# design 1

Design 1, PDN straps and rails:
Drawn at 4 px/um. Pins as bars on the die edge.
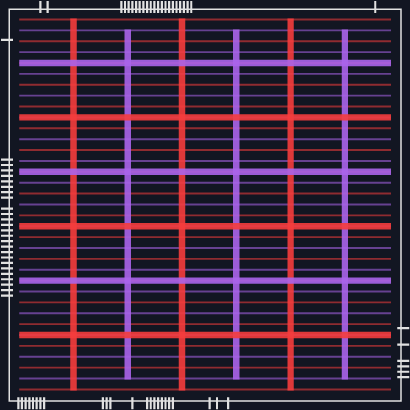

==> src/rtl/xled_ctrl.sv <==
// Memory-mapped LED controller: four registers (CTRL, PATTERN, PERIOD, DUTY) driving
// a registered LED bus in static, blink, pwm or off mode.
module xled_ctrl #(
  parameter int N_LEDS = 8,
  parameter int CNT_W  = 24
) (
  input  logic              clk,
  input  logic              rst,
  input  logic              sel,
  input  logic              we,
  input  logic [1:0]        addr,
  input  logic [31:0]       data_in,
  output logic [31:0]       data_out,
  output logic [N_LEDS-1:0] led
);

  localparam logic [1:0] ADDR_CTRL    = 2'd0;
  localparam logic [1:0] ADDR_PATTERN = 2'd1;
  localparam logic [1:0] ADDR_PERIOD  = 2'd2;
  localparam logic [1:0] ADDR_DUTY    = 2'd3;

  localparam logic [1:0] MODE_STATIC = 2'd0;
  localparam logic [1:0] MODE_BLINK  = 2'd1;
  localparam logic [1:0] MODE_PWM    = 2'd2;

  logic [2:0]        ctrl_q,    ctrl_d;
  logic [N_LEDS-1:0] pattern_q, pattern_d;
  logic [CNT_W-1:0]  period_q,  period_d;
  logic [7:0]        duty_q,    duty_d;
  logic [CNT_W-1:0]  bcnt_q,    bcnt_d;
  logic              phase_q,   phase_d;
  logic [7:0]        pcnt_q,    pcnt_d;
  logic [N_LEDS-1:0] led_q,     led_d;

  logic             wr_en;
  logic             en;
  logic [1:0]       mode;
  logic             blink_act;
  logic             pwm_act;
  logic             cnt_clr;
  logic [CNT_W-1:0] bcnt_last;
  logic [31:0]      rd_val;
  logic             unused_data;

  assign unused_data = &{1'b0, data_in};

  assign wr_en     = sel & we;
  assign en        = ctrl_q[2];
  assign mode      = ctrl_q[1:0];
  assign blink_act = en && (mode == MODE_BLINK);
  assign pwm_act   = en && (mode == MODE_PWM);
  // Changing mode or period restarts every counter so the new setting starts cleanly.
  assign cnt_clr   = wr_en && ((addr == ADDR_CTRL) || (addr == ADDR_PERIOD));
  // PERIOD of 0 behaves like 1: last count is 0 either way.
  assign bcnt_last = (period_q == '0) ? '0 : (period_q - CNT_W'(1));

  always_comb begin
    ctrl_d    = ctrl_q;
    pattern_d = pattern_q;
    period_d  = period_q;
    duty_d    = duty_q;
    if (wr_en) begin
      case (addr)
        ADDR_CTRL:    ctrl_d    = data_in[2:0];
        ADDR_PATTERN: pattern_d = data_in[N_LEDS-1:0];
        ADDR_PERIOD:  period_d  = data_in[CNT_W-1:0];
        default:      duty_d    = data_in[7:0];
      endcase
    end
  end

  always_comb begin
    bcnt_d  = '0;
    phase_d = 1'b1;
    pcnt_d  = '0;
    if (!cnt_clr) begin
      if (blink_act) begin
        if (bcnt_q == bcnt_last) begin
          bcnt_d  = '0;
          phase_d = ~phase_q;
        end else begin
          bcnt_d  = bcnt_q + CNT_W'(1);
          phase_d = phase_q;
        end
      end
      if (pwm_act) begin
        pcnt_d = pcnt_q + 8'd1;
      end
    end
  end

  always_comb begin
    led_d = '0;
    if (en) begin
      case (mode)
        MODE_STATIC: led_d = pattern_q;
        MODE_BLINK:  led_d = phase_q ? pattern_q : '0;
        MODE_PWM:    led_d = (pcnt_q < duty_q) ? pattern_q : '0;
        default:     led_d = '0;
      endcase
    end
  end

  always_comb begin
    rd_val = '0;
    case (addr)
      ADDR_CTRL:    rd_val[2:0]        = ctrl_q;
      ADDR_PATTERN: rd_val[N_LEDS-1:0] = pattern_q;
      ADDR_PERIOD:  rd_val[CNT_W-1:0]  = period_q;
      default:      rd_val[7:0]        = duty_q;
    endcase
  end

  assign data_out = (sel && !we) ? rd_val : 32'd0;
  assign led      = led_q;

  always_ff @(posedge clk or negedge rst) begin
    if (!rst) begin
      ctrl_q    <= '0;
      pattern_q <= '0;
      period_q  <= '0;
      duty_q    <= '0;
      bcnt_q    <= '0;
      phase_q   <= 1'b1;
      pcnt_q    <= '0;
      led_q     <= '0;
    end else begin
      ctrl_q    <= ctrl_d;
      pattern_q <= pattern_d;
      period_q  <= period_d;
      duty_q    <= duty_d;
      bcnt_q    <= bcnt_d;
      phase_q   <= phase_d;
      pcnt_q    <= pcnt_d;
      led_q     <= led_d;
    end
  end

endmodule

==> config.mk <==
export PLATFORM = sky130hd
export DESIGN_NAME = xled_ctrl
export DESIGN_NICKNAME = d
export VERILOG_FILES = /design/src/rtl/xled_ctrl.sv
export SDC_FILE = /design/constraint.sdc
export NUM_CORES = 1
export LEC_CHECK = 0
export ABC_AREA = 1
export CORE_MARGIN = 2
export CORE_UTILIZATION = 61
export CTS_BUF_LIST = sky130_fd_sc_hd__clkbuf_4
export DETAILED_ROUTE_END_ITERATION = 10
export MAX_ROUTING_LAYER = met4
export PLACE_DENSITY = 0.9
export SLEW_MARGIN = 20
export SYNTH_ARGS = -nofsm -noshare
export SYNTH_HDL_FRONTEND = slang
export SYNTH_SLANG_ARGS = --single-unit
==> constraint.sdc <==
create_clock -name clk -period 5.85 [get_ports clk]
set_input_delay 1.17 -clock clk [delete_from_list [all_inputs] [get_ports clk]]
set_output_delay 1.17 -clock clk [all_outputs]
set_load 0.02 [all_outputs]
# design 2

### src/rtl/board_ctrl_if.sv
// Player-facing bus of the tic-tac-toe board controller: raw buttons in,
// renderer buses and game result out.
interface board_ctrl_if;
  logic        btn_up;
  logic        btn_down;
  logic        btn_left;
  logic        btn_right;
  logic        btn_sel;
  logic        btn_new;
  logic [17:0] Cells;
  logic [8:0]  Color;
  logic        Turn;
  logic        game_over;
  logic [1:0]  winner;

  modport master (
    output btn_up, btn_down, btn_left, btn_right, btn_sel, btn_new,
    input  Cells, Color, Turn, game_over, winner
  );

  modport slave (
    input  btn_up, btn_down, btn_left, btn_right, btn_sel, btn_new,
    output Cells, Color, Turn, game_over, winner
  );
endinterface

### src/rtl/board_ctrl.sv
// 3x3 game-state controller: button sync, cursor/turn FSM, win/draw detect,
// and mapping of board state onto the renderer's Cells/Color/Turn buses.
module btn_sync (
  input  logic clk,
  input  logic reset,
  input  logic btn,
  output logic pulse
);
  // [0],[1] = two-flop synchronizer, [2] = delay flop for edge detect
  logic [2:0] sync_q;

  always_ff @(posedge clk or posedge reset)
    if (reset) sync_q <= '0;
    else       sync_q <= {sync_q[1:0], btn};

  assign pulse = sync_q[1] & ~sync_q[2];
endmodule

module board_ctrl #(
  parameter int BLINK_CYCLES = 25_000_000,
  parameter int CURSOR_RESET = 4
) (
  input  logic         clk,
  input  logic         reset,
  board_ctrl_if.slave  bus
);
  localparam int NUM_BTN   = 6;
  localparam int NUM_CELLS = 9;
  localparam int CW        = (BLINK_CYCLES > 2) ? $clog2(BLINK_CYCLES) : 1;
  localparam int B_UP = 0, B_DOWN = 1, B_LEFT = 2, B_RIGHT = 3, B_SEL = 4, B_NEW = 5;

  // rows, columns, diagonals as cell masks
  localparam logic [7:0][8:0] LINES = {9'h054, 9'h111, 9'h124, 9'h092,
                                       9'h049, 9'h1C0, 9'h038, 9'h007};

  typedef enum logic [1:0] {PLAY, CHECK, WIN, DRAW} state_t;

  logic [NUM_BTN-1:0]   btn_raw, pulse;
  logic [NUM_CELLS-1:0] occ, own, win_mask, hit;
  logic [3:0]           cursor, moves;
  logic                 turn, blink;
  logic [1:0]           winner;
  logic [CW-1:0]        bcnt;
  state_t               state;
  logic [17:0]          cells;
  logic [8:0]           color;

  assign btn_raw = {bus.btn_new, bus.btn_sel, bus.btn_right,
                    bus.btn_left, bus.btn_down, bus.btn_up};

  btn_sync u_sync [NUM_BTN-1:0] (
    .clk   (clk),
    .reset (reset),
    .btn   (btn_raw),
    .pulse (pulse)
  );

  function automatic logic [3:0] step(input logic [3:0] cur, input int dir);
    logic [1:0] r, c;
    r = 2'(cur / 4'd3);
    c = 2'(cur % 4'd3);
    case (dir)
      B_UP:    r = (r == 2'd0) ? 2'd2 : r - 2'd1;
      B_DOWN:  r = (r == 2'd2) ? 2'd0 : r + 2'd1;
      B_LEFT:  c = (c == 2'd0) ? 2'd2 : c - 2'd1;
      default: c = (c == 2'd2) ? 2'd0 : c + 2'd1;
    endcase
    return 4'(32'(r) * 3 + 32'(c));
  endfunction

  // only the mover's lines can newly complete; earlier checks ruled out the rest
  always_comb begin
    hit = '0;
    for (int i = 0; i < 8; i++)
      if (((occ & LINES[i]) == LINES[i]) && (((own ^ {NUM_CELLS{turn}}) & LINES[i]) == '0))
        hit = hit | LINES[i];
  end

  always_ff @(posedge clk or posedge reset) begin
    if (reset) begin
      occ      <= '0;
      own      <= '0;
      cursor   <= 4'(CURSOR_RESET);
      turn     <= 1'b0;
      moves    <= '0;
      win_mask <= '0;
      winner   <= 2'b00;
      state    <= PLAY;
    end else if (pulse[B_NEW]) begin
      occ      <= '0;
      own      <= '0;
      cursor   <= 4'(CURSOR_RESET);
      turn     <= 1'b0;
      moves    <= '0;
      win_mask <= '0;
      winner   <= 2'b00;
      state    <= PLAY;
    end else begin
      case (state)
        PLAY: begin
          if (pulse[B_SEL]) begin
            if (!occ[cursor]) begin
              occ[cursor] <= 1'b1;
              own[cursor] <= turn;
              moves       <= moves + 4'd1;
              state       <= CHECK;
            end
          end
          else if (pulse[B_UP])    cursor <= step(cursor, B_UP);
          else if (pulse[B_DOWN])  cursor <= step(cursor, B_DOWN);
          else if (pulse[B_LEFT])  cursor <= step(cursor, B_LEFT);
          else if (pulse[B_RIGHT]) cursor <= step(cursor, B_RIGHT);
        end
        CHECK: begin
          if (|hit) begin
            win_mask <= hit;
            winner   <= turn ? 2'b10 : 2'b01;
            state    <= WIN;
          end else if (moves == 4'd9) begin
            winner <= 2'b11;
            state  <= DRAW;
          end else begin
            turn  <= ~turn;
            state <= PLAY;
          end
        end
        default: ;
      endcase
    end
  end

  // free-running blink; deliberately untouched by new game
  always_ff @(posedge clk or posedge reset) begin
    if (reset) begin
      bcnt  <= '0;
      blink <= 1'b0;
    end else if (bcnt == CW'(BLINK_CYCLES - 1)) begin
      bcnt  <= '0;
      blink <= ~blink;
    end else begin
      bcnt <= bcnt + CW'(1);
    end
  end

  always_comb begin
    cells = '0;
    for (int k = 0; k < NUM_CELLS; k++) begin
      if (occ[k]) begin
        cells[2*k]   = 1'b1;
        cells[2*k+1] = own[k];
      end else if (state == PLAY && cursor == 4'(k)) begin
        cells[2*k]   = blink;
        cells[2*k+1] = turn;
      end
    end
    case (state)
      PLAY:    color = 9'd1 << cursor;
      WIN:     color = blink ? win_mask : 9'h000;
      default: color = 9'h000;
    endcase
  end

  assign bus.Cells     = cells;
  assign bus.Color     = color;
  assign bus.Turn      = turn;
  assign bus.game_over = (state == WIN) || (state == DRAW);
  assign bus.winner    = winner;
endmodule

### src/flat_wrapper.sv
// flat-port wrapper written by rule: the top's interface ports become plain ports
module board_ctrl_flat 
#(
  parameter int BLINK_CYCLES = 25_000_000,
  parameter int CURSOR_RESET = 4
)
  (clk, reset, bus_btn_up, bus_btn_down, bus_btn_left, bus_btn_right, bus_btn_sel, bus_btn_new, bus_Cells, bus_Color, bus_Turn, bus_game_over, bus_winner);
  board_ctrl_if bus_i ();
  input  logic clk;
  input  logic reset;
  input wire logic [$bits(bus_i.btn_up)-1:0] bus_btn_up;
  input wire logic [$bits(bus_i.btn_down)-1:0] bus_btn_down;
  input wire logic [$bits(bus_i.btn_left)-1:0] bus_btn_left;
  input wire logic [$bits(bus_i.btn_right)-1:0] bus_btn_right;
  input wire logic [$bits(bus_i.btn_sel)-1:0] bus_btn_sel;
  input wire logic [$bits(bus_i.btn_new)-1:0] bus_btn_new;
  output wire logic [$bits(bus_i.Cells)-1:0] bus_Cells;
  output wire logic [$bits(bus_i.Color)-1:0] bus_Color;
  output wire logic [$bits(bus_i.Turn)-1:0] bus_Turn;
  output wire logic [$bits(bus_i.game_over)-1:0] bus_game_over;
  output wire logic [$bits(bus_i.winner)-1:0] bus_winner;
  assign bus_i.btn_up = bus_btn_up;
  assign bus_i.btn_down = bus_btn_down;
  assign bus_i.btn_left = bus_btn_left;
  assign bus_i.btn_right = bus_btn_right;
  assign bus_i.btn_sel = bus_btn_sel;
  assign bus_i.btn_new = bus_btn_new;
  assign bus_Cells = bus_i.Cells;
  assign bus_Color = bus_i.Color;
  assign bus_Turn = bus_i.Turn;
  assign bus_game_over = bus_i.game_over;
  assign bus_winner = bus_i.winner;
  board_ctrl #(.BLINK_CYCLES(BLINK_CYCLES), .CURSOR_RESET(CURSOR_RESET)) u_core (.clk(clk), .reset(reset), .bus(bus_i));
endmodule
### config.mk
export PLATFORM = sky130hd
export DESIGN_NAME = board_ctrl_flat
export DESIGN_NICKNAME = d
export VERILOG_FILES = /design/src/rtl/board_ctrl_if.sv /design/src/rtl/board_ctrl.sv /design/src/flat_wrapper.sv
export SDC_FILE = /design/constraint.sdc
export NUM_CORES = 1
export LEC_CHECK = 0
export CORE_ASPECT_RATIO = 1.75
export CORE_MARGIN = 4
export CORE_UTILIZATION = 34
export CTS_BUF_LIST = sky130_fd_sc_hd__clkbuf_8
export DETAILED_ROUTE_END_ITERATION = 10
export PLACE_DENSITY = 0.51
export SYNTH_ARGS = -nofsm -noshare
export SYNTH_HDL_FRONTEND = slang
export SYNTH_SLANG_ARGS = --single-unit
### constraint.sdc
create_clock -name clk -period 3.7 [get_ports clk]
set_input_delay 0.37 -clock clk [delete_from_list [all_inputs] [get_ports clk]]
set_output_delay 0.37 -clock clk [all_outputs]
set_load 0.1 [all_outputs]
# design 3

--- config.mk ---
export PLATFORM = sky130hd
export DESIGN_NAME = mem_bus_if
export DESIGN_NICKNAME = d
export VERILOG_FILES = /design/src/rtl/cpu_pkg.sv /design/src/rtl/mem_bus_if_ard_sync.sv /design/src/rtl/mem_bus_if.sv
export SDC_FILE = /design/constraint.sdc
export NUM_CORES = 1
export LEC_CHECK = 0
export CAP_MARGIN = 20
export CORE_MARGIN = 5
export CORE_UTILIZATION = 40
export DETAILED_ROUTE_END_ITERATION = 8
export PLACE_DENSITY = 0.71
export SETUP_SLACK_MARGIN = 0.15
export SLEW_MARGIN = 20
export SYNTH_ARGS = -nofsm -noshare
export SYNTH_HDL_FRONTEND = slang
export SYNTH_SLANG_ARGS = --single-unit
--- constraint.sdc ---
create_clock -name clk -period 2 [get_ports clk]
set_clock_uncertainty 0.2 [all_clocks]
set_input_delay 0.4 -clock clk [delete_from_list [all_inputs] [get_ports clk]]
set_output_delay 0.4 -clock clk [all_outputs]
set_load 0.03 [all_outputs]
--- src/rtl/cpu_pkg.sv ---
// Shared cpu_core definitions for the Arduino memory bus: state encoding,
// phase-flag encodings ({bus_pc, bus_mar, bus_mdr}) and data widths.
package cpu_pkg;

    localparam int unsigned BYTE_W = 8;
    localparam int unsigned WORD_W = 16;

    typedef enum logic [2:0] {
        IDLE,
        ADDR_HI,
        ADDR_LO,
        WR_HI,
        WR_LO,
        RD_HI,
        RD_LO,
        DONE
    } bus_state_t;

    localparam logic [2:0] FL_NONE    = 3'b000;
    localparam logic [2:0] FL_FETCH   = 3'b100;
    localparam logic [2:0] FL_RD_ADDR = 3'b010;
    localparam logic [2:0] FL_WR_ADDR = 3'b011;
    localparam logic [2:0] FL_WR_DATA = 3'b001;

    function automatic logic [2:0] addr_flags(input logic is_fetch, input logic is_wr);
        if (is_fetch)
            return FL_FETCH;
        else if (is_wr)
            return FL_WR_ADDR;
        else
            return FL_RD_ADDR;
    endfunction

endpackage

--- src/rtl/mem_bus_if_ard_sync.sv ---
// ard_sync: STAGES-deep synchronizer for a bundle of async inputs; bit 0 is
// the byte strobe and only its rising edge is exported.
module ard_sync #(
    parameter int unsigned WIDTH  = 3,
    parameter int unsigned STAGES = 2
) (
    input  logic             clk,
    input  logic             rst_n,
    input  logic [WIDTH-1:0] async_in,
    output logic [WIDTH-2:0] sync_out,
    output logic             rise
);

    logic [WIDTH-1:0] stage [STAGES];
    logic             prev;

    if (STAGES < 2) begin : g_bad_stages
        $error("ard_sync: STAGES must be at least 2");
    end

    always_ff @(posedge clk) begin
        if (!rst_n) begin
            for (int unsigned i = 0; i < STAGES; i++)
                stage[i] <= '0;
            prev <= 1'b0;
        end else begin
            stage[0] <= async_in;
            for (int unsigned i = 1; i < STAGES; i++)
                stage[i] <= stage[i-1];
            prev <= stage[STAGES-1][0];
        end
    end

    assign sync_out = stage[STAGES-1][WIDTH-1:1];
    assign rise     = stage[STAGES-1][0] & ~prev;

endmodule

--- src/rtl/mem_bus_if.sv ---
// mem_bus_if: serialises 16-bit CPU requests into strobed byte transfers.
// Optional per-byte watchdog enabled by defining BUS_TIMEOUT_EN.
module mem_bus_if
    import cpu_pkg::*;
#(
    parameter int unsigned SYNC_STAGES    = 2,
    parameter int unsigned TIMEOUT_CYCLES = 4096
) (
    input  logic              clk,
    input  logic              rst_n,
    input  logic              req,
    input  logic              fetch,
    input  logic              we,
    input  logic [WORD_W-1:0] addr,
    input  logic [WORD_W-1:0] wdata,
    output logic [WORD_W-1:0] rdata,
    output logic              done,
    output logic              err,
    input  logic              ard_clk,
    input  logic              ard_data_ready,
    input  logic              ard_receive_ready,
    input  logic [BYTE_W-1:0] in_bus,
    output logic [BYTE_W-1:0] out_bus,
    output logic              bus_pc,
    output logic              bus_mar,
    output logic              bus_mdr
);

    bus_state_t        state;
    logic [WORD_W-1:0] addr_q;
    logic [WORD_W-1:0] wdata_q;
    logic              fetch_q;
    logic              wr_q;
    logic [BYTE_W-1:0] shadow_hi;
    logic [2:0]        flags;
    logic [1:0]        sync_rdy;
    logic              strobe;
    logic              tx_ok;
    logic              rx_ok;
    logic              busy;
    logic              advance;

    if (TIMEOUT_CYCLES < 2 || TIMEOUT_CYCLES > 65536) begin : g_bad_timeout
        $error("mem_bus_if: TIMEOUT_CYCLES out of range");
    end

    ard_sync #(
        .WIDTH (3),
        .STAGES(SYNC_STAGES)
    ) u_sync (
        .clk     (clk),
        .rst_n   (rst_n),
        .async_in({ard_receive_ready, ard_data_ready, ard_clk}),
        .sync_out(sync_rdy),
        .rise    (strobe)
    );

    assign tx_ok = strobe & sync_rdy[1];
    assign rx_ok = strobe & sync_rdy[0];
    assign {bus_pc, bus_mar, bus_mdr} = flags;

    always_comb begin
        busy    = 1'b0;
        advance = 1'b0;
        unique case (state)
            IDLE:                         advance = req;
            ADDR_HI, ADDR_LO, WR_HI, WR_LO: begin
                busy    = 1'b1;
                advance = tx_ok;
            end
            RD_HI, RD_LO: begin
                busy    = 1'b1;
                advance = rx_ok;
            end
            DONE:                         advance = 1'b1;
            default:                      advance = 1'b0;
        endcase
    end

`ifdef BUS_TIMEOUT_EN
    logic [15:0] cnt;
    logic        timeout;

    // A byte accepted on the limit cycle wins over the abort.
    assign timeout = busy && !advance && (cnt == 16'(TIMEOUT_CYCLES - 1));
`else
    assign err = 1'b0;
`endif

    always_ff @(posedge clk) begin
        if (!rst_n) begin
            state     <= IDLE;
            out_bus   <= '0;
            flags     <= FL_NONE;
            done      <= 1'b0;
            rdata     <= '0;
            addr_q    <= '0;
            wdata_q   <= '0;
            fetch_q   <= 1'b0;
            wr_q      <= 1'b0;
            shadow_hi <= '0;
`ifdef BUS_TIMEOUT_EN
            cnt       <= '0;
            err       <= 1'b0;
`endif
        end else begin
            done <= 1'b0;
`ifdef BUS_TIMEOUT_EN
            err  <= 1'b0;
            cnt  <= (advance || !busy) ? '0 : cnt + 16'd1;
`endif
            unique case (state)
                IDLE: begin
                    out_bus <= '0;
                    flags   <= FL_NONE;
                    if (req) begin
                        addr_q  <= addr;
                        wdata_q <= wdata;
                        fetch_q <= fetch;
                        wr_q    <= we & ~fetch;
                        out_bus <= addr[15:8];
                        flags   <= addr_flags(fetch, we & ~fetch);
                        state   <= ADDR_HI;
                    end
                end
                ADDR_HI: if (tx_ok) begin
                    out_bus <= addr_q[7:0];
                    state   <= ADDR_LO;
                end
                ADDR_LO: if (tx_ok) begin
                    if (wr_q) begin
                        out_bus <= wdata_q[15:8];
                        flags   <= FL_WR_DATA;
                        state   <= WR_HI;
                    end else begin
                        out_bus <= '0;
                        flags   <= FL_NONE;
                        state   <= RD_HI;
                    end
                end
                WR_HI: if (tx_ok) begin
                    out_bus <= wdata_q[7:0];
                    state   <= WR_LO;
                end
                WR_LO: if (tx_ok) begin
                    out_bus <= '0;
                    flags   <= FL_NONE;
                    done    <= 1'b1;
                    state   <= DONE;
                end
                RD_HI: if (rx_ok) begin
                    shadow_hi <= in_bus;
                    state     <= RD_LO;
                end
                RD_LO: if (rx_ok) begin
                    rdata <= {shadow_hi, in_bus};
                    done  <= 1'b1;
                    state <= DONE;
                end
                DONE:    state <= IDLE;
                default: state <= IDLE;
            endcase
`ifdef BUS_TIMEOUT_EN
            if (timeout) begin
                out_bus <= '0;
                flags   <= FL_NONE;
                err     <= 1'b1;
                state   <= IDLE;
            end
`endif
        end
    end

endmodule

Design 2, signal wires on met2:
Drawn at 3 px/um.
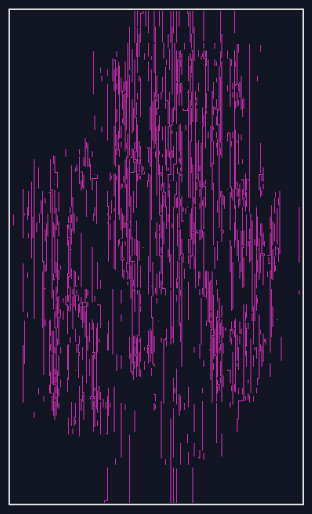
The layer carries 6320 um of wire. 495 nets have wire on it. The wires run mostly vertical. The longest straight run is 56.1 um.
routed wire length: 11810 um
vias post-DR: 3777
met2 usage: 27.45%

Design 2, placement density heat map:
Drawn at 3 px/um. The die is cut into 10 by 16 equal tiles; black is low, pale yellow is high, 0 to 100% covered.
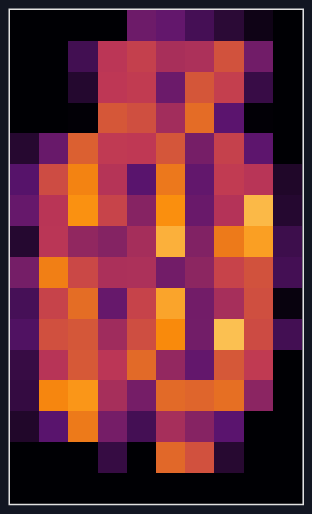
The emptiest ninth of the die: upper left. The fullest tile reaches 86%. 23% of the tiles are nearly empty. 5.0% of the tiles are over 75% full.
core footprint: 13840 um^2
Core Util, Final: 40.33%
FP Util: 34.44%

==> Slide: Implementation Results, design 2 <==
Synthesis and Place & Route Summary

Layout
  – Combinational gate area: 2535 um^2
  – Fill cells: 1427
  – Commonest non-fill, non-tap cell in the layout: dfrtp_1

Routing
  – DR DRC count: 0

Place
  – HPWL Detailed: 8794 um

Final timing
  – Post-route clock period utilization: 95.41%
  – Fmax: 283.3 MHz
  – Slew headroom: 29.50%
  – Final setup vio count: 0
  – Setup TNS: 0 ps
  – Hold Violations, Final: 0

Critical path
  – WP data arrival: 3800 ps
  – Crit Path Max Fanout: 4

Yosys
  – Mux share: 3.046%
  – Yosys top cell by area: dfrtp_1
  – Post-Synth XOR/XNOR Area: 6.618%
  – Biggest area cells: dfrtp_1, nand2_1, ha_1, nor2_1, xnor2_1

Outcome
  – Status: complete, no violations

Floorplanning
  – Tapcells: 177
  – Die H: 164.6 um

Hold path
  – Worst Hold End: u_core.u_sync[4].sync_q[1]

Clocking
  – CTS sink count: 84
  – # hold bufs at CTS: 0

Global routing
  – Number of global-route vias before repair: 3964
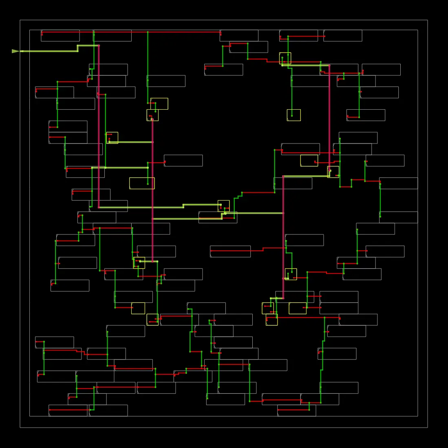
Design 1: clock routing
Clk. pwr: 355 uW
Latency at later pin: 480 ps

Design 1, signal wires on met2:
Drawn at 4 px/um.
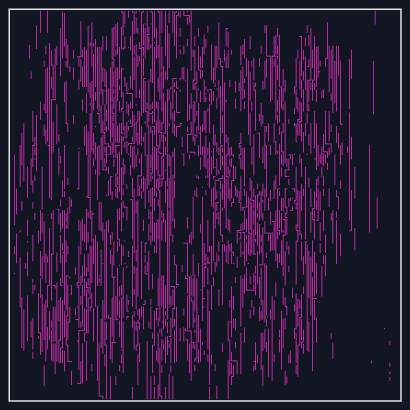
The wires run mostly vertical. The layer holds 46% of the routed length.
routed wire length: 13640 um
met2 usage: 45.89%
vias post-DR: 5152

## Picture notes: 'PDN straps and rails' of design 1
VDD: shown in purple. VSS: shown in red.
The core has 34 rows. 6 straps on met5. 6 straps on met4. 35 met1 rails follow the rows. 78 signal pins sit on the boundary.
VDD IR max: 0.1595 mV
Die X: 97.58 um
core footprint: 8593 um^2
Die H: 97.58 um

==> Slide: Implementation Results, design 1 <==
Synthesis and Place & Route Summary

Layout
  – Top Registers: bcnt_q (24), period_q (24)
  – Largest class: multi-input combinational cells
  – Final #Nets: 865
  – Core Util, Final: 71.05%

Critical path
  – Endpoint class of the critical path: output port
  – Crit path to: data_out[17]
  – R2r endpoint: bcnt_q[17]

Routing
  – Antenna viol nets, final: 0

Pwr
  – Combinational power share: 29.1%

Yosys
  – Mux share: 0%

Clocking
  – CTS sink count: 84

Floorplanning
  – I/O Pins: 78

Outcome
  – Status: complete, no violations

Final timing
  – Post-route clock period utilization: 79.64%

Run
  – Log Warnings: 34
Design 3, placement density heat map:
Drawn at 4 px/um. The die is cut into 10 by 10 equal tiles; black is low, pale yellow is high, 0 to 100% covered.
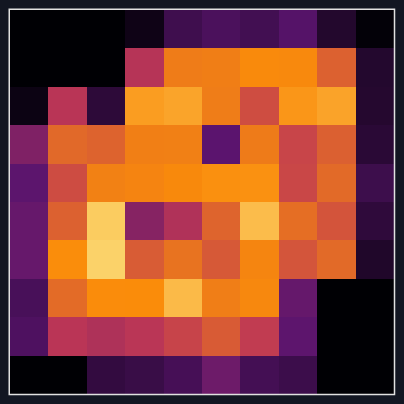
15% of the tiles are nearly empty. The mean over all tiles is 42%. The densest ninth of the die: center. 13% of the tiles are over 75% full. The fullest tile reaches 90%.
FP Util: 40.93%
Core Util, Final: 55.79%
core footprint: 7214 um^2

==> Slide: Implementation Results, design 3 <==
Synthesis and Place & Route Summary

Clocking
  – CTS Buf Count: 9
  – Clock slew at reported path FFs: 70 ps
  – Postcts setup bufs: 0
  – Clock Path Buffers: 2
  – Latency at later pin: 330 ps
  – CTS Root Cell: clkbuf_8

Yosys
  – Post-synth cell types: 41
  – Post-Synth XOR/XNOR Area: 0.2966%
  – Simple-Gate Area Share: 20.55%
  – Biggest area cells: dfxtp_1, nand2_1, a21boi_0, mux2i_1, a221oi_1
  – Post-synthesis sequential area ratio: 48.14%
  – Number of flops mapped to enable cells by yosys: 0

Critical path
  – Endpoint class of the critical path: flip-flop
  – WP data arrival: 1800 ps
  – Flop-to-flop setup slack: 270 ps
  – Crit Path Max Fanout: 15
  – Critical path origin: state[1]

Outcome
  – Status: complete, no violations

Floorplanning
  – I/O Pins: 77
  – Die H: 95.92 um
  – # rows: 31

Layout
  – Commonest non-fill, non-tap cell in the layout: nand2_1
  – CLK BUF: 12
  – Clock-cell share: 5.378%
  – Flip-flops: 71
  – Top Layout Cells: nand2_1, dfxtp_1, clkdlybuf4s50_1

Hold path
  – HP Start: u_sync.stage[0][0]
  – Worst Hold End: u_sync.stage[0][3]
  – Hold crit path type: flip-flop to flip-flop

Pwr
  – Internal power: 2407 uW
  – VDD IR max: 0.4508 mV
  – P_seq: 1540 uW
  – Power density cells: 803.3 nW/um^2

Final timing
  – Setup TNS: 0 ps
  – Fin worst setup slack: 266.4 ps

Global routing
  – Met2 usage: 24.38%
  – Total track usage: 15.40%

## Gallery

Register map, names as in the netlist.
(a)
Drawn at 4 px/um.
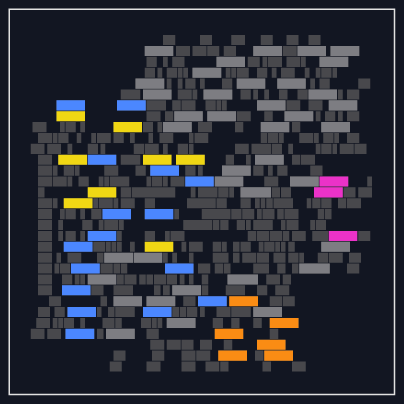
(b)
Drawn at 4 px/um.
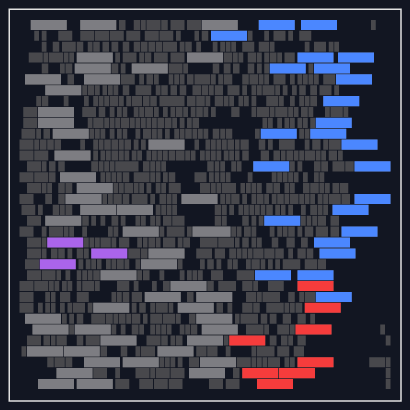
(c)
Drawn at 3 px/um.
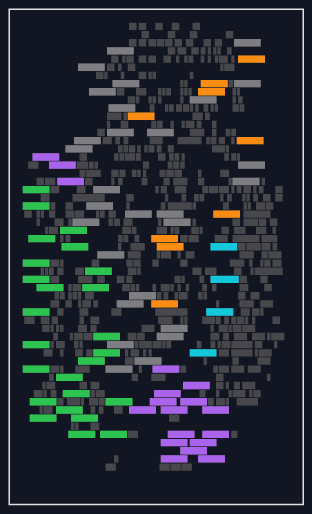
| from | picture |
|---|---|
| design 1 | (b) |
| design 3 | (a) |
| design 2 | (c) |
Of these, most cells: (b)
Of these, largest die: (c)

Key to (c):
u_core.own: shown in orange, sequential cells 9. u_core.u_sync.sync_q: shown in purple, sequential cells 18. u_core.bcnt: shown in green, sequential cells 25. u_core.cursor: shown in cyan, sequential cells 4, where middle right.
Another 28 sequential cells are not colored.


# design 4

Design 4, PDN straps and rails:
Drawn at 3 px/um. Pins as bars on the die edge.
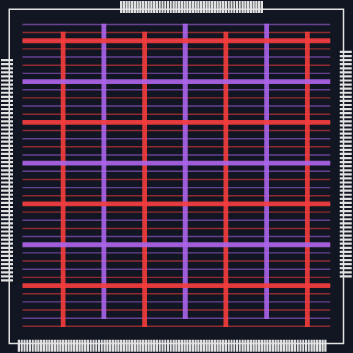

## src/rtl/riscv_pkg.sv

```systemverilog
// Shared pipeline package: memory-arbiter state encoding, default timing
// parameters and a small saturating-counter helper.
package riscv_pkg;

    // Arbiter FSM encoding; the values are visible to other pipeline logic.
    typedef enum logic [1:0] {
        ARB_IDLE = 2'b00,
        ARB_IF   = 2'b01,
        ARB_DM   = 2'b10
    } arb_state_t;

    // Width of the latency and starve counters.
    localparam int ARB_CNT_W = 3;

    // Default cycles from mem_en to valid mem_rdata (legal 1..7).
    localparam int ARB_MEM_LAT_DEF = 2;

    // Default consecutive fetch losses before fetch is forced.
    localparam int ARB_STARVE_MAX_DEF = 4;

    // Increment v by one, but never past lim.
    function automatic logic [ARB_CNT_W-1:0] arb_sat_inc(
        input logic [ARB_CNT_W-1:0] v,
        input logic [ARB_CNT_W-1:0] lim
    );
        return (v >= lim) ? v : v + 1'b1;
    endfunction

endpackage

```

## src/rtl/arb_lat_counter.sv

```systemverilog
// Fixed-latency wait counter. clr restarts the count at 0, en advances it,
// done flags that the count has reached MEM_LAT. Kept generic so other
// multi-cycle units can share it.
module arb_lat_counter
    import riscv_pkg::*;
#(
    parameter int MEM_LAT = ARB_MEM_LAT_DEF
) (
    input  logic clk,
    input  logic rst,
    input  logic clr,
    input  logic en,
    output logic done
);

    logic [ARB_CNT_W-1:0] cnt_reg;

    // Count cycles since the last clear; saturate at MEM_LAT.
    always_ff @(posedge clk) begin
        if (rst) begin
            cnt_reg <= '0;
        end else if (clr) begin
            cnt_reg <= '0;
        end else if (en) begin
            cnt_reg <= arb_sat_inc(cnt_reg, ARB_CNT_W'(MEM_LAT));
        end
    end

    assign done = (cnt_reg == ARB_CNT_W'(MEM_LAT));

endmodule

```

## src/rtl/mem_port_arbiter.sv

```systemverilog
// Arbiter sharing one single-port unified memory between the fetch stage
// and the load/store stage. Data requests win over fetch; each access is
// one mem_en pulse, a MEM_LAT wait, a one-cycle ack and one IDLE
// turnaround cycle.
// Optional build macro MEM_ARB_STARVE_GUARD_EN: after STARVE_MAX data
// grants taken while fetch was waiting, the next grant goes to fetch.
module mem_port_arbiter
    import riscv_pkg::*;
#(
    parameter int ADDR_W     = 32,
    parameter int DATA_W     = 32,
    parameter int MEM_LAT    = ARB_MEM_LAT_DEF,
    parameter int STARVE_MAX = ARB_STARVE_MAX_DEF
) (
    input  logic                  clk,
    input  logic                  rst,
    input  logic                  if_req,
    input  logic [ADDR_W-1:0]     if_addr,
    output logic [DATA_W-1:0]     if_rdata,
    output logic                  if_ack,
    input  logic                  dm_req,
    input  logic                  dm_we,
    input  logic [ADDR_W-1:0]     dm_addr,
    input  logic [DATA_W-1:0]     dm_wdata,
    input  logic [DATA_W/8-1:0]   dm_wstrb,
    output logic [DATA_W-1:0]     dm_rdata,
    output logic                  dm_ack,
    output logic                  mem_en,
    output logic                  mem_we,
    output logic [ADDR_W-1:0]     mem_addr,
    output logic [DATA_W-1:0]     mem_wdata,
    output logic [DATA_W/8-1:0]   mem_wstrb,
    input  logic [DATA_W-1:0]     mem_rdata,
    output logic                  stall_if,
    output logic                  stall_mem
);

    localparam int STRB_W = DATA_W / 8;

    // Reject out-of-range timing parameters at elaboration.
    if (MEM_LAT < 1 || MEM_LAT > 7 || STARVE_MAX < 1 || STARVE_MAX > 7) begin : g_param_check
        $error("mem_port_arbiter: MEM_LAT and STARVE_MAX must be in 1..7");
    end

    arb_state_t          state_reg;
    logic                mem_en_reg;
    logic                mem_we_reg;
    logic [ADDR_W-1:0]   mem_addr_reg;
    logic [DATA_W-1:0]   mem_wdata_reg;
    logic [STRB_W-1:0]   mem_wstrb_reg;

    logic                in_idle;
    logic                grant_dm;
    logic                grant_if;
    logic                force_if;
    logic                lat_done;
    logic                lat_en;

    assign in_idle = (state_reg == ARB_IDLE);

`ifdef MEM_ARB_STARVE_GUARD_EN
    logic [ARB_CNT_W-1:0] starve_reg;

    // Track data grants that overtook a waiting fetch; any fetch grant clears it.
    always_ff @(posedge clk) begin
        if (rst) begin
            starve_reg <= '0;
        end else if (grant_if) begin
            starve_reg <= '0;
        end else if (grant_dm && if_req) begin
            starve_reg <= arb_sat_inc(starve_reg, ARB_CNT_W'(STARVE_MAX));
        end
    end

    assign force_if = if_req && (starve_reg >= ARB_CNT_W'(STARVE_MAX));
`else
    assign force_if = 1'b0;
`endif

    // Data has priority unless the starve guard is forcing a fetch.
    assign grant_dm = in_idle && dm_req && !force_if;
    assign grant_if = in_idle && if_req && !grant_dm;

    // Latency counter runs only while an access is in flight.
    assign lat_en = !in_idle && !lat_done;

    arb_lat_counter #(
        .MEM_LAT (MEM_LAT)
    ) u_lat_counter (
        .clk  (clk),
        .rst  (rst),
        .clr  (grant_dm || grant_if),
        .en   (lat_en),
        .done (lat_done)
    );

    // Arbiter FSM and memory-port output registers.
    always_ff @(posedge clk) begin
        if (rst) begin
            state_reg     <= ARB_IDLE;
            mem_en_reg    <= 1'b0;
            mem_we_reg    <= 1'b0;
            mem_addr_reg  <= '0;
            mem_wdata_reg <= '0;
            mem_wstrb_reg <= '0;
        end else begin
            // mem_en and mem_we are single-cycle strobes; address/data/strobes hold.
            mem_en_reg <= 1'b0;
            mem_we_reg <= 1'b0;
            case (state_reg)
                ARB_IDLE: begin
                    if (grant_dm) begin
                        state_reg     <= ARB_DM;
                        mem_en_reg    <= 1'b1;
                        mem_we_reg    <= dm_we;
                        mem_addr_reg  <= dm_addr;
                        mem_wdata_reg <= dm_wdata;
                        mem_wstrb_reg <= dm_we ? dm_wstrb : '0;
                    end else if (grant_if) begin
                        state_reg     <= ARB_IF;
                        mem_en_reg    <= 1'b1;
                        mem_addr_reg  <= if_addr;
                        mem_wstrb_reg <= '0;
                    end
                end
                ARB_IF, ARB_DM: begin
                    if (lat_done) begin
                        state_reg <= ARB_IDLE;
                    end
                end
                default: begin
                    state_reg <= ARB_IDLE;
                end
            endcase
        end
    end

    // Ack in the cycle the counter reaches MEM_LAT; an access caught by
    // reset is abandoned, so the ack is suppressed while rst is high.
    assign if_ack = !rst && (state_reg == ARB_IF) && lat_done;
    assign dm_ack = !rst && (state_reg == ARB_DM) && lat_done;

    assign if_rdata = if_ack ? mem_rdata : '0;
    assign dm_rdata = dm_ack ? mem_rdata : '0;

    assign stall_if  = if_req && !if_ack;
    assign stall_mem = dm_req && !dm_ack;

    assign mem_en    = mem_en_reg;
    assign mem_we    = mem_we_reg;
    assign mem_addr  = mem_addr_reg;
    assign mem_wdata = mem_wdata_reg;
    assign mem_wstrb = mem_wstrb_reg;

endmodule
```

## config.mk

```make
export PLATFORM = sky130hd
export DESIGN_NAME = mem_port_arbiter
export DESIGN_NICKNAME = d
export VERILOG_FILES = /design/src/rtl/riscv_pkg.sv /design/src/rtl/arb_lat_counter.sv /design/src/rtl/mem_port_arbiter.sv
export SDC_FILE = /design/constraint.sdc
export NUM_CORES = 1
export LEC_CHECK = 0
export CORE_MARGIN = 4
export CORE_UTILIZATION = 33
export CTS_CLUSTER_DIAMETER = 30
export DETAILED_ROUTE_END_ITERATION = 6
export GPL_TIMING_DRIVEN = 0
export HOLD_SLACK_MARGIN = 0.15
export PLACE_DENSITY = 0.8
export SLEW_MARGIN = 20
export SYNTH_ARGS = -nofsm -noshare
export SYNTH_HDL_FRONTEND = slang
export SYNTH_HIERARCHICAL = 1
export SYNTH_SLANG_ARGS = --single-unit
```

## constraint.sdc

```tcl
create_clock -name clk -period 2.1 [get_ports clk]
set_input_delay 0.315 -clock clk [delete_from_list [all_inputs] [get_ports clk]]
set_output_delay 0.315 -clock clk [all_outputs]
set_load 0.01 [all_outputs]
```

# design 5

==> src/rtl/result_window_stats_if.sv <==
// ---------------------------------------------------------------------------
// result_window_stats_if
//
// Bundles the sample input handshake and the summary-record output handshake
// of result_window_stats.
//
//   master : upstream producer / downstream consumer side (drives samples,
//            flush and out_ready; observes in_ready and the record)
//   slave  : the window statistics block itself
//
// Signals
//   in_valid, in_result[DATA_W], in_gt_zero, flush  -> sample stream
//   in_ready                                        <- block can accept
//   out_valid, out_sum[SUM_W], out_max[DATA_W],
//   out_pos_count[CNT_W], out_count[CNT_W]          <- summary record
//   out_ready                                       -> consumer takes record
//   out_max_run[CNT_W]                              <- only with RUN_LEN_EN
// ---------------------------------------------------------------------------
interface result_window_stats_if #(
  parameter int DATA_W = 5,
  parameter int SUM_W  = 8,
  parameter int CNT_W  = 4
);

  logic              in_valid;
  logic [DATA_W-1:0] in_result;
  logic              in_gt_zero;
  logic              flush;
  logic              in_ready;
  logic              out_valid;
  logic              out_ready;
  logic [SUM_W-1:0]  out_sum;
  logic [DATA_W-1:0] out_max;
  logic [CNT_W-1:0]  out_pos_count;
  logic [CNT_W-1:0]  out_count;
`ifdef RUN_LEN_EN
  logic [CNT_W-1:0]  out_max_run;

  modport master (
    output in_valid, in_result, in_gt_zero, flush, out_ready,
    input  in_ready, out_valid, out_sum, out_max, out_pos_count, out_count,
           out_max_run
  );

  modport slave (
    input  in_valid, in_result, in_gt_zero, flush, out_ready,
    output in_ready, out_valid, out_sum, out_max, out_pos_count, out_count,
           out_max_run
  );
`else
  modport master (
    output in_valid, in_result, in_gt_zero, flush, out_ready,
    input  in_ready, out_valid, out_sum, out_max, out_pos_count, out_count
  );

  modport slave (
    input  in_valid, in_result, in_gt_zero, flush, out_ready,
    output in_ready, out_valid, out_sum, out_max, out_pos_count, out_count
  );
`endif

endinterface : result_window_stats_if

==> src/rtl/result_window_stats.sv <==
// ---------------------------------------------------------------------------
// result_window_stats
//
// Collects result/gt_zero samples into windows of WIN_LEN samples (or fewer
// when flush closes a partial window) and emits one summary record per
// window: sum, unsigned max, count of gt_zero samples and sample count.
// The record is held on a valid/ready handshake until the consumer takes it;
// no samples are accepted while a record is pending.
//
// Ports
//   clk    : rising-edge clock
//   reset  : synchronous, active-high reset
//   bus    : result_window_stats_if.slave (sample in / record out)
//
// Optional feature (macro RUN_LEN_EN)
//   Adds out_max_run: longest run of consecutive accepted samples with
//   in_gt_zero=1 within the window. Idle cycles do not break a run.
// ---------------------------------------------------------------------------
module result_window_stats #(
  parameter int DATA_W  = 5,
  parameter int WIN_LEN = 8,
  parameter int SUM_W   = 8,
  parameter int CNT_W   = 4
) (
  input  logic                  clk,
  input  logic                  reset,
  result_window_stats_if.slave  bus
);

  typedef enum logic {
    ACCUM  = 1'b0,
    REPORT = 1'b1
  } state_t;

  state_t state, state_nxt;

  // Running window totals
  logic [SUM_W-1:0]  sum_acc, sum_nxt;
  logic [DATA_W-1:0] max_acc, max_nxt;
  logic [CNT_W-1:0]  pos_acc, pos_nxt;
  logic [CNT_W-1:0]  cnt_acc, cnt_nxt;
`ifdef RUN_LEN_EN
  logic [CNT_W-1:0]  run_cur, run_cur_nxt;
  logic [CNT_W-1:0]  run_max, run_max_nxt;
`endif

  logic accept;       // sample handshake completes this cycle
  logic close_win;    // window closes this cycle, record latched
  logic take_rec;     // consumer takes the pending record

  // Readiness is derived from the registered state only, so the accept and
  // close terms never loop back through the handshake outputs.
  assign bus.in_ready  = (state == ACCUM);
  assign bus.out_valid = (state == REPORT);

  assign accept    = bus.in_valid && (state == ACCUM);
  assign take_rec  = (state == REPORT) && bus.out_ready;
  // A flush with nothing collected and nothing arriving is ignored.
  assign close_win = (state == ACCUM) &&
                     ((accept && (cnt_nxt == CNT_W'(WIN_LEN))) ||
                      (bus.flush && ((cnt_acc != '0) || accept)));

  // Totals including the sample accepted this cycle, so a closing window
  // reports the sample that closed it.
  always_comb begin
    // NOTE: every always_comb output gets a default first so no path leaves
    // it unassigned and no latch is inferred.
    sum_nxt = sum_acc;
    max_nxt = max_acc;
    pos_nxt = pos_acc;
    cnt_nxt = cnt_acc;
`ifdef RUN_LEN_EN
    run_cur_nxt = run_cur;
`endif
    if (accept) begin
      sum_nxt = sum_acc + SUM_W'(bus.in_result);
      max_nxt = (bus.in_result > max_acc) ? bus.in_result : max_acc;
      pos_nxt = pos_acc + CNT_W'(bus.in_gt_zero);
      cnt_nxt = cnt_acc + CNT_W'(1);
`ifdef RUN_LEN_EN
      run_cur_nxt = bus.in_gt_zero ? (run_cur + CNT_W'(1)) : '0;
`endif
    end
`ifdef RUN_LEN_EN
    run_max_nxt = (run_cur_nxt > run_max) ? run_cur_nxt : run_max;
`endif
  end

  // Next-state logic
  always_comb begin
    state_nxt = state;
    unique case (state)
      ACCUM:   if (close_win) state_nxt = REPORT;
      REPORT:  if (take_rec)  state_nxt = ACCUM;
      default: state_nxt = ACCUM;
    endcase
  end

  // NOTE: sequential state uses non-blocking assignments so every register
  // samples pre-edge values regardless of statement order.
  always_ff @(posedge clk) begin
    if (reset) begin
      state <= ACCUM;
    end else begin
      state <= state_nxt;
    end
  end

  // Accumulators: updated on accept, cleared once the record is taken.
  always_ff @(posedge clk) begin
    if (reset || take_rec) begin
      sum_acc <= '0;
      max_acc <= '0;
      pos_acc <= '0;
      cnt_acc <= '0;
`ifdef RUN_LEN_EN
      run_cur <= '0;
      run_max <= '0;
`endif
    end else if (accept) begin
      sum_acc <= sum_nxt;
      max_acc <= max_nxt;
      pos_acc <= pos_nxt;
      cnt_acc <= cnt_nxt;
`ifdef RUN_LEN_EN
      run_cur <= run_cur_nxt;
      run_max <= run_max_nxt;
`endif
    end
  end

  // Record registers: loaded only when a window closes, so they stay stable
  // while the record waits and keep their values after it is taken.
  always_ff @(posedge clk) begin
    if (reset) begin
      bus.out_sum       <= '0;
      bus.out_max       <= '0;
      bus.out_pos_count <= '0;
      bus.out_count     <= '0;
`ifdef RUN_LEN_EN
      bus.out_max_run   <= '0;
`endif
    end else if (close_win) begin
      bus.out_sum       <= sum_nxt;
      bus.out_max       <= max_nxt;
      bus.out_pos_count <= pos_nxt;
      bus.out_count     <= cnt_nxt;
`ifdef RUN_LEN_EN
      bus.out_max_run   <= run_max_nxt;
`endif
    end
  end

endmodule : result_window_stats
==> src/flat_wrapper.sv <==
// flat-port wrapper written by rule: the top's interface ports become plain ports
module result_window_stats_flat 
#(
  parameter int DATA_W  = 5,
  parameter int WIN_LEN = 8,
  parameter int SUM_W   = 8,
  parameter int CNT_W   = 4
)
  (clk, reset, bus_in_valid, bus_in_result, bus_in_gt_zero, bus_flush, bus_out_ready, bus_in_ready, bus_out_valid, bus_out_sum, bus_out_max, bus_out_pos_count, bus_out_count);
  result_window_stats_if #(.DATA_W(DATA_W), .SUM_W(SUM_W), .CNT_W(CNT_W)) bus_i ();
  input  logic clk;
  input  logic reset;
  input wire logic [$bits(bus_i.in_valid)-1:0] bus_in_valid;
  input wire logic [$bits(bus_i.in_result)-1:0] bus_in_result;
  input wire logic [$bits(bus_i.in_gt_zero)-1:0] bus_in_gt_zero;
  input wire logic [$bits(bus_i.flush)-1:0] bus_flush;
  input wire logic [$bits(bus_i.out_ready)-1:0] bus_out_ready;
  output wire logic [$bits(bus_i.in_ready)-1:0] bus_in_ready;
  output wire logic [$bits(bus_i.out_valid)-1:0] bus_out_valid;
  output wire logic [$bits(bus_i.out_sum)-1:0] bus_out_sum;
  output wire logic [$bits(bus_i.out_max)-1:0] bus_out_max;
  output wire logic [$bits(bus_i.out_pos_count)-1:0] bus_out_pos_count;
  output wire logic [$bits(bus_i.out_count)-1:0] bus_out_count;
  assign bus_i.in_valid = bus_in_valid;
  assign bus_i.in_result = bus_in_result;
  assign bus_i.in_gt_zero = bus_in_gt_zero;
  assign bus_i.flush = bus_flush;
  assign bus_i.out_ready = bus_out_ready;
  assign bus_in_ready = bus_i.in_ready;
  assign bus_out_valid = bus_i.out_valid;
  assign bus_out_sum = bus_i.out_sum;
  assign bus_out_max = bus_i.out_max;
  assign bus_out_pos_count = bus_i.out_pos_count;
  assign bus_out_count = bus_i.out_count;
  result_window_stats #(.DATA_W(DATA_W), .WIN_LEN(WIN_LEN), .SUM_W(SUM_W), .CNT_W(CNT_W)) u_core (.clk(clk), .reset(reset), .bus(bus_i));
endmodule
==> config.mk <==
export PLATFORM = sky130hd
export DESIGN_NAME = result_window_stats_flat
export DESIGN_NICKNAME = d
export VERILOG_FILES = /design/src/rtl/result_window_stats_if.sv /design/src/rtl/result_window_stats.sv /design/src/flat_wrapper.sv
export SDC_FILE = /design/constraint.sdc
export NUM_CORES = 1
export LEC_CHECK = 0
export CORE_ASPECT_RATIO = 2
export CORE_MARGIN = 2
export CORE_UTILIZATION = 41
export CTS_CLUSTER_DIAMETER = 60
export DETAILED_ROUTE_END_ITERATION = 10
export GPL_TIMING_DRIVEN = 0
export SYNTH_ARGS = -nofsm -noshare
export SYNTH_HDL_FRONTEND = slang
export SYNTH_SLANG_ARGS = --single-unit
==> constraint.sdc <==
create_clock -name clk -period 2.29 [get_ports clk]
set_input_delay 0.458 -clock clk [delete_from_list [all_inputs] [get_ports clk]]
set_output_delay 0.458 -clock clk [all_outputs]
set_load 0.02 [all_outputs]
# design 6

<file path="src/rtl/otter_timer_counter.sv">
// Memory-mapped timer/counter for the OTTER I/O bus: a 16-byte register window,
// a power-of-two prescaler, a terminal-count compare and a level interrupt.
module otter_timer_counter #(
  parameter logic [31:0] BASE_ADDR = 32'h1100_0100
) (
  input  logic        CLK,
  input  logic        RST,
  input  logic [31:0] IOBUS_ADDR,
  input  logic [31:0] IOBUS_OUT,
  input  logic        IOBUS_WR,
  output logic [31:0] RD_DATA,
  output logic        RD_HIT,
  output logic        INTR
);

  typedef enum logic [1:0] {
    REG_CTRL   = 2'd0,
    REG_TERM   = 2'd1,
    REG_COUNT  = 2'd2,
    REG_STATUS = 2'd3
  } reg_sel_e;

  logic        r_en;
  logic        r_reload;
  logic        r_ie;
  logic [3:0]  r_ps;
  logic [31:0] r_term;
  logic [31:0] r_count;
  logic        r_pend;
  logic [15:0] r_presc;

  reg_sel_e    w_sel;
  logic        w_wr_ctrl;
  logic        w_wr_term;
  logic        w_wr_count;
  logic        w_wr_status;
  logic [15:0] w_ps_limit;
  logic        w_tick;
  logic        w_event;
  logic        w_unused;

  // Byte lane bits are irrelevant: only word accesses exist.
  assign w_unused = &{1'b0, IOBUS_ADDR[1:0]};

  assign RD_HIT      = (IOBUS_ADDR[31:4] == BASE_ADDR[31:4]);
  assign w_sel       = reg_sel_e'(IOBUS_ADDR[3:2]);
  assign w_wr_ctrl   = IOBUS_WR && RD_HIT && (w_sel == REG_CTRL);
  assign w_wr_term   = IOBUS_WR && RD_HIT && (w_sel == REG_TERM);
  assign w_wr_count  = IOBUS_WR && RD_HIT && (w_sel == REG_COUNT);
  assign w_wr_status = IOBUS_WR && RD_HIT && (w_sel == REG_STATUS);

  assign w_ps_limit = (16'd1 << r_ps) - 16'd1;
  assign w_tick     = r_en && (r_presc == w_ps_limit);

  // A CTRL or COUNT write swallows a coincident tick, so no event can fire then.
  assign w_event = w_tick && (r_count == r_term) && !(w_wr_ctrl || w_wr_count);

  assign INTR = r_pend && r_ie;

  // NOTE: sequential state uses non-blocking assignments so every register
  // samples the pre-edge values of the others, regardless of statement order.
  always_ff @(posedge CLK) begin
    if (RST) begin
      r_en     <= 1'b0;
      r_reload <= 1'b0;
      r_ie     <= 1'b0;
      r_ps     <= 4'd0;
      r_term   <= 32'd0;
      r_count  <= 32'd0;
      r_pend   <= 1'b0;
      r_presc  <= 16'd0;
    end else begin
      if (w_wr_ctrl) begin
        r_en     <= IOBUS_OUT[0];
        r_reload <= IOBUS_OUT[1];
        r_ie     <= IOBUS_OUT[2];
        r_ps     <= IOBUS_OUT[11:8];
      end else if (w_event && !r_reload) begin
        r_en <= 1'b0;
      end

      if (w_wr_term) begin
        r_term <= IOBUS_OUT;
      end

      if (w_wr_count) begin
        r_count <= IOBUS_OUT;
      end else if (w_tick && !w_wr_ctrl) begin
        r_count <= w_event ? 32'd0 : r_count + 32'd1;
      end

      if (w_wr_ctrl || w_wr_count) begin
        r_presc <= 16'd0;
      end else if (r_en) begin
        r_presc <= w_tick ? 16'd0 : r_presc + 16'd1;
      end

      // An event setting PEND beats a software clear in the same cycle.
      if (w_event) begin
        r_pend <= 1'b1;
      end else if (w_wr_status && IOBUS_OUT[0]) begin
        r_pend <= 1'b0;
      end
    end
  end

  // NOTE: RD_DATA gets a default before the case so no latch is inferred.
  always_comb begin
    RD_DATA = 32'd0;
    if (RD_HIT) begin
      case (w_sel)
        REG_CTRL:   RD_DATA = {20'd0, r_ps, 5'd0, r_ie, r_reload, r_en};
        REG_TERM:   RD_DATA = r_term;
        REG_COUNT:  RD_DATA = r_count;
        REG_STATUS: RD_DATA = {31'd0, r_pend};
        default:    RD_DATA = 32'd0;
      endcase
    end
  end

endmodule

</file>
<file path="config.mk">
export PLATFORM = sky130hd
export DESIGN_NAME = otter_timer_counter
export DESIGN_NICKNAME = d
export VERILOG_FILES = /design/src/rtl/otter_timer_counter.sv
export SDC_FILE = /design/constraint.sdc
export NUM_CORES = 1
export LEC_CHECK = 0
export ABC_AREA = 1
export CAP_MARGIN = 0
export CORE_AREA = 3 3 115 117
export CTS_CLUSTER_DIAMETER = 50
export DETAILED_ROUTE_END_ITERATION = 16
export DIE_AREA = 0 0 118 120
export GPL_ROUTABILITY_DRIVEN = 0
export GPL_TIMING_DRIVEN = 0
export PLACE_DENSITY = 0.79
export RECOVER_POWER = 100
export SLEW_MARGIN = 15
export SYNTH_ARGS = -nofsm -noshare
export SYNTH_HDL_FRONTEND = slang
export SYNTH_SLANG_ARGS = --single-unit
</file>
<file path="constraint.sdc">
create_clock -name CLK -period 3 [get_ports CLK]
set_input_delay 0.6 -clock CLK [delete_from_list [all_inputs] [get_ports CLK]]
set_output_delay 0.6 -clock CLK [all_outputs]
set_load 0.1 [all_outputs]
</file>
# design 7

## src/rtl/vec_seq_pkg.sv

```systemverilog
// Shared types and default sizes for the exhaustive vector sequencer.
// Latency: n/a (declarations only).
// Backpressure: n/a.
// Contents: sequencer state enum, default NUM_PI / NUM_PO / SETTLE_W.
package vec_seq_pkg;

  localparam int DEF_NUM_PI   = 6;
  localparam int DEF_NUM_PO   = 5;
  localparam int DEF_SETTLE_W = 4;

  typedef enum logic [2:0] {
    ST_IDLE    = 3'd0,
    ST_DRIVE   = 3'd1,
    ST_SETTLE  = 3'd2,
    ST_SAMPLE  = 3'd3,
    ST_COMPARE = 3'd4,
    ST_DONE    = 3'd5
  } state_e;

endpackage

```

## src/rtl/settle_counter.sv

```systemverilog
// Settle timer: loads a cycle count, counts down to zero, flags zero.
// Latency: zero flag reflects the registered count (load visible next cycle).
// Backpressure: none; decrement is ignored once the count reaches zero.
// Ports: clk, rst_n (sync, active-low), load/load_val, dec, zero.
module settle_counter #(
  parameter int W = 4
) (
  input  logic         clk,
  input  logic         rst_n,
  input  logic         load,
  input  logic [W-1:0] load_val,
  input  logic         dec,
  output logic         zero
);

  logic [W-1:0] cnt_q, cnt_d;

  always_comb begin
    cnt_d = cnt_q;
    if (load) begin
      cnt_d = load_val;
    end else if (dec && (cnt_q != '0)) begin
      cnt_d = cnt_q - W'(1);
    end
  end

  always_ff @(posedge clk) begin
    if (!rst_n) begin
      cnt_q <= '0;
    end else begin
      cnt_q <= cnt_d;
    end
  end

  assign zero = (cnt_q == '0);

endmodule

```

## src/rtl/vector_sequencer.sv

```systemverilog
// Exhaustive stimulus sweep of a combinational DUT against a golden table.
// Latency: S+4 cycles per vector; done pulses 2^NUM_PI*(S+4) cycles after start.
// Backpressure: none; start ignored while busy, abort forces IDLE.
// Ports: clk, rst_n, start, abort, settle_cycles in; pi, exp_addr out to DUT/table;
//        po, exp_data in; busy, done, pass, err_cnt, first_fail status out.
module vector_sequencer
  import vec_seq_pkg::*;
#(
  parameter int NUM_PI   = DEF_NUM_PI,
  parameter int NUM_PO   = DEF_NUM_PO,
  parameter int SETTLE_W = DEF_SETTLE_W
) (
  input  logic                clk,
  input  logic                rst_n,
  input  logic                start,
  input  logic                abort,
  input  logic [SETTLE_W-1:0] settle_cycles,
  output logic [NUM_PI-1:0]   pi,
  input  logic [NUM_PO-1:0]   po,
  output logic [NUM_PI-1:0]   exp_addr,
  input  logic [NUM_PO-1:0]   exp_data,
  output logic                busy,
  output logic                done,
  output logic                pass,
  output logic [NUM_PI:0]     err_cnt,
  output logic [NUM_PI-1:0]   first_fail
);

  localparam logic [NUM_PI-1:0] VEC_LAST = '1;
  localparam logic [NUM_PI:0]   ERR_MAX  = {1'b1, {NUM_PI{1'b0}}};

  state_e              state_q, state_d;
  logic [NUM_PI-1:0]   vec_q, vec_d;
  logic [NUM_PI-1:0]   pi_q, pi_d;
  logic [SETTLE_W-1:0] s_q, s_d;
  logic [NUM_PI:0]     err_q, err_d;
  logic [NUM_PI-1:0]   ff_q, ff_d;
  logic                pass_q, pass_d;
  logic [NUM_PO-1:0]   po_s_q, po_s_d;
  logic [NUM_PO-1:0]   exp_s_q, exp_s_d;
  logic                cnt_load, cnt_dec, cnt_zero;

  settle_counter #(.W(SETTLE_W)) u_settle (
    .clk      (clk),
    .rst_n    (rst_n),
    .load     (cnt_load),
    .load_val (s_q),
    .dec      (cnt_dec),
    .zero     (cnt_zero)
  );

  always_comb begin
    state_d  = state_q;
    vec_d    = vec_q;
    pi_d     = pi_q;
    s_d      = s_q;
    err_d    = err_q;
    ff_d     = ff_q;
    pass_d   = pass_q;
    po_s_d   = po_s_q;
    exp_s_d  = exp_s_q;
    cnt_load = 1'b0;
    cnt_dec  = 1'b0;

    case (state_q)
      ST_IDLE: begin
        // start together with abort launches nothing
        if (start && !abort) begin
          s_d     = settle_cycles;
          vec_d   = '0;
          err_d   = '0;
          ff_d    = '0;
          pass_d  = 1'b0;
          state_d = ST_DRIVE;
        end
      end
      ST_DRIVE: begin
        pi_d     = vec_q;
        cnt_load = 1'b1;
        state_d  = ST_SETTLE;
      end
      ST_SETTLE: begin
        // counter was loaded with S, so this state spans S+1 cycles
        if (cnt_zero) begin
          state_d = ST_SAMPLE;
        end else begin
          cnt_dec = 1'b1;
        end
      end
      ST_SAMPLE: begin
        po_s_d  = po;
        exp_s_d = exp_data;
        state_d = ST_COMPARE;
      end
      ST_COMPARE: begin
        if (po_s_q != exp_s_q) begin
          if (err_q != ERR_MAX) begin
            err_d = err_q + (NUM_PI+1)'(1);
          end
          if (err_q == '0) begin
            ff_d = vec_q;
          end
        end
        if (vec_q == VEC_LAST) begin
          state_d = ST_DONE;
        end else begin
          vec_d   = vec_q + NUM_PI'(1);
          state_d = ST_DRIVE;
        end
      end
      ST_DONE: begin
        pass_d  = (err_q == '0);
        state_d = ST_IDLE;
      end
      default: state_d = ST_IDLE;
    endcase

    // abort wins over every in-flight update; error results are frozen
    if (abort && (state_q != ST_IDLE)) begin
      state_d  = ST_IDLE;
      pass_d   = 1'b0;
      vec_d    = vec_q;
      pi_d     = pi_q;
      err_d    = err_q;
      ff_d     = ff_q;
      cnt_load = 1'b0;
      cnt_dec  = 1'b0;
    end
  end

  always_ff @(posedge clk) begin
    if (!rst_n) begin
      state_q <= ST_IDLE;
      vec_q   <= '0;
      pi_q    <= '0;
      s_q     <= '0;
      err_q   <= '0;
      ff_q    <= '0;
      pass_q  <= 1'b0;
      po_s_q  <= '0;
      exp_s_q <= '0;
    end else begin
      state_q <= state_d;
      vec_q   <= vec_d;
      pi_q    <= pi_d;
      s_q     <= s_d;
      err_q   <= err_d;
      ff_q    <= ff_d;
      pass_q  <= pass_d;
      po_s_q  <= po_s_d;
      exp_s_q <= exp_s_d;
    end
  end

  // golden address always tracks the applied vector
  assign pi         = pi_q;
  assign exp_addr   = pi_q;
  assign busy       = (state_q != ST_IDLE);
  assign done       = (state_q == ST_DONE);
  assign pass       = pass_q;
  assign err_cnt    = err_q;
  assign first_fail = ff_q;

endmodule

```

## config.mk

```make
export PLATFORM = sky130hd
export DESIGN_NAME = vector_sequencer
export DESIGN_NICKNAME = d
export VERILOG_FILES = /design/src/rtl/vec_seq_pkg.sv /design/src/rtl/settle_counter.sv /design/src/rtl/vector_sequencer.sv
export SDC_FILE = /design/constraint.sdc
export NUM_CORES = 1
export LEC_CHECK = 0
export ABC_AREA = 1
export CORE_ASPECT_RATIO = 2
export CORE_MARGIN = 3
export CORE_UTILIZATION = 32
export CTS_CLUSTER_DIAMETER = 30
export CTS_CLUSTER_SIZE = 30
export DETAILED_ROUTE_END_ITERATION = 12
export GPL_TIMING_DRIVEN = 0
export MAX_ROUTING_LAYER = met4
export PLACE_DENSITY = 0.53
export SLEW_MARGIN = 20
export SYNTH_ARGS = -nofsm -noshare
export SYNTH_HDL_FRONTEND = slang
export SYNTH_SLANG_ARGS = --single-unit
```

## constraint.sdc

```tcl
create_clock -name clk -period 1.97 [get_ports clk]
set_clock_uncertainty 0.2 [all_clocks]
set_input_delay 0.394 -clock clk [delete_from_list [all_inputs] [get_ports clk]]
set_output_delay 0.394 -clock clk [all_outputs]
set_load 0.01 [all_outputs]
```

Design 5, PDN straps and rails:
Drawn at 4 px/um. Pins as bars on the die edge.
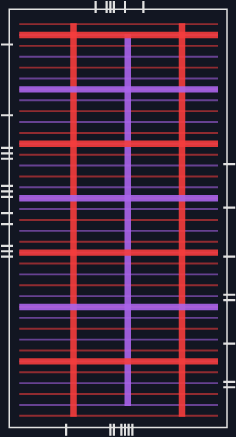
VSS: shown in red. VDD: shown in purple.
34 signal pins sit on the boundary. 7 straps on met5. 3 straps on met4.
VDD IR max: 0.4226 mV
core footprint: 4865 um^2
Die X: 54.09 um

==> Slide: Implementation Results, design 5 <==
Synthesis and Place & Route Summary

Layout
  – Non-clk buf share: 15.51%
  – Fin cells: 321
  – Fraction of layout cells with a size suffix above 1: 9.091%
  – Fill cells: 460
  – Bufs w/o clock: 45
  – Largest class: multi-input combinational cells
  – Sequential cell area: 860.8 um^2
  – Core Util, Final: 53.55%
  – Flip-flops: 43

Clocking
  – CTS tree: done
  – Clock Path Buffers: 2
  – Clock slew at reported path FFs: 80 ps
  – CTS Buf Count: 5

Yosys
  – Synthesized area per cell: 9.308 um^2
  – Yosys cell count: 221
  – Post-synth regs: 43
  – Syn Std Cell Area: 2057 um^2
  – Most common cell in the synthesized netlist: dfxtp_1
  – Most used DFF post-synth: dfxtp_1
  – Simple-Gate Area Share: 15.94%
  – Synthesis area per yosys: 2057 um^2
  – Syn_nets: 247

Pwr
  – Internal power: 1282 uW
  – P_seq: 855 uW
  – Combinational power share: 28.0%
  – Leak Pwr: 0.001004 uW
  – Highest-power group: sequential cells

Routing
  – WL/cell: 15.06 um
  – Initial detailed-routing violation count: 17
  – Max layer used: met4
  – Drt pass-1 iters: 4
  – Vias post-DR: 1725
  – Vias per cell: 5.374
  – Met2 Wirelength: 2602 um

Final timing
  – Final setup vio count: 0
  – Final hold slack: 465.6 ps
  – Post-route clock period utilization: 95.06%
  – Slew headroom: 63.82%
  – Clock Skew: 3.435 ps
  – Min Tclk post-route: 2177 ps
  – Setup TNS: 0 ps
  – Fin worst setup slack: 113.2 ps
  – Slew Viols, Final: 0

Place
  – Pre-CTS setup slack: -420.7 ps
  – HPWL Detailed: 3709 um
  – Area after DPL: 2459 um^2

Critical path
  – Critical path's top delay family: buffers and inverters
  – Critical path required time: 2450 ps
  – Crit path buf inv count: 2
  – Crit-path cells: clkdlybuf4s50_1 -> nor2b_4 -> nand2_1 -> o41a_1 -> nor2_1 -> clkbuf_4 -> a211oi_1
  – Max incr delay on CP: 520 ps
  – Critical path origin: bus_in_valid

Hold path
  – Hold crit path type: flip-flop to flip-flop
  – Hold depth: 1

Global routing
  – Initial antenna violation count: 0
  – Largest net degree at the start of global routing: 13
  – Met3 Use GR: 2.155%

Outcome
  – Status: complete, no violations
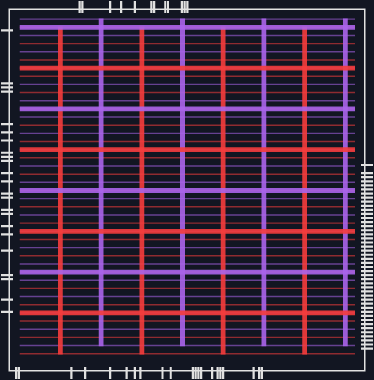
Design 6: PDN straps and rails
Drawn at 3 px/um. Pins as bars on the die edge.
VSS: shown in red. VDD: shown in purple.
8 straps on met5. 8 straps on met4. 42 met1 rails follow the rows. 101 signal pins sit on the boundary.
Die H: 120 um
VDD IR max: 0.2277 mV
Die X: 118 um

==> Slide: Implementation Results, design 6 <==
Synthesis and Place & Route Summary

Outcome
  – Status: complete, no violations

Clocking
  – H-tree depth: 3
  – Post-cts sizing count: 253
  – Clock Path Buffers: 2
  – CTS tree: done

Pwr
  – Leak Pwr: 0.003313 uW
  – Sw frac: 22.94%
  – Combinational power share: 7.0%
  – Combinational power: 177 uW

Layout
  – Clock-cell share: 3.452%
  – Seq/total area: 20.27%
  – Combinational gate area: 4524 um^2
  – Top Registers: r_count (32), r_term (32), r_presc (16)

Floorplanning
  – Die ar.: 14160 um^2

Final timing
  – Slew Viols, Final: 0
  – Fin worst setup slack: 94.23 ps
  – Clock Skew: 10.83 ps

Yosys
  – Most used DFF post-synth: dfxtp_1
  – Most common cell in the synthesized netlist: nand2_1
  – Dominant comb cell: simple AND/OR/NAND/NOR gates

Global routing
  – Met2 usage: 52.46%
  – Number of global-route vias before repair: 7399

Critical path
  – Crit Path Max Fanout: 7
  – CP max-delay cell: clkdlybuf4s50_1
  – Startpoint Class: primary input

Routing
  – Routed wire length: 23090 um

Place
  – Area after DPL: 8157 um^2
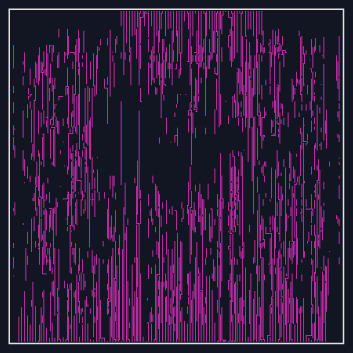
Design 4: signal wires on met2
Drawn at 3 px/um.
The longest straight run is 44.7 um. The wires run mostly vertical.
vias post-DR: 4169
met2 usage: 41.46%
routed wire length: 15090 um

## Picture notes: 'PDN straps and rails' of design 4
VDD: shown in purple. VSS: shown in red.
7 straps on met4. 275 signal pins sit on the boundary.
core footprint: 10320 um^2
Die X: 110.9 um
VDD IR max: 0.4587 mV

==> Slide: Implementation Results, design 4 <==
Synthesis and Place & Route Summary

Outcome
  – Status: complete, but fails checks
  – Failing checks: setup timing

Global routing
  – First-pass GRT wire length: 23220 um
  – Busiest grt layer: met2
  – Grt total ovfl: 0
  – Total track usage: 23.10%
  – Number of global-route vias before repair: 4391
  – Largest net degree at the start of global routing: 13

Routing
  – DR DRC count: 0
  – Drt pass-1 iters: 4
  – Antenna viol nets, final: 0

Critical path
  – Startpoint Class: flip-flop
  – Critical path's top delay family: simple AND/OR/NAND/NOR gates
  – Critical path origin: u_lat_counter/cnt_reg[0]
  – R2r endpoint: mem_addr[14]
  – Max incr delay on CP: 340 ps
  – CP Depth: 8

Yosys
  – Biggest area cells: dfxtp_1, and2_1, nor2_1, nor4_2, nand2_1
  – Number of flops mapped to enable cells by yosys: 0
  – Post-Synthesis Cells: 442
  – Most common cell in the synthesized netlist: nor2_1
  – Post-synth regs: 75
  – Syn_nets: 584
  – Post-Synth XOR/XNOR Area: 0%
  – Mux share: 0.4298%

Clocking
  – # hold bufs at CTS: 0
  – CTS Buf Count: 9
  – Clock slew at reported path FFs: 80 ps
  – Post-cts sizing count: 342

Run
  – Log Warnings: 31
  – Max Cap Viol: 0

Layout
  – Bufs w/o clock: 324
  – Final instance area: 7018 um^2
  – Top Layout Cells: clkdlybuf4s50_1, nor2_1, dfxtp_1
  – Flip-flops: 75
  – Seq/total area: 21.47%
  – Sequential cell area: 1506 um^2
  – Largest class: non-clock buffers

Pwr
  – Sequential power share: 38.5%
  – Sw frac: 32.98%
  – Final Total Pwr: 4658 uW
  – Clk. pwr: 1070 uW

Place
  – Port bufs: 274
  – Area after DPL: 6406 um^2

Hold path
  – Worst Hold End: mem_wdata[14]

Final timing
  – Final setup vio count: 25
  – Fin worst setup slack: -80.13 ps
  – Setup TNS: -1215 ps

Floorplanning
  – Die ar.: 12300 um^2
  – # rows: 37
Design 7, clock routing:
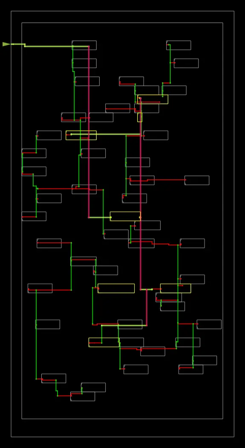
flip-flops: 47
Latency at later pin: 290 ps
CTS Buf Count: 5

==> Slide: Implementation Results, design 7 <==
Synthesis and Place & Route Summary

Pwr
  – Internal power: 1954 uW

Routing
  – Vias post-DR: 2262
  – Initial detailed-routing violation count: 143
  – Detail Route met3 WL: 193 um
  – WL met1: 2441 um
  – Vias per cell: 4.683
  – Routed wire length: 6056 um

Yosys
  – Synth Warn #: 0
  – Yosys cell count: 340

Layout
  – Non-clk buf share: 17.57%
  – Top Layout Cells: nand2_1, dfxtp_1, nor2_1, clkdlybuf4s50_1, inv_1
  – Sequential cell area: 945.9 um^2
  – #MultiIn Comb: 232

Critical path
  – CP max-delay cell: clkdlybuf4s50_1
  – Endpoint class of the critical path: output port

Floorplanning
  – Core footprint: 7267 um^2

Hold path
  – Worst Hold End: s_q[3]

Final timing
  – Fmax: 522.2 MHz
  – Slew headroom: 63.49%
  – Hold Violations, Final: 0

Outcome
  – Status: complete, no violations

Place
  – Port bufs: 44
  – Pre-CTS setup slack: -136.0 ps
  – Area after DPL: 2963 um^2

# design 8

===== config.mk =====
export PLATFORM = sky130hd
export DESIGN_NAME = alu_seq
export DESIGN_NICKNAME = d
export VERILOG_FILES = /design/src/rtl/alu_seq.sv
export SDC_FILE = /design/constraint.sdc
export NUM_CORES = 1
export LEC_CHECK = 0
export CORE_ASPECT_RATIO = 0.7
export CORE_UTILIZATION = 50
export CTS_BUF_LIST = sky130_fd_sc_hd__clkbuf_16
export DETAILED_ROUTE_END_ITERATION = 10
export PLACE_DENSITY = 0.76
export RECOVER_POWER = 100
export SLEW_MARGIN = 25
export SYNTH_ARGS = -nofsm -noshare
export SYNTH_HDL_FRONTEND = slang
export SYNTH_SLANG_ARGS = --single-unit

===== constraint.sdc =====
create_clock -name clk -period 2.6 [get_ports clk]
set_clock_uncertainty 0.15 [all_clocks]
set_input_delay 0.39 -clock clk [delete_from_list [all_inputs] [get_ports clk]]
set_output_delay 0.39 -clock clk [all_outputs]
set_load 0.02 [all_outputs]

===== src/rtl/alu_seq.sv =====
// alu_seq: registered ALU with a multi-cycle unsigned shift-add multiply.
// Single-cycle logic/arithmetic results appear one edge after acceptance.
// A multiply holds busy high and finishes WIDTH edges later.
module alu_seq #(
  parameter int WIDTH = 4,
  parameter int CW    = $clog2(WIDTH) + 1
) (
  input  logic             clk,
  input  logic             rst_n,
  input  logic             start,
  input  logic [1:0]       op,
  input  logic             l,
  input  logic             cin,
  input  logic [WIDTH-1:0] a,
  input  logic [WIDTH-1:0] b,
  output logic [WIDTH-1:0] r,
  output logic [WIDTH-1:0] r_hi,
  output logic             z,
  output logic             c,
  output logic             s,
  output logic             v,
  output logic             busy,
  output logic             done
);

  typedef enum logic {
    IDLE = 1'b0,
    MUL  = 1'b1
  } state_t;

  state_t               state;
  state_t               state_nxt;
  logic [CW-1:0]        cnt;
  logic [2*WIDTH-1:0]   acc;
  logic [WIDTH-1:0]     mcand;
  logic [2*WIDTH-1:0]   acc_step;
  logic [WIDTH:0]       add_hi;
  logic                 is_mul;
  logic                 last_step;

  logic [WIDTH-1:0]     alu_r;
  logic                 alu_c;
  logic                 alu_v;
  logic [WIDTH-1:0]     opnd_b;
  logic                 cin_eff;
  logic [WIDTH:0]       sum;

  assign is_mul    = (l == 1'b0) && (op == 2'b11);
  assign last_step = (cnt == CW'(WIDTH - 1));
  assign busy      = (state == MUL);

  // Single-cycle logic/arithmetic result and flags from the live inputs.
  always_comb begin
    alu_r   = '0;
    alu_c   = 1'b0;
    alu_v   = 1'b0;
    opnd_b  = '0;
    cin_eff = 1'b0;
    sum     = '0;
    if (l) begin
      case (op)
        2'b00:   alu_r = a & b;
        2'b01:   alu_r = a | b;
        2'b10:   alu_r = a ^ b;
        default: alu_r = ~a;
      endcase
    end else begin
      case (op)
        2'b00: begin
          opnd_b  = b;
          cin_eff = cin;
        end
        2'b01: begin
          opnd_b  = ~b;
          cin_eff = cin;
        end
        default: begin
          opnd_b  = {{(WIDTH-1){1'b0}}, 1'b1};
          cin_eff = 1'b0;
        end
      endcase
      sum   = {1'b0, a} + {1'b0, opnd_b} + {{WIDTH{1'b0}}, cin_eff};
      alu_r = sum[WIDTH-1:0];
      alu_c = sum[WIDTH];
      alu_v = (a[WIDTH-1] == opnd_b[WIDTH-1]) && (sum[WIDTH-1] != a[WIDTH-1]);
    end
  end

  // One shift-add multiply step: conditional add into the upper half, then shift right.
  always_comb begin
    add_hi   = {1'b0, acc[2*WIDTH-1:WIDTH]} + {1'b0, (acc[0] ? mcand : {WIDTH{1'b0}})};
    acc_step = {add_hi, acc[WIDTH-1:1]};
  end

  // FSM state register.
  always_ff @(posedge clk or negedge rst_n) begin
    if (!rst_n) state <= IDLE;
    else        state <= state_nxt;
  end

  // FSM next state: enter MUL on an accepted multiply, leave after the last step.
  always_comb begin
    state_nxt = state;
    case (state)
      IDLE:    if (start && is_mul) state_nxt = MUL;
      MUL:     if (last_step)       state_nxt = IDLE;
      default: state_nxt = IDLE;
    endcase
  end

  // Datapath registers: operand capture, multiply iteration and result/flag update.
  always_ff @(posedge clk or negedge rst_n) begin
    if (!rst_n) begin
      cnt   <= '0;
      acc   <= '0;
      mcand <= '0;
      r     <= '0;
      r_hi  <= '0;
      z     <= 1'b0;
      c     <= 1'b0;
      s     <= 1'b0;
      v     <= 1'b0;
      done  <= 1'b0;
    end else begin
      done <= 1'b0;
      case (state)
        IDLE: begin
          if (start) begin
            if (is_mul) begin
              cnt   <= '0;
              acc   <= {{WIDTH{1'b0}}, a};
              mcand <= b;
            end else begin
              r    <= alu_r;
              r_hi <= '0;
              z    <= (alu_r == '0);
              c    <= alu_c;
              s    <= alu_r[WIDTH-1];
              v    <= alu_v;
              done <= 1'b1;
            end
          end
        end
        MUL: begin
          acc <= acc_step;
          cnt <= cnt + CW'(1);
          if (last_step) begin
            r    <= acc_step[WIDTH-1:0];
            r_hi <= acc_step[2*WIDTH-1:WIDTH];
            z    <= (acc_step == '0);
            c    <= |acc_step[2*WIDTH-1:WIDTH];
            s    <= acc_step[WIDTH-1];
            v    <= 1'b0;
            done <= 1'b1;
          end
        end
        default: ;
      endcase
    end
  end

endmodule


# design 9

File: src/rtl/pov_pkg.sv
`default_nettype none
// +--------------------------------------------------------------------+
// | pov_pkg: shared state encoding and default sizing for the POV      |
// | column sequencer.                          Revision: 1.0           |
// +--------------------------------------------------------------------+
package pov_pkg;

  typedef enum logic [1:0] {
    ST_IDLE  = 2'd0,
    ST_FETCH = 2'd1,
    ST_LOAD  = 2'd2,
    ST_SHOW  = 2'd3
  } state_e;

  localparam int POV_NUM_COLS   = 64;
  localparam int POV_COL_HOLD   = 4;
  localparam int POV_NUM_FRAMES = 2;

  // Counter width able to hold 0..max_val, never narrower than one bit.
  function automatic int cnt_width(input int max_val);
    return (max_val < 2) ? 1 : $clog2(max_val + 1);
  endfunction

endpackage
`default_nettype wire

File: src/rtl/pov_hold_timer.sv
`default_nettype none
// +--------------------------------------------------------------------+
// | pov_hold_timer: loadable down-counter timing the SHOW phase of a   |
// | column, with a zero flag.                  Revision: 1.0           |
// +--------------------------------------------------------------------+
module pov_hold_timer #(
  parameter int WIDTH    = 2,
  parameter int LOAD_VAL = 3
) (
  input  logic clk,
  input  logic rst,
  input  logic load,
  input  logic dec,
  input  logic clr,
  output logic zero
);

  localparam logic [WIDTH-1:0] LOAD_V = WIDTH'(LOAD_VAL);

  logic [WIDTH-1:0] cnt_q;
  logic [WIDTH-1:0] cnt_d;

  always_comb begin
    cnt_d = cnt_q;
    if (clr) begin
      cnt_d = '0;
    end else if (load) begin
      cnt_d = LOAD_V;
    end else if (dec && (cnt_q != '0)) begin
      cnt_d = cnt_q - 1'b1;
    end
  end

  always_ff @(posedge clk or posedge rst) begin
    if (rst) begin
      cnt_q <= '0;
    end else begin
      cnt_q <= cnt_d;
    end
  end

  assign zero = (cnt_q == '0);

endmodule
`default_nettype wire

File: src/rtl/pov_column_sequencer.sv
`default_nettype none
// +--------------------------------------------------------------------+
// | pov_column_sequencer: steps a pattern ROM column by column onto    |
// | the LED drive, NUM_FRAMES frames per run.  Revision: 1.0           |
// +--------------------------------------------------------------------+
module pov_column_sequencer
  import pov_pkg::*;
#(
  parameter int NUM_COLS   = POV_NUM_COLS,
  parameter int ADDR_W     = 6,
  parameter int COL_HOLD   = POV_COL_HOLD,
  parameter int NUM_FRAMES = POV_NUM_FRAMES
) (
  input  logic              clk,
  input  logic              rst,
  input  logic              run,
  input  logic              stop,
  input  logic              index,
  output logic [ADDR_W-1:0] col_addr,
  input  logic [15:0]       col_data,
  output logic [15:0]       ledsOut,
  output logic              busy,
  output logic              frame_done
);

  localparam int HOLD_W  = cnt_width(COL_HOLD - 1);
  localparam int FRAME_W = cnt_width(NUM_FRAMES);

  localparam logic [ADDR_W-1:0]  LAST_COL   = ADDR_W'(NUM_COLS - 1);
  localparam logic [FRAME_W-1:0] LAST_FRAME = FRAME_W'(NUM_FRAMES - 1);

  state_e              state_q, state_d;
  logic [ADDR_W-1:0]   col_addr_q, col_addr_d;
  logic [15:0]         leds_q, leds_d;
  logic [FRAME_W-1:0]  frame_cnt_q, frame_cnt_d;
  logic                busy_q, busy_d;
  logic                frame_done_q, frame_done_d;
  logic                run_q;

  logic start;
  logic hold_load, hold_dec, hold_clr, hold_zero;

  assign start = run & ~run_q;

  pov_hold_timer #(
    .WIDTH    (HOLD_W),
    .LOAD_VAL (COL_HOLD - 1)
  ) u_hold_timer (
    .clk  (clk),
    .rst  (rst),
    .load (hold_load),
    .dec  (hold_dec),
    .clr  (hold_clr),
    .zero (hold_zero)
  );

  always_comb begin
    state_d      = state_q;
    col_addr_d   = col_addr_q;
    leds_d       = leds_q;
    frame_cnt_d  = frame_cnt_q;
    frame_done_d = 1'b0;
    hold_load    = 1'b0;
    hold_dec     = 1'b0;
    hold_clr     = 1'b0;

    if (state_q == ST_IDLE) begin
      leds_d     = '0;
      col_addr_d = '0;
      if (start && !stop) begin
        state_d     = ST_FETCH;
        frame_cnt_d = '0;
      end
    end else if (stop) begin
      state_d    = ST_IDLE;
      leds_d     = '0;
      col_addr_d = '0;
      hold_clr   = 1'b1;
    end else if (index) begin
      // Rotor resync restarts the frame but keeps the frame count.
      state_d    = ST_FETCH;
      col_addr_d = '0;
      hold_clr   = 1'b1;
    end else begin
      case (state_q)
        ST_FETCH: state_d = ST_LOAD;
        ST_LOAD: begin
          leds_d    = col_data;
          hold_load = 1'b1;
          state_d   = ST_SHOW;
        end
        ST_SHOW: begin
          if (!hold_zero) begin
            hold_dec = 1'b1;
          end else if (col_addr_q != LAST_COL) begin
            col_addr_d = col_addr_q + 1'b1;
            state_d    = ST_FETCH;
          end else begin
            frame_done_d = 1'b1;
            frame_cnt_d  = frame_cnt_q + 1'b1;
            col_addr_d   = '0;
            if (frame_cnt_q == LAST_FRAME) begin
              state_d = ST_IDLE;
              leds_d  = '0;
            end else begin
              state_d = ST_FETCH;
            end
          end
        end
        default: state_d = ST_IDLE;
      endcase
    end

    busy_d = (state_d != ST_IDLE);
  end

  always_ff @(posedge clk or posedge rst) begin
    if (rst) begin
      state_q      <= ST_IDLE;
      col_addr_q   <= '0;
      leds_q       <= '0;
      frame_cnt_q  <= '0;
      busy_q       <= 1'b0;
      frame_done_q <= 1'b0;
      run_q        <= 1'b0;
    end else begin
      state_q      <= state_d;
      col_addr_q   <= col_addr_d;
      leds_q       <= leds_d;
      frame_cnt_q  <= frame_cnt_d;
      busy_q       <= busy_d;
      frame_done_q <= frame_done_d;
      run_q        <= run;
    end
  end

  assign col_addr   = col_addr_q;
  assign ledsOut    = leds_q;
  assign busy       = busy_q;
  assign frame_done = frame_done_q;

endmodule
`default_nettype wire

File: config.mk
export PLATFORM = sky130hd
export DESIGN_NAME = pov_column_sequencer
export DESIGN_NICKNAME = d
export VERILOG_FILES = /design/src/rtl/pov_pkg.sv /design/src/rtl/pov_hold_timer.sv /design/src/rtl/pov_column_sequencer.sv
export SDC_FILE = /design/constraint.sdc
export NUM_CORES = 1
export LEC_CHECK = 0
export CORE_MARGIN = 1.5
export CORE_UTILIZATION = 50
export DETAILED_ROUTE_END_ITERATION = 16
export HOLD_SLACK_MARGIN = 0.1
export MAX_ROUTING_LAYER = met4
export PLACE_DENSITY_LB_ADDON = 0.08
export SYNTH_ARGS = -nofsm -noshare
export SYNTH_HDL_FRONTEND = slang
export SYNTH_HIERARCHICAL = 1
export SYNTH_SLANG_ARGS = --single-unit
File: constraint.sdc
create_clock -name clk -period 4.4 [get_ports clk]
set_input_delay 0.44 -clock clk [delete_from_list [all_inputs] [get_ports clk]]
set_output_delay 0.44 -clock clk [all_outputs]
set_load 0.02 [all_outputs]
Design 9, clock routing:
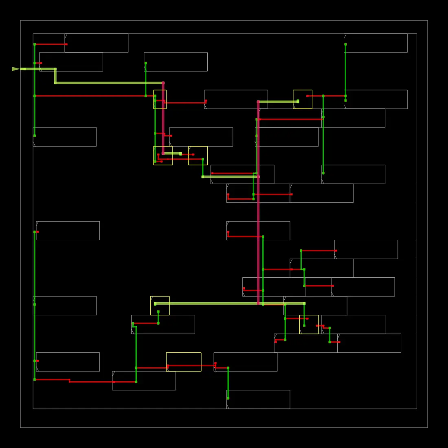
Clk. pwr: 164 uW
flip-flops: 31
CLK BUF: 6
Latency at later pin: 320 ps
CTS sink count: 31

Design 9, PDN straps and rails:
Drawn at 6 px/um. Pins as bars on the die edge.
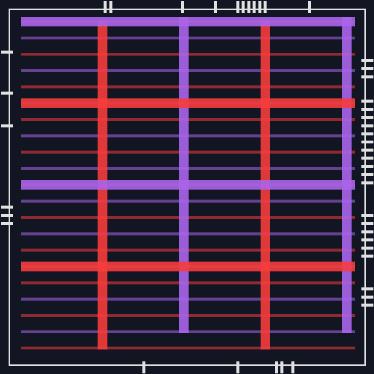
VSS: shown in red. VDD: shown in purple.
4 straps on met4. The core has 20 rows.
VDD IR max: 0.2296 mV
core footprint: 3028 um^2
Die H: 59.06 um
Die X: 59.06 um

==> Slide: Implementation Results, design 9 <==
Synthesis and Place & Route Summary

Yosys
  – Most common cell in the synthesized netlist: dfrtp_1
  – Syn Std Cell Area: 1572 um^2
  – Synth Warn #: 6
  – Synthesized area per cell: 10.84 um^2
  – Compound Share, Synth: 19.35%
  – Synthesis area per yosys: 1572 um^2
  – Post-Synthesis Cells: 145
  – Yosys cell count: 145
  – Post-Synth XOR/XNOR Area: 0.5573%

Clocking
  – Post-cts sizing count: 0
  – CTS Root Cell: clkbuf_4
  – H-tree depth: 2
  – Clock slew at reported path FFs: 90 ps
  – CTS Buf Count: 5
  – Postcts setup bufs: 0
  – Clock Path Buffers: 2
  – CTS tree: done

Layout
  – Inverters: 10
  – Final #Nets: 219
  – Top Layout Cells: clkdlybuf4s50_1, dfrtp_1, a22o_1
  – Largest class: flip-flops and latches
  – Non-clk buf share: 21.14%
  – Max reg flops: 16
  – P&R area growth vs syn: 32.56%

Place
  – Pre-CTS setup slack: 1977 ps
  – HPWL Detailed: 2427 um
  – Port bufs: 44

Global routing
  – Met3 Use GR: 6.769%
  – Met1 Use GR: 25.21%
  – Number of global-route vias before repair: 1243
  – Grt total ovfl: 0
  – Total track usage: 20.89%

Routing
  – WL/cell: 13.88 um
  – DR DRC count: 0
  – Max layer used: met4
  – Detail Route met3 WL: 195 um
  – Vias post-DR: 1276
  – WL met1: 1462 um

Hold path
  – Hold crit path type: primary input to async pin

Critical path
  – FF-to-FF path depth: 6
  – CP Depth: 6
  – Startpoint Class: flip-flop
  – Critical path required time: 4660 ps
  – CP max-delay cell: o2bb2ai_1

Pwr
  – Final Total Pwr: 723.5 uW
  – Sequential power share: 45.1%

Run
  – Log Warnings: 29
  – Max Cap Viol: 0

Final timing
  – Slew @ Worst Pin: 1210 ps
  – Slew headroom: 19.34%
  – Final setup vio count: 0

Floorplanning
  – I/O Pins: 45
  – # rows: 20
  – Die ar.: 3488 um^2

Outcome
  – Status: complete, no violations
Design 8, PDN straps and rails:
Drawn at 4 px/um. Pins as bars on the die edge.
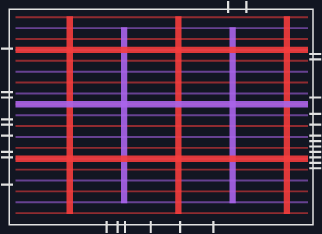
VDD: shown in purple. VSS: shown in red.
19 met1 rails follow the rows. 5 straps on met4. 29 signal pins sit on the boundary.
core footprint: 3581 um^2
Die H: 53.50 um

==> Slide: Implementation Results, design 8 <==
Synthesis and Place & Route Summary

Clocking
  – CTS tree: done
  – CTS sink count: 28
  – # hold bufs at CTS: 0
  – H-tree depth: 1

Place
  – RePlAce Congestion: 0.8750
  – Post-Place Cells: 284
  – Port bufs: 28
  – Pre-CTS setup slack: -382.4 ps

Layout
  – Bufs w/o clock: 47
  – Inverters: 22
  – CLK BUF: 3
  – Flip-flops: 28
  – Sequential cell area: 700.7 um^2
  – #MultiIn Comb: 137
  – Largest class: multi-input combinational cells
  – Seq/total area: 28.62%

Routing
  – DR DRC count: 0
  – WL/cell: 13.91 um
  – Antenna viol nets, final: 0
  – Vias post-DR: 1506

Floorplanning
  – I/O Pins: 29
  – Die ar.: 4043 um^2

Pwr
  – P_seq: 733 uW
  – Final Total Pwr: 2167 uW
  – Sequential power share: 33.8%
  – Combinational power share: 45.4%
  – Combinational power: 984 uW
  – Internal power: 1361 uW

Outcome
  – Status: complete, but fails checks
  – Failing checks: capacitance limit

Run
  – Max Cap Viol: 1

Yosys
  – Post-synth cell types: 48
  – Biggest area cells: dfrtp_1, ha_1, inv_1, nand2_1, mux2_2
  – Post-synth ARST share: 100.0%
  – Dominant comb cell: adder cells
  – Synthesis area per yosys: 1894 um^2
  – Yosys top cell by area: dfrtp_1
  – Syn Std Cell Area: 1894 um^2
  – Number of flops mapped to enable cells by yosys: 0

Global routing
  – Grt total ovfl: 0
  – Met2 usage: 37.65%
  – Largest net degree at the start of global routing: 29

Final timing
  – Fin worst setup slack: 103.2 ps
  – Slew @ Worst Pin: 1498 ps

Critical path
  – CP max-delay cell: clkdlybuf4s50_1
  – Critical path's top delay family: adder cells
  – CP Depth: 8

## Gallery

Register map, names as in the netlist.
panel A
Drawn at 4 px/um.
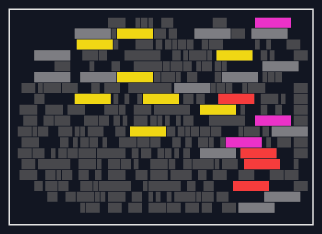
panel B
Drawn at 6 px/um.
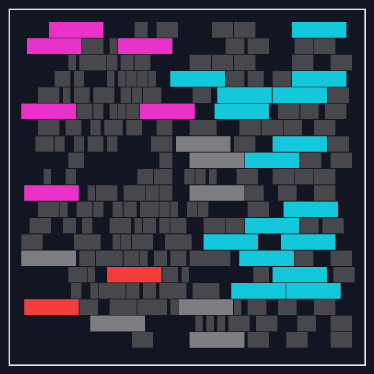
Panel B comes from design 9.
Panel A comes from design 8.
Of these, most cells: panel A


# design 10

Design 10, placement density heat map:
Drawn at 4 px/um. The die is cut into 9 by 9 equal tiles; black is low, pale yellow is high, 0 to 100% covered.
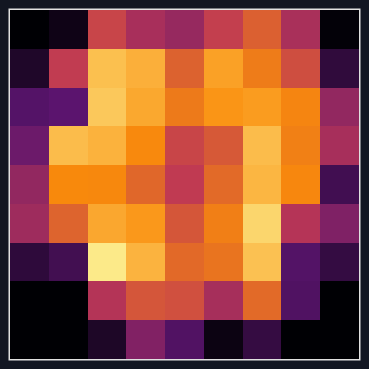

File: config.mk
export PLATFORM = sky130hd
export DESIGN_NAME = fetch_unit
export DESIGN_NICKNAME = d
export VERILOG_FILES = /design/src/rtl/fetch_unit_pkg.sv /design/src/rtl/fetch_unit.sv
export SDC_FILE = /design/constraint.sdc
export NUM_CORES = 1
export LEC_CHECK = 0
export CAP_MARGIN = 20
export CORE_MARGIN = 2
export CORE_UTILIZATION = 40
export CTS_CLUSTER_SIZE = 10
export DETAILED_ROUTE_END_ITERATION = 12
export PLACE_DENSITY = 0.74
export SLEW_MARGIN = 5
export SYNTH_ARGS = -nofsm -noshare
export SYNTH_HDL_FRONTEND = slang
export SYNTH_SLANG_ARGS = --single-unit
export TNS_END_PERCENT = 100
File: constraint.sdc
create_clock -name clk -period 3.1 [get_ports clk]
set_input_delay 0.62 -clock clk [delete_from_list [all_inputs] [get_ports clk]]
set_output_delay 0.62 -clock clk [all_outputs]
set_load 0.05 [all_outputs]
File: src/rtl/fetch_unit_pkg.sv
// Shared types and constants for the instruction fetch unit.
// Latency: n/a (package only).
// Backpressure: n/a (package only).
package fetch_unit_pkg;

    localparam int ADDR_W = 12;

    // Program start address loaded by reset unless overridden.
    localparam logic [ADDR_W-1:0] DEFAULT_START_ADDR = 12'h200;

    // Byte-fetch sequencing: two reads, one capture, then hold for the consumer.
    typedef enum logic [1:0] {
        FETCH_HI = 2'd0,
        FETCH_LO = 2'd1,
        CAPTURE  = 2'd2,
        VALID    = 2'd3
    } fetch_state_e;

    // Address increment with natural wrap at the top of the 4 KiB space.
    function automatic logic [ADDR_W-1:0] addr_add(input logic [ADDR_W-1:0] a,
                                                   input logic [ADDR_W-1:0] n);
        return a + n;
    endfunction

endpackage

File: src/rtl/fetch_unit.sv
// Fetches 16-bit big-endian opcodes one byte at a time from an 8-bit memory.
// Latency: op_valid 3 cycles after the FETCH_HI cycle; one opcode per 4 cycles at full rate.
// Backpressure: holds opcode/op_pc with op_valid until op_ready; pc_load redirects at any time.
module fetch_unit
    import fetch_unit_pkg::*;
#(
    parameter logic [ADDR_W-1:0] START_ADDR = DEFAULT_START_ADDR
) (
    input  logic              clk,
    input  logic              rst_n,
    output logic              mem_read,
    output logic [ADDR_W-1:0] mem_read_addr,
    input  logic [7:0]        mem_read_data,
    output logic              op_valid,
    input  logic              op_ready,
    output logic [15:0]       opcode,
    output logic [ADDR_W-1:0] op_pc,
    input  logic              pc_load,
    input  logic [ADDR_W-1:0] pc_load_addr
);

    fetch_state_e      state_q, state_d;
    logic [ADDR_W-1:0] pc_q, pc_d;
    logic [7:0]        hi_byte_q, hi_byte_d;
    logic [15:0]       opcode_q, opcode_d;
    logic [ADDR_W-1:0] op_pc_q, op_pc_d;
    logic              op_valid_q, op_valid_d;
    logic              mem_read_q, mem_read_d;
    logic [ADDR_W-1:0] mem_read_addr_q, mem_read_addr_d;

    // Next-state, datapath capture and registered-output decode of the next state.
    always_comb begin
        state_d   = state_q;
        pc_d      = pc_q;
        hi_byte_d = hi_byte_q;
        opcode_d  = opcode_q;
        op_pc_d   = op_pc_q;

        unique case (state_q)
            FETCH_HI: state_d = FETCH_LO;
            FETCH_LO: begin
                // Byte for pc is only on the bus this cycle.
                hi_byte_d = mem_read_data;
                state_d   = CAPTURE;
            end
            CAPTURE: begin
                opcode_d = {hi_byte_q, mem_read_data};
                op_pc_d  = pc_q;
                state_d  = VALID;
            end
            VALID: begin
                if (op_ready) begin
                    pc_d    = addr_add(pc_q, ADDR_W'(2));
                    state_d = FETCH_HI;
                end
            end
            default: state_d = FETCH_HI;
        endcase

        // Redirect overrides everything: in-flight bytes are dropped and the
        // held opcode registers are left untouched (op_valid drops instead).
        if (pc_load) begin
            pc_d      = pc_load_addr;
            state_d   = FETCH_HI;
            hi_byte_d = hi_byte_q;
            opcode_d  = opcode_q;
            op_pc_d   = op_pc_q;
        end

        // Outputs are registered: decode them from where the FSM is going.
        // In FETCH_LO the pc cannot have changed, so pc_d+1 is the low byte.
        op_valid_d      = (state_d == VALID);
        mem_read_d      = (state_d == FETCH_HI) || (state_d == FETCH_LO);
        mem_read_addr_d = (state_d == FETCH_LO) ? addr_add(pc_d, ADDR_W'(1)) : pc_d;
    end

    // State and output registers; reset starts a fresh fetch at START_ADDR.
    always_ff @(posedge clk or negedge rst_n) begin
        if (!rst_n) begin
            state_q         <= FETCH_HI;
            pc_q            <= START_ADDR;
            hi_byte_q       <= 8'h00;
            opcode_q        <= 16'h0000;
            op_pc_q         <= START_ADDR;
            op_valid_q      <= 1'b0;
            mem_read_q      <= 1'b1;
            mem_read_addr_q <= START_ADDR;
        end else begin
            state_q         <= state_d;
            pc_q            <= pc_d;
            hi_byte_q       <= hi_byte_d;
            opcode_q        <= opcode_d;
            op_pc_q         <= op_pc_d;
            op_valid_q      <= op_valid_d;
            mem_read_q      <= mem_read_d;
            mem_read_addr_q <= mem_read_addr_d;
        end
    end

    assign mem_read      = mem_read_q;
    assign mem_read_addr = mem_read_addr_q;
    assign op_valid      = op_valid_q;
    assign opcode        = opcode_q;
    assign op_pc         = op_pc_q;

endmodule

# design 11

**config.mk**
```make
export PLATFORM = sky130hd
export DESIGN_NAME = mcpu_seq_alu
export DESIGN_NICKNAME = d
export VERILOG_FILES = /design/src/rtl/mcpu_seq_alu.sv
export SDC_FILE = /design/constraint.sdc
export NUM_CORES = 1
export LEC_CHECK = 0
export CAP_MARGIN = 20
export CORE_ASPECT_RATIO = 1.4
export CORE_MARGIN = 3
export CORE_UTILIZATION = 50
export CTS_CLUSTER_SIZE = 14
export DETAILED_ROUTE_END_ITERATION = 8
export GPL_TIMING_DRIVEN = 0
export PLACE_DENSITY = 0.71
export SYNTH_ARGS = -nofsm -noshare
export SYNTH_HDL_FRONTEND = slang
export SYNTH_SLANG_ARGS = --single-unit
export TNS_END_PERCENT = 20
```
**constraint.sdc**
```tcl
create_clock -name clk -period 8.9 [get_ports clk]
set_input_delay 0.89 -clock clk [delete_from_list [all_inputs] [get_ports clk]]
set_output_delay 0.89 -clock clk [all_outputs]
set_load 0.01 [all_outputs]
```
**src/rtl/mcpu_seq_alu.sv**
```systemverilog
`default_nettype none
// ============================================================================
// Module  : mcpu_seq_alu
// Brief   : Registered valid/ready MCPU ALU with AND/OR/XOR/ADD/SUB and a
//           shift-add MUL. Optional MCPU_ALU_SAT_EN makes ADD/SUB saturate.
// Revision: 1.0 - initial release
// ============================================================================
module mcpu_seq_alu #(
    parameter int CMD_SIZE  = 3,
    parameter int WORD_SIZE = 8
) (
    input  logic                   clk,
    input  logic                   reset_n,
    input  logic                   in_valid,
    output logic                   in_ready,
    input  logic [CMD_SIZE-1:0]    opcode,
    input  logic [WORD_SIZE-1:0]   r1,
    input  logic [WORD_SIZE-1:0]   r2,
    output logic                   out_valid,
    input  logic                   out_ready,
    output logic [2*WORD_SIZE-1:0] out,
    output logic                   OVERFLOW
);

    localparam int c_W     = WORD_SIZE;
    localparam int c_RW    = 2 * WORD_SIZE;
    localparam int c_CNT_W = $clog2(WORD_SIZE);

    localparam logic [CMD_SIZE-1:0] c_OP_AND = CMD_SIZE'(0);
    localparam logic [CMD_SIZE-1:0] c_OP_OR  = CMD_SIZE'(1);
    localparam logic [CMD_SIZE-1:0] c_OP_XOR = CMD_SIZE'(2);
    localparam logic [CMD_SIZE-1:0] c_OP_SUB = CMD_SIZE'(4);
    localparam logic [CMD_SIZE-1:0] c_OP_MUL = CMD_SIZE'(5);
    localparam logic [c_CNT_W-1:0]  c_LAST   = c_CNT_W'(WORD_SIZE - 1);

    typedef enum logic [1:0] {
        S_IDLE = 2'd0,
        S_BUSY = 2'd1,
        S_DONE = 2'd2
    } state_t;

    state_t               r_state;
    logic                 r_in_ready;
    logic                 r_out_valid;
    logic [c_RW-1:0]      r_out;
    logic                 r_overflow;
    logic [c_RW-1:0]      r_mcand;
    logic [c_W-1:0]       r_mplier;
    logic [c_RW-1:0]      r_acc;
    logic [c_CNT_W-1:0]   r_cnt;

    logic [c_W:0]         w_sum;
    logic [c_W:0]         w_diff;
    logic [c_RW-1:0]      w_res;
    logic                 w_ovf;
    logic [c_RW-1:0]      w_partial;

    assign w_sum  = {1'b0, r1} + {1'b0, r2};
    // The extra top bit of the widened difference is the borrow.
    assign w_diff = {1'b0, r1} - {1'b0, r2};

    always_comb begin
        w_res = '0;
        w_ovf = 1'b0;
        case (opcode)
            c_OP_AND: w_res[c_W-1:0] = r1 & r2;
            c_OP_OR:  w_res[c_W-1:0] = r1 | r2;
            c_OP_XOR: w_res[c_W-1:0] = r1 ^ r2;
            c_OP_SUB: begin
                w_ovf = w_diff[c_W];
`ifdef MCPU_ALU_SAT_EN
                w_res[c_W-1:0] = w_diff[c_W] ? '0 : w_diff[c_W-1:0];
`else
                w_res[c_W-1:0] = w_diff[c_W-1:0];
`endif
            end
            c_OP_MUL: w_res = '0;
            default: begin
                // ADD, also reached by every opcode above MUL
                w_ovf = w_sum[c_W];
`ifdef MCPU_ALU_SAT_EN
                w_res[c_W-1:0] = w_sum[c_W] ? '1 : w_sum[c_W-1:0];
`else
                w_res[c_W:0] = w_sum;
`endif
            end
        endcase
    end

    assign w_partial = r_acc + (r_mplier[0] ? r_mcand : '0);

    always_ff @(posedge clk or negedge reset_n) begin
        if (!reset_n) begin
            r_state     <= S_IDLE;
            r_in_ready  <= 1'b1;
            r_out_valid <= 1'b0;
            r_out       <= '0;
            r_overflow  <= 1'b0;
            r_mcand     <= '0;
            r_mplier    <= '0;
            r_acc       <= '0;
            r_cnt       <= '0;
        end else begin
            case (r_state)
                S_IDLE: begin
                    if (in_valid) begin
                        r_in_ready <= 1'b0;
                        if (opcode == c_OP_MUL) begin
                            r_mcand  <= {{c_W{1'b0}}, r1};
                            r_mplier <= r2;
                            r_acc    <= '0;
                            r_cnt    <= '0;
                            r_state  <= S_BUSY;
                        end else begin
                            r_out       <= w_res;
                            r_overflow  <= w_ovf;
                            r_out_valid <= 1'b1;
                            r_state     <= S_DONE;
                        end
                    end
                end
                S_BUSY: begin
                    // One multiplier bit per cycle, always the full word length.
                    r_acc    <= w_partial;
                    r_mcand  <= r_mcand << 1;
                    r_mplier <= r_mplier >> 1;
                    r_cnt    <= r_cnt + 1'b1;
                    if (r_cnt == c_LAST) begin
                        r_out       <= w_partial;
                        r_overflow  <= |w_partial[c_RW-1:c_W];
                        r_out_valid <= 1'b1;
                        r_state     <= S_DONE;
                    end
                end
                S_DONE: begin
                    if (out_ready) begin
                        r_out_valid <= 1'b0;
                        r_in_ready  <= 1'b1;
                        r_state     <= S_IDLE;
                    end
                end
                default: begin
                    r_state     <= S_IDLE;
                    r_in_ready  <= 1'b1;
                    r_out_valid <= 1'b0;
                end
            endcase
        end
    end

    assign in_ready  = r_in_ready;
    assign out_valid = r_out_valid;
    assign out       = r_out;
    assign OVERFLOW  = r_overflow;

endmodule
`default_nettype wire

```
Design 10, signal wires on met2:
Drawn at 4 px/um.
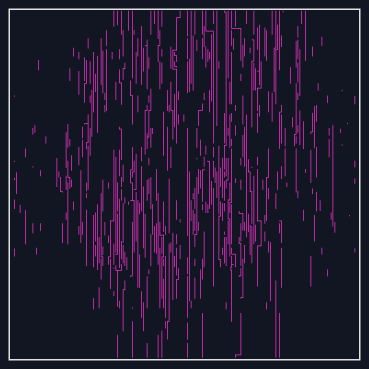
The wires run mostly vertical. 275 nets have wire on it.
routed wire length: 5745 um
met2 usage: 25.68%
vias post-DR: 1868

## Picture notes: 'placement density heat map' of design 10
The fullest tile reaches 96%. 11% of the tiles are nearly empty. The mean over all tiles is 48%. The emptiest ninth of the die: lower left. 21% of the tiles are over 75% full.
Core Util, Final: 55.87%
core footprint: 6756 um^2
FP Util: 41.00%

==> Slide: Implementation Results, design 10 <==
Synthesis and Place & Route Summary

Clocking
  – Latency at later pin: 340 ps
  – Clock Path Buffers: 2
  – H-tree depth: 3

Layout
  – CLK BUF: 11
  – Final instance area: 3775 um^2
  – Flip-flops: 64
  – Ant. Diodes: 0
  – Top Layout Cells: clkdlybuf4s50_1, dfrtp_1, mux2_2
  – Commonest non-fill, non-tap cell in the layout: clkdlybuf4s50_1

Pwr
  – Highest-power group: combinational cells
  – Sequential power share: 35.7%
  – VDD IR max: 0.4841 mV

Floorplanning
  – Die ar.: 7607 um^2
  – Die H: 87.22 um
  – Tapcells: 80

Global routing
  – Initial antenna violation count: 0
  – First-pass GRT wire length: 9528 um
  – Met3 Use GR: 3.223%
  – Number of global-route vias before repair: 1954
  – Largest net degree at the start of global routing: 35

Yosys
  – Post-Synth XOR/XNOR Area: 4.110%
  – Post-synthesis sequential area ratio: 57.99%
  – Biggest area cells: dfrtp_1, mux2_2, dfstp_2, xnor2_1, nor2_1
  – Post-synth regs: 64
  – Adder Area Share: 0.9033%

Outcome
  – Status: complete, no violations

Critical path
  – Critical Path Most Common Cell: xnor2_1
  – CP max-delay cell: clkdlybuf4s50_1

Place
  – Port bufs: 65

Routing
  – WL/cell: 15.57 um
Design 11, PDN straps and rails:
Drawn at 3 px/um. Pins as bars on the die edge.
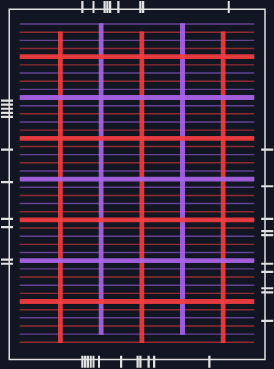
VDD: shown in purple. VSS: shown in red.
42 signal pins sit on the boundary. 5 straps on met4. The core has 39 rows.
VDD IR max: 0.1883 mV
core footprint: 8295 um^2
Die H: 116.2 um

==> Slide: Implementation Results, design 11 <==
Synthesis and Place & Route Summary

Yosys
  – Most common cell in the synthesized netlist: dfrtp_1
  – Number of flops mapped to enable cells by yosys: 0
  – Post-Synth XOR/XNOR Area: 4.442%
  – Simple-Gate Area Share: 15.86%
  – Adder Area Share: 13.21%
  – Post-Synthesis Cells: 485
  – Most used DFF post-synth: dfrtp_1
  – Post-synth regs: 64
  – Yosys top cell by area: dfrtp_1
  – Post-synthesis sequential area ratio: 36.95%
  – Top cell area share: 36.34%
  – Dominant comb cell: AND-OR/OR-AND gates

Place
  – Post-Place Cells: 626
  – Area after DPL: 4853 um^2

Layout
  – Clock-cell share: 5.941%
  – Combinational gate area: 2532 um^2
  – Comb area share: 49.08%
  – Non-clk buf share: 9.336%
  – Final instance area: 5160 um^2
  – Seq/total area: 31.06%
  – #MultiIn Comb: 367
  – Fin cells: 642
  – Ant. Diodes: 0

Floorplanning
  – Tapcells: 102
  – Die ar.: 9845 um^2
  – FP Util: 52.29%

Final timing
  – Hold Violations, Final: 0
  – RSZ-0062 raised after global routing: false
  – Setup TNS: 0 ps
  – Slew @ Worst Pin: 824.7 ps
  – Final setup vio count: 0

Critical path
  – WS Path Type: flip-flop to flip-flop
  – FF-to-FF path depth: 11
  – CP Depth: 11
  – Crit path to: OVERFLOW
  – WP data arrival: 3770 ps
  – Critical path required time: 9120 ps
  – Critical path origin: r_mplier[0]
  – R2r endpoint: OVERFLOW

Routing
  – WL/cell: 17.99 um
  – Routed wire length: 11550 um
  – Max layer used: met4
  – Met2 Wirelength: 6052 um
  – Drt pass-1 iters: 4
  – Detail Route met3 WL: 365 um

Pwr
  – Power density cells: 362.3 nW/um^2
  – Leak Pwr: 0.002388 uW
  – Final Total Pwr: 1869 uW
  – Internal power: 1071 uW

Global routing
  – Met1 Use GR: 28.16%
  – Number of global-route vias before repair: 3834
  – Initial antenna violation count: 0
  – Largest net degree at the start of global routing: 65

Clocking
  – CTS Buf Count: 9
  – Clock slew at reported path FFs: 50 ps

Outcome
  – Status: complete, no violations

# design 12

Design 12, signal wires on met2:
Drawn at 2 px/um.
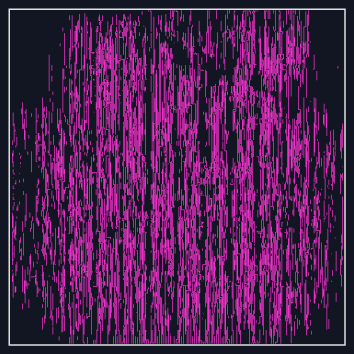

File: src/rtl/islip_grant_arbiter.sv
// islip_grant_arbiter: grant stage of a flattened-priority iSLIP scheduler,
// one instance per output port. A request snapshot is captured, the highest
// non-empty priority level is chosen, and one requester in that level gets a
// round-robin grant from that level's pointer. The pointer advances only when
// the grant is accepted, so a rejected requester keeps its turn.
module islip_grant_arbiter #(
  parameter int N = 24,
  parameter int P = 8,
  localparam int LW = (P > 1) ? $clog2(P) : 1,
  localparam int NW = (N > 1) ? $clog2(N) : 1
) (
  input  logic            clk,
  input  logic            rst_n,
  input  logic            i_valid,
  input  logic [N*P-1:0]  i_request,
  input  logic            i_accept,
  input  logic            i_reject,
  output logic            o_grant_valid,
  output logic [N-1:0]    o_grant,
  output logic [LW-1:0]   o_grant_level,
  output logic            o_empty,
  output logic            o_busy
);

  typedef enum logic [1:0] {
    IDLE  = 2'd0,
    EVAL  = 2'd1,
    GRANT = 2'd2
  } state_t;

  state_t           state_q, state_d;
  logic [N*P-1:0]   req_q, req_d;
  logic [NW-1:0]    ptr_q [P];
  logic [NW-1:0]    ptr_d [P];
  logic [N-1:0]     grant_q, grant_d;
  logic [LW-1:0]    level_q, level_d;
  logic [NW-1:0]    idx_q, idx_d;
  logic             gvalid_q, gvalid_d;
  logic             empty_q, empty_d;
  logic             busy_q, busy_d;

  logic             sel_any;
  logic [LW-1:0]    sel_level;
  logic [N-1:0]     lvl_req;
  logic [NW-1:0]    lvl_ptr;
  logic             hi_found;
  logic [NW-1:0]    hi_idx;
  logic [NW-1:0]    lo_idx;
  logic [NW-1:0]    sel_idx;

  // Pick the highest non-empty level, then the first requester at or after
  // that level's pointer, falling back to the lowest requester on wrap.
  always_comb begin
    sel_any   = 1'b0;
    sel_level = '0;
    for (int j = 0; j < P; j++) begin
      if (|req_q[j*N +: N]) begin
        sel_any   = 1'b1;
        sel_level = LW'(j);
      end
    end
    lvl_req  = req_q[sel_level*N +: N];
    lvl_ptr  = ptr_q[sel_level];
    hi_found = 1'b0;
    hi_idx   = '0;
    lo_idx   = '0;
    for (int i = N - 1; i >= 0; i--) begin
      if (lvl_req[i]) begin
        lo_idx = NW'(i);
        if (i >= int'(lvl_ptr)) begin
          hi_found = 1'b1;
          hi_idx   = NW'(i);
        end
      end
    end
    sel_idx = hi_found ? hi_idx : lo_idx;
  end

  // Next-state and next-output logic for the IDLE/EVAL/GRANT sequence.
  always_comb begin
    state_d  = state_q;
    req_d    = req_q;
    ptr_d    = ptr_q;
    grant_d  = grant_q;
    level_d  = level_q;
    idx_d    = idx_q;
    gvalid_d = gvalid_q;
    empty_d  = 1'b0;
    case (state_q)
      IDLE: begin
        if (i_valid) begin
          req_d   = i_request;
          state_d = EVAL;
        end
      end
      EVAL: begin
        if (!sel_any) begin
          empty_d = 1'b1;
          state_d = IDLE;
        end else begin
          grant_d  = {{(N-1){1'b0}}, 1'b1} << sel_idx;
          level_d  = sel_level;
          idx_d    = sel_idx;
          gvalid_d = 1'b1;
          state_d  = GRANT;
        end
      end
      GRANT: begin
        if (i_accept) begin
          ptr_d[level_q] = (idx_q == NW'(N - 1)) ? '0 : idx_q + NW'(1);
        end
        if (i_accept || i_reject) begin
          grant_d  = '0;
          level_d  = '0;
          gvalid_d = 1'b0;
          state_d  = IDLE;
        end
      end
      default: begin
        state_d  = IDLE;
        grant_d  = '0;
        level_d  = '0;
        gvalid_d = 1'b0;
      end
    endcase
    busy_d = (state_d != IDLE);
  end

  // State, pointers and registered outputs; reset drops any pending grant.
  always_ff @(posedge clk or negedge rst_n) begin
    if (!rst_n) begin
      state_q  <= IDLE;
      req_q    <= '0;
      for (int j = 0; j < P; j++) begin
        ptr_q[j] <= '0;
      end
      grant_q  <= '0;
      level_q  <= '0;
      idx_q    <= '0;
      gvalid_q <= 1'b0;
      empty_q  <= 1'b0;
      busy_q   <= 1'b0;
    end else begin
      state_q  <= state_d;
      req_q    <= req_d;
      ptr_q    <= ptr_d;
      grant_q  <= grant_d;
      level_q  <= level_d;
      idx_q    <= idx_d;
      gvalid_q <= gvalid_d;
      empty_q  <= empty_d;
      busy_q   <= busy_d;
    end
  end

  assign o_grant_valid = gvalid_q;
  assign o_grant       = grant_q;
  assign o_grant_level = level_q;
  assign o_empty       = empty_q;
  assign o_busy        = busy_q;

endmodule

File: config.mk
export PLATFORM = sky130hd
export DESIGN_NAME = islip_grant_arbiter
export DESIGN_NICKNAME = d
export VERILOG_FILES = /design/src/rtl/islip_grant_arbiter.sv
export SDC_FILE = /design/constraint.sdc
export NUM_CORES = 1
export LEC_CHECK = 0
export CAP_MARGIN = 40
export CORE_UTILIZATION = 50
export CTS_CLUSTER_SIZE = 30
export DETAILED_ROUTE_END_ITERATION = 7
export PLACE_DENSITY = 0.77
export SYNTH_ARGS = -nofsm -noshare
export SYNTH_HDL_FRONTEND = slang
export SYNTH_SLANG_ARGS = --single-unit
File: constraint.sdc
create_clock -name clk -period 4.73 [get_ports clk]
set_input_delay 0.7095 -clock clk [delete_from_list [all_inputs] [get_ports clk]]
set_output_delay 0.7095 -clock clk [all_outputs]
set_load 0.01 [all_outputs]
# design 13

**config.mk**
```make
export PLATFORM = sky130hd
export DESIGN_NAME = pipe_stage_regs
export DESIGN_NICKNAME = d
export VERILOG_FILES = /design/src/rtl/pipe_stage_regs.sv
export SDC_FILE = /design/constraint.sdc
export NUM_CORES = 1
export LEC_CHECK = 0
export ABC_AREA = 1
export CAP_MARGIN = 20
export CORE_AREA = 4 4 176 178
export DETAILED_ROUTE_END_ITERATION = 8
export DIE_AREA = 0 0 180 182
export PLACE_DENSITY = 0.75
export SLEW_MARGIN = 25
export SYNTH_ARGS = -nofsm -noshare
export SYNTH_HDL_FRONTEND = slang
export SYNTH_SLANG_ARGS = --single-unit
```
**constraint.sdc**
```tcl
create_clock -name clk -period 9.4 [get_ports clk]
set_clock_uncertainty 0.2 [all_clocks]
set_input_delay 0.94 -clock clk [delete_from_list [all_inputs] [get_ports clk]]
set_output_delay 0.94 -clock clk [all_outputs]
set_load 0.01 [all_outputs]
```
**src/rtl/pipe_stage_regs.sv**
```systemverilog
// PC, IF/ID and ID/EX pipeline registers of a 5-stage MIPS pipeline.
// Applies the hazard unit's stall, flush and redirect decisions, and counts stall cycles.
module pipe_stage_regs #(
  parameter logic [31:0] RESET_PC = 32'h0000_0000,
  parameter int unsigned CTRL_W   = 12,
  parameter int unsigned CNT_W    = 16
) (
  input  logic              clk,
  input  logic              rst,
  input  logic              StallF,
  input  logic              StallD,
  input  logic              FlushE,
  input  logic [1:0]        PCSrcD,
  input  logic [31:0]       PCBranchD,
  input  logic [31:0]       PCJumpD,
  input  logic [31:0]       RD1D,
  input  logic [31:0]       RD2D,
  input  logic [31:0]       InstrF,
  input  logic [CTRL_W-1:0] CtrlD,
  input  logic [4:0]        RsD,
  input  logic [4:0]        RtD,
  input  logic [4:0]        RdD,
  input  logic [31:0]       SignImmD,
  output logic [31:0]       PCF,
  output logic [31:0]       InstrD,
  output logic [31:0]       PCPlus4D,
  output logic              ValidD,
  output logic [CTRL_W-1:0] CtrlE,
  output logic [31:0]       RD1E,
  output logic [31:0]       RD2E,
  output logic [4:0]        RsE,
  output logic [4:0]        RtE,
  output logic [4:0]        RdE,
  output logic [31:0]       SignImmE,
  output logic              ValidE,
  output logic [CNT_W-1:0]  StallCnt
);

  localparam logic [CNT_W-1:0] CNT_MAX = '1;

  logic        redir;
  logic [31:0] pcPlus4F;
  logic [31:0] pcTarget;

  // A stalled decode cannot redirect: its branch outcome is not resolved yet.
  assign redir    = (PCSrcD != 2'd0) && !StallD;
  assign pcPlus4F = PCF + 32'd4;

  always_comb begin
    pcTarget = pcPlus4F;
    case (PCSrcD)
      2'd1:    pcTarget = PCBranchD;
      2'd2:    pcTarget = PCJumpD;
      2'd3:    pcTarget = RD1D;
      default: pcTarget = pcPlus4F;
    endcase
  end

  always_ff @(posedge clk or posedge rst) begin
    if (rst) begin
      PCF <= RESET_PC;
    end else if (!StallF) begin
      PCF <= redir ? pcTarget : pcPlus4F;
    end
  end

  // No delay slot: a redirect kills the wrong-path instruction in IF/ID.
  always_ff @(posedge clk or posedge rst) begin
    if (rst) begin
      InstrD   <= 32'd0;
      PCPlus4D <= 32'd0;
      ValidD   <= 1'b0;
    end else if (!StallD) begin
      if (redir) begin
        InstrD   <= 32'd0;
        PCPlus4D <= 32'd0;
        ValidD   <= 1'b0;
      end else begin
        InstrD   <= InstrF;
        PCPlus4D <= pcPlus4F;
        ValidD   <= 1'b1;
      end
    end
  end

  // A decode stall bubbles EX so the held instruction issues only once.
  always_ff @(posedge clk or posedge rst) begin
    if (rst) begin
      CtrlE    <= '0;
      RD1E     <= 32'd0;
      RD2E     <= 32'd0;
      RsE      <= 5'd0;
      RtE      <= 5'd0;
      RdE      <= 5'd0;
      SignImmE <= 32'd0;
      ValidE   <= 1'b0;
    end else if (FlushE || StallD) begin
      CtrlE    <= '0;
      RD1E     <= 32'd0;
      RD2E     <= 32'd0;
      RsE      <= 5'd0;
      RtE      <= 5'd0;
      RdE      <= 5'd0;
      SignImmE <= 32'd0;
      ValidE   <= 1'b0;
    end else begin
      CtrlE    <= CtrlD;
      RD1E     <= RD1D;
      RD2E     <= RD2D;
      RsE      <= RsD;
      RtE      <= RtD;
      RdE      <= RdD;
      SignImmE <= SignImmD;
      ValidE   <= ValidD;
    end
  end

  always_ff @(posedge clk or posedge rst) begin
    if (rst) begin
      StallCnt <= '0;
    end else if (StallF && (StallCnt != CNT_MAX)) begin
      StallCnt <= StallCnt + CNT_W'(1);
    end
  end

endmodule

```

==> gallery <==
Placement density heat map.
Plate I
Drawn at 2 px/um. The die is cut into 18 by 18 equal tiles; black is low, pale yellow is high, 0 to 100% covered.
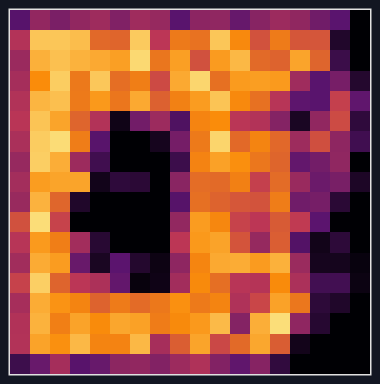
Plate II
Drawn at 2 px/um. The die is cut into 17 by 17 equal tiles; black is low, pale yellow is high, 0 to 100% covered.
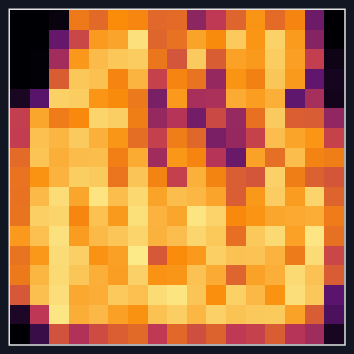
design 13 -> Plate I
design 12 -> Plate II
Of these, largest die: Plate I

Design 13, PDN straps and rails:
Drawn at 2 px/um. Pins as bars on the die edge.
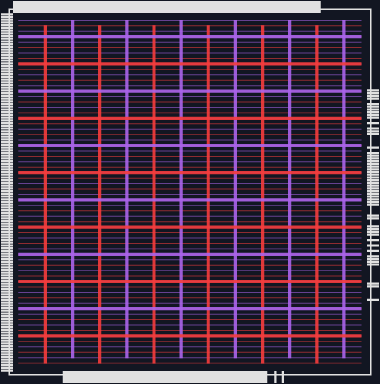
VSS: shown in red. VDD: shown in purple.
12 straps on met4. 64 met1 rails follow the rows. 463 signal pins sit on the boundary. The core has 63 rows. 12 straps on met5.
Die H: 182 um
Die X: 180 um

==> Slide: Implementation Results, design 13 <==
Synthesis and Place & Route Summary

Critical path
  – Critical Path Most Common Cell: buf_4
  – Critical path origin: StallD
  – Flop-to-flop setup slack: 6930 ps
  – Endpoint class of the critical path: flip-flop
  – FF-to-FF path depth: 9
  – Critical path's top delay family: buffers and inverters
  – Crit path buf inv count: 3
  – CP max-delay cell: buf_4

Floorplanning
  – Die ar.: 32760 um^2
  – Tapcells: 390
  – I/O Pins: 463

Pwr
  – P_seq: 1210 uW
  – Combinational power share: 22.2%

Layout
  – P&R area growth vs syn: 59.05%
  – Flip-flops: 237
  – Fraction of layout cells with a size suffix above 1: 4.634%
  – Combinational gate area: 3271 um^2
  – Comb area share: 20.36%
  – CLK BUF: 41
  – Inverters: 191
  – Ant. Diodes: 1

Yosys
  – Post-Synth XOR/XNOR Area: 1.821%
  – Post-Synthesis Cells: 1164
  – Synthesis area per yosys: 10100 um^2
  – Commonest cells post-synth: nand2_1, dfrtp_1, nor2_1, inv_1, nand3_1

Global routing
  – Met2 usage: 38.86%
  – Grt total ovfl: 0
  – Met3 Use GR: 6.911%

Final timing
  – Fmax: 336.6 MHz
  – Slew headroom: 39.03%
  – RSZ-0062 raised after global routing: false
  – Hold Violations, Final: 0
  – Min Tclk post-route: 2971 ps
  – Final setup vio count: 0
  – Final hold slack: 278.1 ps
  – Slew Viols, Final: 0

Hold path
  – Hold crit path type: flip-flop to flip-flop
  – HP Start: PCPlus4D[16]

Place
  – RePlAce Congestion: 0.9014
  – Area after DPL: 15080 um^2

Clocking
  – Clock slew at reported path FFs: 60 ps
  – Latency at later pin: 530 ps
  – Postcts setup bufs: 0
  – Clock Path Buffers: 3

Run
  – Max Cap Viol: 0

Routing
  – WL/cell: 19.02 um
  – Met2 Wirelength: 19080 um
  – Antenna viol nets, final: 0

Outcome
  – Status: complete, no violations
Design 12, register map, names as in the netlist:
Drawn at 2 px/um.
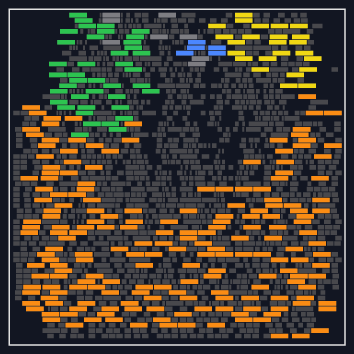
o_grant: shown in yellow, sequential cells 24, where upper right. req_q: shown in orange, sequential cells 192. ptr_q: shown in green, sequential cells 40, where upper left. idx_q: shown in blue, sequential cells 5, where top center.
Another 8 sequential cells are not colored.
Core Util, Final: 72.73%
P_seq: 3900 uW
Seq/total area: 34.44%
sequential cell area: 6731 um^2

Notes on 'signal wires on met2' of design 12 above:
The longest straight run is 68.0 um. 1633 nets have wire on it. The wires run mostly vertical. The layer carries 22.1 mm of wire. The layer holds 47% of the routed length.
met2 usage: 53.83%
routed wire length: 47120 um
vias post-DR: 11960

==> Slide: Implementation Results, design 12 <==
Synthesis and Place & Route Summary

Critical path
  – WS Path Type: flip-flop to flip-flop
  – Crit Path Max Fanout: 15
  – WP data arrival: 5310 ps
  – Flop-to-flop setup slack: -140 ps
  – Crit path to: o_grant[10]
  – Endpoint class of the critical path: flip-flop
  – Max incr delay on CP: 550 ps
  – FF-to-FF path depth: 18
  – R2R Path Start: req_q[100]
  – Startpoint Class: flip-flop
  – Crit-path cells: or4_4 -> nor2_4 -> a211oi_4 -> buf_4 -> a211oi_4 -> buf_12 -> mux2i_2 -> a221oi_2 -> buf_4 -> a31o_2 -> buf_4 -> nor4_2 -> o21ai_2 -> and4b_1 -> and3_4 -> buf_4 -> a221o_2 -> a32o_2

Layout
  – Bufs w/o clock: 502
  – Largest class: multi-input combinational cells
  – Comb area share: 35.08%
  – Final instance area: 19550 um^2
  – Commonest non-fill, non-tap cell in the layout: dfrtp_1
  – Max reg flops: 192
  – Largest Register: req_q
  – Fill cells: 1867
  – CLK BUF: 38
  – Fin cells: 1964
  – Inverters: 10
  – #MultiIn Comb: 791
  – Top Layout Cells: dfrtp_1, buf_4, clkdlybuf4s50_1

Yosys
  – Simple-Gate Area Share: 11.99%
  – Yosys cell count: 1134
  – Synthesized area per cell: 12.02 um^2
  – Number of flops mapped to enable cells by yosys: 0
  – Most common cell in the synthesized netlist: dfrtp_1
  – Top cell area share: 49.39%
  – Post-synth regs: 269
  – Most used DFF post-synth: dfrtp_1
  – Post-synth ARST share: 100.0%
  – Post-Synth XOR/XNOR Area: 0.06427%
  – Adder Area Share: 0.09181%

Run
  – Max Cap Viol: 0
  – Log Warnings: 34

Routing
  – Met2 Wirelength: 22060 um
  – DR DRC count: 0
  – Antenna viol nets, final: 0
  – Initial detailed-routing violation count: 1286

Final timing
  – Fin worst setup slack: -135.6 ps
  – Final setup vio count: 25
  – Fmax: 205.5 MHz
  – Final hold slack: 213.9 ps
  – Post-route clock period utilization: 102.9%
  – Min Tclk post-route: 4866 ps

Outcome
  – Failing checks: setup timing
  – Status: complete, but fails checks

Global routing
  – Busiest grt layer: met2
  – Initial antenna violation count: 0

Floorplanning
  – I/O Pins: 227
  – Die ar.: 27920 um^2

Pwr
  – Sw frac: 35.79%
  – Switching Power: 4029 uW
  – VDD IR max: 0.3428 mV
  – Clk. pwr: 2320 uW

Clocking
  – CTS sink count: 269
  – # hold bufs at CTS: 0
  – CTS Root Cell: clkbuf_16
  – Postcts setup bufs: 9
  – Clock slew at reported path FFs: 60 ps
  – H-tree depth: 1

Place
  – RePlAce Congestion: 0.9244
  – HPWL Detailed: 34900 um
  – Post-Place Cells: 1889
  – Area after DPL: 17980 um^2

# design 14

Design 14, signal wires on met2:
Drawn at 4 px/um.
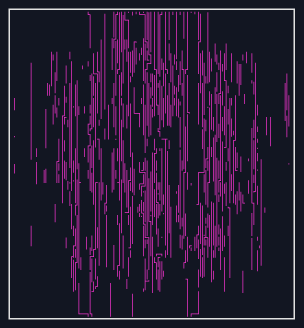

**src/rtl/uart_pkg.sv**
```systemverilog
// Shared types for the UART transmit path: arbiter FSM states and the default byte width.
package uart_pkg;

    localparam int DATA_BITS_DEFAULT = 8;

    typedef enum logic [1:0] {
        IDLE  = 2'd0,
        START = 2'd1,
        WAIT  = 2'd2
    } arb_state_t;

endpackage

```
**src/rtl/uart_tx_arbiter_rr_picker.sv**
```systemverilog
// Combinational round-robin picker: first set request after the last pointer, wrapping
// modulo N (N need not be a power of two).
module rr_picker #(
    parameter int N  = 4,
    parameter int IW = (N > 1) ? $clog2(N) : 1
) (
    input  logic [N-1:0]  req,
    input  logic [IW-1:0] last,
    output logic [IW-1:0] winner,
    output logic          any_valid
);

    logic [IW:0] cand;

    always_comb begin
        winner    = '0;
        any_valid = 1'b0;
        cand      = '0;
        // Search last+1 .. last+N; the extra bit holds the sum before the explicit wrap.
        for (int k = 1; k <= N; k++) begin
            cand = {1'b0, last} + (IW + 1)'(k);
            if (cand >= (IW + 1)'(N)) begin
                cand = cand - (IW + 1)'(N);
            end
            if (!any_valid && req[cand[IW-1:0]]) begin
                any_valid = 1'b1;
                winner    = cand[IW-1:0];
            end
        end
    end

endmodule

```
**src/rtl/uart_tx_arbiter.sv**
```systemverilog
// Shares one uart_tx between NUM_REQ byte producers: round-robin grants, optional bursts,
// and the load / start-pulse / wait-for-done byte sequence.
module uart_tx_arbiter
    import uart_pkg::*;
#(
    parameter int NUM_REQ   = 4,
    parameter int MAX_BURST = 4,
    parameter int DATA_BITS = DATA_BITS_DEFAULT
) (
    input  logic                         clk,
    input  logic                         rst,
    input  logic [NUM_REQ-1:0]           req_valid,
    input  logic [NUM_REQ*DATA_BITS-1:0] req_data,
    output logic [NUM_REQ-1:0]           req_ready,
    output logic                         tx_start,
    output logic [DATA_BITS-1:0]         tx_din,
    input  logic                         tx_done_tick,
    output logic [$clog2(NUM_REQ)-1:0]   grant_id,
    output logic                         busy,
    output logic [1:0]                   dbg_state
);

    localparam int GW = $clog2(NUM_REQ);
    localparam int BW = $clog2(MAX_BURST + 1);

    arb_state_t           state_q, state_d;
    logic [DATA_BITS-1:0] tx_din_q, tx_din_d;
    logic [GW-1:0]        grant_id_q, grant_id_d;
    logic [GW-1:0]        last_grant_q, last_grant_d;
    logic [BW-1:0]        burst_cnt_q, burst_cnt_d;

    logic [GW-1:0]        pick_idx;
    logic                 pick_any;
    logic [DATA_BITS-1:0] pick_data, grant_data;
    logic [BW:0]          burst_next;
    logic                 burst_more;

    rr_picker #(.N(NUM_REQ), .IW(GW)) u_picker (
        .req       (req_valid),
        .last      (last_grant_q),
        .winner    (pick_idx),
        .any_valid (pick_any)
    );

    always_comb begin
        pick_data  = '0;
        grant_data = '0;
        for (int i = 0; i < NUM_REQ; i++) begin
            if (pick_idx == GW'(i)) pick_data = req_data[i*DATA_BITS +: DATA_BITS];
            if (grant_id_q == GW'(i)) grant_data = req_data[i*DATA_BITS +: DATA_BITS];
        end
    end

    // burst_cnt counts bytes already sent in this grant beyond the first.
    assign burst_next = {1'b0, burst_cnt_q} + (BW + 1)'(1);
    assign burst_more = burst_next < (BW + 1)'(MAX_BURST);

    always_comb begin
        state_d      = state_q;
        tx_din_d     = tx_din_q;
        grant_id_d   = grant_id_q;
        last_grant_d = last_grant_q;
        burst_cnt_d  = burst_cnt_q;
        req_ready    = '0;
        tx_start     = 1'b0;
        case (state_q)
            IDLE: begin
                if (pick_any) begin
                    req_ready[pick_idx] = 1'b1;
                    tx_din_d            = pick_data;
                    grant_id_d          = pick_idx;
                    burst_cnt_d         = '0;
                    state_d             = START;
                end
            end
            START: begin
                tx_start = 1'b1;
                state_d  = WAIT;
            end
            WAIT: begin
                if (tx_done_tick) begin
                    if (req_valid[grant_id_q] && burst_more) begin
                        req_ready[grant_id_q] = 1'b1;
                        tx_din_d              = grant_data;
                        burst_cnt_d           = burst_next[BW-1:0];
                        state_d               = START;
                    end else begin
                        last_grant_d = grant_id_q;
                        state_d      = IDLE;
                    end
                end
            end
            default: begin
                state_d      = IDLE;
                tx_din_d     = '0;
                grant_id_d   = '0;
                burst_cnt_d  = '0;
                last_grant_d = GW'(NUM_REQ - 1);
            end
        endcase
    end

    always_ff @(posedge clk) begin
        if (rst) begin
            state_q      <= IDLE;
            tx_din_q     <= '0;
            grant_id_q   <= '0;
            burst_cnt_q  <= '0;
            last_grant_q <= GW'(NUM_REQ - 1);
        end else begin
            state_q      <= state_d;
            tx_din_q     <= tx_din_d;
            grant_id_q   <= grant_id_d;
            burst_cnt_q  <= burst_cnt_d;
            last_grant_q <= last_grant_d;
        end
    end

    assign tx_din    = tx_din_q;
    assign grant_id  = grant_id_q;
    assign busy      = (state_q == START) || (state_q == WAIT);
    assign dbg_state = state_q;

endmodule

```
**config.mk**
```make
export PLATFORM = sky130hd
export DESIGN_NAME = uart_tx_arbiter
export DESIGN_NICKNAME = d
export VERILOG_FILES = /design/src/rtl/uart_pkg.sv /design/src/rtl/uart_tx_arbiter_rr_picker.sv /design/src/rtl/uart_tx_arbiter.sv
export SDC_FILE = /design/constraint.sdc
export NUM_CORES = 1
export LEC_CHECK = 0
export CORE_ASPECT_RATIO = 1.1
export CORE_MARGIN = 5
export CORE_UTILIZATION = 40
export CTS_BUF_LIST = sky130_fd_sc_hd__clkbuf_8
export DETAILED_ROUTE_END_ITERATION = 7
export GPL_ROUTABILITY_DRIVEN = 1
export PLACE_DENSITY = 0.75
export SETUP_SLACK_MARGIN = 0.1
export SYNTH_ARGS = -nofsm -noshare
export SYNTH_HDL_FRONTEND = slang
export SYNTH_HIERARCHICAL = 1
export SYNTH_SLANG_ARGS = --single-unit
```
**constraint.sdc**
```tcl
create_clock -name clk -period 1.85 [get_ports clk]
set_clock_uncertainty 0.2 [all_clocks]
set_input_delay 0.37 -clock clk [delete_from_list [all_inputs] [get_ports clk]]
set_output_delay 0.37 -clock clk [all_outputs]
set_load 0.005 [all_outputs]
```
# design 15

`src/rtl/sevenseg_capture.sv`:
```
// -----------------------------------------------------------------------------
// sevenseg_capture
// Receiving end of a quad seven-segment scan interface. Samples the multiplexed
// active-low anode/cathode lines, waits for each digit strobe to settle,
// decodes the segment pattern into a digit value, and publishes all four digits
// as one coherent frame once every digit has been seen.
//
// Optional feature macro: SEVENSEG_CAPTURE_HEX_EN
//   defined   -> hex glyphs A,b,C,d,E,F also decode cleanly (values 4'hA..4'hF)
//   undefined -> only 0-9 decode; every other pattern is flagged as an error
//
// Ports:
//   clk          in   1  system clock (5 MHz)
//   reset        in   1  asynchronous, active-high reset
//   cathodes_in  in   7  active-low segments, bit0=a .. bit6=g
//   anodes_in    in   8  active-low digit enables, bit n = digit n
//   digit0..3    out  4  published digit values (digit0 rightmost)
//   digit_err    out  4  per-digit flag: published pattern was undecodable
//   frame_valid  out  1  one-clock pulse when digit0..3/digit_err update
//   stale        out  1  high while no capture has completed for TIMEOUT_CYCLES
// -----------------------------------------------------------------------------
module sevenseg_capture #(
  parameter int SETTLE_CYCLES  = 16,
  parameter int SETTLE_WIDTH   = 5,
  parameter int TIMEOUT_CYCLES = 50000,
  parameter int TIMEOUT_WIDTH  = 16
) (
  input  logic       clk,
  input  logic       reset,
  input  logic [6:0] cathodes_in,
  input  logic [7:0] anodes_in,
  output logic [3:0] digit0,
  output logic [3:0] digit1,
  output logic [3:0] digit2,
  output logic [3:0] digit3,
  output logic [3:0] digit_err,
  output logic       frame_valid,
  output logic       stale
);

  typedef enum logic [1:0] {
    S_WAIT   = 2'd0,
    S_SETTLE = 2'd1,
    S_HOLD   = 2'd2
  } state_t;

  localparam logic [SETTLE_WIDTH-1:0]  LP_SETTLE_ONE = SETTLE_WIDTH'(1);
  localparam logic [SETTLE_WIDTH-1:0]  LP_SETTLE_MAX = SETTLE_WIDTH'(SETTLE_CYCLES);
  localparam logic [TIMEOUT_WIDTH-1:0] LP_TO_MAX     = TIMEOUT_WIDTH'(TIMEOUT_CYCLES);

  // Returns {err, value}; undecodable patterns give value 4'hF with err set.
  function automatic logic [4:0] decode_seg(input logic [6:0] seg);
    logic [4:0] res;
    case (seg)
      7'h40:   res = {1'b0, 4'h0};
      7'h79:   res = {1'b0, 4'h1};
      7'h24:   res = {1'b0, 4'h2};
      7'h30:   res = {1'b0, 4'h3};
      7'h19:   res = {1'b0, 4'h4};
      7'h12:   res = {1'b0, 4'h5};
      7'h02:   res = {1'b0, 4'h6};
      7'h78:   res = {1'b0, 4'h7};
      7'h00:   res = {1'b0, 4'h8};
      7'h10:   res = {1'b0, 4'h9};
`ifdef SEVENSEG_CAPTURE_HEX_EN
      7'h08:   res = {1'b0, 4'hA};
      7'h03:   res = {1'b0, 4'hB};
      7'h46:   res = {1'b0, 4'hC};
      7'h21:   res = {1'b0, 4'hD};
      7'h06:   res = {1'b0, 4'hE};
      7'h0E:   res = {1'b0, 4'hF};
`endif
      default: res = {1'b1, 4'hF};
    endcase
    return res;
  endfunction

  state_t                   r_state;
  state_t                   w_next_state;
  logic [7:0]               r_an;
  logic [6:0]               r_cat;
  logic [7:0]               r_an_lat;
  logic [6:0]               r_cat_lat;
  logic [SETTLE_WIDTH-1:0]  r_settle_cnt;
  logic [TIMEOUT_WIDTH-1:0] r_to_cnt;
  logic [TIMEOUT_WIDTH-1:0] w_to_next;
  logic [3:0]               r_seen;
  logic [3:0][3:0]          r_shadow_val;
  logic [3:0]               r_shadow_err;
  logic [3:0][3:0]          r_digit;
  logic [3:0]               r_digit_err;
  logic                     r_frame_valid;
  logic                     r_stale;
  logic                     w_strobe_valid;
  logic [1:0]               w_idx;
  logic                     w_same;
  logic                     w_load;
  logic                     w_capture;
  logic [4:0]               w_dec;

  assign digit0      = r_digit[0];
  assign digit1      = r_digit[1];
  assign digit2      = r_digit[2];
  assign digit3      = r_digit[3];
  assign digit_err   = r_digit_err;
  assign frame_valid = r_frame_valid;
  assign stale       = r_stale;

  assign w_same = (r_an == r_an_lat) && (r_cat == r_cat_lat);
  assign w_dec  = decode_seg(r_cat);

  // Strobe qualification: exactly one of the low four anodes active, upper four idle.
  always_comb begin
    w_strobe_valid = 1'b0;
    w_idx          = 2'd0;
    if (r_an[7:4] == 4'hF) begin
      case (r_an[3:0])
        4'b1110: begin w_strobe_valid = 1'b1; w_idx = 2'd0; end
        4'b1101: begin w_strobe_valid = 1'b1; w_idx = 2'd1; end
        4'b1011: begin w_strobe_valid = 1'b1; w_idx = 2'd2; end
        4'b0111: begin w_strobe_valid = 1'b1; w_idx = 2'd3; end
        default: begin w_strobe_valid = 1'b0; w_idx = 2'd0; end
      endcase
    end else begin
      w_strobe_valid = 1'b0;
    end
  end

  // Capture FSM next-state logic.
  always_comb begin
    w_next_state = r_state;
    w_load       = 1'b0;
    w_capture    = 1'b0;
    case (r_state)
      S_WAIT: begin
        if (w_strobe_valid) begin
          w_load       = 1'b1;
          w_next_state = S_SETTLE;
        end else begin
          w_next_state = S_WAIT;
        end
      end
      S_SETTLE: begin
        if (!w_same || !w_strobe_valid) begin
          w_next_state = S_WAIT;
        end else if (r_settle_cnt == LP_SETTLE_MAX) begin
          w_capture    = 1'b1;
          w_next_state = S_HOLD;
        end else begin
          w_next_state = S_SETTLE;
        end
      end
      S_HOLD: begin
        // One capture per strobe: wait for the anode pattern to move on.
        if (r_an != r_an_lat) begin
          w_next_state = S_WAIT;
        end else begin
          w_next_state = S_HOLD;
        end
      end
      default: w_next_state = S_WAIT;
    endcase
  end

  // Input sampling register and the pattern latched at strobe start.
  always_ff @(posedge clk or posedge reset) begin
    if (reset) begin
      r_an      <= 8'hFF;
      r_cat     <= 7'h7F;
      r_an_lat  <= 8'hFF;
      r_cat_lat <= 7'h7F;
    end else begin
      r_an  <= anodes_in;
      r_cat <= cathodes_in;
      if (w_load) begin
        r_an_lat  <= r_an;
        r_cat_lat <= r_cat;
      end
    end
  end

  // FSM state register and settle counter.
  always_ff @(posedge clk or posedge reset) begin
    if (reset) begin
      r_state      <= S_WAIT;
      r_settle_cnt <= '0;
    end else begin
      r_state <= w_next_state;
      if (w_load) begin
        r_settle_cnt <= LP_SETTLE_ONE;
      end else if (r_state == S_SETTLE && w_next_state == S_SETTLE) begin
        r_settle_cnt <= r_settle_cnt + LP_SETTLE_ONE;
      end else begin
        r_settle_cnt <= '0;
      end
    end
  end

  // Shadow registers and seen mask; a full mask is cleared as it is published.
  always_ff @(posedge clk or posedge reset) begin
    if (reset) begin
      r_seen       <= 4'h0;
      r_shadow_val <= '0;
      r_shadow_err <= 4'h0;
    end else if (r_seen == 4'hF) begin
      r_seen <= 4'h0;
    end else if (w_capture) begin
      r_shadow_val[w_idx] <= w_dec[3:0];
      r_shadow_err[w_idx] <= w_dec[4];
      r_seen[w_idx]       <= 1'b1;
    end
  end

  // Frame publication: copy shadows the clock after the mask completes.
  always_ff @(posedge clk or posedge reset) begin
    if (reset) begin
      r_digit       <= '0;
      r_digit_err   <= 4'h0;
      r_frame_valid <= 1'b0;
    end else if (r_seen == 4'hF) begin
      r_digit       <= r_shadow_val;
      r_digit_err   <= r_shadow_err;
      r_frame_valid <= 1'b1;
    end else begin
      r_frame_valid <= 1'b0;
    end
  end

  assign w_to_next = w_capture ? '0 :
                     (r_to_cnt == LP_TO_MAX) ? LP_TO_MAX : r_to_cnt + TIMEOUT_WIDTH'(1);

  // Saturating timeout counter; stale mirrors the saturated state.
  always_ff @(posedge clk or posedge reset) begin
    if (reset) begin
      r_to_cnt <= '0;
      r_stale  <= 1'b0;
    end else begin
      r_to_cnt <= w_to_next;
      r_stale  <= (w_to_next == LP_TO_MAX);
    end
  end

endmodule

```
`config.mk`:
```
export PLATFORM = sky130hd
export DESIGN_NAME = sevenseg_capture
export DESIGN_NICKNAME = d
export VERILOG_FILES = /design/src/rtl/sevenseg_capture.sv
export SDC_FILE = /design/constraint.sdc
export NUM_CORES = 1
export LEC_CHECK = 0
export ABC_AREA = 1
export CAP_MARGIN = 25
export CORE_MARGIN = 2
export CORE_UTILIZATION = 60
export CTS_CLUSTER_DIAMETER = 30
export DETAILED_ROUTE_END_ITERATION = 6
export GPL_TIMING_DRIVEN = 0
export PLACE_DENSITY = 0.79
export SLEW_MARGIN = 20
export SYNTH_ARGS = -nofsm -noshare
export SYNTH_HDL_FRONTEND = slang
export SYNTH_SLANG_ARGS = --single-unit
```
`constraint.sdc`:
```
create_clock -name clk -period 8.7 [get_ports clk]
set_clock_uncertainty 0.2 [all_clocks]
set_input_delay 0.87 -clock clk [delete_from_list [all_inputs] [get_ports clk]]
set_output_delay 0.87 -clock clk [all_outputs]
set_load 0.01 [all_outputs]
```
# design 16

$ cat src/rtl/alu_issue_ctrl.sv
// Issue/collect controller around the combinational EX-stage ALU, with an internal
// iterative shift-add MUL. Optional overflow exceptions: define ALU_OVF_EXC_EN.
`ifndef REG_SIZE
`define REG_SIZE 32
`endif
`ifndef ALUOP_ADD
`define ALUOP_ADD 5'd0
`endif
`ifndef ALUOP_SUB
`define ALUOP_SUB 5'd1
`endif
`ifndef ALUOP_MOV
`define ALUOP_MOV 5'd2
`endif
`ifndef ALUOP_JUMP
`define ALUOP_JUMP 5'd3
`endif
`ifndef ALUOP_MUL
`define ALUOP_MUL 5'd4
`endif

module alu_issue_ctrl #(
  parameter int unsigned W  = `REG_SIZE,
  parameter int unsigned RW = 5
) (
  input  logic          clk,
  input  logic          rst_n,
  input  logic          flush,
  input  logic          in_valid,
  output logic          in_ready,
  input  logic [4:0]    in_aluop,
  input  logic [W-1:0]  in_src1,
  input  logic [W-1:0]  in_src2,
  input  logic [RW-1:0] in_rd,
  output logic [4:0]    alu_aluop,
  output logic [W-1:0]  alu_src1,
  output logic [W-1:0]  alu_src2,
  input  logic [W-1:0]  alu_out,
  input  logic          alu_overflow,
  output logic          out_valid,
  input  logic          out_ready,
  output logic [W-1:0]  out_result,
  output logic [RW-1:0] out_rd,
  output logic          out_we,
  output logic          out_exc
);

  localparam int unsigned OPW = 5;
  localparam int unsigned CW  = $clog2(W);
`ifdef ALU_OVF_EXC_EN
  localparam bit OVF_EXC_EN = 1'b1;
`else
  localparam bit OVF_EXC_EN = 1'b0;
`endif

  typedef enum logic [1:0] {
    S_IDLE = 2'd0,
    S_EXEC = 2'd1,
    S_MUL  = 2'd2
  } state_t;

  state_t          r_state;
  state_t          w_state_nxt;

  logic [OPW-1:0]  r_op;
  logic [W-1:0]    r_src1;
  logic [W-1:0]    r_src2;
  logic [RW-1:0]   r_rd;

  logic [CW-1:0]   r_cnt;
  logic [2*W-1:0]  r_acc;
  logic [2*W-1:0]  r_mcand;
  logic [W-1:0]    r_mplier;

  logic            r_out_valid;
  logic [W-1:0]    r_out_result;
  logic [RW-1:0]   r_out_rd;
  logic            r_out_we;
  logic            r_out_exc;

  logic            w_accept;
  logic            w_done;
  logic            w_mul_last;
  logic [2*W-1:0]  w_acc_nxt;
  logic [W-1:0]    w_res;
  logic            w_ovf;
  logic            w_ovf_op;
  logic            w_we;
  logic            w_exc;

  assign in_ready   = rst_n & (r_state == S_IDLE) & (~r_out_valid | out_ready) & ~flush;
  assign w_accept   = in_valid & in_ready;
  assign w_acc_nxt  = r_acc + (r_mplier[0] ? r_mcand : {(2*W){1'b0}});
  assign w_mul_last = (r_state == S_MUL) && (r_cnt == CW'(W - 1));

  // Next-state; flush squashes both a pending accept and a completing op
  always_comb begin
    w_state_nxt = r_state;
    w_done      = 1'b0;
    case (r_state)
      S_IDLE: begin
        if (w_accept) begin
          w_state_nxt = (in_aluop == `ALUOP_MUL) ? S_MUL : S_EXEC;
        end
      end
      S_EXEC: begin
        w_state_nxt = S_IDLE;
        w_done      = 1'b1;
      end
      S_MUL: begin
        if (w_mul_last) begin
          w_state_nxt = S_IDLE;
          w_done      = 1'b1;
        end
      end
      default: w_state_nxt = S_IDLE;
    endcase
    if (flush) begin
      w_state_nxt = S_IDLE;
      w_done      = 1'b0;
    end
  end

  // Result formatting: MUL comes from the accumulator, everything else from the ALU
  always_comb begin
    w_res    = alu_out;
    w_ovf    = alu_overflow;
    w_ovf_op = 1'b0;
    w_we     = 1'b1;
    if (r_state == S_MUL) begin
      w_res = w_acc_nxt[W-1:0];
      w_ovf = |w_acc_nxt[2*W-1:W];
    end
    case (r_op)
      `ALUOP_ADD, `ALUOP_SUB, `ALUOP_MUL: w_ovf_op = 1'b1;
      `ALUOP_MOV:                         w_we     = 1'b1;
      default:                            w_we     = 1'b0;
    endcase
    w_exc = OVF_EXC_EN & w_ovf_op & w_ovf;
    if (w_exc) begin
      w_we = 1'b0;
    end
  end

  always_ff @(posedge clk or negedge rst_n) begin
    if (!rst_n) begin
      r_state <= S_IDLE;
    end else begin
      r_state <= w_state_nxt;
    end
  end

  // Operand capture and shift-add multiplier datapath
  always_ff @(posedge clk or negedge rst_n) begin
    if (!rst_n) begin
      r_op     <= `ALUOP_JUMP;
      r_src1   <= '0;
      r_src2   <= '0;
      r_rd     <= '0;
      r_cnt    <= '0;
      r_acc    <= '0;
      r_mcand  <= '0;
      r_mplier <= '0;
    end else begin
      if (w_accept) begin
        r_op     <= in_aluop;
        r_src1   <= in_src1;
        r_src2   <= in_src2;
        r_rd     <= in_rd;
        r_cnt    <= '0;
        r_acc    <= '0;
        r_mcand  <= {{W{1'b0}}, in_src1};
        r_mplier <= in_src2;
      end else if (r_state == S_MUL && !flush) begin
        r_acc    <= w_acc_nxt;
        r_mcand  <= {r_mcand[2*W-2:0], 1'b0};
        r_mplier <= {1'b0, r_mplier[W-1:1]};
        r_cnt    <= r_cnt + CW'(1);
      end
      if (flush) begin
        r_cnt <= '0;
      end
      if (flush || w_done) begin
        r_op <= `ALUOP_JUMP;
      end
    end
  end

  // EX/MEM result register; held while out_valid & ~out_ready
  always_ff @(posedge clk or negedge rst_n) begin
    if (!rst_n) begin
      r_out_valid  <= 1'b0;
      r_out_result <= '0;
      r_out_rd     <= '0;
      r_out_we     <= 1'b0;
      r_out_exc    <= 1'b0;
    end else if (flush) begin
      r_out_valid <= 1'b0;
      r_out_we    <= 1'b0;
      r_out_exc   <= 1'b0;
    end else if (w_done) begin
      r_out_valid  <= 1'b1;
      r_out_result <= w_res;
      r_out_rd     <= r_rd;
      r_out_we     <= w_we;
      r_out_exc    <= w_exc;
    end else if (out_ready) begin
      r_out_valid <= 1'b0;
    end
  end

  assign alu_aluop  = r_op;
  assign alu_src1   = r_src1;
  assign alu_src2   = r_src2;
  assign out_valid  = r_out_valid;
  assign out_result = r_out_result;
  assign out_rd     = r_out_rd;
  assign out_we     = r_out_we;
  assign out_exc    = r_out_exc;

endmodule

$ cat config.mk
export PLATFORM = sky130hd
export DESIGN_NAME = alu_issue_ctrl
export DESIGN_NICKNAME = d
export VERILOG_FILES = /design/src/rtl/alu_issue_ctrl.sv
export SDC_FILE = /design/constraint.sdc
export NUM_CORES = 1
export LEC_CHECK = 0
export ABC_CLOCK_PERIOD_IN_PS = 7500
export CAP_MARGIN = 20
export CELL_PAD_IN_SITES_DETAIL_PLACEMENT = 0
export CELL_PAD_IN_SITES_GLOBAL_PLACEMENT = 2
export CORE_ASPECT_RATIO = 0.75
export CORE_UTILIZATION = 28
export CTS_CLUSTER_SIZE = 8
export DETAILED_ROUTE_END_ITERATION = 6
export PLACE_DENSITY = 0.79
export SETUP_SLACK_MARGIN = 0.5
export SLEW_MARGIN = 20
export SYNTH_ARGS = -nofsm -noshare
export SYNTH_HDL_FRONTEND = slang
export SYNTH_SLANG_ARGS = --single-unit
$ cat constraint.sdc
create_clock -name clk -period 7.5 [get_ports clk]
set_input_delay 1.125 -clock clk [delete_from_list [all_inputs] [get_ports clk]]
set_output_delay 1.125 -clock clk [all_outputs]
set_load 0.02 [all_outputs]

==> notes/layouts.md <==
Pictures saved along the way, in no particular order.

Clock routing.
shot_01.png
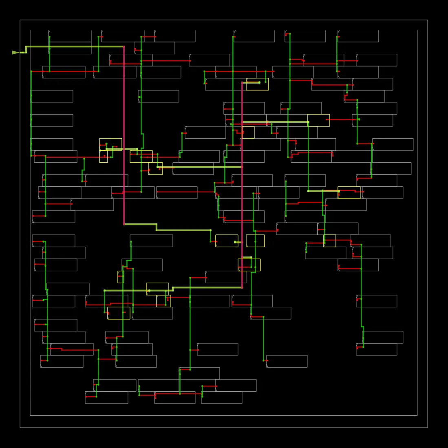
shot_02.png
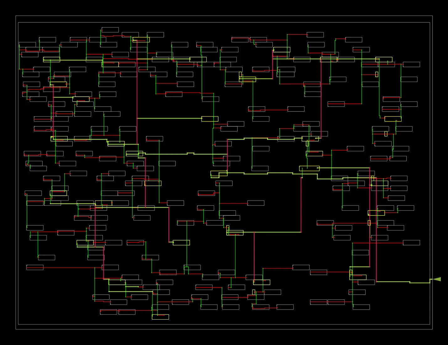
shot_03.png
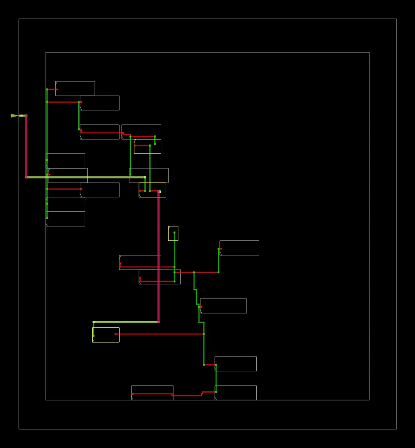
For design 15, see shot_01.png.
For design 16, see shot_02.png.
For design 14, see shot_03.png.
Of these, fewest clock buffers: shot_03.png
Of these, fewest sequential cells: shot_03.png

Design 15, register map, names as in the netlist:
Drawn at 4 px/um.
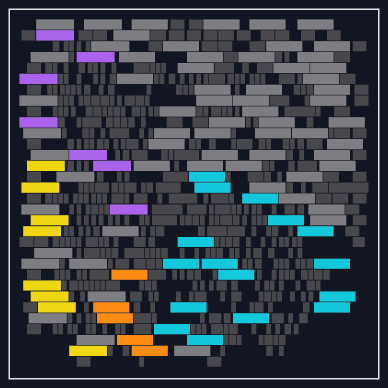
r_cat_lat: shown in purple, sequential cells 7. r_an: shown in yellow, sequential cells 8. r_settle_cnt: shown in orange, sequential cells 5. r_to_cnt: shown in cyan, sequential cells 16.
Another 63 sequential cells are not colored.
Seq/total area: 46.87%
sequential cell area: 2515 um^2

Design 15, signal wires on met2:
Drawn at 4 px/um.
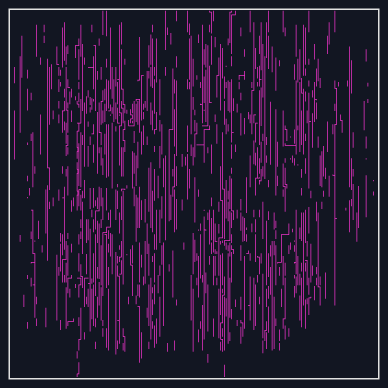
484 nets have wire on it. The wires run mostly vertical. The longest straight run is 45.2 um. The layer holds 50% of the routed length.
vias post-DR: 3426
met2 usage: 37.38%
routed wire length: 8462 um

==> Slide: Implementation Results, design 15 <==
Synthesis and Place & Route Summary

Floorplanning
  – Die X: 92.02 um
  – Tapcells: 102
  – # rows: 32
  – Core footprint: 7607 um^2

Routing
  – Max layer used: met4
  – Drt pass-1 iters: 4
  – Met2 Wirelength: 4240 um
  – WL/cell: 12.48 um

Global routing
  – Met3 Use GR: 5.505%
  – Grt total ovfl: 0
  – Busiest grt layer: met2

Hold path
  – HP Start: r_an_lat[5]
  – Hold crit path type: flip-flop to flip-flop

Final timing
  – Post-route clock period utilization: 27.17%
  – Fmax: 423.1 MHz
  – Final hold slack: 284.1 ps

Yosys
  – Simple-Gate Area Share: 25.98%
  – Commonest cells post-synth: nand2_1, inv_1, dfrtp_1, nor2_1, dfstp_2
  – Synthesis area per yosys: 4648 um^2
  – Post-synth regs: 99
  – Adder Area Share: 1.077%
  – Synthesized area per cell: 8.922 um^2

Place
  – Port bufs: 38
  – RePlAce Congestion: 0.8847
  – HPWL Detailed: 6249 um
  – Post-Place Cells: 662
  – Pre-CTS setup slack: 6564 ps

Layout
  – Core Util, Final: 70.53%
  – CLK BUF: 9
  – Bufs w/o clock: 46
  – Fin cells: 678
  – Largest class: flip-flops and latches
  – Inverters: 80
  – Non-clk buf share: 8.442%

Clocking
  – H-tree depth: 3
  – Clock slew at reported path FFs: 90 ps
  – # hold bufs at CTS: 0
  – Latency at later pin: 360 ps
  – Clock Path Buffers: 2
  – CTS Buf Count: 9
  – CTS tree: done

Run
  – Max Cap Viol: 0

Critical path
  – R2R Path Start: r_to_cnt[0]
  – CP Depth: 1
  – WS Path Type: flip-flop to output port
  – Startpoint Class: flip-flop
  – Critical path's top delay family: buffers and inverters
  – Max incr delay on CP: 550 ps
  – Crit path to: digit0[2]
  – Critical path required time: 7630 ps
  – Endpoint class of the critical path: output port
  – Flop-to-flop setup slack: 6500 ps

Pwr
  – Leak Pwr: 0.002668 uW
  – Clock share of power: 31.7%
  – Sw frac: 25.45%
  – Sequential power share: 60.4%

Outcome
  – Status: complete, no violations
Design 14, register map, names as in the netlist:
Drawn at 4 px/um.
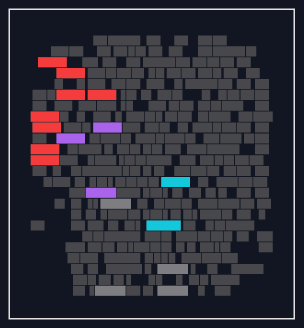
tx_din: shown in red, sequential cells 8. last_grant_q: shown in cyan, sequential cells 2. burst_cnt_q: shown in purple, sequential cells 3.
P_seq: 489 uW
Seq/total area: 11.86%
Core Util, Final: 74.49%

Notes on 'signal wires on met2' of design 14 above:
The wires run mostly vertical. The layer holds 49% of the routed length. 298 nets have wire on it.
routed wire length: 5989 um
vias post-DR: 1913

==> Slide: Implementation Results, design 14 <==
Synthesis and Place & Route Summary

Layout
  – #MultiIn Comb: 144
  – Final #Nets: 331
  – Fraction of layout cells with a size suffix above 1: 49.65%

Critical path
  – Crit Path Max Fanout: 7
  – Critical path required time: 1280 ps
  – Crit-path cells: mux2i_2 -> o221ai_2 -> nand2b_4 -> o22ai_2 -> buf_2
  – CP Depth: 5
  – CP max-delay cell: dfxtp_4

Outcome
  – Status: complete, but fails checks
  – Failing checks: setup timing

Final timing
  – Fin worst setup slack: -255.1 ps
  – Slew Viols, Final: 0
  – Final setup vio count: 17

Global routing
  – Met2 usage: 36.73%

Yosys
  – Yosys top cell by area: dfxtp_1
  – Yosys cell count: 183
  – Number of flops mapped to enable cells by yosys: 0
  – Syn Std Cell Area: 1632 um^2
  – Mux share: 20.63%
  – Synth Warn #: 6
  – Dominant comb cell: AND-OR/OR-AND gates
  – Post-synth regs: 17
  – Post-Synth XOR/XNOR Area: 0%

Pwr
  – Clock share of power: 13.1%
  – Sequential power share: 22.0%
  – Internal power: 1394 uW

Place
  – Port bufs: 56

Floorplanning
  – FP Util: 41.16%

Routing
  – Met2 Wirelength: 2960 um

Run
  – Log Warnings: 32

Hold path
  – HP Start: burst_cnt_q[2]
Design 16, signal wires on met2:
Drawn at 1.5 px/um.
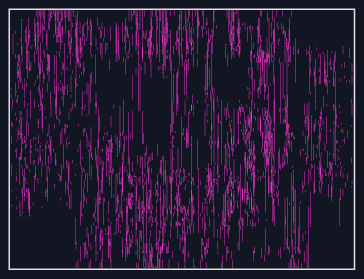
The layer holds 40% of the routed length. The longest straight run is 61.9 um. The wires run mostly vertical. 1194 nets have wire on it. The layer carries 13000 um of wire.
routed wire length: 32180 um
met2 usage: 22.58%
vias post-DR: 8742

Design 16, clock network drawn from the DEF:
Drawn at 1 px/um.
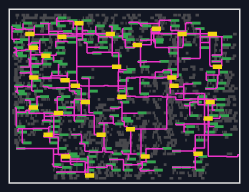
clock wires: shown in magenta, length 3680 um. flip-flops: shown in green, count 216. clock-net drivers: shown in yellow, count 30.
There are 31 routed clock nets.
Latency at later pin: 580 ps
clock share of power: 36.1%

==> Slide: Implementation Results, design 16 <==
Synthesis and Place & Route Summary

Critical path
  – CP max-delay cell: clkdlybuf4s50_1
  – WS Path Type: primary input to output port
  – Critical Path Most Common Cell: clkdlybuf4s50_1
  – Critical path origin: flush

Outcome
  – Status: complete, no violations

Layout
  – Combinational gate area: 5107 um^2
  – Final #Nets: 1507

Yosys
  – Post-synth cell types: 61
  – Post-synthesis sequential area ratio: 49.92%
  – Syn Std Cell Area: 10830 um^2
  – Top cell area share: 49.43%

Pwr
  – P_seq: 1440 uW

Place
  – Pre-CTS setup slack: 3250 ps

Routing
  – Max layer used: met4

Final timing
  – Slew headroom: 33.67%

Floorplanning
  – # rows: 61
  – Core footprint: 37550 um^2

# design 17

Design 17, register map, names as in the netlist:
Drawn at 4 px/um.
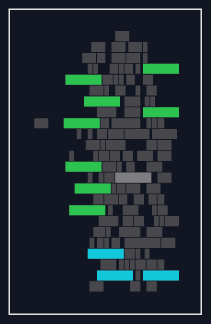

`src/rtl/seq_pkg.sv`:
```
// Shared definitions for the serializer and the downstream sequence detector.
package seq_pkg;

  // Default word width, also used by the detector testbench.
  localparam int DEFAULT_WIDTH = 8;

  typedef enum logic {
    ST_IDLE  = 1'b0,
    ST_SHIFT = 1'b1
  } ser_state_e;

  // Ceiling log2, at least 1 so that a counter always has one bit.
  function automatic int clog2(input int n);
    int r;
    r = 0;
    while ((1 << r) < n) r++;
    if (r < 1) r = 1;
    return r;
  endfunction

endpackage

```
`src/rtl/seq_bit_serializer.sv`:
```
// Parallel-in/serial-out stage feeding the detector's serial input.
// Words are taken over valid/ready. On the last bit of a word a new word
// can be accepted, so back-to-back words leave no gap in the bit stream.
//
// state    | meaning
// ---------+-----------------------------------------------------------
// ST_IDLE  | nothing in flight, ser_out parked at IDLE_BIT, ready for a word
// ST_SHIFT | one payload bit per cycle on ser_out, bit_cnt = index sent
module seq_bit_serializer
  import seq_pkg::*;
#(
  parameter int WIDTH     = DEFAULT_WIDTH,
  parameter bit MSB_FIRST = 1'b1,
  parameter bit IDLE_BIT  = 1'b0,
  localparam int CNT_W    = clog2(WIDTH)
) (
  input  logic             clk,
  input  logic             reset,
  input  logic             in_valid,
  input  logic [WIDTH-1:0] in_data,
  output logic             in_ready,
  output logic             ser_out,
  output logic             ser_valid,
  output logic             frame_last,
  output logic [CNT_W-1:0] bit_cnt,
  output logic             busy
);

  localparam logic [CNT_W-1:0] LAST_IDX = CNT_W'(WIDTH - 1);

  ser_state_e       state_q, state_d;
  logic [WIDTH-1:0] shift_q, shift_d;
  logic [CNT_W-1:0] cnt_q, cnt_d;
  logic             last_bit;
  logic             accept;
  logic             head_bit;

  assign last_bit = (state_q == ST_SHIFT) && (cnt_q == LAST_IDX);

  // Ready in idle or on the final bit; reset forces it low without a clock.
  assign in_ready = reset & ((state_q == ST_IDLE) | last_bit);
  assign accept   = in_valid & in_ready;

  assign head_bit = MSB_FIRST ? shift_q[WIDTH-1] : shift_q[0];

  // Outputs decode from registers only, so in_data never reaches ser_out.
  always_comb begin
    ser_out    = IDLE_BIT;
    ser_valid  = 1'b0;
    frame_last = 1'b0;
    busy       = 1'b0;
    if (state_q == ST_SHIFT) begin
      ser_out    = head_bit;
      ser_valid  = 1'b1;
      frame_last = last_bit;
      busy       = 1'b1;
    end
  end

  assign bit_cnt = cnt_q;

  // Next state: load on accept, shift and count otherwise, wrap at WIDTH-1.
  always_comb begin
    state_d = state_q;
    shift_d = shift_q;
    cnt_d   = cnt_q;
    unique case (state_q)
      ST_IDLE: begin
        if (accept) begin
          shift_d = in_data;
          cnt_d   = '0;
          state_d = ST_SHIFT;
        end
      end
      ST_SHIFT: begin
        if (cnt_q == LAST_IDX) begin
          cnt_d = '0;
          if (accept) begin
            shift_d = in_data;
          end else begin
            shift_d = '0;
            state_d = ST_IDLE;
          end
        end else begin
          cnt_d = cnt_q + CNT_W'(1);
          if (MSB_FIRST) shift_d = {shift_q[WIDTH-2:0], 1'b0};
          else           shift_d = {1'b0, shift_q[WIDTH-1:1]};
        end
      end
      default: begin
        state_d = ST_IDLE;
        cnt_d   = '0;
        shift_d = '0;
      end
    endcase
  end

  // State registers; reset discards any word in flight.
  always_ff @(posedge clk or negedge reset) begin
    if (!reset) begin
      state_q <= ST_IDLE;
      shift_q <= '0;
      cnt_q   <= '0;
    end else begin
      state_q <= state_d;
      shift_q <= shift_d;
      cnt_q   <= cnt_d;
    end
  end

endmodule

```
`config.mk`:
```
export PLATFORM = sky130hd
export DESIGN_NAME = seq_bit_serializer
export DESIGN_NICKNAME = d
export VERILOG_FILES = /design/src/rtl/seq_pkg.sv /design/src/rtl/seq_bit_serializer.sv
export SDC_FILE = /design/constraint.sdc
export NUM_CORES = 1
export LEC_CHECK = 0
export ABC_AREA = 1
export CORE_ASPECT_RATIO = 1.75
export CORE_MARGIN = 5
export CORE_UTILIZATION = 30
export DETAILED_ROUTE_END_ITERATION = 6
export PLACE_DENSITY = 0.64
export SLEW_MARGIN = 20
export SYNTH_ARGS = -nofsm -noshare
export SYNTH_HDL_FRONTEND = slang
export SYNTH_SLANG_ARGS = --single-unit
```
`constraint.sdc`:
```
create_clock -name clk -period 1.3 [get_ports clk]
set_input_delay 0.26 -clock clk [delete_from_list [all_inputs] [get_ports clk]]
set_output_delay 0.26 -clock clk [all_outputs]
set_load 0.01 [all_outputs]
```
# design 18

==> src/rtl/inject_scheduler.sv <==
// inject_scheduler: staggered launch of per-node dataout buffers,
// drain tracking, end-of-run pulse and traffic/watchdog error flags.
module inject_scheduler #(
  parameter int NUM_NODES = 16,
  parameter int PKT_WORDS = 30,
  parameter int GAP_W     = 8,
  parameter int TIMEOUT   = 256
) (
  input  logic                 clk,
  input  logic                 RST,
  input  logic                 start,
  input  logic [NUM_NODES-1:0] node_mask,
  input  logic [GAP_W-1:0]     stagger,
  input  logic [NUM_NODES-1:0] out_valid,
  output logic [NUM_NODES-1:0] enable,
  output logic [NUM_NODES-1:0] node_done,
  output logic                 busy,
  output logic                 done,
  output logic                 err_unexp,
  output logic                 err_timeout
);

  localparam int CW = $clog2(PKT_WORDS + 1);
  localparam int IW = (NUM_NODES > 1) ? $clog2(NUM_NODES) : 1;
  localparam int WW = $clog2(TIMEOUT + 1);

  localparam logic [CW-1:0] FULL   = CW'(PKT_WORDS);
  localparam logic [CW-1:0] LAST_W = CW'(PKT_WORDS - 1);
  localparam logic [IW-1:0] LAST_I = IW'(NUM_NODES - 1);
  localparam logic [WW-1:0] WD_MAX = WW'(TIMEOUT - 1);

  typedef enum logic [1:0] {
    S_IDLE,
    S_LAUNCH,
    S_DRAIN
  } state_t;

  state_t state_q, state_d;

  logic [NUM_NODES-1:0] mask_q;
  logic [GAP_W-1:0]     stag_q;
  logic [GAP_W-1:0]     gap_q;
  logic                 hold_q;
  logic [IW-1:0]        cur_q;
  logic [WW-1:0]        wd_q;
  logic                 armed_q;
  logic [CW-1:0]        cnt_q [NUM_NODES];

  logic accept;
  logic advance;
  logic set_en;
  logic gap_load;
  logic done_d;
  logic abort;
  logic all_done;
  logic quiet;
  logic wd_hit;

  logic [NUM_NODES-1:0] set_vec;
  logic [NUM_NODES-1:0] cnt_hit;
  logic [NUM_NODES-1:0] over_hit;

  assign accept   = (state_q == S_IDLE) && start;
  assign all_done = (node_done == mask_q);
  assign quiet    = (out_valid == '0);
  assign wd_hit   = quiet && (wd_q == WD_MAX);
  assign set_vec  = set_en ? (NUM_NODES'(1) << cur_q) : '0;

  // Per-node word events: completing word and illegal word.
  always_comb begin
    cnt_hit  = '0;
    over_hit = '0;
    for (int i = 0; i < NUM_NODES; i++) begin
      over_hit[i] = out_valid[i]
                  && (!mask_q[i] || cnt_q[i] == FULL);
      cnt_hit[i]  = out_valid[i] && mask_q[i]
                  && (cnt_q[i] == LAST_W);
    end
  end

  // Next-state and launch/terminate decisions.
  always_comb begin
    state_d  = state_q;
    advance  = 1'b0;
    set_en   = 1'b0;
    gap_load = 1'b0;
    done_d   = 1'b0;
    abort    = 1'b0;
    unique case (1'b1)
      (state_q == S_IDLE): begin
        if (start) begin
          if (node_mask != '0) state_d = S_LAUNCH;
          else                 done_d  = 1'b1;
        end
      end
      (state_q == S_LAUNCH): begin
        if (hold_q) begin
          advance = (gap_q <= GAP_W'(1));
        end else if (mask_q[cur_q]) begin
          set_en   = 1'b1;
          advance  = (stag_q == '0);
          gap_load = (stag_q != '0);
        end else begin
          advance = 1'b1;
        end
        if (advance && cur_q == LAST_I) state_d = S_DRAIN;
      end
      (state_q == S_DRAIN): begin
        if (all_done) begin
          state_d = S_IDLE;
          done_d  = 1'b1;
        end else if (wd_hit) begin
          state_d = S_IDLE;
          done_d  = 1'b1;
          abort   = 1'b1;
        end
      end
      default: state_d = S_IDLE;
    endcase
  end

  // FSM state register.
  always_ff @(posedge clk or negedge RST) begin
    if (!RST) state_q <= S_IDLE;
    else      state_q <= state_d;
  end

  // Launch cursor and stagger gap counter.
  always_ff @(posedge clk or negedge RST) begin
    if (!RST) begin
      cur_q  <= '0;
      gap_q  <= '0;
      hold_q <= 1'b0;
    end else if (accept) begin
      cur_q  <= '0;
      gap_q  <= '0;
      hold_q <= 1'b0;
    end else if (state_q == S_LAUNCH) begin
      if (advance) begin
        cur_q  <= cur_q + IW'(1);
        gap_q  <= '0;
        hold_q <= 1'b0;
      end else if (gap_load) begin
        gap_q  <= stag_q;
        hold_q <= 1'b1;
      end else if (hold_q) begin
        gap_q <= gap_q - GAP_W'(1);
      end
    end
  end

  // Run capture, enables, status and watchdog.
  always_ff @(posedge clk or negedge RST) begin
    if (!RST) begin
      mask_q      <= '0;
      stag_q      <= '0;
      armed_q     <= 1'b0;
      enable      <= '0;
      busy        <= 1'b0;
      done        <= 1'b0;
      err_unexp   <= 1'b0;
      err_timeout <= 1'b0;
      wd_q        <= '0;
    end else begin
      busy <= (state_d != S_IDLE);
      done <= done_d;
      if (accept) begin
        mask_q      <= node_mask;
        stag_q      <= stagger;
        armed_q     <= 1'b1;
        enable      <= '0;
        err_unexp   <= 1'b0;
        err_timeout <= 1'b0;
      end else begin
        if (armed_q && |over_hit) err_unexp <= 1'b1;
        if (abort) begin
          enable      <= '0;
          err_timeout <= 1'b1;
        end else begin
          enable <= (enable | set_vec) & ~node_done;
        end
      end
      if (state_q == S_DRAIN && quiet) wd_q <= wd_q + WW'(1);
      else                             wd_q <= '0;
    end
  end

  // Saturating per-node word counters and completion flags.
  always_ff @(posedge clk or negedge RST) begin
    if (!RST) begin
      node_done <= '0;
      for (int i = 0; i < NUM_NODES; i++) cnt_q[i] <= '0;
    end else if (accept) begin
      node_done <= '0;
      for (int i = 0; i < NUM_NODES; i++) cnt_q[i] <= '0;
    end else if (armed_q) begin
      node_done <= node_done | cnt_hit;
      for (int i = 0; i < NUM_NODES; i++) begin
        if (out_valid[i] && mask_q[i] && cnt_q[i] != FULL)
          cnt_q[i] <= cnt_q[i] + CW'(1);
      end
    end
  end

endmodule

==> config.mk <==
export PLATFORM = sky130hd
export DESIGN_NAME = inject_scheduler
export DESIGN_NICKNAME = d
export VERILOG_FILES = /design/src/rtl/inject_scheduler.sv
export SDC_FILE = /design/constraint.sdc
export NUM_CORES = 1
export LEC_CHECK = 0
export ABC_AREA = 1
export CAP_MARGIN = 0
export CORE_MARGIN = 3
export CORE_UTILIZATION = 29
export CTS_BUF_LIST = sky130_fd_sc_hd__clkbuf_4 sky130_fd_sc_hd__clkbuf_8
export DETAILED_ROUTE_END_ITERATION = 8
export PLACE_DENSITY_LB_ADDON = 0.2
export SYNTH_ARGS = -nofsm -noshare
export SYNTH_HDL_FRONTEND = slang
export SYNTH_SLANG_ARGS = --single-unit
==> constraint.sdc <==
create_clock -name clk -period 5.4 [get_ports clk]
set_clock_uncertainty 0.1 [all_clocks]
set_input_delay 0.54 -clock clk [delete_from_list [all_inputs] [get_ports clk]]
set_output_delay 0.54 -clock clk [all_outputs]
set_load 0.005 [all_outputs]
# design 19

===== src/rtl/tx_framer_pkg.sv =====
// tx_framer shared definitions.
// Frame constants, FSM state encoding and the payload length clamp.
package tx_framer_pkg;

    localparam logic [15:0] SYNC_WORD     = 16'h2DD4;
    localparam logic [7:0]  PREAMBLE_BYTE = 8'hAA;
    localparam logic [15:0] CRC_POLY      = 16'h1021;
    localparam logic [15:0] CRC_INIT      = 16'hFFFF;
    localparam int          MSG_RAM_SIZE  = 1000;

    typedef enum logic [2:0] {
        ST_IDLE,
        ST_PREAMBLE,
        ST_SYNC,
        ST_LEN,
        ST_PAYLOAD,
        ST_CRC,
        ST_DONE,
        ST_CW
    } state_e;

    function automatic logic [9:0] clamp_len(
        input logic [9:0] len,
        input logic [9:0] max_len
    );
        return (len > max_len) ? max_len : len;
    endfunction

endpackage


===== src/rtl/tx_framer_if.sv =====
// Framer bus: message RAM read port and modulator bit handshake.
// master = framer side, slave = RAM/modulator side.
interface tx_framer_if;

    logic       o_ram_rd_en;
    logic [9:0] o_ram_rd_addr;
    logic [7:0] i_ram_rd_data;
    logic       i_bit_strobe;
    logic       o_bit;
    logic       o_bit_valid;

    modport master (
        output o_ram_rd_en,
        output o_ram_rd_addr,
        input  i_ram_rd_data,
        input  i_bit_strobe,
        output o_bit,
        output o_bit_valid
    );

    modport slave (
        input  o_ram_rd_en,
        input  o_ram_rd_addr,
        output i_ram_rd_data,
        output i_bit_strobe,
        input  o_bit,
        input  o_bit_valid
    );

endinterface


===== src/rtl/tx_framer_crc.sv =====
// Bit-serial CRC-16/CCITT-FALSE (poly 0x1021, init 0xFFFF).
// init restarts the register; en shifts bit_in into it.
module crc16_ccitt_serial
    import tx_framer_pkg::*;
(
    input  logic        clk,
    input  logic        reset,
    input  logic        init,
    input  logic        en,
    input  logic        bit_in,
    output logic [15:0] crc
);

    logic [15:0] crc_q;
    logic [15:0] crc_d;
    logic        fb;

    // Next CRC value: restart on init, else fold one data bit in
    always_comb begin
        fb    = crc_q[15] ^ bit_in;
        crc_d = crc_q;
        if (init) begin
            crc_d = CRC_INIT;
        end else if (en) begin
            crc_d = {crc_q[14:0], 1'b0} ^ (fb ? CRC_POLY : 16'h0000);
        end
    end

    // CRC register
    always_ff @(posedge clk) begin
        if (reset) begin
            crc_q <= CRC_INIT;
        end else begin
            crc_q <= crc_d;
        end
    end

    assign crc = crc_q;

endmodule


===== src/rtl/tx_framer.sv =====
// Frame transmitter: preamble, sync, length, payload from RAM, CRC-16.
// Serialised MSB-first under the modulator bit strobe; CW test mode.
module tx_framer
    import tx_framer_pkg::*;
#(
    parameter int PREAMBLE_BYTES = 4,
    parameter int MAX_LEN        = MSG_RAM_SIZE
) (
    input  logic        clk,
    input  logic        reset,
    input  logic        i_transmit,
    input  logic [9:0]  i_msg_length,
    input  logic        i_cw,
    tx_framer_if.master bus,
    output logic        o_busy,
    output logic        o_tx_done
);

    state_e      state_q, state_d;
    logic        armed_q, armed_d;
    logic [9:0]  len_q, len_d;
    logic [15:0] sh_q, sh_d;
    logic [4:0]  cnt_q, cnt_d;
    logic [3:0]  pre_q, pre_d;
    logic [9:0]  idx_q, idx_d;
    logic [9:0]  addr_q, addr_d;
    logic        rd_en_q, rd_en_d;
    logic        rd_pend_q, rd_pend_d;
    logic [7:0]  buf_q, buf_d;
    logic        valid_q, valid_d;
    logic        busy_q, busy_d;
    logic        done_q, done_d;

    logic        take;
    logic        last;
    logic        crc_init;
    logic        crc_en;
    logic [15:0] crc_val;

    crc16_ccitt_serial u_crc (
        .clk    (clk),
        .reset  (reset),
        .init   (crc_init),
        .en     (crc_en),
        .bit_in (sh_q[15]),
        .crc    (crc_val)
    );

    // Next-state logic: FSM, bit counters, shifter and prefetch buffer
    always_comb begin
        state_d   = state_q;
        armed_d   = armed_q | ~i_transmit;
        len_d     = len_q;
        sh_d      = sh_q;
        cnt_d     = cnt_q;
        pre_d     = pre_q;
        idx_d     = idx_q;
        addr_d    = addr_q;
        rd_en_d   = 1'b0;
        rd_pend_d = rd_en_q;
        buf_d     = buf_q;
        valid_d   = valid_q;
        busy_d    = busy_q;
        done_d    = 1'b0;
        crc_init  = 1'b0;
        take      = bus.i_bit_strobe & valid_q;
        last      = take & (cnt_q == 5'd1);
        crc_en    = take & (state_q == ST_PAYLOAD);

        if (rd_pend_q) begin
            buf_d = bus.i_ram_rd_data;
        end

        if (take) begin
            sh_d  = {sh_q[14:0], 1'b0};
            cnt_d = cnt_q - 5'd1;
        end

        unique case (state_q)
            ST_IDLE: begin
                sh_d    = '0;
                valid_d = 1'b0;
                busy_d  = 1'b0;
                if (i_cw) begin
                    state_d = ST_CW;
                    sh_d    = '1;
                    valid_d = 1'b1;
                    busy_d  = 1'b1;
                end else if (i_transmit && armed_q) begin
                    state_d  = ST_PREAMBLE;
                    armed_d  = 1'b0;
                    len_d    = clamp_len(i_msg_length, 10'(MAX_LEN));
                    sh_d     = {PREAMBLE_BYTE, 8'h00};
                    cnt_d    = 5'd8;
                    pre_d    = 4'(PREAMBLE_BYTES - 1);
                    valid_d  = 1'b1;
                    busy_d   = 1'b1;
                    crc_init = 1'b1;
                end
            end
            ST_CW: begin
                sh_d = '1;
                if (!i_cw) begin
                    state_d = ST_IDLE;
                    sh_d    = '0;
                    valid_d = 1'b0;
                    busy_d  = 1'b0;
                end
            end
            ST_PREAMBLE: begin
                if (last) begin
                    if (pre_q != 4'd0) begin
                        sh_d  = {PREAMBLE_BYTE, 8'h00};
                        cnt_d = 5'd8;
                        pre_d = pre_q - 4'd1;
                    end else begin
                        state_d = ST_SYNC;
                        sh_d    = SYNC_WORD;
                        cnt_d   = 5'd16;
                    end
                end
            end
            ST_SYNC: begin
                if (last) begin
                    state_d = ST_LEN;
                    sh_d    = {6'b0, len_q};
                    cnt_d   = 5'd16;
                    if (len_q != 10'd0) begin
                        rd_en_d = 1'b1;
                        addr_d  = 10'd0;
                    end
                end
            end
            ST_LEN: begin
                if (last) begin
                    if (len_q == 10'd0) begin
                        state_d = ST_CRC;
                        sh_d    = '0;
                        valid_d = 1'b0;
                    end else begin
                        state_d = ST_PAYLOAD;
                        sh_d    = {buf_q, 8'h00};
                        cnt_d   = 5'd8;
                        idx_d   = 10'd0;
                        if (len_q > 10'd1) begin
                            rd_en_d = 1'b1;
                            addr_d  = 10'd1;
                        end
                    end
                end
            end
            ST_PAYLOAD: begin
                if (last) begin
                    if (idx_q == len_q - 10'd1) begin
                        // one idle cycle lets the last CRC update settle
                        state_d = ST_CRC;
                        sh_d    = '0;
                        valid_d = 1'b0;
                    end else begin
                        sh_d  = {buf_q, 8'h00};
                        cnt_d = 5'd8;
                        idx_d = idx_q + 10'd1;
                        if (({1'b0, idx_q} + 11'd2) < {1'b0, len_q}) begin
                            rd_en_d = 1'b1;
                            addr_d  = idx_q + 10'd2;
                        end
                    end
                end
            end
            ST_CRC: begin
                if (!valid_q) begin
                    sh_d    = crc_val;
                    cnt_d   = 5'd16;
                    valid_d = 1'b1;
                end else if (last) begin
                    state_d = ST_DONE;
                    sh_d    = '0;
                    valid_d = 1'b0;
                    done_d  = 1'b1;
                end
            end
            ST_DONE: begin
                state_d = ST_IDLE;
                sh_d    = '0;
                valid_d = 1'b0;
                busy_d  = 1'b0;
            end
        endcase
    end

    // State and registered outputs
    always_ff @(posedge clk) begin
        if (reset) begin
            state_q   <= ST_IDLE;
            armed_q   <= 1'b1;
            len_q     <= '0;
            sh_q      <= '0;
            cnt_q     <= '0;
            pre_q     <= '0;
            idx_q     <= '0;
            addr_q    <= '0;
            rd_en_q   <= 1'b0;
            rd_pend_q <= 1'b0;
            buf_q     <= '0;
            valid_q   <= 1'b0;
            busy_q    <= 1'b0;
            done_q    <= 1'b0;
        end else begin
            state_q   <= state_d;
            armed_q   <= armed_d;
            len_q     <= len_d;
            sh_q      <= sh_d;
            cnt_q     <= cnt_d;
            pre_q     <= pre_d;
            idx_q     <= idx_d;
            addr_q    <= addr_d;
            rd_en_q   <= rd_en_d;
            rd_pend_q <= rd_pend_d;
            buf_q     <= buf_d;
            valid_q   <= valid_d;
            busy_q    <= busy_d;
            done_q    <= done_d;
        end
    end

    assign bus.o_ram_rd_en   = rd_en_q;
    assign bus.o_ram_rd_addr = addr_q;
    assign bus.o_bit         = sh_q[15];
    assign bus.o_bit_valid   = valid_q;
    assign o_busy            = busy_q;
    assign o_tx_done         = done_q;

endmodule

===== src/flat_wrapper.sv =====
// flat-port wrapper written by rule: the top's interface ports become plain ports
module tx_framer_flat import tx_framer_pkg::*;
#(
    parameter int PREAMBLE_BYTES = 4,
    parameter int MAX_LEN        = MSG_RAM_SIZE
)
  (clk, reset, i_transmit, i_msg_length, i_cw, o_busy, o_tx_done, bus_o_ram_rd_en, bus_o_ram_rd_addr, bus_i_ram_rd_data, bus_i_bit_strobe, bus_o_bit, bus_o_bit_valid);
  tx_framer_if bus_i ();
  input  logic clk;
  input  logic reset;
  input  logic i_transmit;
  input  logic [9:0] i_msg_length;
  input  logic i_cw;
  output logic o_busy;
  output logic o_tx_done;
  output wire logic [$bits(bus_i.o_ram_rd_en)-1:0] bus_o_ram_rd_en;
  output wire logic [$bits(bus_i.o_ram_rd_addr)-1:0] bus_o_ram_rd_addr;
  input wire logic [$bits(bus_i.i_ram_rd_data)-1:0] bus_i_ram_rd_data;
  input wire logic [$bits(bus_i.i_bit_strobe)-1:0] bus_i_bit_strobe;
  output wire logic [$bits(bus_i.o_bit)-1:0] bus_o_bit;
  output wire logic [$bits(bus_i.o_bit_valid)-1:0] bus_o_bit_valid;
  assign bus_o_ram_rd_en = bus_i.o_ram_rd_en;
  assign bus_o_ram_rd_addr = bus_i.o_ram_rd_addr;
  assign bus_i.i_ram_rd_data = bus_i_ram_rd_data;
  assign bus_i.i_bit_strobe = bus_i_bit_strobe;
  assign bus_o_bit = bus_i.o_bit;
  assign bus_o_bit_valid = bus_i.o_bit_valid;
  tx_framer #(.PREAMBLE_BYTES(PREAMBLE_BYTES), .MAX_LEN(MAX_LEN)) u_core (.clk(clk), .reset(reset), .i_transmit(i_transmit), .i_msg_length(i_msg_length), .i_cw(i_cw), .bus(bus_i), .o_busy(o_busy), .o_tx_done(o_tx_done));
endmodule

===== config.mk =====
export PLATFORM = sky130hd
export DESIGN_NAME = tx_framer_flat
export DESIGN_NICKNAME = d
export VERILOG_FILES = /design/src/rtl/tx_framer_pkg.sv /design/src/rtl/tx_framer_if.sv /design/src/rtl/tx_framer_crc.sv /design/src/rtl/tx_framer.sv /design/src/flat_wrapper.sv
export SDC_FILE = /design/constraint.sdc
export NUM_CORES = 1
export LEC_CHECK = 0
export CAP_MARGIN = 20
export CELL_PAD_IN_SITES_DETAIL_PLACEMENT = 2
export CELL_PAD_IN_SITES_GLOBAL_PLACEMENT = 2
export CORE_UTILIZATION = 38
export DETAILED_ROUTE_END_ITERATION = 6
export GPL_TIMING_DRIVEN = 1
export PLACE_DENSITY = 0.82
export SKIP_LAST_GASP = 1
export SLEW_MARGIN = 20
export SYNTH_ARGS = -nofsm -noshare
export SYNTH_HDL_FRONTEND = slang
export SYNTH_SLANG_ARGS = --single-unit

===== constraint.sdc =====
create_clock -name clk -period 5 [get_ports clk]
set_input_delay 1 -clock clk [delete_from_list [all_inputs] [get_ports clk]]
set_output_delay 1 -clock clk [all_outputs]
set_load 0.05 [all_outputs]

# design 20

--- src/rtl/alu_mc_pkg.sv ---
// Shared constants for the multi-cycle ALU: widths, opcodes, FSM states and flag bundle.
package alu_mc_pkg;
  localparam int ALU_DSIZE = 16;
  localparam int ALU_OPW   = 4;

  localparam logic [ALU_OPW-1:0] ALU_ADD  = 4'd0;
  localparam logic [ALU_OPW-1:0] ALU_SUB  = 4'd1;
  localparam logic [ALU_OPW-1:0] ALU_AND  = 4'd2;
  localparam logic [ALU_OPW-1:0] ALU_XOR  = 4'd3;
  localparam logic [ALU_OPW-1:0] ALU_COM  = 4'd4;
  localparam logic [ALU_OPW-1:0] ALU_MUL  = 4'd5;
  localparam logic [ALU_OPW-1:0] ALU_ADDI = 4'd6;
  localparam logic [ALU_OPW-1:0] ALU_LW   = 4'd7;
  localparam logic [ALU_OPW-1:0] ALU_SW   = 4'd8;
  localparam logic [ALU_OPW-1:0] ALU_BEQ  = 4'd9;
  localparam logic [ALU_OPW-1:0] ALU_OR   = 4'd10;
  localparam logic [ALU_OPW-1:0] ALU_SLL  = 4'd11;
  localparam logic [ALU_OPW-1:0] ALU_SRL  = 4'd12;
  localparam logic [ALU_OPW-1:0] ALU_SRA  = 4'd13;
  localparam logic [ALU_OPW-1:0] ALU_SLT  = 4'd14;
  localparam logic [ALU_OPW-1:0] ALU_NOP  = 4'd15;

  typedef enum logic [1:0] {
    ST_IDLE = 2'd0,
    ST_MUL  = 2'd1,
    ST_HOLD = 2'd2
  } alu_state_e;

  typedef struct packed {
    logic zero;
    logic neg;
    logic carry;
    logic ovf;
  } alu_flags_t;
endpackage

--- src/rtl/alu_mc_if.sv ---
// Operand/result handshake bundle between register-read and writeback stages.
interface alu_mc_if #(
  parameter int DSIZE = 16,
  parameter int OPW   = 4
);
  logic             in_valid;
  logic             in_ready;
  logic [DSIZE-1:0] a;
  logic [DSIZE-1:0] b;
  logic [OPW-1:0]   op;
  logic             out_valid;
  logic             out_ready;
  logic [DSIZE-1:0] out;
  logic [DSIZE-1:0] out_hi;
  logic             zero;
  logic             neg;
  logic             carry;
  logic             ovf;

  modport slave (
    input  in_valid, a, b, op, out_ready,
    output in_ready, out_valid, out, out_hi, zero, neg, carry, ovf
  );

  modport master (
    output in_valid, a, b, op, out_ready,
    input  in_ready, out_valid, out, out_hi, zero, neg, carry, ovf
  );
endinterface

--- src/rtl/alu_mc_mul_seq.sv ---
// Iterative unsigned shift-add multiplier: one partial product per cycle, DSIZE cycles.
module mul_seq #(
  parameter int DSIZE = 16
) (
  input  logic               clk,
  input  logic               rst,
  input  logic               start_i,
  input  logic [DSIZE-1:0]   a_i,
  input  logic [DSIZE-1:0]   b_i,
  output logic               done_o,
  output logic [2*DSIZE-1:0] prod_o
);
  localparam int CW = $clog2(DSIZE);

  logic               busy_q;
  logic [CW-1:0]      cnt_q;
  logic [2*DSIZE-1:0] acc_q, acc_d;
  logic [2*DSIZE-1:0] mcand_q;
  logic [DSIZE-1:0]   mplr_q;

  assign acc_d = acc_q + (mplr_q[0] ? mcand_q : '0);
  // Product is taken combinationally from the last step so the caller can load it on that same edge.
  assign done_o = busy_q && (cnt_q == CW'(DSIZE-1));
  assign prod_o = acc_d;

  always_ff @(posedge clk or posedge rst) begin
    if (rst) begin
      busy_q  <= 1'b0;
      cnt_q   <= '0;
      acc_q   <= '0;
      mcand_q <= '0;
      mplr_q  <= '0;
    end else if (start_i) begin
      busy_q  <= 1'b1;
      cnt_q   <= '0;
      acc_q   <= '0;
      mcand_q <= {{DSIZE{1'b0}}, a_i};
      mplr_q  <= b_i;
    end else if (busy_q) begin
      acc_q   <= acc_d;
      mcand_q <= mcand_q << 1;
      mplr_q  <= mplr_q >> 1;
      cnt_q   <= cnt_q + CW'(1);
      if (done_o) busy_q <= 1'b0;
    end
  end
endmodule

--- src/rtl/alu_mc.sv ---
// Multi-cycle ALU with registered result/flags, valid/ready on both sides and a sequential multiplier.
module alu_mc
  import alu_mc_pkg::*;
#(
  parameter int DSIZE = ALU_DSIZE,
  parameter int OPW   = ALU_OPW
) (
  input logic     clk,
  input logic     rst,
  alu_mc_if.slave bus
);
  localparam int SHW = $clog2(DSIZE);

  alu_state_e       state_q, state_d;
  logic [DSIZE-1:0] out_q, hi_q;
  alu_flags_t       flags_q;

  logic [DSIZE-1:0] a, b, res;
  logic [OPW-1:0]   op;
  logic [DSIZE:0]   sum, dif;
  logic [SHW-1:0]   shamt;
  alu_flags_t       fl;
  logic             in_ready, accept, mul_start, load_alu, load_mul, mul_done;
  logic [2*DSIZE-1:0] prod;

  assign a     = bus.a;
  assign b     = bus.b;
  assign op    = bus.op;
  assign sum   = {1'b0, a} + {1'b0, b};
  assign dif   = {1'b0, a} - {1'b0, b};
  assign shamt = b[SHW-1:0];

  // Single-cycle result path; MUL is handled by the sequencer and yields zero here.
  always_comb begin
    res      = '0;
    fl       = '0;
    case (op)
      ALU_ADD, ALU_ADDI: begin
        res      = sum[DSIZE-1:0];
        fl.carry = sum[DSIZE];
        fl.ovf   = (a[DSIZE-1] == b[DSIZE-1]) && (sum[DSIZE-1] != a[DSIZE-1]);
      end
      ALU_LW, ALU_SW: begin
        res      = sum[DSIZE-1:0];
        fl.carry = sum[DSIZE];
      end
      ALU_SUB: begin
        res      = dif[DSIZE-1:0];
        fl.carry = dif[DSIZE];
        fl.ovf   = (a[DSIZE-1] != b[DSIZE-1]) && (dif[DSIZE-1] != a[DSIZE-1]);
      end
      ALU_AND: res = a & b;
      ALU_XOR: res = a ^ b;
      ALU_OR:  res = a | b;
      ALU_COM: res = {{(DSIZE-1){1'b0}}, (a <= b)};
      ALU_SLT: res = {{(DSIZE-1){1'b0}}, ($signed(a) < $signed(b))};
      ALU_SLL: res = a << shamt;
      ALU_SRL: res = a >> shamt;
      ALU_SRA: res = $signed(a) >>> shamt;
      default: res = '0;
    endcase
    if (op == ALU_BEQ)      fl.zero = (a == b);
    else if (op == ALU_NOP) fl.zero = 1'b0;
    else                    fl.zero = (res == '0);
    fl.neg = res[DSIZE-1];
  end

  always_comb begin
    state_d   = state_q;
    in_ready  = (state_q == ST_IDLE) || ((state_q == ST_HOLD) && bus.out_ready);
    accept    = bus.in_valid && in_ready;
    mul_start = 1'b0;
    load_alu  = 1'b0;
    load_mul  = 1'b0;
    case (state_q)
      ST_IDLE, ST_HOLD: begin
        if (accept) begin
          if (op == ALU_MUL) begin
            state_d   = ST_MUL;
            mul_start = 1'b1;
          end else begin
            state_d  = ST_HOLD;
            load_alu = 1'b1;
          end
        end else if (state_q == ST_HOLD && bus.out_ready) begin
          state_d = ST_IDLE;
        end
      end
      ST_MUL: begin
        if (mul_done) begin
          state_d  = ST_HOLD;
          load_mul = 1'b1;
        end
      end
      default: state_d = ST_IDLE;
    endcase
  end

  always_ff @(posedge clk or posedge rst) begin
    if (rst) state_q <= ST_IDLE;
    else     state_q <= state_d;
  end

  always_ff @(posedge clk or posedge rst) begin
    if (rst) begin
      out_q   <= '0;
      hi_q    <= '0;
      flags_q <= '0;
    end else if (load_alu) begin
      out_q   <= res;
      hi_q    <= '0;
      flags_q <= fl;
    end else if (load_mul) begin
      out_q   <= prod[DSIZE-1:0];
      hi_q    <= prod[2*DSIZE-1:DSIZE];
      flags_q <= '{zero: (prod == '0), neg: prod[DSIZE-1], carry: 1'b0, ovf: 1'b0};
    end
  end

  mul_seq #(.DSIZE(DSIZE)) u_mul (
    .clk     (clk),
    .rst     (rst),
    .start_i (mul_start),
    .a_i     (a),
    .b_i     (b),
    .done_o  (mul_done),
    .prod_o  (prod)
  );

  assign bus.in_ready  = in_ready;
  assign bus.out_valid = (state_q == ST_HOLD);
  assign bus.out       = out_q;
  assign bus.out_hi    = hi_q;
  assign bus.zero      = flags_q.zero;
  assign bus.neg       = flags_q.neg;
  assign bus.carry     = flags_q.carry;
  assign bus.ovf       = flags_q.ovf;
endmodule

--- src/flat_wrapper.sv ---
// flat-port wrapper written by rule: the top's interface ports become plain ports
module alu_mc_flat import alu_mc_pkg::*;
#(
  parameter int DSIZE = ALU_DSIZE,
  parameter int OPW   = ALU_OPW
)
  (clk, rst, bus_in_valid, bus_a, bus_b, bus_op, bus_out_ready, bus_in_ready, bus_out_valid, bus_out, bus_out_hi, bus_zero, bus_neg, bus_carry, bus_ovf);
  alu_mc_if #(.DSIZE(DSIZE), .OPW(OPW)) bus_i ();
  input logic clk;
  input logic rst;
  input wire logic [$bits(bus_i.in_valid)-1:0] bus_in_valid;
  input wire logic [$bits(bus_i.a)-1:0] bus_a;
  input wire logic [$bits(bus_i.b)-1:0] bus_b;
  input wire logic [$bits(bus_i.op)-1:0] bus_op;
  input wire logic [$bits(bus_i.out_ready)-1:0] bus_out_ready;
  output wire logic [$bits(bus_i.in_ready)-1:0] bus_in_ready;
  output wire logic [$bits(bus_i.out_valid)-1:0] bus_out_valid;
  output wire logic [$bits(bus_i.out)-1:0] bus_out;
  output wire logic [$bits(bus_i.out_hi)-1:0] bus_out_hi;
  output wire logic [$bits(bus_i.zero)-1:0] bus_zero;
  output wire logic [$bits(bus_i.neg)-1:0] bus_neg;
  output wire logic [$bits(bus_i.carry)-1:0] bus_carry;
  output wire logic [$bits(bus_i.ovf)-1:0] bus_ovf;
  assign bus_i.in_valid = bus_in_valid;
  assign bus_i.a = bus_a;
  assign bus_i.b = bus_b;
  assign bus_i.op = bus_op;
  assign bus_i.out_ready = bus_out_ready;
  assign bus_in_ready = bus_i.in_ready;
  assign bus_out_valid = bus_i.out_valid;
  assign bus_out = bus_i.out;
  assign bus_out_hi = bus_i.out_hi;
  assign bus_zero = bus_i.zero;
  assign bus_neg = bus_i.neg;
  assign bus_carry = bus_i.carry;
  assign bus_ovf = bus_i.ovf;
  alu_mc #(.DSIZE(DSIZE), .OPW(OPW)) u_core (.clk(clk), .rst(rst), .bus(bus_i));
endmodule
--- config.mk ---
export PLATFORM = sky130hd
export DESIGN_NAME = alu_mc_flat
export DESIGN_NICKNAME = d
export VERILOG_FILES = /design/src/rtl/alu_mc_pkg.sv /design/src/rtl/alu_mc_if.sv /design/src/rtl/alu_mc_mul_seq.sv /design/src/rtl/alu_mc.sv /design/src/flat_wrapper.sv
export SDC_FILE = /design/constraint.sdc
export NUM_CORES = 1
export LEC_CHECK = 0
export CAP_MARGIN = 10
export CORE_MARGIN = 4
export CORE_UTILIZATION = 24
export DETAILED_ROUTE_END_ITERATION = 8
export GPL_TIMING_DRIVEN = 0
export SYNTH_ARGS = -nofsm -noshare
export SYNTH_HDL_FRONTEND = slang
export SYNTH_SLANG_ARGS = --single-unit
--- constraint.sdc ---
create_clock -name clk -period 7.2 [get_ports clk]
set_clock_uncertainty 0.15 [all_clocks]
set_input_delay 1.08 -clock clk [delete_from_list [all_inputs] [get_ports clk]]
set_output_delay 1.08 -clock clk [all_outputs]
set_load 0.05 [all_outputs]
Design 17, PDN straps and rails:
Drawn at 4 px/um. Pins as bars on the die edge.
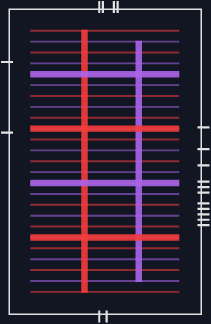
VDD: shown in purple. VSS: shown in red.
19 signal pins sit on the boundary. 25 met1 rails follow the rows. 2 straps on met4.
VDD IR max: 0.6924 mV
core footprint: 2432 um^2

## Picture notes: 'register map, names as in the netlist' of design 17
bit_cnt: shown in cyan, sequential cells 3. shift_q: shown in green, sequential cells 8.
P_seq: 645 uW
Seq/total area: 26.43%
sequential cell area: 300.3 um^2

==> Slide: Implementation Results, design 17 <==
Synthesis and Place & Route Summary

Place
  – Port bufs: 18
  – RePlAce Congestion: 0.7073
  – Post-Place Cells: 136

Yosys
  – Syn Std Cell Area: 744.5 um^2
  – Syn_nets: 97
  – Post-synthesis sequential area ratio: 40.34%
  – Top cell area share: 40.34%
  – Post-Synth XOR/XNOR Area: 0%
  – Most used DFF post-synth: dfrtp_1
  – Adder Area Share: 3.361%
  – Synthesized area per cell: 8.863 um^2

Final timing
  – Fin worst setup slack: -266.7 ps
  – Final setup vio count: 14
  – Final hold slack: 383.7 ps
  – Clock Skew: 4.357 ps
  – Post-route clock period utilization: 120.5%
  – Hold Violations, Final: 0

Layout
  – Combinational gate area: 377.9 um^2
  – Final #Nets: 134
  – Comb area share: 33.26%
  – Clock-cell share: 3.634%
  – Top Layout Cells: nand2_1, buf_4, dfrtp_1
  – Largest class: multi-input combinational cells
  – Fraction of layout cells with a size suffix above 1: 36.13%
  – P&R area growth vs syn: 52.61%
  – Commonest non-fill, non-tap cell in the layout: nand2_1
  – #MultiIn Comb: 55
  – Final instance area: 1136 um^2

Run
  – Max Cap Viol: 0
  – Log Warnings: 29

Pwr
  – Internal power: 1615 uW
  – Power density cells: 2331 nW/um^2
  – Clock share of power: 12.6%
  – Final Total Pwr: 2648 uW

Outcome
  – Failing checks: setup timing
  – Status: complete, but fails checks

Global routing
  – First-pass GRT wire length: 2973 um
  – Busiest grt layer: met2
  – Number of global-route vias before repair: 718
  – Total track usage: 11.09%

Critical path
  – Critical Path Most Common Cell: inv_4
  – Critical path origin: bit_cnt[0]
  – R2R Path Start: bit_cnt[0]

Floorplanning
  – Die X: 47.66 um

Clocking
  – CTS Root Cell: clkbuf_8
  – Clock Path Buffers: 2
  – Clock slew at reported path FFs: 50 ps
  – Latency at later pin: 240 ps
  – Post-cts sizing count: 27

Routing
  – Routed wire length: 1724 um
  – WL met1: 607 um
  – WL/cell: 11.89 um
  – Max layer used: met4
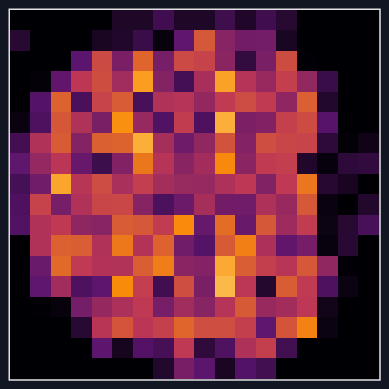
Design 18: placement density heat map
Drawn at 2 px/um. The die is cut into 18 by 18 equal tiles; black is low, pale yellow is high, 0 to 100% covered.
The mean over all tiles is 30%. 23% of the tiles are nearly empty. The fullest tile reaches 85%.
FP Util: 29.88%
Core Util, Final: 35.10%
core footprint: 30990 um^2

==> Slide: Implementation Results, design 18 <==
Synthesis and Place & Route Summary

Clocking
  – Latency at later pin: 460 ps
  – Clock slew at reported path FFs: 100 ps
  – Postcts setup bufs: 0

Yosys
  – Top cell area share: 44.59%
  – Dominant comb cell: simple AND/OR/NAND/NOR gates
  – Mux share: 0%
  – Yosys top cell by area: dfrtp_1
  – Syn Std Cell Area: 9259 um^2

Outcome
  – Status: complete, but fails checks
  – Failing checks: hold timing

Pwr
  – Final Total Pwr: 3104 uW
  – Clock share of power: 32.7%

Layout
  – Ant. Diodes: 0
  – Seq/total area: 37.96%
  – #MultiIn Comb: 781

Routing
  – WL met1: 12710 um
  – Antenna viol nets, final: 0

Floorplanning
  – Die ar.: 34110 um^2
  – I/O Pins: 79

Global routing
  – Met1 Use GR: 22.01%
  – First-pass GRT wire length: 40820 um

Critical path
  – Startpoint Class: primary input
  – Critical path origin: start

Place
  – RePlAce Congestion: 0.7901

Final timing
  – Final hold slack: -0.1124 ps
  – Hold Violations, Final: 1
Design 19, placement density heat map:
Drawn at 3 px/um. The die is cut into 12 by 12 equal tiles; black is low, pale yellow is high, 0 to 100% covered.
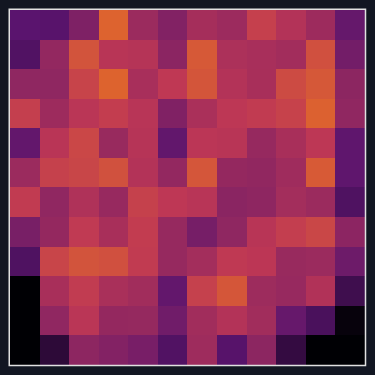
4.2% of the tiles are nearly empty. The emptiest ninth of the die: lower right. The mean over all tiles is 41%. The fullest tile reaches 63%.
Core Util, Final: 45.25%
FP Util: 38.91%
core footprint: 13190 um^2

==> Slide: Implementation Results, design 19 <==
Synthesis and Place & Route Summary

Layout
  – Final #Nets: 717
  – Comb area share: 51.82%
  – Largest class: multi-input combinational cells
  – Sequential cell area: 1762 um^2
  – Fraction of layout cells with a size suffix above 1: 8.065%
  – Fill cells: 1529
  – Ant. Diodes: 0
  – CLK BUF: 10
  – Clock-cell share: 5.514%
  – Seq/total area: 29.52%

Yosys
  – Post-synth cell types: 67
  – Adder Area Share: 4.144%
  – Synthesis area per yosys: 5132 um^2
  – Post-synth regs: 88
  – Compound Share, Synth: 21.94%
  – Top cell area share: 34.32%
  – Post-synthesis sequential area ratio: 34.32%
  – Mux share: 3.925%

Pwr
  – P_seq: 968 uW
  – Combinational power share: 43.8%
  – Combinational power: 1360 uW
  – Clk. pwr: 776 uW
  – Internal power: 1742 uW
  – VDD IR max: 0.2010 mV

Clocking
  – Postcts setup bufs: 0
  – H-tree depth: 3
  – Clock slew at reported path FFs: 70 ps
  – Latency at later pin: 360 ps

Global routing
  – Busiest grt layer: met2
  – Met2 usage: 48.97%
  – Met1 Use GR: 38.27%

Routing
  – Antenna viol nets, final: 0
  – WL/cell: 23.56 um
  – Vias post-DR: 5265

Critical path
  – Flop-to-flop setup slack: 1530 ps
  – WS Path Type: primary input to flip-flop
  – Critical path origin: bus_i_bit_strobe
  – Crit-path cells: clkdlybuf4s50_1 -> nand2_1 -> buf_4 -> or4_1 -> nor3_2 -> buf_4 -> a21oi_1 -> a211oi_1

Final timing
  – Clock Skew: 8.028 ps
  – Final hold slack: 465.2 ps
  – Slew @ Worst Pin: 1045 ps

Floorplanning
  – Die H: 118.2 um
  – I/O Pins: 38

Outcome
  – Status: complete, no violations

Place
  – RePlAce Congestion: 0.8566
Design 20, placement density heat map:
Drawn at 1.5 px/um. The die is cut into 23 by 23 equal tiles; black is low, pale yellow is high, 0 to 100% covered.
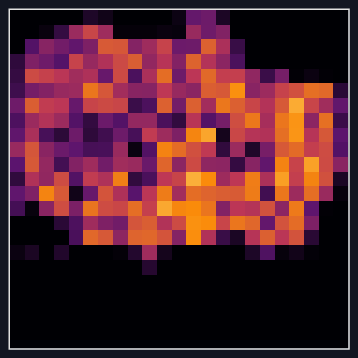
The fullest tile reaches 83%. The densest ninth of the die: center. The emptiest ninth of the die: lower left.
core footprint: 46650 um^2
FP Util: 24.32%
Core Util, Final: 29.05%

==> Slide: Implementation Results, design 20 <==
Synthesis and Place & Route Summary

Clocking
  – CTS sink count: 122
  – Postcts setup bufs: 0
  – CTS Root Cell: clkbuf_16
  – Clock slew at reported path FFs: 60 ps
  – Latency at later pin: 430 ps
  – H-tree depth: 4

Hold path
  – HP Start: u_core.bus.out_hi[7]
  – Hold crit path type: flip-flop to flip-flop
  – Hold depth: 2
  – Worst Hold End: u_core.bus.out_hi[7]

Global routing
  – Met1 Use GR: 23.41%
  – Grt total ovfl: 0
  – Busiest grt layer: met2
  – Initial antenna violation count: 0
  – Number of global-route vias before repair: 11160
  – Met3 Use GR: 2.475%

Layout
  – Final instance area: 13550 um^2
  – Top Registers: u_core.u_mul.acc_q (32), u_core.u_mul.mcand_q (32)
  – Clock-cell share: 4.699%
  – #MultiIn Comb: 1089
  – P&R area growth vs syn: 19.43%
  – Bufs w/o clock: 162

Critical path
  – Crit-path cells: clkdlybuf4s50_1 -> inv_1 -> buf_1 -> ha_1 -> clkbuf_2 -> nor2_1 -> o31ai_1 -> a2111oi_0 -> or4_1 -> o211ai_1 -> a211oi_1 -> nand4_1 -> nor4_1 -> nand4_1 -> nand3_1
  – R2r endpoint: u_core.bus.zero
  – Flop-to-flop setup slack: 2720 ps
  – Crit path buf inv count: 4
  – Crit Path Max Fanout: 11
  – Endpoint class of the critical path: flip-flop
  – WS Path Type: primary input to flip-flop
  – FF-to-FF path depth: 13

Yosys
  – Most common cell in the synthesized netlist: nor2_1
  – Commonest cells post-synth: nor2_1, nand2_1, dfrtp_1, mux2i_1
  – Post-Synth XOR/XNOR Area: 2.834%
  – Dominant comb cell: AND-OR/OR-AND gates
  – Post-synth regs: 122
  – Syn Std Cell Area: 11350 um^2
  – Compound Share, Synth: 23.94%

Outcome
  – Status: complete, no violations

Pwr
  – Final Total Pwr: 4238 uW
  – Internal power: 2336 uW
  – Clk. pwr: 935 uW
  – Clock share of power: 22.1%
  – Power density cells: 312.7 nW/um^2
  – Highest-power group: combinational cells
  – Leak Pwr: 0.005809 uW

Run
  – Max Cap Viol: 0

Floorplanning
  – Tapcells: 607
  – I/O Pins: 78
  – # rows: 79
  – Die ar.: 50830 um^2

Routing
  – Vias per cell: 5.403
  – Antenna viol nets, final: 0
  – Met2 Wirelength: 21410 um

Final timing
  – RSZ-0062 raised after global routing: false
  – Setup TNS: 0 ps
  – Slew headroom: 31.27%

Place
  – RePlAce Congestion: 0.9674
  – Pre-CTS setup slack: 1556 ps

# design 21

[config.mk]
export PLATFORM = sky130hd
export DESIGN_NAME = id_control_unit
export DESIGN_NICKNAME = d
export VERILOG_FILES = /design/src/rtl/id_control_unit.sv
export SDC_FILE = /design/constraint.sdc
export NUM_CORES = 1
export LEC_CHECK = 0
export CORE_AREA = 2 2 81 83
export CTS_BUF_LIST = sky130_fd_sc_hd__clkbuf_16
export CTS_CLUSTER_DIAMETER = 50
export CTS_CLUSTER_SIZE = 40
export DETAILED_ROUTE_END_ITERATION = 7
export DIE_AREA = 0 0 83 85
export PLACE_DENSITY = 0.87
export SLEW_MARGIN = 20
export SYNTH_ARGS = -nofsm -noshare
export SYNTH_HDL_FRONTEND = slang
export SYNTH_SLANG_ARGS = --single-unit
[constraint.sdc]
create_clock -name Clk -period 3 [get_ports Clk]
set_clock_uncertainty 0.2 [all_clocks]
set_input_delay 0.6 -clock Clk [delete_from_list [all_inputs] [get_ports Clk]]
set_output_delay 0.6 -clock Clk [all_outputs]
set_load 0.005 [all_outputs]
[src/rtl/id_control_unit.sv]
// ID-stage control decode for the 5-stage MIPS pipeline: raw decode, NOP mux for
// stalls/flushes, the ID/EX control register, and the IF next-fetch address mux.
module id_control_unit (
    input  logic        Clk,
    input  logic        Reset,
    input  logic [31:0] instruction,
    input  logic        controlMux,
    input  logic [8:0]  nPC,
    input  logic [31:0] TA,
    input  logic        S,
    output logic [31:0] Address,

    output logic [3:0]  ID_ALU_OP,
    output logic [2:0]  ID_OP_H_S,
    output logic [1:0]  ID_DESTINATION_REGISTER,
    output logic [1:0]  ID_MEM_SIZE,
    output logic        ID_LOAD_INSTR,
    output logic        ID_RF_ENABLE,
    output logic        ID_HI_ENABLE,
    output logic        ID_LO_ENABLE,
    output logic        ID_PC_PLUS8_INSTR,
    output logic        ID_UB_INSTR,
    output logic        ID_JALR_JR_INSTR,
    output logic        ID_MEM_ENABLE,
    output logic        ID_MEM_READWRITE,
    output logic        ID_MEM_SIGNE,

    output logic [3:0]  OUT_ID_ALU_OP,
    output logic [2:0]  OUT_ID_OP_H_S,
    output logic [1:0]  OUT_ID_DESTINATION_REGISTER,
    output logic [1:0]  OUT_ID_MEM_SIZE,
    output logic        OUT_ID_LOAD_INSTR,
    output logic        OUT_ID_RF_ENABLE,
    output logic        OUT_ID_HI_ENABLE,
    output logic        OUT_ID_LO_ENABLE,
    output logic        OUT_ID_PC_PLUS8_INSTR,
    output logic        OUT_ID_UB_INSTR,
    output logic        OUT_ID_JALR_JR_INSTR,
    output logic        OUT_ID_MEM_ENABLE,
    output logic        OUT_ID_MEM_READWRITE,
    output logic        OUT_ID_MEM_SIGNE,

    output logic [3:0]  EX_ALU_OP,
    output logic [2:0]  EX_OP_H_S,
    output logic [1:0]  EX_DESTINATION_REGISTER,
    output logic [1:0]  EX_MEM_SIZE,
    output logic        EX_LOAD_INSTR,
    output logic        EX_RF_ENABLE,
    output logic        EX_HI_ENABLE,
    output logic        EX_LO_ENABLE,
    output logic        EX_PC_PLUS8_INSTR,
    output logic        EX_UB_INSTR,
    output logic        EX_JALR_JR_INSTR,
    output logic        EX_MEM_ENABLE,
    output logic        EX_MEM_READWRITE,
    output logic        EX_MEM_SIGNE
);

    typedef struct packed {
        logic [3:0] alu_op;
        logic [2:0] op_h_s;
        logic [1:0] dest;
        logic [1:0] mem_size;
        logic       load;
        logic       rf_en;
        logic       hi_en;
        logic       lo_en;
        logic       pc8;
        logic       ub;
        logic       jalr_jr;
        logic       mem_en;
        logic       mem_rw;
        logic       mem_signe;
    } ctrl_t;

    localparam ctrl_t CTRL_NOP = ctrl_t'(21'd0);

    localparam logic [3:0] ALU_ADD   = 4'd0;
    localparam logic [3:0] ALU_SUB   = 4'd1;
    localparam logic [3:0] ALU_AND   = 4'd2;
    localparam logic [3:0] ALU_OR    = 4'd3;
    localparam logic [3:0] ALU_XOR   = 4'd4;
    localparam logic [3:0] ALU_NOR   = 4'd5;
    localparam logic [3:0] ALU_SLL   = 4'd6;
    localparam logic [3:0] ALU_SRL   = 4'd7;
    localparam logic [3:0] ALU_SRA   = 4'd8;
    localparam logic [3:0] ALU_SLT   = 4'd9;
    localparam logic [3:0] ALU_SLTU  = 4'd10;
    localparam logic [3:0] ALU_PASSB = 4'd11;
    localparam logic [3:0] ALU_PASSA = 4'd12;

    localparam logic [2:0] OPH_RT    = 3'b000;
    localparam logic [2:0] OPH_SIMM  = 3'b001;
    localparam logic [2:0] OPH_ZIMM  = 3'b010;
    localparam logic [2:0] OPH_LUI   = 3'b011;
    localparam logic [2:0] OPH_SHAMT = 3'b100;
    localparam logic [2:0] OPH_HI    = 3'b101;
    localparam logic [2:0] OPH_LO    = 3'b110;
    localparam logic [2:0] OPH_PC8   = 3'b111;

    localparam logic [1:0] DST_RD  = 2'b00;
    localparam logic [1:0] DST_RT  = 2'b01;
    localparam logic [1:0] DST_R31 = 2'b10;

    localparam logic [1:0] MS_BYTE = 2'b00;
    localparam logic [1:0] MS_HALF = 2'b01;
    localparam logic [1:0] MS_WORD = 2'b10;

    logic [5:0] opcode_s;
    logic [5:0] funct_s;
    logic [4:0] rt_s;
    ctrl_t      id_s;
    ctrl_t      out_id_d;
    ctrl_t      ex_q;

    assign opcode_s = instruction[31:26];
    assign funct_s  = instruction[5:0];
    assign rt_s     = instruction[20:16];

    // Raw decode; the all-zero word is the canonical NOP even though it encodes SLL.
    always_comb begin
        id_s = CTRL_NOP;
        if (instruction == 32'h0000_0000) begin
            id_s = CTRL_NOP;
        end else begin
            case (opcode_s)
                6'h00: begin
                    case (funct_s)
                        6'h00, 6'h02, 6'h03: begin
                            id_s.alu_op = (funct_s == 6'h00) ? ALU_SLL :
                                          (funct_s == 6'h02) ? ALU_SRL : ALU_SRA;
                            id_s.op_h_s = OPH_SHAMT;
                            id_s.rf_en  = 1'b1;
                            id_s.dest   = DST_RD;
                        end
                        6'h04, 6'h06, 6'h07: begin
                            id_s.alu_op = (funct_s == 6'h04) ? ALU_SLL :
                                          (funct_s == 6'h06) ? ALU_SRL : ALU_SRA;
                            id_s.op_h_s = OPH_RT;
                            id_s.rf_en  = 1'b1;
                            id_s.dest   = DST_RD;
                        end
                        6'h08: begin
                            id_s.jalr_jr = 1'b1;
                        end
                        6'h09: begin
                            id_s.jalr_jr = 1'b1;
                            id_s.pc8     = 1'b1;
                            id_s.rf_en   = 1'b1;
                            id_s.dest    = DST_RD;
                            id_s.alu_op  = ALU_PASSB;
                            id_s.op_h_s  = OPH_PC8;
                        end
                        6'h10, 6'h12: begin
                            id_s.alu_op = ALU_PASSB;
                            id_s.op_h_s = (funct_s == 6'h10) ? OPH_HI : OPH_LO;
                            id_s.rf_en  = 1'b1;
                            id_s.dest   = DST_RD;
                        end
                        6'h11: begin
                            id_s.alu_op = ALU_PASSA;
                            id_s.hi_en  = 1'b1;
                        end
                        6'h13: begin
                            id_s.alu_op = ALU_PASSA;
                            id_s.lo_en  = 1'b1;
                        end
                        6'h20, 6'h21, 6'h22, 6'h23, 6'h24, 6'h25, 6'h26, 6'h27, 6'h2A, 6'h2B: begin
                            case (funct_s)
                                6'h20, 6'h21: id_s.alu_op = ALU_ADD;
                                6'h22, 6'h23: id_s.alu_op = ALU_SUB;
                                6'h24:        id_s.alu_op = ALU_AND;
                                6'h25:        id_s.alu_op = ALU_OR;
                                6'h26:        id_s.alu_op = ALU_XOR;
                                6'h27:        id_s.alu_op = ALU_NOR;
                                6'h2A:        id_s.alu_op = ALU_SLT;
                                default:      id_s.alu_op = ALU_SLTU;
                            endcase
                            id_s.op_h_s = OPH_RT;
                            id_s.rf_en  = 1'b1;
                            id_s.dest   = DST_RD;
                        end
                        default: id_s = CTRL_NOP;
                    endcase
                end
                // REGIMM: the rt field selects the branch flavour
                6'h01: begin
                    case (rt_s)
                        5'd0, 5'd1: begin
                            id_s.alu_op = ALU_SUB;
                            id_s.op_h_s = OPH_RT;
                        end
                        5'd16, 5'd17: begin
                            id_s.pc8    = 1'b1;
                            id_s.rf_en  = 1'b1;
                            id_s.dest   = DST_R31;
                            id_s.alu_op = ALU_PASSB;
                            id_s.op_h_s = OPH_PC8;
                        end
                        default: id_s = CTRL_NOP;
                    endcase
                end
                6'h02: begin
                    id_s.ub = 1'b1;
                end
                6'h03: begin
                    id_s.ub     = 1'b1;
                    id_s.pc8    = 1'b1;
                    id_s.rf_en  = 1'b1;
                    id_s.dest   = DST_R31;
                    id_s.alu_op = ALU_PASSB;
                    id_s.op_h_s = OPH_PC8;
                end
                6'h04, 6'h05, 6'h06, 6'h07: begin
                    id_s.alu_op = ALU_SUB;
                    id_s.op_h_s = OPH_RT;
                end
                6'h08, 6'h09, 6'h0A, 6'h0B: begin
                    id_s.alu_op = (opcode_s == 6'h0A) ? ALU_SLT :
                                  (opcode_s == 6'h0B) ? ALU_SLTU : ALU_ADD;
                    id_s.op_h_s = OPH_SIMM;
                    id_s.rf_en  = 1'b1;
                    id_s.dest   = DST_RT;
                end
                6'h0C, 6'h0D, 6'h0E: begin
                    id_s.alu_op = (opcode_s == 6'h0C) ? ALU_AND :
                                  (opcode_s == 6'h0D) ? ALU_OR : ALU_XOR;
                    id_s.op_h_s = OPH_ZIMM;
                    id_s.rf_en  = 1'b1;
                    id_s.dest   = DST_RT;
                end
                6'h0F: begin
                    id_s.alu_op = ALU_PASSB;
                    id_s.op_h_s = OPH_LUI;
                    id_s.rf_en  = 1'b1;
                    id_s.dest   = DST_RT;
                end
                // Loads: LB 20, LH 21, LW 23, LBU 24, LHU 25
                6'h20, 6'h21, 6'h23, 6'h24, 6'h25: begin
                    id_s.load      = 1'b1;
                    id_s.rf_en     = 1'b1;
                    id_s.dest      = DST_RT;
                    id_s.alu_op    = ALU_ADD;
                    id_s.op_h_s    = OPH_SIMM;
                    id_s.mem_en    = 1'b1;
                    id_s.mem_rw    = 1'b0;
                    id_s.mem_size  = (opcode_s == 6'h23) ? MS_WORD :
                                     (opcode_s[0] == 1'b1) ? MS_HALF : MS_BYTE;
                    id_s.mem_signe = (opcode_s == 6'h20) || (opcode_s == 6'h21);
                end
                6'h28, 6'h29, 6'h2B: begin
                    id_s.mem_en   = 1'b1;
                    id_s.mem_rw   = 1'b1;
                    id_s.alu_op   = ALU_ADD;
                    id_s.op_h_s   = OPH_SIMM;
                    id_s.mem_size = (opcode_s == 6'h28) ? MS_BYTE :
                                    (opcode_s == 6'h29) ? MS_HALF : MS_WORD;
                end
                default: id_s = CTRL_NOP;
            endcase
        end
    end

    // NOP mux: a stall or flush replaces the decoded controls with a bubble.
    always_comb begin
        if (controlMux) begin
            out_id_d = CTRL_NOP;
        end else begin
            out_id_d = id_s;
        end
    end

    // ID/EX control register.
    always_ff @(posedge Clk) begin
        if (Reset) begin
            ex_q <= CTRL_NOP;
        end else begin
            ex_q <= out_id_d;
        end
    end

    // IF next-fetch address select.
    always_comb begin
        if (S) begin
            Address = TA;
        end else begin
            Address = {23'd0, nPC};
        end
    end

    assign {ID_ALU_OP, ID_OP_H_S, ID_DESTINATION_REGISTER, ID_MEM_SIZE, ID_LOAD_INSTR,
            ID_RF_ENABLE, ID_HI_ENABLE, ID_LO_ENABLE, ID_PC_PLUS8_INSTR, ID_UB_INSTR,
            ID_JALR_JR_INSTR, ID_MEM_ENABLE, ID_MEM_READWRITE, ID_MEM_SIGNE} = id_s;

    assign {OUT_ID_ALU_OP, OUT_ID_OP_H_S, OUT_ID_DESTINATION_REGISTER, OUT_ID_MEM_SIZE,
            OUT_ID_LOAD_INSTR, OUT_ID_RF_ENABLE, OUT_ID_HI_ENABLE, OUT_ID_LO_ENABLE,
            OUT_ID_PC_PLUS8_INSTR, OUT_ID_UB_INSTR, OUT_ID_JALR_JR_INSTR,
            OUT_ID_MEM_ENABLE, OUT_ID_MEM_READWRITE, OUT_ID_MEM_SIGNE} = out_id_d;

    assign {EX_ALU_OP, EX_OP_H_S, EX_DESTINATION_REGISTER, EX_MEM_SIZE, EX_LOAD_INSTR,
            EX_RF_ENABLE, EX_HI_ENABLE, EX_LO_ENABLE, EX_PC_PLUS8_INSTR, EX_UB_INSTR,
            EX_JALR_JR_INSTR, EX_MEM_ENABLE, EX_MEM_READWRITE, EX_MEM_SIGNE} = ex_q;

endmodule

# design 22

===== config.mk =====
export PLATFORM = sky130hd
export DESIGN_NAME = bsg_tanh_pack
export DESIGN_NICKNAME = d
export VERILOG_FILES = /design/src/rtl/bsg_tanh_pack.sv
export SDC_FILE = /design/constraint.sdc
export NUM_CORES = 1
export LEC_CHECK = 0
export ABC_AREA = 1
export CAP_MARGIN = 20
export CORE_MARGIN = 5
export CORE_UTILIZATION = 55
export CTS_CLUSTER_SIZE = 12
export DETAILED_ROUTE_END_ITERATION = 10
export GPL_ROUTABILITY_DRIVEN = 1
export GPL_TIMING_DRIVEN = 0
export PLACE_DENSITY_LB_ADDON = 0.15
export SLEW_MARGIN = 5
export SYNTH_ARGS = -nofsm -noshare
export SYNTH_HDL_FRONTEND = slang
export SYNTH_SLANG_ARGS = --single-unit

===== constraint.sdc =====
create_clock -name clk_i -period 7 [get_ports clk_i]
set_input_delay 1.4 -clock clk_i [delete_from_list [all_inputs] [get_ports clk_i]]
set_output_delay 1.4 -clock clk_i [all_outputs]
set_load 0.005 [all_outputs]

===== src/rtl/bsg_tanh_pack.sv =====
// Converts signed Q16 tanh samples to saturated Q1.15 lanes and packs pairs
// into 32-bit words behind a 2-entry output FIFO, with partial-word flush.
module bsg_tanh_pack #(
  parameter int in_width_p  = 32,
  parameter int out_width_p = 16
) (
  input  logic                     clk_i,
  input  logic                     reset_n_i,
  input  logic [in_width_p-1:0]    tanh_i,
  input  logic                     v_i,
  output logic                     ready_o,
  input  logic                     flush_i,
  output logic [2*out_width_p-1:0] data_o,
  output logic [1:0]               lanes_o,
  output logic                     v_o,
  input  logic                     yumi_i,
  output logic [7:0]               sat_cnt_o
);

  localparam int ext_w = in_width_p + 1;
  localparam logic signed [ext_w-1:0] max_c = ext_w'(2**(out_width_p-1) - 1);
  localparam logic signed [ext_w-1:0] min_c = ext_w'(-(2**(out_width_p-1)));

  typedef enum logic {eEMPTY, eHALF} state_e;

  typedef struct packed {
    logic [1:0]               lanes;
    logic [2*out_width_p-1:0] data;
  } entry_t;

  // One extra bit so x + 1 cannot overflow for the most positive input.
  logic signed [ext_w-1:0] x_ext, sum, y_full;
  logic [out_width_p-1:0]  y_lane;
  logic                    y_sat;

  assign x_ext  = signed'({tanh_i[in_width_p-1], tanh_i});
  assign sum    = x_ext + ext_w'(1);
  assign y_full = sum >>> 1;

  always_comb begin
    y_sat  = 1'b0;
    y_lane = y_full[out_width_p-1:0];
    if (y_full > max_c) begin
      y_sat  = 1'b1;
      y_lane = {1'b0, {(out_width_p-1){1'b1}}};
    end else if (y_full < min_c) begin
      y_sat  = 1'b1;
      y_lane = {1'b1, {(out_width_p-1){1'b0}}};
    end
  end

  state_e                 state_r, state_n;
  logic [out_width_p-1:0] lane0_r, lane0_n;
  logic                   flush_pend_r, flush_pend_n;
  logic                   pend, accept, push, pop;
  entry_t                 push_entry;
  entry_t                 mem_r [2];
  logic                   rd_ptr_r, wr_ptr_r;
  logic [1:0]             count_r;
  logic [7:0]             sat_cnt_r;
  logic                   fifo_full;
  entry_t                 head;

  assign fifo_full = (count_r == 2'd2);
  assign v_o       = (count_r != 2'd0);
  assign pop       = yumi_i & v_o;
  assign pend      = flush_i | flush_pend_r;
  assign head      = mem_r[rd_ptr_r];
  assign data_o    = v_o ? head.data  : '0;
  assign lanes_o   = v_o ? head.lanes : 2'b00;
  assign sat_cnt_o = sat_cnt_r;

  // NOTE: every variable gets a default before the case so no latch is inferred.
  always_comb begin
    state_n      = state_r;
    lane0_n      = lane0_r;
    flush_pend_n = flush_pend_r;
    push         = 1'b0;
    push_entry   = '0;
    ready_o      = 1'b1;
    accept       = 1'b0;
    case (state_r)
      eEMPTY: begin
        ready_o = 1'b1;
        accept  = v_i;
        if (v_i) begin
          lane0_n      = y_lane;
          state_n      = eHALF;
          flush_pend_n = pend;
        end else begin
          flush_pend_n = 1'b0;
        end
      end
      eHALF: begin
        // Fullness is taken from the registered count: no pass-through when full.
        ready_o = ~fifo_full;
        accept  = v_i & ~fifo_full;
        if (accept) begin
          push         = 1'b1;
          push_entry   = '{lanes: 2'b11, data: {y_lane, lane0_r}};
          state_n      = eEMPTY;
          flush_pend_n = 1'b0;
        end else if (pend && !fifo_full) begin
          push         = 1'b1;
          push_entry   = '{lanes: 2'b01, data: {{out_width_p{1'b0}}, lane0_r}};
          state_n      = eEMPTY;
          flush_pend_n = 1'b0;
        end else begin
          flush_pend_n = pend;
        end
      end
    endcase
  end

  // NOTE: sequential state uses non-blocking assignments so all flops update together.
  always_ff @(posedge clk_i or negedge reset_n_i) begin
    if (!reset_n_i) begin
      state_r      <= eEMPTY;
      lane0_r      <= '0;
      flush_pend_r <= 1'b0;
      rd_ptr_r     <= 1'b0;
      wr_ptr_r     <= 1'b0;
      count_r      <= 2'd0;
      sat_cnt_r    <= 8'd0;
    end else begin
      state_r      <= state_n;
      lane0_r      <= lane0_n;
      flush_pend_r <= flush_pend_n;
      if (push) wr_ptr_r <= ~wr_ptr_r;
      if (pop)  rd_ptr_r <= ~rd_ptr_r;
      case ({push, pop})
        2'b10:   count_r <= count_r + 2'd1;
        2'b01:   count_r <= count_r - 2'd1;
        default: count_r <= count_r;
      endcase
      if (accept && y_sat && sat_cnt_r != 8'hFF) sat_cnt_r <= sat_cnt_r + 8'd1;
    end
  end

  // NOTE: FIFO storage is not reset; outputs are gated by v_o so stale data never leaks.
  always_ff @(posedge clk_i) begin
    if (push) mem_r[wr_ptr_r] <= push_entry;
  end

  yumi_legal_a: assert property (@(posedge clk_i) disable iff (!reset_n_i) yumi_i |-> v_o)
    else $error("bsg_tanh_pack: yumi_i asserted while v_o is low");

endmodule


Design 22, register map, names as in the netlist:
Drawn at 3 px/um.
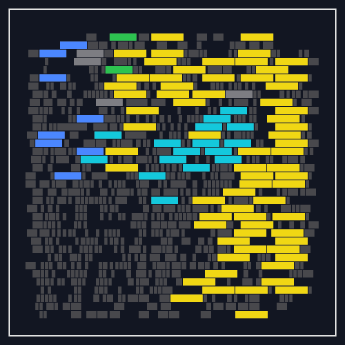
mem_r: shown in yellow, sequential cells 68. sat_cnt_o: shown in blue, sequential cells 8. count_r: shown in green, sequential cells 2. lane0_r: shown in cyan, sequential cells 16.
sequential cell area: 2793 um^2
Seq/total area: 42.71%
Core Util, Final: 70.10%
P_seq: 994 uW

==> Slide: Implementation Results, design 22 <==
Synthesis and Place & Route Summary

Pwr
  – Clock share of power: 14.2%
  – Combinational power: 1060 uW
  – Switching Power: 877.6 uW
  – Sw frac: 36.64%
  – Internal power: 1518 uW
  – Combinational power share: 44.3%
  – Sequential power share: 41.5%

Yosys
  – Yosys cell count: 655
  – Post-synth regs: 98
  – Mux share: 0%
  – Post-synthesis sequential area ratio: 52.52%
  – Adder Area Share: 0.7059%
  – Syn Std Cell Area: 5318 um^2
  – Dominant comb cell: simple AND/OR/NAND/NOR gates
  – Post-synth ARST share: 30.61%
  – Synth Warn #: 0
  – Yosys top cell by area: edfxtp_1
  – Simple-Gate Area Share: 30.78%
  – Compound Share, Synth: 5.435%
  – Syn_nets: 695

Final timing
  – Post-route clock period utilization: 55.11%
  – Final setup vio count: 0
  – Hold Violations, Final: 0
  – Clock Skew: 10.45 ps
  – Final hold slack: 489.6 ps

Hold path
  – Worst Hold End: lane0_r[10]
  – Hold crit path type: flip-flop to flip-flop

Critical path
  – FF-to-FF path depth: 8
  – Crit-path cells: clkdlybuf4s50_1 -> ha_1 -> nand2_1 -> nor2_4 -> nand2_2 -> nor2_1 -> nand2_1 -> nand2_1 -> nand2_1 -> nor2_1 -> nand3_1 -> nor2_1 -> nand2_1 -> nand2_2 -> buf_8 -> buf_6 -> a21oi_1
  – Critical path required time: 7090 ps
  – Critical path origin: tanh_i[0]
  – R2r endpoint: count_r[1]

Floorplanning
  – I/O Pins: 81
  – Die ar.: 11730 um^2

Routing
  – Detail Route met3 WL: 551 um
  – Initial detailed-routing violation count: 285
  – Met2 Wirelength: 6090 um
  – WL met1: 5499 um
  – Routed wire length: 12340 um
  – Vias per cell: 5.122

Global routing
  – Met3 Use GR: 3.642%
  – Initial antenna violation count: 0
  – Met1 Use GR: 28.02%
  – Met2 usage: 38.59%

Layout
  – Non-clk buf share: 15.02%
  – Top Layout Cells: nand2_1, clkdlybuf4s50_1, nor2_1
  – Flip-flops: 98
  – Fill cells: 765
  – Combinational gate area: 2197 um^2
  – Max reg flops: 68
  – Fraction of layout cells with a size suffix above 1: 6.764%
  – Clock-cell share: 2.698%
  – Largest class: flip-flops and latches
  – Ant. Diodes: 0

Clocking
  – Postcts setup bufs: 0
  – H-tree depth: 3
  – CTS sink count: 98
  – CTS Buf Count: 9
  – CTS tree: done

Run
  – Max Cap Viol: 0

Outcome
  – Status: complete, no violations

Place
  – Area after DPL: 6362 um^2
  – HPWL Detailed: 9385 um
  – Pre-CTS setup slack: 2769 ps
Design 21, PDN straps and rails:
Drawn at 4 px/um. Pins as bars on the die edge.
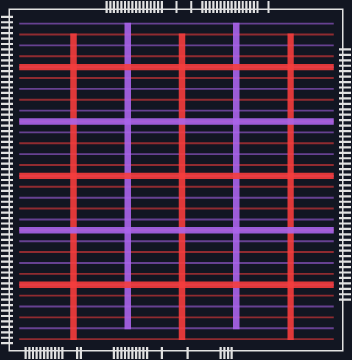
VSS: shown in red. VDD: shown in purple.
5 straps on met5. The core has 29 rows. 172 signal pins sit on the boundary. 5 straps on met4.
Die X: 83 um
VDD IR max: 0.7355 mV
core footprint: 6205 um^2
Die H: 85 um

==> Slide: Implementation Results, design 21 <==
Synthesis and Place & Route Summary

Pwr
  – Clk. pwr: 288 uW
  – Sw frac: 28.61%
  – P_seq: 283 uW
  – Final Total Pwr: 1006 uW
  – Highest-power group: combinational cells
  – Power density cells: 221.5 nW/um^2

Clocking
  – Postcts setup bufs: 23
  – CTS sink count: 21
  – Clock Path Buffers: 2
  – # hold bufs at CTS: 0
  – CTS Root Cell: clkbuf_16

Hold path
  – Hold crit path type: primary input to flip-flop

Layout
  – Largest class: non-clock buffers
  – Seq/total area: 9.254%
  – CLK BUF: 3
  – Max reg flops: 4
  – P&R area growth vs syn: 154.6%
  – Commonest non-fill, non-tap cell in the layout: clkdlybuf4s50_1
  – Fill cells: 396
  – Bufs w/o clock: 273

Global routing
  – Initial antenna violation count: 1
  – Largest net degree at the start of global routing: 24
  – Number of global-route vias before repair: 3354
  – Grt total ovfl: 0
  – Met3 Use GR: 6.323%
  – First-pass GRT wire length: 15540 um
  – Total track usage: 26.95%

Critical path
  – Critical path's top delay family: buffers and inverters
  – Critical path required time: 2200 ps
  – Crit Path Max Fanout: 7
  – Crit path to: ID_ALU_OP[3]
  – Max incr delay on CP: 310 ps
  – Crit-path cells: clkdlybuf4s15_2 -> buf_4 -> nor4bb_1 -> a211oi_2 -> o22ai_2 -> a22oi_2 -> buf_4 -> inv_1 -> dlygate4sd2_1

Yosys
  – Post-synth regs: 21
  – Post-synthesis sequential area ratio: 23.56%
  – Biggest area cells: dfxtp_1, nor2_1, and2_1, mux2_2, inv_1
  – Post-synth ARST share: 0%
  – Syn Std Cell Area: 1784 um^2
  – Commonest cells post-synth: nor2_1, and2_1, inv_1, dfxtp_1, nor3_1
  – Simple-Gate Area Share: 42.01%
  – Adder Area Share: 0%
  – Mux share: 7.924%
  – Synth Warn #: 0
  – Top cell area share: 23.56%
  – Most common cell in the synthesized netlist: nor2_1
  – Syn_nets: 334
  – Compound Share, Synth: 15.71%

Routing
  – DR DRC count: 0
  – Drt pass-1 iters: 5
  – Detail Route met3 WL: 913 um

Floorplanning
  – I/O Pins: 172
  – Tapcells: 77
  – # rows: 29
  – Die ar.: 7055 um^2

Final timing
  – Fin worst setup slack: 14.04 ps

Place
  – HPWL Detailed: 6711 um
  – Port bufs: 171
  – Area after DPL: 4024 um^2

Outcome
  – Status: complete, no violations

Run
  – Log Warnings: 27
  – Max Cap Viol: 0

==> screenshots <==
Clock routing.
image #1
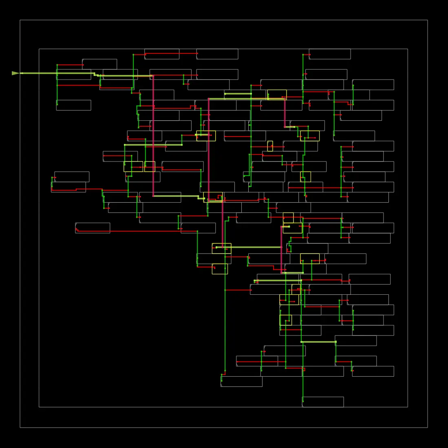
image #2
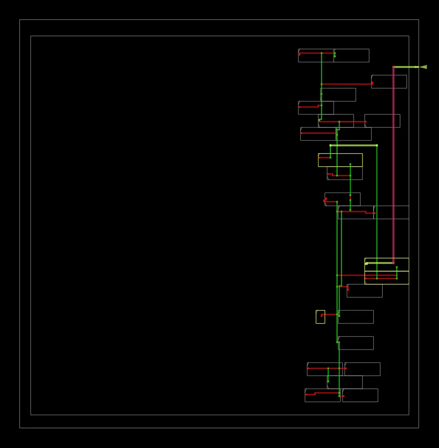
| picture | from |
|---|---|
| image #1 | design 22 |
| image #2 | design 21 |


# design 23

Design 23, signal wires on met2:
Drawn at 4 px/um.
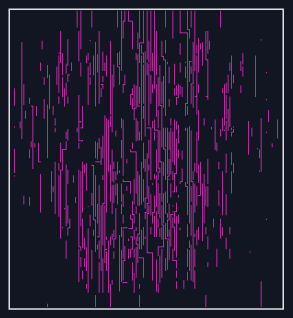

==> src/rtl/pdpw8ke_fifo_ctrl.sv <==
// Control sequencer for a PDPW8KE EBR used as a 512x18 write / 1024x9 read FIFO.
// Produces EBR addresses and enables, fill level, status flags and a latency-aligned read-valid strobe.
module pdpw8ke_fifo_ctrl #(
    parameter string REGMODE   = "NOREG",
    parameter int    AF_THRESH = 1020,
    parameter int    AE_THRESH = 2
) (
    input  logic        clk,
    input  logic        rst,
    input  logic        wr_en,
    input  logic        rd_en,
    output logic [8:0]  adw,
    output logic [1:0]  be,
    output logic        cew,
    output logic [9:0]  adr,
    output logic        cer,
    output logic        ocer,
    output logic        rd_valid,
    output logic        full,
    output logic        empty,
    output logic        almost_full,
    output logic        almost_empty,
    output logic [10:0] fill,
    output logic        overflow,
    output logic        underflow
);

    localparam bit          OUTREG_MODE = (REGMODE == "OUTREG");
    localparam logic [10:0] AF_TH       = 11'(AF_THRESH);
    localparam logic [10:0] AE_TH       = 11'(AE_THRESH);

    logic [9:0]  wptr_r;
    logic [10:0] rptr_r;
    logic [10:0] fill_r;
    logic        full_r;
    logic        empty_r;
    logic        af_r;
    logic        ae_r;
    logic        ovf_r;
    logic        unf_r;
    logic [1:0]  vpipe_r;

    logic        wacc_s;
    logic        racc_s;
    logic        wrej_s;
    logic        rrej_s;
    logic [10:0] fill_next_s;
    logic        ptr_wrap_unused_s;

    // Accept/reject decisions and next occupancy; a write adds two 9-bit units.
    always_comb begin
        wacc_s      = 1'b0;
        racc_s      = 1'b0;
        wrej_s      = 1'b0;
        rrej_s      = 1'b0;
        fill_next_s = fill_r;
        if (rst) begin
            wacc_s = 1'b0;
            racc_s = 1'b0;
        end else begin
            wacc_s = wr_en & ~full_r;
            racc_s = rd_en & ~empty_r;
            wrej_s = wr_en & full_r;
            rrej_s = rd_en & empty_r;
        end
        fill_next_s = fill_r + {9'd0, wacc_s, 1'b0} - {10'd0, racc_s};
    end

    // Pointers, fill level, registered flags and the read-valid shift register.
    always_ff @(posedge clk) begin
        if (rst) begin
            wptr_r  <= 10'd0;
            rptr_r  <= 11'd0;
            fill_r  <= 11'd0;
            full_r  <= 1'b0;
            empty_r <= 1'b1;
            af_r    <= 1'b0;
            ae_r    <= 1'b1;
            ovf_r   <= 1'b0;
            unf_r   <= 1'b0;
            vpipe_r <= 2'b00;
        end else begin
            wptr_r  <= wptr_r + {9'd0, wacc_s};
            rptr_r  <= rptr_r + {10'd0, racc_s};
            fill_r  <= fill_next_s;
            full_r  <= (fill_next_s > 11'd1022);
            empty_r <= (fill_next_s == 11'd0);
            af_r    <= (fill_next_s >= AF_TH);
            ae_r    <= (fill_next_s <= AE_TH);
            ovf_r   <= wrej_s;
            unf_r   <= rrej_s;
            vpipe_r <= {vpipe_r[0], racc_s};
        end
    end

    // Wrap bits are kept for debug visibility only; flags come from the fill count.
    assign ptr_wrap_unused_s = wptr_r[9] ^ rptr_r[10];

    assign adw          = wptr_r[8:0];
    assign adr          = rptr_r[9:0];
    assign be           = 2'b11;
    assign ocer         = 1'b1;
    assign cew          = wacc_s;
    assign cer          = racc_s;
    assign rd_valid     = OUTREG_MODE ? vpipe_r[1] : vpipe_r[0];
    assign full         = full_r;
    assign empty        = empty_r;
    assign almost_full  = af_r;
    assign almost_empty = ae_r;
    assign fill         = fill_r;
    assign overflow     = ovf_r;
    assign underflow    = unf_r;

endmodule

==> config.mk <==
export PLATFORM = sky130hd
export DESIGN_NAME = pdpw8ke_fifo_ctrl
export DESIGN_NICKNAME = d
export VERILOG_FILES = /design/src/rtl/pdpw8ke_fifo_ctrl.sv
export SDC_FILE = /design/constraint.sdc
export NUM_CORES = 1
export LEC_CHECK = 0
export ABC_AREA = 1
export CORE_ASPECT_RATIO = 1.1
export CORE_MARGIN = 2
export CORE_UTILIZATION = 45
export DETAILED_ROUTE_END_ITERATION = 8
export GPL_TIMING_DRIVEN = 0
export PLACE_DENSITY = 0.79
export SETUP_SLACK_MARGIN = 0.2
export SLEW_MARGIN = 20
export SYNTH_ARGS = -nofsm -noshare
export SYNTH_HDL_FRONTEND = slang
export SYNTH_SLANG_ARGS = --single-unit
export TNS_END_PERCENT = 100
==> constraint.sdc <==
create_clock -name clk -period 2.7 [get_ports clk]
set_input_delay 0.54 -clock clk [delete_from_list [all_inputs] [get_ports clk]]
set_output_delay 0.54 -clock clk [all_outputs]
set_load 0.005 [all_outputs]
# design 24

File: config.mk
export PLATFORM = sky130hd
export DESIGN_NAME = parity_generator
export DESIGN_NICKNAME = d
export VERILOG_FILES = /design/src/rtl/parity_pkg.sv /design/src/rtl/parity_xor_tree.sv /design/src/rtl/parity_generator.sv
export SDC_FILE = /design/constraint.sdc
export NUM_CORES = 1
export LEC_CHECK = 0
export ABC_AREA = 1
export CORE_AREA = 10 10 47 49
export CTS_CLUSTER_SIZE = 16
export DETAILED_ROUTE_END_ITERATION = 12
export DIE_AREA = 0 0 57 59
export PLACE_DENSITY = 0.47
export SLEW_MARGIN = 10
export SYNTH_ARGS = -nofsm -noshare
export SYNTH_HDL_FRONTEND = slang
export SYNTH_SLANG_ARGS = --single-unit
File: constraint.sdc
create_clock -name clk -period 0.8 [get_ports clk]
set_input_delay 0.08 -clock clk [delete_from_list [all_inputs] [get_ports clk]]
set_output_delay 0.08 -clock clk [all_outputs]
set_load 0.01 [all_outputs]
File: src/rtl/parity_pkg.sv
// Shared parity constants and helpers for parity generators and checkers.
package parity_pkg;

  localparam int unsigned DEFAULT_PARITY_WIDTH = 3;

  // Narrower words zero-extend into the argument without changing the result.
  function automatic logic calc_even_parity(input logic [63:0] word);
    return ^word;
  endfunction

endpackage

File: src/rtl/parity_xor_tree.sv
// Balanced combinational XOR reduction of a WIDTH-bit word.
module parity_xor_tree #(
  parameter int unsigned WIDTH = 3
) (
  input  logic [WIDTH-1:0] data,
  output logic             parity
);

  if (WIDTH == 1) begin : g_leaf
    assign parity = data[0];
  end else begin : g_split
    localparam int unsigned LoWidth = WIDTH / 2;
    localparam int unsigned HiWidth = WIDTH - LoWidth;

    logic lo_parity;
    logic hi_parity;

    parity_xor_tree #(
      .WIDTH(LoWidth)
    ) u_lo (
      .data  (data[LoWidth-1:0]),
      .parity(lo_parity)
    );

    parity_xor_tree #(
      .WIDTH(HiWidth)
    ) u_hi (
      .data  (data[WIDTH-1:LoWidth]),
      .parity(hi_parity)
    );

    assign parity = lo_parity ^ hi_parity;
  end

endmodule

File: src/rtl/parity_generator.sv
// Word parity (combinational and registered) plus parity accumulated over
// in_last-delimited frames.
module parity_generator
  import parity_pkg::*;
#(
  parameter int unsigned WIDTH = DEFAULT_PARITY_WIDTH
) (
  input  logic             clk,
  input  logic             rst,
  input  logic [WIDTH-1:0] m,
  output logic             even_parity_bit,
  output logic             odd_parity_bit,
  input  logic             in_valid,
  input  logic             in_last,
  output logic             q_valid,
  output logic             q_even,
  output logic             q_odd,
  output logic             frame_valid,
  output logic             frame_even,
  output logic             frame_odd
);

  logic word_parity;
  logic acc_q;
  logic acc_d;
  logic frame_parity;

  parity_xor_tree #(
    .WIDTH(WIDTH)
  ) u_xor_tree (
    .data  (m),
    .parity(word_parity)
  );

  assign even_parity_bit = word_parity;
  assign odd_parity_bit  = ~word_parity;

  // Closing word folds into the reported parity; the accumulator restarts at 0.
  always_comb begin
    frame_parity = acc_q ^ word_parity;
    acc_d        = acc_q;
    if (in_valid) begin
      acc_d = in_last ? 1'b0 : frame_parity;
    end
  end

  always_ff @(posedge clk or posedge rst) begin
    if (rst) begin
      q_valid     <= 1'b0;
      q_even      <= 1'b0;
      frame_valid <= 1'b0;
      frame_even  <= 1'b0;
      acc_q       <= 1'b0;
    end else begin
      q_valid     <= in_valid;
      frame_valid <= in_valid & in_last;
      acc_q       <= acc_d;
      if (in_valid) begin
        q_even <= word_parity;
        if (in_last) begin
          frame_even <= frame_parity;
        end
      end
    end
  end

  assign q_odd     = ~q_even;
  assign frame_odd = ~frame_even;

endmodule

# design 25

**config.mk**
```make
export PLATFORM = sky130hd
export DESIGN_NAME = regfile_write_arbiter
export DESIGN_NICKNAME = d
export VERILOG_FILES = /design/src/rtl/regfile_write_arbiter.sv
export SDC_FILE = /design/constraint.sdc
export NUM_CORES = 1
export LEC_CHECK = 0
export ABC_AREA = 0
export CORE_MARGIN = 3
export CORE_UTILIZATION = 54
export DETAILED_ROUTE_END_ITERATION = 7
export GPL_TIMING_DRIVEN = 0
export PLACE_DENSITY = 0.8
export SETUP_SLACK_MARGIN = 0.05
export SYNTH_ARGS = -nofsm -noshare
export SYNTH_HDL_FRONTEND = slang
export SYNTH_SLANG_ARGS = --single-unit
```
**constraint.sdc**
```tcl
create_clock -name clk_i -period 3.4 [get_ports clk_i]
set_input_delay 0.68 -clock clk_i [delete_from_list [all_inputs] [get_ports clk_i]]
set_output_delay 0.68 -clock clk_i [all_outputs]
set_load 0.005 [all_outputs]
```
**src/rtl/regfile_write_arbiter.sv**
```systemverilog
// Write-port arbiter for the 32x32 register file: LSU results go straight to the output stage, ALU results queue in a FIFO.
// Optional macro WB_BYPASS_EN lets an ALU result skip the empty FIFO when no LSU result competes.
module regfile_write_arbiter #(
  parameter int unsigned FIFO_DEPTH = 4,
  parameter int unsigned DATA_W     = 32
) (
  input  logic              clk_i,
  input  logic              rst_i,
  input  logic              alu_valid_i,
  output logic              alu_ready_o,
  input  logic [4:0]        alu_rd_i,
  input  logic [DATA_W-1:0] alu_data_i,
  input  logic              lsu_valid_i,
  output logic              lsu_ready_o,
  input  logic [4:0]        lsu_rd_i,
  input  logic [DATA_W-1:0] lsu_data_i,
  output logic [4:0]        rd_addr_o,
  output logic [DATA_W-1:0] rd_data_o,
  output logic              reg_wen_o,
  output logic [31:0]       pending_o
);

  localparam int unsigned PTR_W = (FIFO_DEPTH > 1) ? $clog2(FIFO_DEPTH) : 1;
  localparam int unsigned CNT_W = $clog2(FIFO_DEPTH) + 1;
  localparam int unsigned NREGS = 32;

  logic [4:0]        fifo_rd   [FIFO_DEPTH];
  logic [DATA_W-1:0] fifo_data [FIFO_DEPTH];
  logic [PTR_W-1:0]  rd_ptr;
  logic [PTR_W-1:0]  wr_ptr;
  logic [CNT_W-1:0]  count;

  logic full;
  logic empty;
  logic alu_acc;
  logic lsu_acc;
  logic bypass;
  logic push;
  logic pop;

  assign full        = (count == CNT_W'(FIFO_DEPTH));
  assign empty       = (count == '0);
  assign alu_ready_o = ~full & ~rst_i;
  assign lsu_ready_o = ~full & ~rst_i;
  assign alu_acc     = alu_valid_i & alu_ready_o;
  assign lsu_acc     = lsu_valid_i & lsu_ready_o;

`ifdef WB_BYPASS_EN
  assign bypass = empty & ~lsu_valid_i & alu_acc;
`else
  assign bypass = 1'b0;
`endif

  // LSU wins the output stage; the FIFO head drains whenever the LSU is idle or stalled by a full FIFO.
  assign pop  = ~rst_i & ~lsu_acc & ~empty;
  assign push = alu_acc & ~bypass;

  always_ff @(posedge clk_i) begin
    if (rst_i) begin
      rd_ptr    <= '0;
      wr_ptr    <= '0;
      count     <= '0;
      rd_addr_o <= '0;
      rd_data_o <= '0;
      reg_wen_o <= 1'b0;
    end else begin
      if (push) begin
        fifo_rd[wr_ptr]   <= alu_rd_i;
        fifo_data[wr_ptr] <= alu_data_i;
        wr_ptr            <= wr_ptr + PTR_W'(1);
      end
      if (pop) begin
        rd_ptr <= rd_ptr + PTR_W'(1);
      end
      case ({push, pop})
        2'b10:   count <= count + CNT_W'(1);
        2'b01:   count <= count - CNT_W'(1);
        default: count <= count;
      endcase

      // x0 writes consume their slot but leave the output registers untouched.
      reg_wen_o <= 1'b0;
      if (lsu_acc) begin
        if (lsu_rd_i != 5'd0) begin
          reg_wen_o <= 1'b1;
          rd_addr_o <= lsu_rd_i;
          rd_data_o <= lsu_data_i;
        end
      end else if (bypass) begin
        if (alu_rd_i != 5'd0) begin
          reg_wen_o <= 1'b1;
          rd_addr_o <= alu_rd_i;
          rd_data_o <= alu_data_i;
        end
      end else if (pop) begin
        if (fifo_rd[rd_ptr] != 5'd0) begin
          reg_wen_o <= 1'b1;
          rd_addr_o <= fifo_rd[rd_ptr];
          rd_data_o <= fifo_data[rd_ptr];
        end
      end
    end
  end

  // Pending-write mask: every live FIFO entry plus the output stage while it is writing.
  always_comb begin
    logic [PTR_W-1:0] idx;
    logic [NREGS-1:0] mask;
    mask = '0;
    idx  = '0;
    for (int i = 0; i < int'(FIFO_DEPTH); i++) begin
      idx = rd_ptr + PTR_W'(i);
      if (CNT_W'(i) < count) begin
        mask = mask | (NREGS'(1) << fifo_rd[idx]);
      end
    end
    if (reg_wen_o) begin
      mask = mask | (NREGS'(1) << rd_addr_o);
    end
    mask[0]   = 1'b0;
    pending_o = mask;
  end

endmodule

```
# design 26

File: src/rtl/spi_sync_edge.sv
// Multi-flop synchroniser for one asynchronous input with registered level, rise and fall outputs.
module spi_sync_edge #(
  parameter int   SYNC_STAGES = 2,
  parameter logic RESET_VAL   = 1'b0
) (
  input  logic i_clk,
  input  logic i_reset,
  input  logic i_d,
  output logic o_level,
  output logic o_rise,
  output logic o_fall
);

  logic [SYNC_STAGES-1:0] r_sync;
  logic                   r_prev;
  logic                   r_rise;
  logic                   r_fall;

  // r_prev doubles as the level output so level, rise and fall all describe the same sample.
  always_ff @(posedge i_clk) begin
    if (i_reset) begin
      r_sync <= {SYNC_STAGES{RESET_VAL}};
      r_prev <= RESET_VAL;
      r_rise <= 1'b0;
      r_fall <= 1'b0;
    end else begin
      r_sync <= {r_sync[SYNC_STAGES-2:0], i_d};
      r_prev <= r_sync[SYNC_STAGES-1];
      r_rise <= r_sync[SYNC_STAGES-1] & ~r_prev;
      r_fall <= ~r_sync[SYNC_STAGES-1] & r_prev;
    end
  end

  assign o_level = r_prev;
  assign o_rise  = r_rise;
  assign o_fall  = r_fall;

endmodule

File: config.mk
export PLATFORM = sky130hd
export DESIGN_NAME = spi_sync_edge
export DESIGN_NICKNAME = d
export VERILOG_FILES = /design/src/rtl/spi_sync_edge.sv
export SDC_FILE = /design/constraint.sdc
export NUM_CORES = 1
export LEC_CHECK = 0
export CAP_MARGIN = 10
export CORE_AREA = 5 5 42 44
export DETAILED_ROUTE_END_ITERATION = 10
export DIE_AREA = 0 0 47 49
export PLACE_DENSITY = 0.35
export SLEW_MARGIN = 15
export SYNTH_ARGS = -nofsm -noshare
export SYNTH_HDL_FRONTEND = slang
export SYNTH_SLANG_ARGS = --single-unit
File: constraint.sdc
create_clock -name i_clk -period 1.5 [get_ports i_clk]
set_input_delay 0.15 -clock i_clk [delete_from_list [all_inputs] [get_ports i_clk]]
set_output_delay 0.15 -clock i_clk [all_outputs]
set_load 0.005 [all_outputs]
Design 24, placement density heat map:
Drawn at 6 px/um. The die is cut into 11 by 12 equal tiles; black is low, pale yellow is high, 0 to 100% covered.
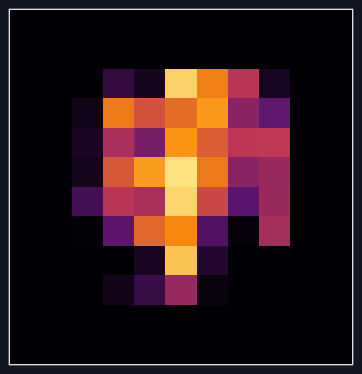
The mean over all tiles is 15%. The densest ninth of the die: center. 5.3% of the tiles are over 75% full. The emptiest ninth of the die: lower right. The fullest tile reaches 94%.
Core Util, Final: 37.95%
core footprint: 1401 um^2
FP Util: 19.02%

Design 24, clock routing:
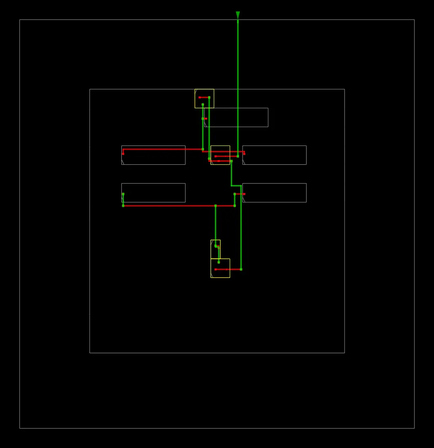
CTS Buf Count: 3
Clock Skew: 4.328 ps
flip-flops: 5
Latency at later pin: 250 ps

==> Slide: Implementation Results, design 24 <==
Synthesis and Place & Route Summary

Outcome
  – Status: complete, but fails checks
  – Failing checks: setup timing

Pwr
  – Leak Pwr: 0.0003006 uW
  – Power density cells: 1717 nW/um^2
  – Combinational power: 301 uW
  – Combinational power share: 33.0%

Yosys
  – Post-synthesis sequential area ratio: 46.95%
  – Biggest area cells: dfrtp_1, nand2_1, inv_1, nand3_1, nand2_2
  – Top cell area share: 46.95%
  – Most common cell in the synthesized netlist: nand2_1

Critical path
  – Crit path buf inv count: 1
  – Flop-to-flop setup slack: 30 ps

Layout
  – Largest class: multi-input combinational cells
  – Final instance area: 531.8 um^2
  – Ant. Diodes: 0
  – Final #Nets: 70
  – Fill cells: 160
  – P&R area growth vs syn: 99.53%

Place
  – Post-Place Cells: 72

Clocking
  – Clock slew at reported path FFs: 50 ps
  – H-tree depth: 1
  – Postcts setup bufs: 2
  – # hold bufs at CTS: 0
  – Clock Path Buffers: 2

Floorplanning
  – Die H: 59 um

Global routing
  – Grt total ovfl: 0
  – Met1 Use GR: 5.048%

Final timing
  – Fin worst setup slack: -69.96 ps
  – Final setup vio count: 6
  – Slew Viols, Final: 0
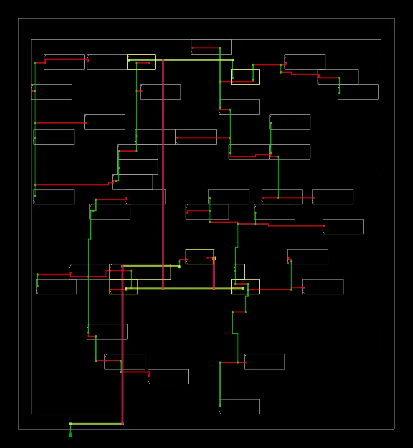
Design 23: clock routing
Clock Skew: 6.334 ps
flip-flops: 37
Latency at later pin: 290 ps
CTS Buf Count: 5
Clk. pwr: 469 uW

## Picture notes: 'signal wires on met2' of design 23
316 nets have wire on it. The wires run mostly vertical. The layer holds 50% of the routed length.
vias post-DR: 2008
routed wire length: 4936 um

==> Slide: Implementation Results, design 23 <==
Synthesis and Place & Route Summary

Critical path
  – Crit path to: full
  – Crit path buf inv count: 4
  – CP max-delay cell: fa_2
  – Flop-to-flop setup slack: 280 ps
  – Critical path origin: rst
  – R2r endpoint: full
  – Crit-path cells: buf_4 -> nor3_4 -> inv_2 -> ha_4 -> inv_2 -> ha_4 -> fa_2 -> xor2_1 -> inv_1 -> nor2_2 -> nand3_1 -> nor2_2 -> nand2_1 -> nand2_1 -> a21oi_2

Pwr
  – Internal power: 1708 uW
  – P_seq: 686 uW
  – Combinational power share: 65.1%
  – Clock share of power: 14.2%
  – Highest-power group: combinational cells

Run
  – Max Cap Viol: 0

Layout
  – Inverters: 63
  – Fraction of layout cells with a size suffix above 1: 19.33%
  – Sequential cell area: 742.0 um^2
  – Fill cells: 373
  – Ant. Diodes: 0
  – Comb area share: 41.63%
  – Combinational gate area: 1197 um^2
  – Max reg flops: 11

Final timing
  – Slew @ Worst Pin: 571.5 ps
  – Final hold slack: 470.4 ps
  – Slew headroom: 61.90%

Place
  – RePlAce Congestion: 0.8679
  – Port bufs: 42
  – Area after DPL: 2587 um^2

Global routing
  – Number of global-route vias before repair: 1795
  – Largest net degree at the start of global routing: 12
  – Busiest grt layer: met2

Yosys
  – Post-synth cell types: 27
  – Top cell area share: 36.39%
  – Synthesized area per cell: 6.854 um^2
  – Simple-Gate Area Share: 30.61%
  – Post-Synthesis Cells: 297
  – Biggest area cells: dfxtp_1, inv_1, nand2_1, ha_1, nor2_1
  – Most common cell in the synthesized netlist: inv_1
  – Post-Synth XOR/XNOR Area: 0.8605%

Hold path
  – Hold crit path type: flip-flop to flip-flop
  – HP Start: rptr_r[9]
  – Worst Hold End: rptr_r[9]
  – Hold depth: 2

Routing
  – Met2 Wirelength: 2478 um
  – WL met1: 2090 um
  – WL/cell: 12.01 um
  – Detail Route met3 WL: 269 um

Clocking
  – # hold bufs at CTS: 0
  – CTS tree: done
  – Postcts setup bufs: 6

Floorplanning
  – Core footprint: 4317 um^2
  – # rows: 25

Outcome
  – Status: complete, no violations
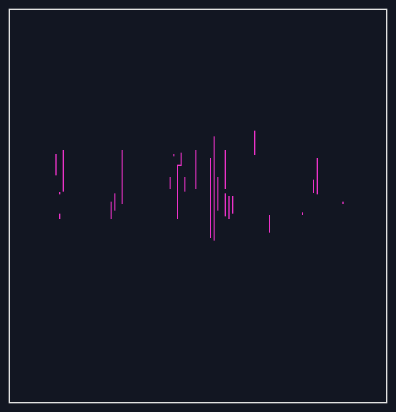
Design 26: signal wires on met2
Drawn at 8 px/um.
The wires run mostly vertical. The layer holds 36% of the routed length. The longest straight run is 12.9 um.
vias post-DR: 103
routed wire length: 236 um
met2 usage: 3.167%

==> Slide: Implementation Results, design 26 <==
Synthesis and Place & Route Summary

Outcome
  – Status: complete, no violations

Routing
  – Met2 Wirelength: 85 um
  – Drt pass-1 iters: 1
  – DR DRC count: 0
  – WL/cell: 6.743 um
  – Max layer used: met3
  – Initial detailed-routing violation count: 0

Layout
  – Largest class: flip-flops and latches
  – Fin cells: 35
  – Non-clk buf share: 21.74%
  – Top Layout Cells: clkdlybuf4s50_1, dfxtp_1, nor2b_1, clkbuf_4, nor3b_1

Yosys
  – Top cell area share: 74.77%
  – Yosys cell count: 10
  – Syn_nets: 13
  – Biggest area cells: dfxtp_1, nor2b_1, nor3b_1
  – Yosys top cell by area: dfxtp_1
  – Dominant comb cell: simple AND/OR/NAND/NOR gates
  – Syn Std Cell Area: 133.9 um^2
  – Post-Synth XOR/XNOR Area: 0%
  – Post-synth cell types: 3

Global routing
  – Grt total ovfl: 0
  – Largest net degree at the start of global routing: 6
  – Met1 Use GR: 1.987%
  – Busiest grt layer: met3

Critical path
  – Flop-to-flop setup slack: 920 ps
  – Crit Path Max Fanout: 3
  – Endpoint class of the critical path: output port

Final timing
  – Hold Violations, Final: 0
  – Setup TNS: 0 ps

Pwr
  – Clk. pwr: 155 uW
  – Final Total Pwr: 307.7 uW

Floorplanning
  – FP Util: 9.554%

Place
  – Post-Place Cells: 31
  – Port bufs: 5

Clocking
  – Clock slew at reported path FFs: 40 ps
Design 25, signal wires on met2:
Drawn at 3 px/um.
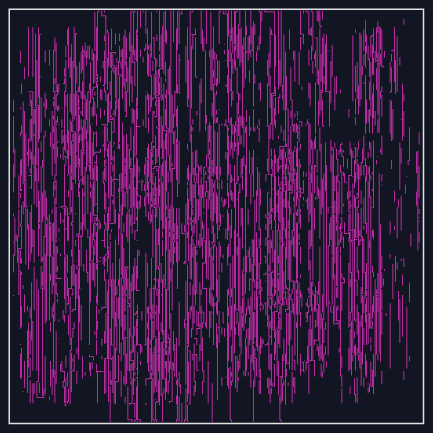
The longest straight run is 59.8 um. The layer carries 15300 um of wire. 912 nets have wire on it. The wires run mostly vertical. The layer holds 50% of the routed length.
vias post-DR: 7362
routed wire length: 30430 um

Design 25, clock routing:
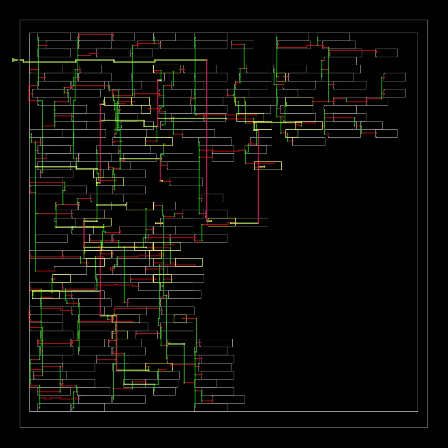
CTS sink count: 195
CLK BUF: 18
flip-flops: 195

==> Slide: Implementation Results, design 25 <==
Synthesis and Place & Route Summary

Final timing
  – Slew @ Worst Pin: 1087 ps
  – Setup TNS: 0 ps

Layout
  – Seq/total area: 42.76%
  – Fin cells: 1128
  – Final #Nets: 982

Clocking
  – CTS tree: done
  – Post-cts sizing count: 142

Run
  – Max Cap Viol: 0

Yosys
  – Compound Share, Synth: 11.76%
  – Post-synthesis sequential area ratio: 57.58%
  – Post-synth ARST share: 0%
  – Synthesized area per cell: 13.98 um^2

Pwr
  – Highest-power group: sequential cells
  – P_seq: 2780 uW
  – Switching Power: 2092 uW

Place
  – HPWL Detailed: 20070 um
  – Area after DPL: 11190 um^2

Outcome
  – Status: complete, no violations

Routing
  – Met2 Wirelength: 15290 um
  – DR DRC count: 0


==> layout pictures side by side <==
Signal wires on met2.
picture 1
Drawn at 3 px/um.
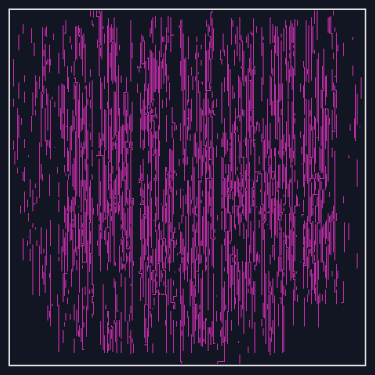
picture 2
Drawn at 4 px/um.
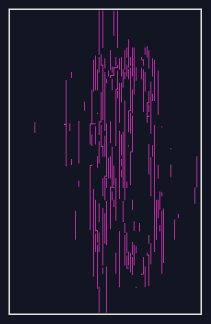
picture 3
Drawn at 3 px/um.
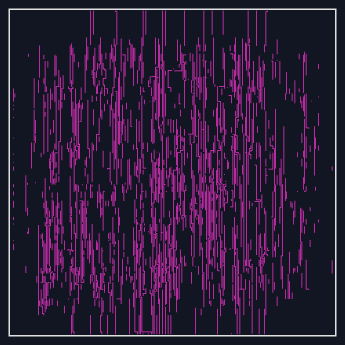
picture 4
Drawn at 4 px/um.
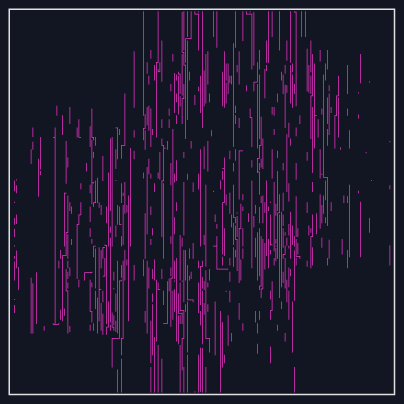
picture 5
Drawn at 2 px/um.
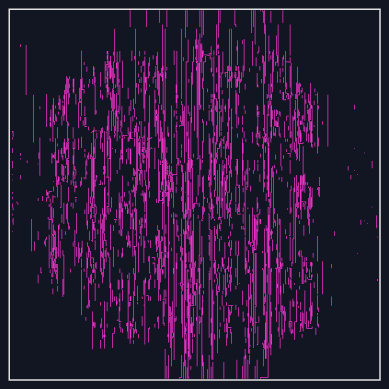
picture 6
Drawn at 3 px/um.
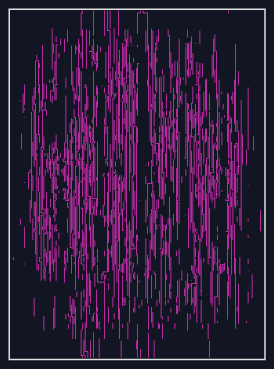
Of these, largest die: picture 5
Of these, smallest die: picture 2
| from | picture |
|---|---|
| design 22 | picture 3 |
| design 17 | picture 2 |
| design 11 | picture 6 |
| design 18 | picture 5 |
| design 3 | picture 4 |
| design 19 | picture 1 |


==> gallery <==
Signal wires on met2.
shot_01.png
Drawn at 2 px/um.
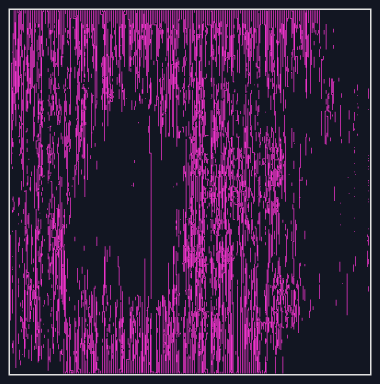
shot_02.png
Drawn at 1.5 px/um.
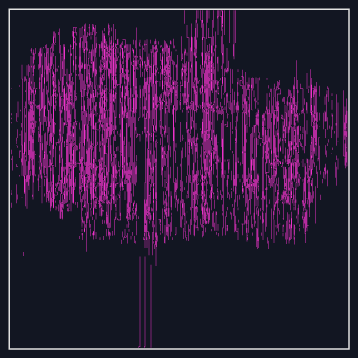
shot_03.png
Drawn at 4 px/um.
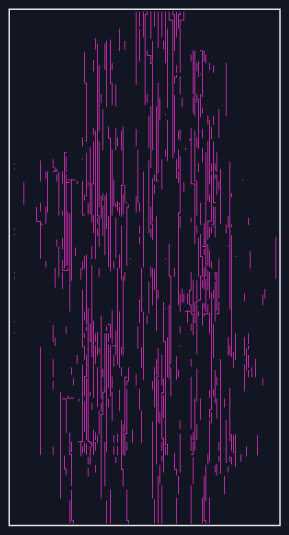
shot_04.png
Drawn at 3 px/um.
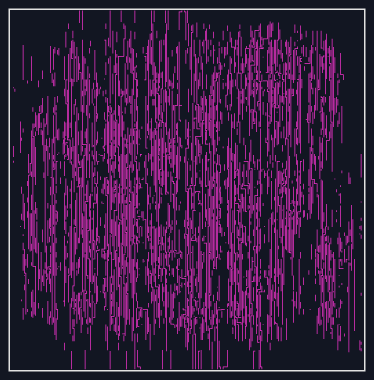
shot_05.png
Drawn at 4 px/um.
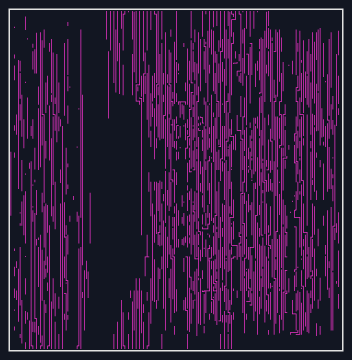
shot_06.png
Drawn at 4 px/um.
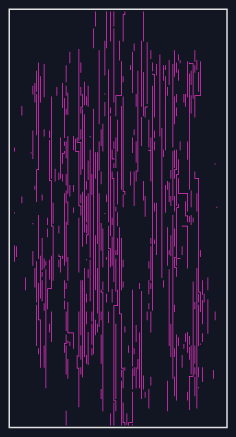
The one with the smallest die is shot_06.png.
The one with the largest die is shot_02.png.
shot_03.png -> design 7
shot_06.png -> design 5
shot_04.png -> design 6
shot_02.png -> design 20
shot_01.png -> design 13
shot_05.png -> design 21

Key to shot_04.png:
The wires run mostly vertical. 1090 nets have wire on it.

Power and IR drop assume default switching activity.
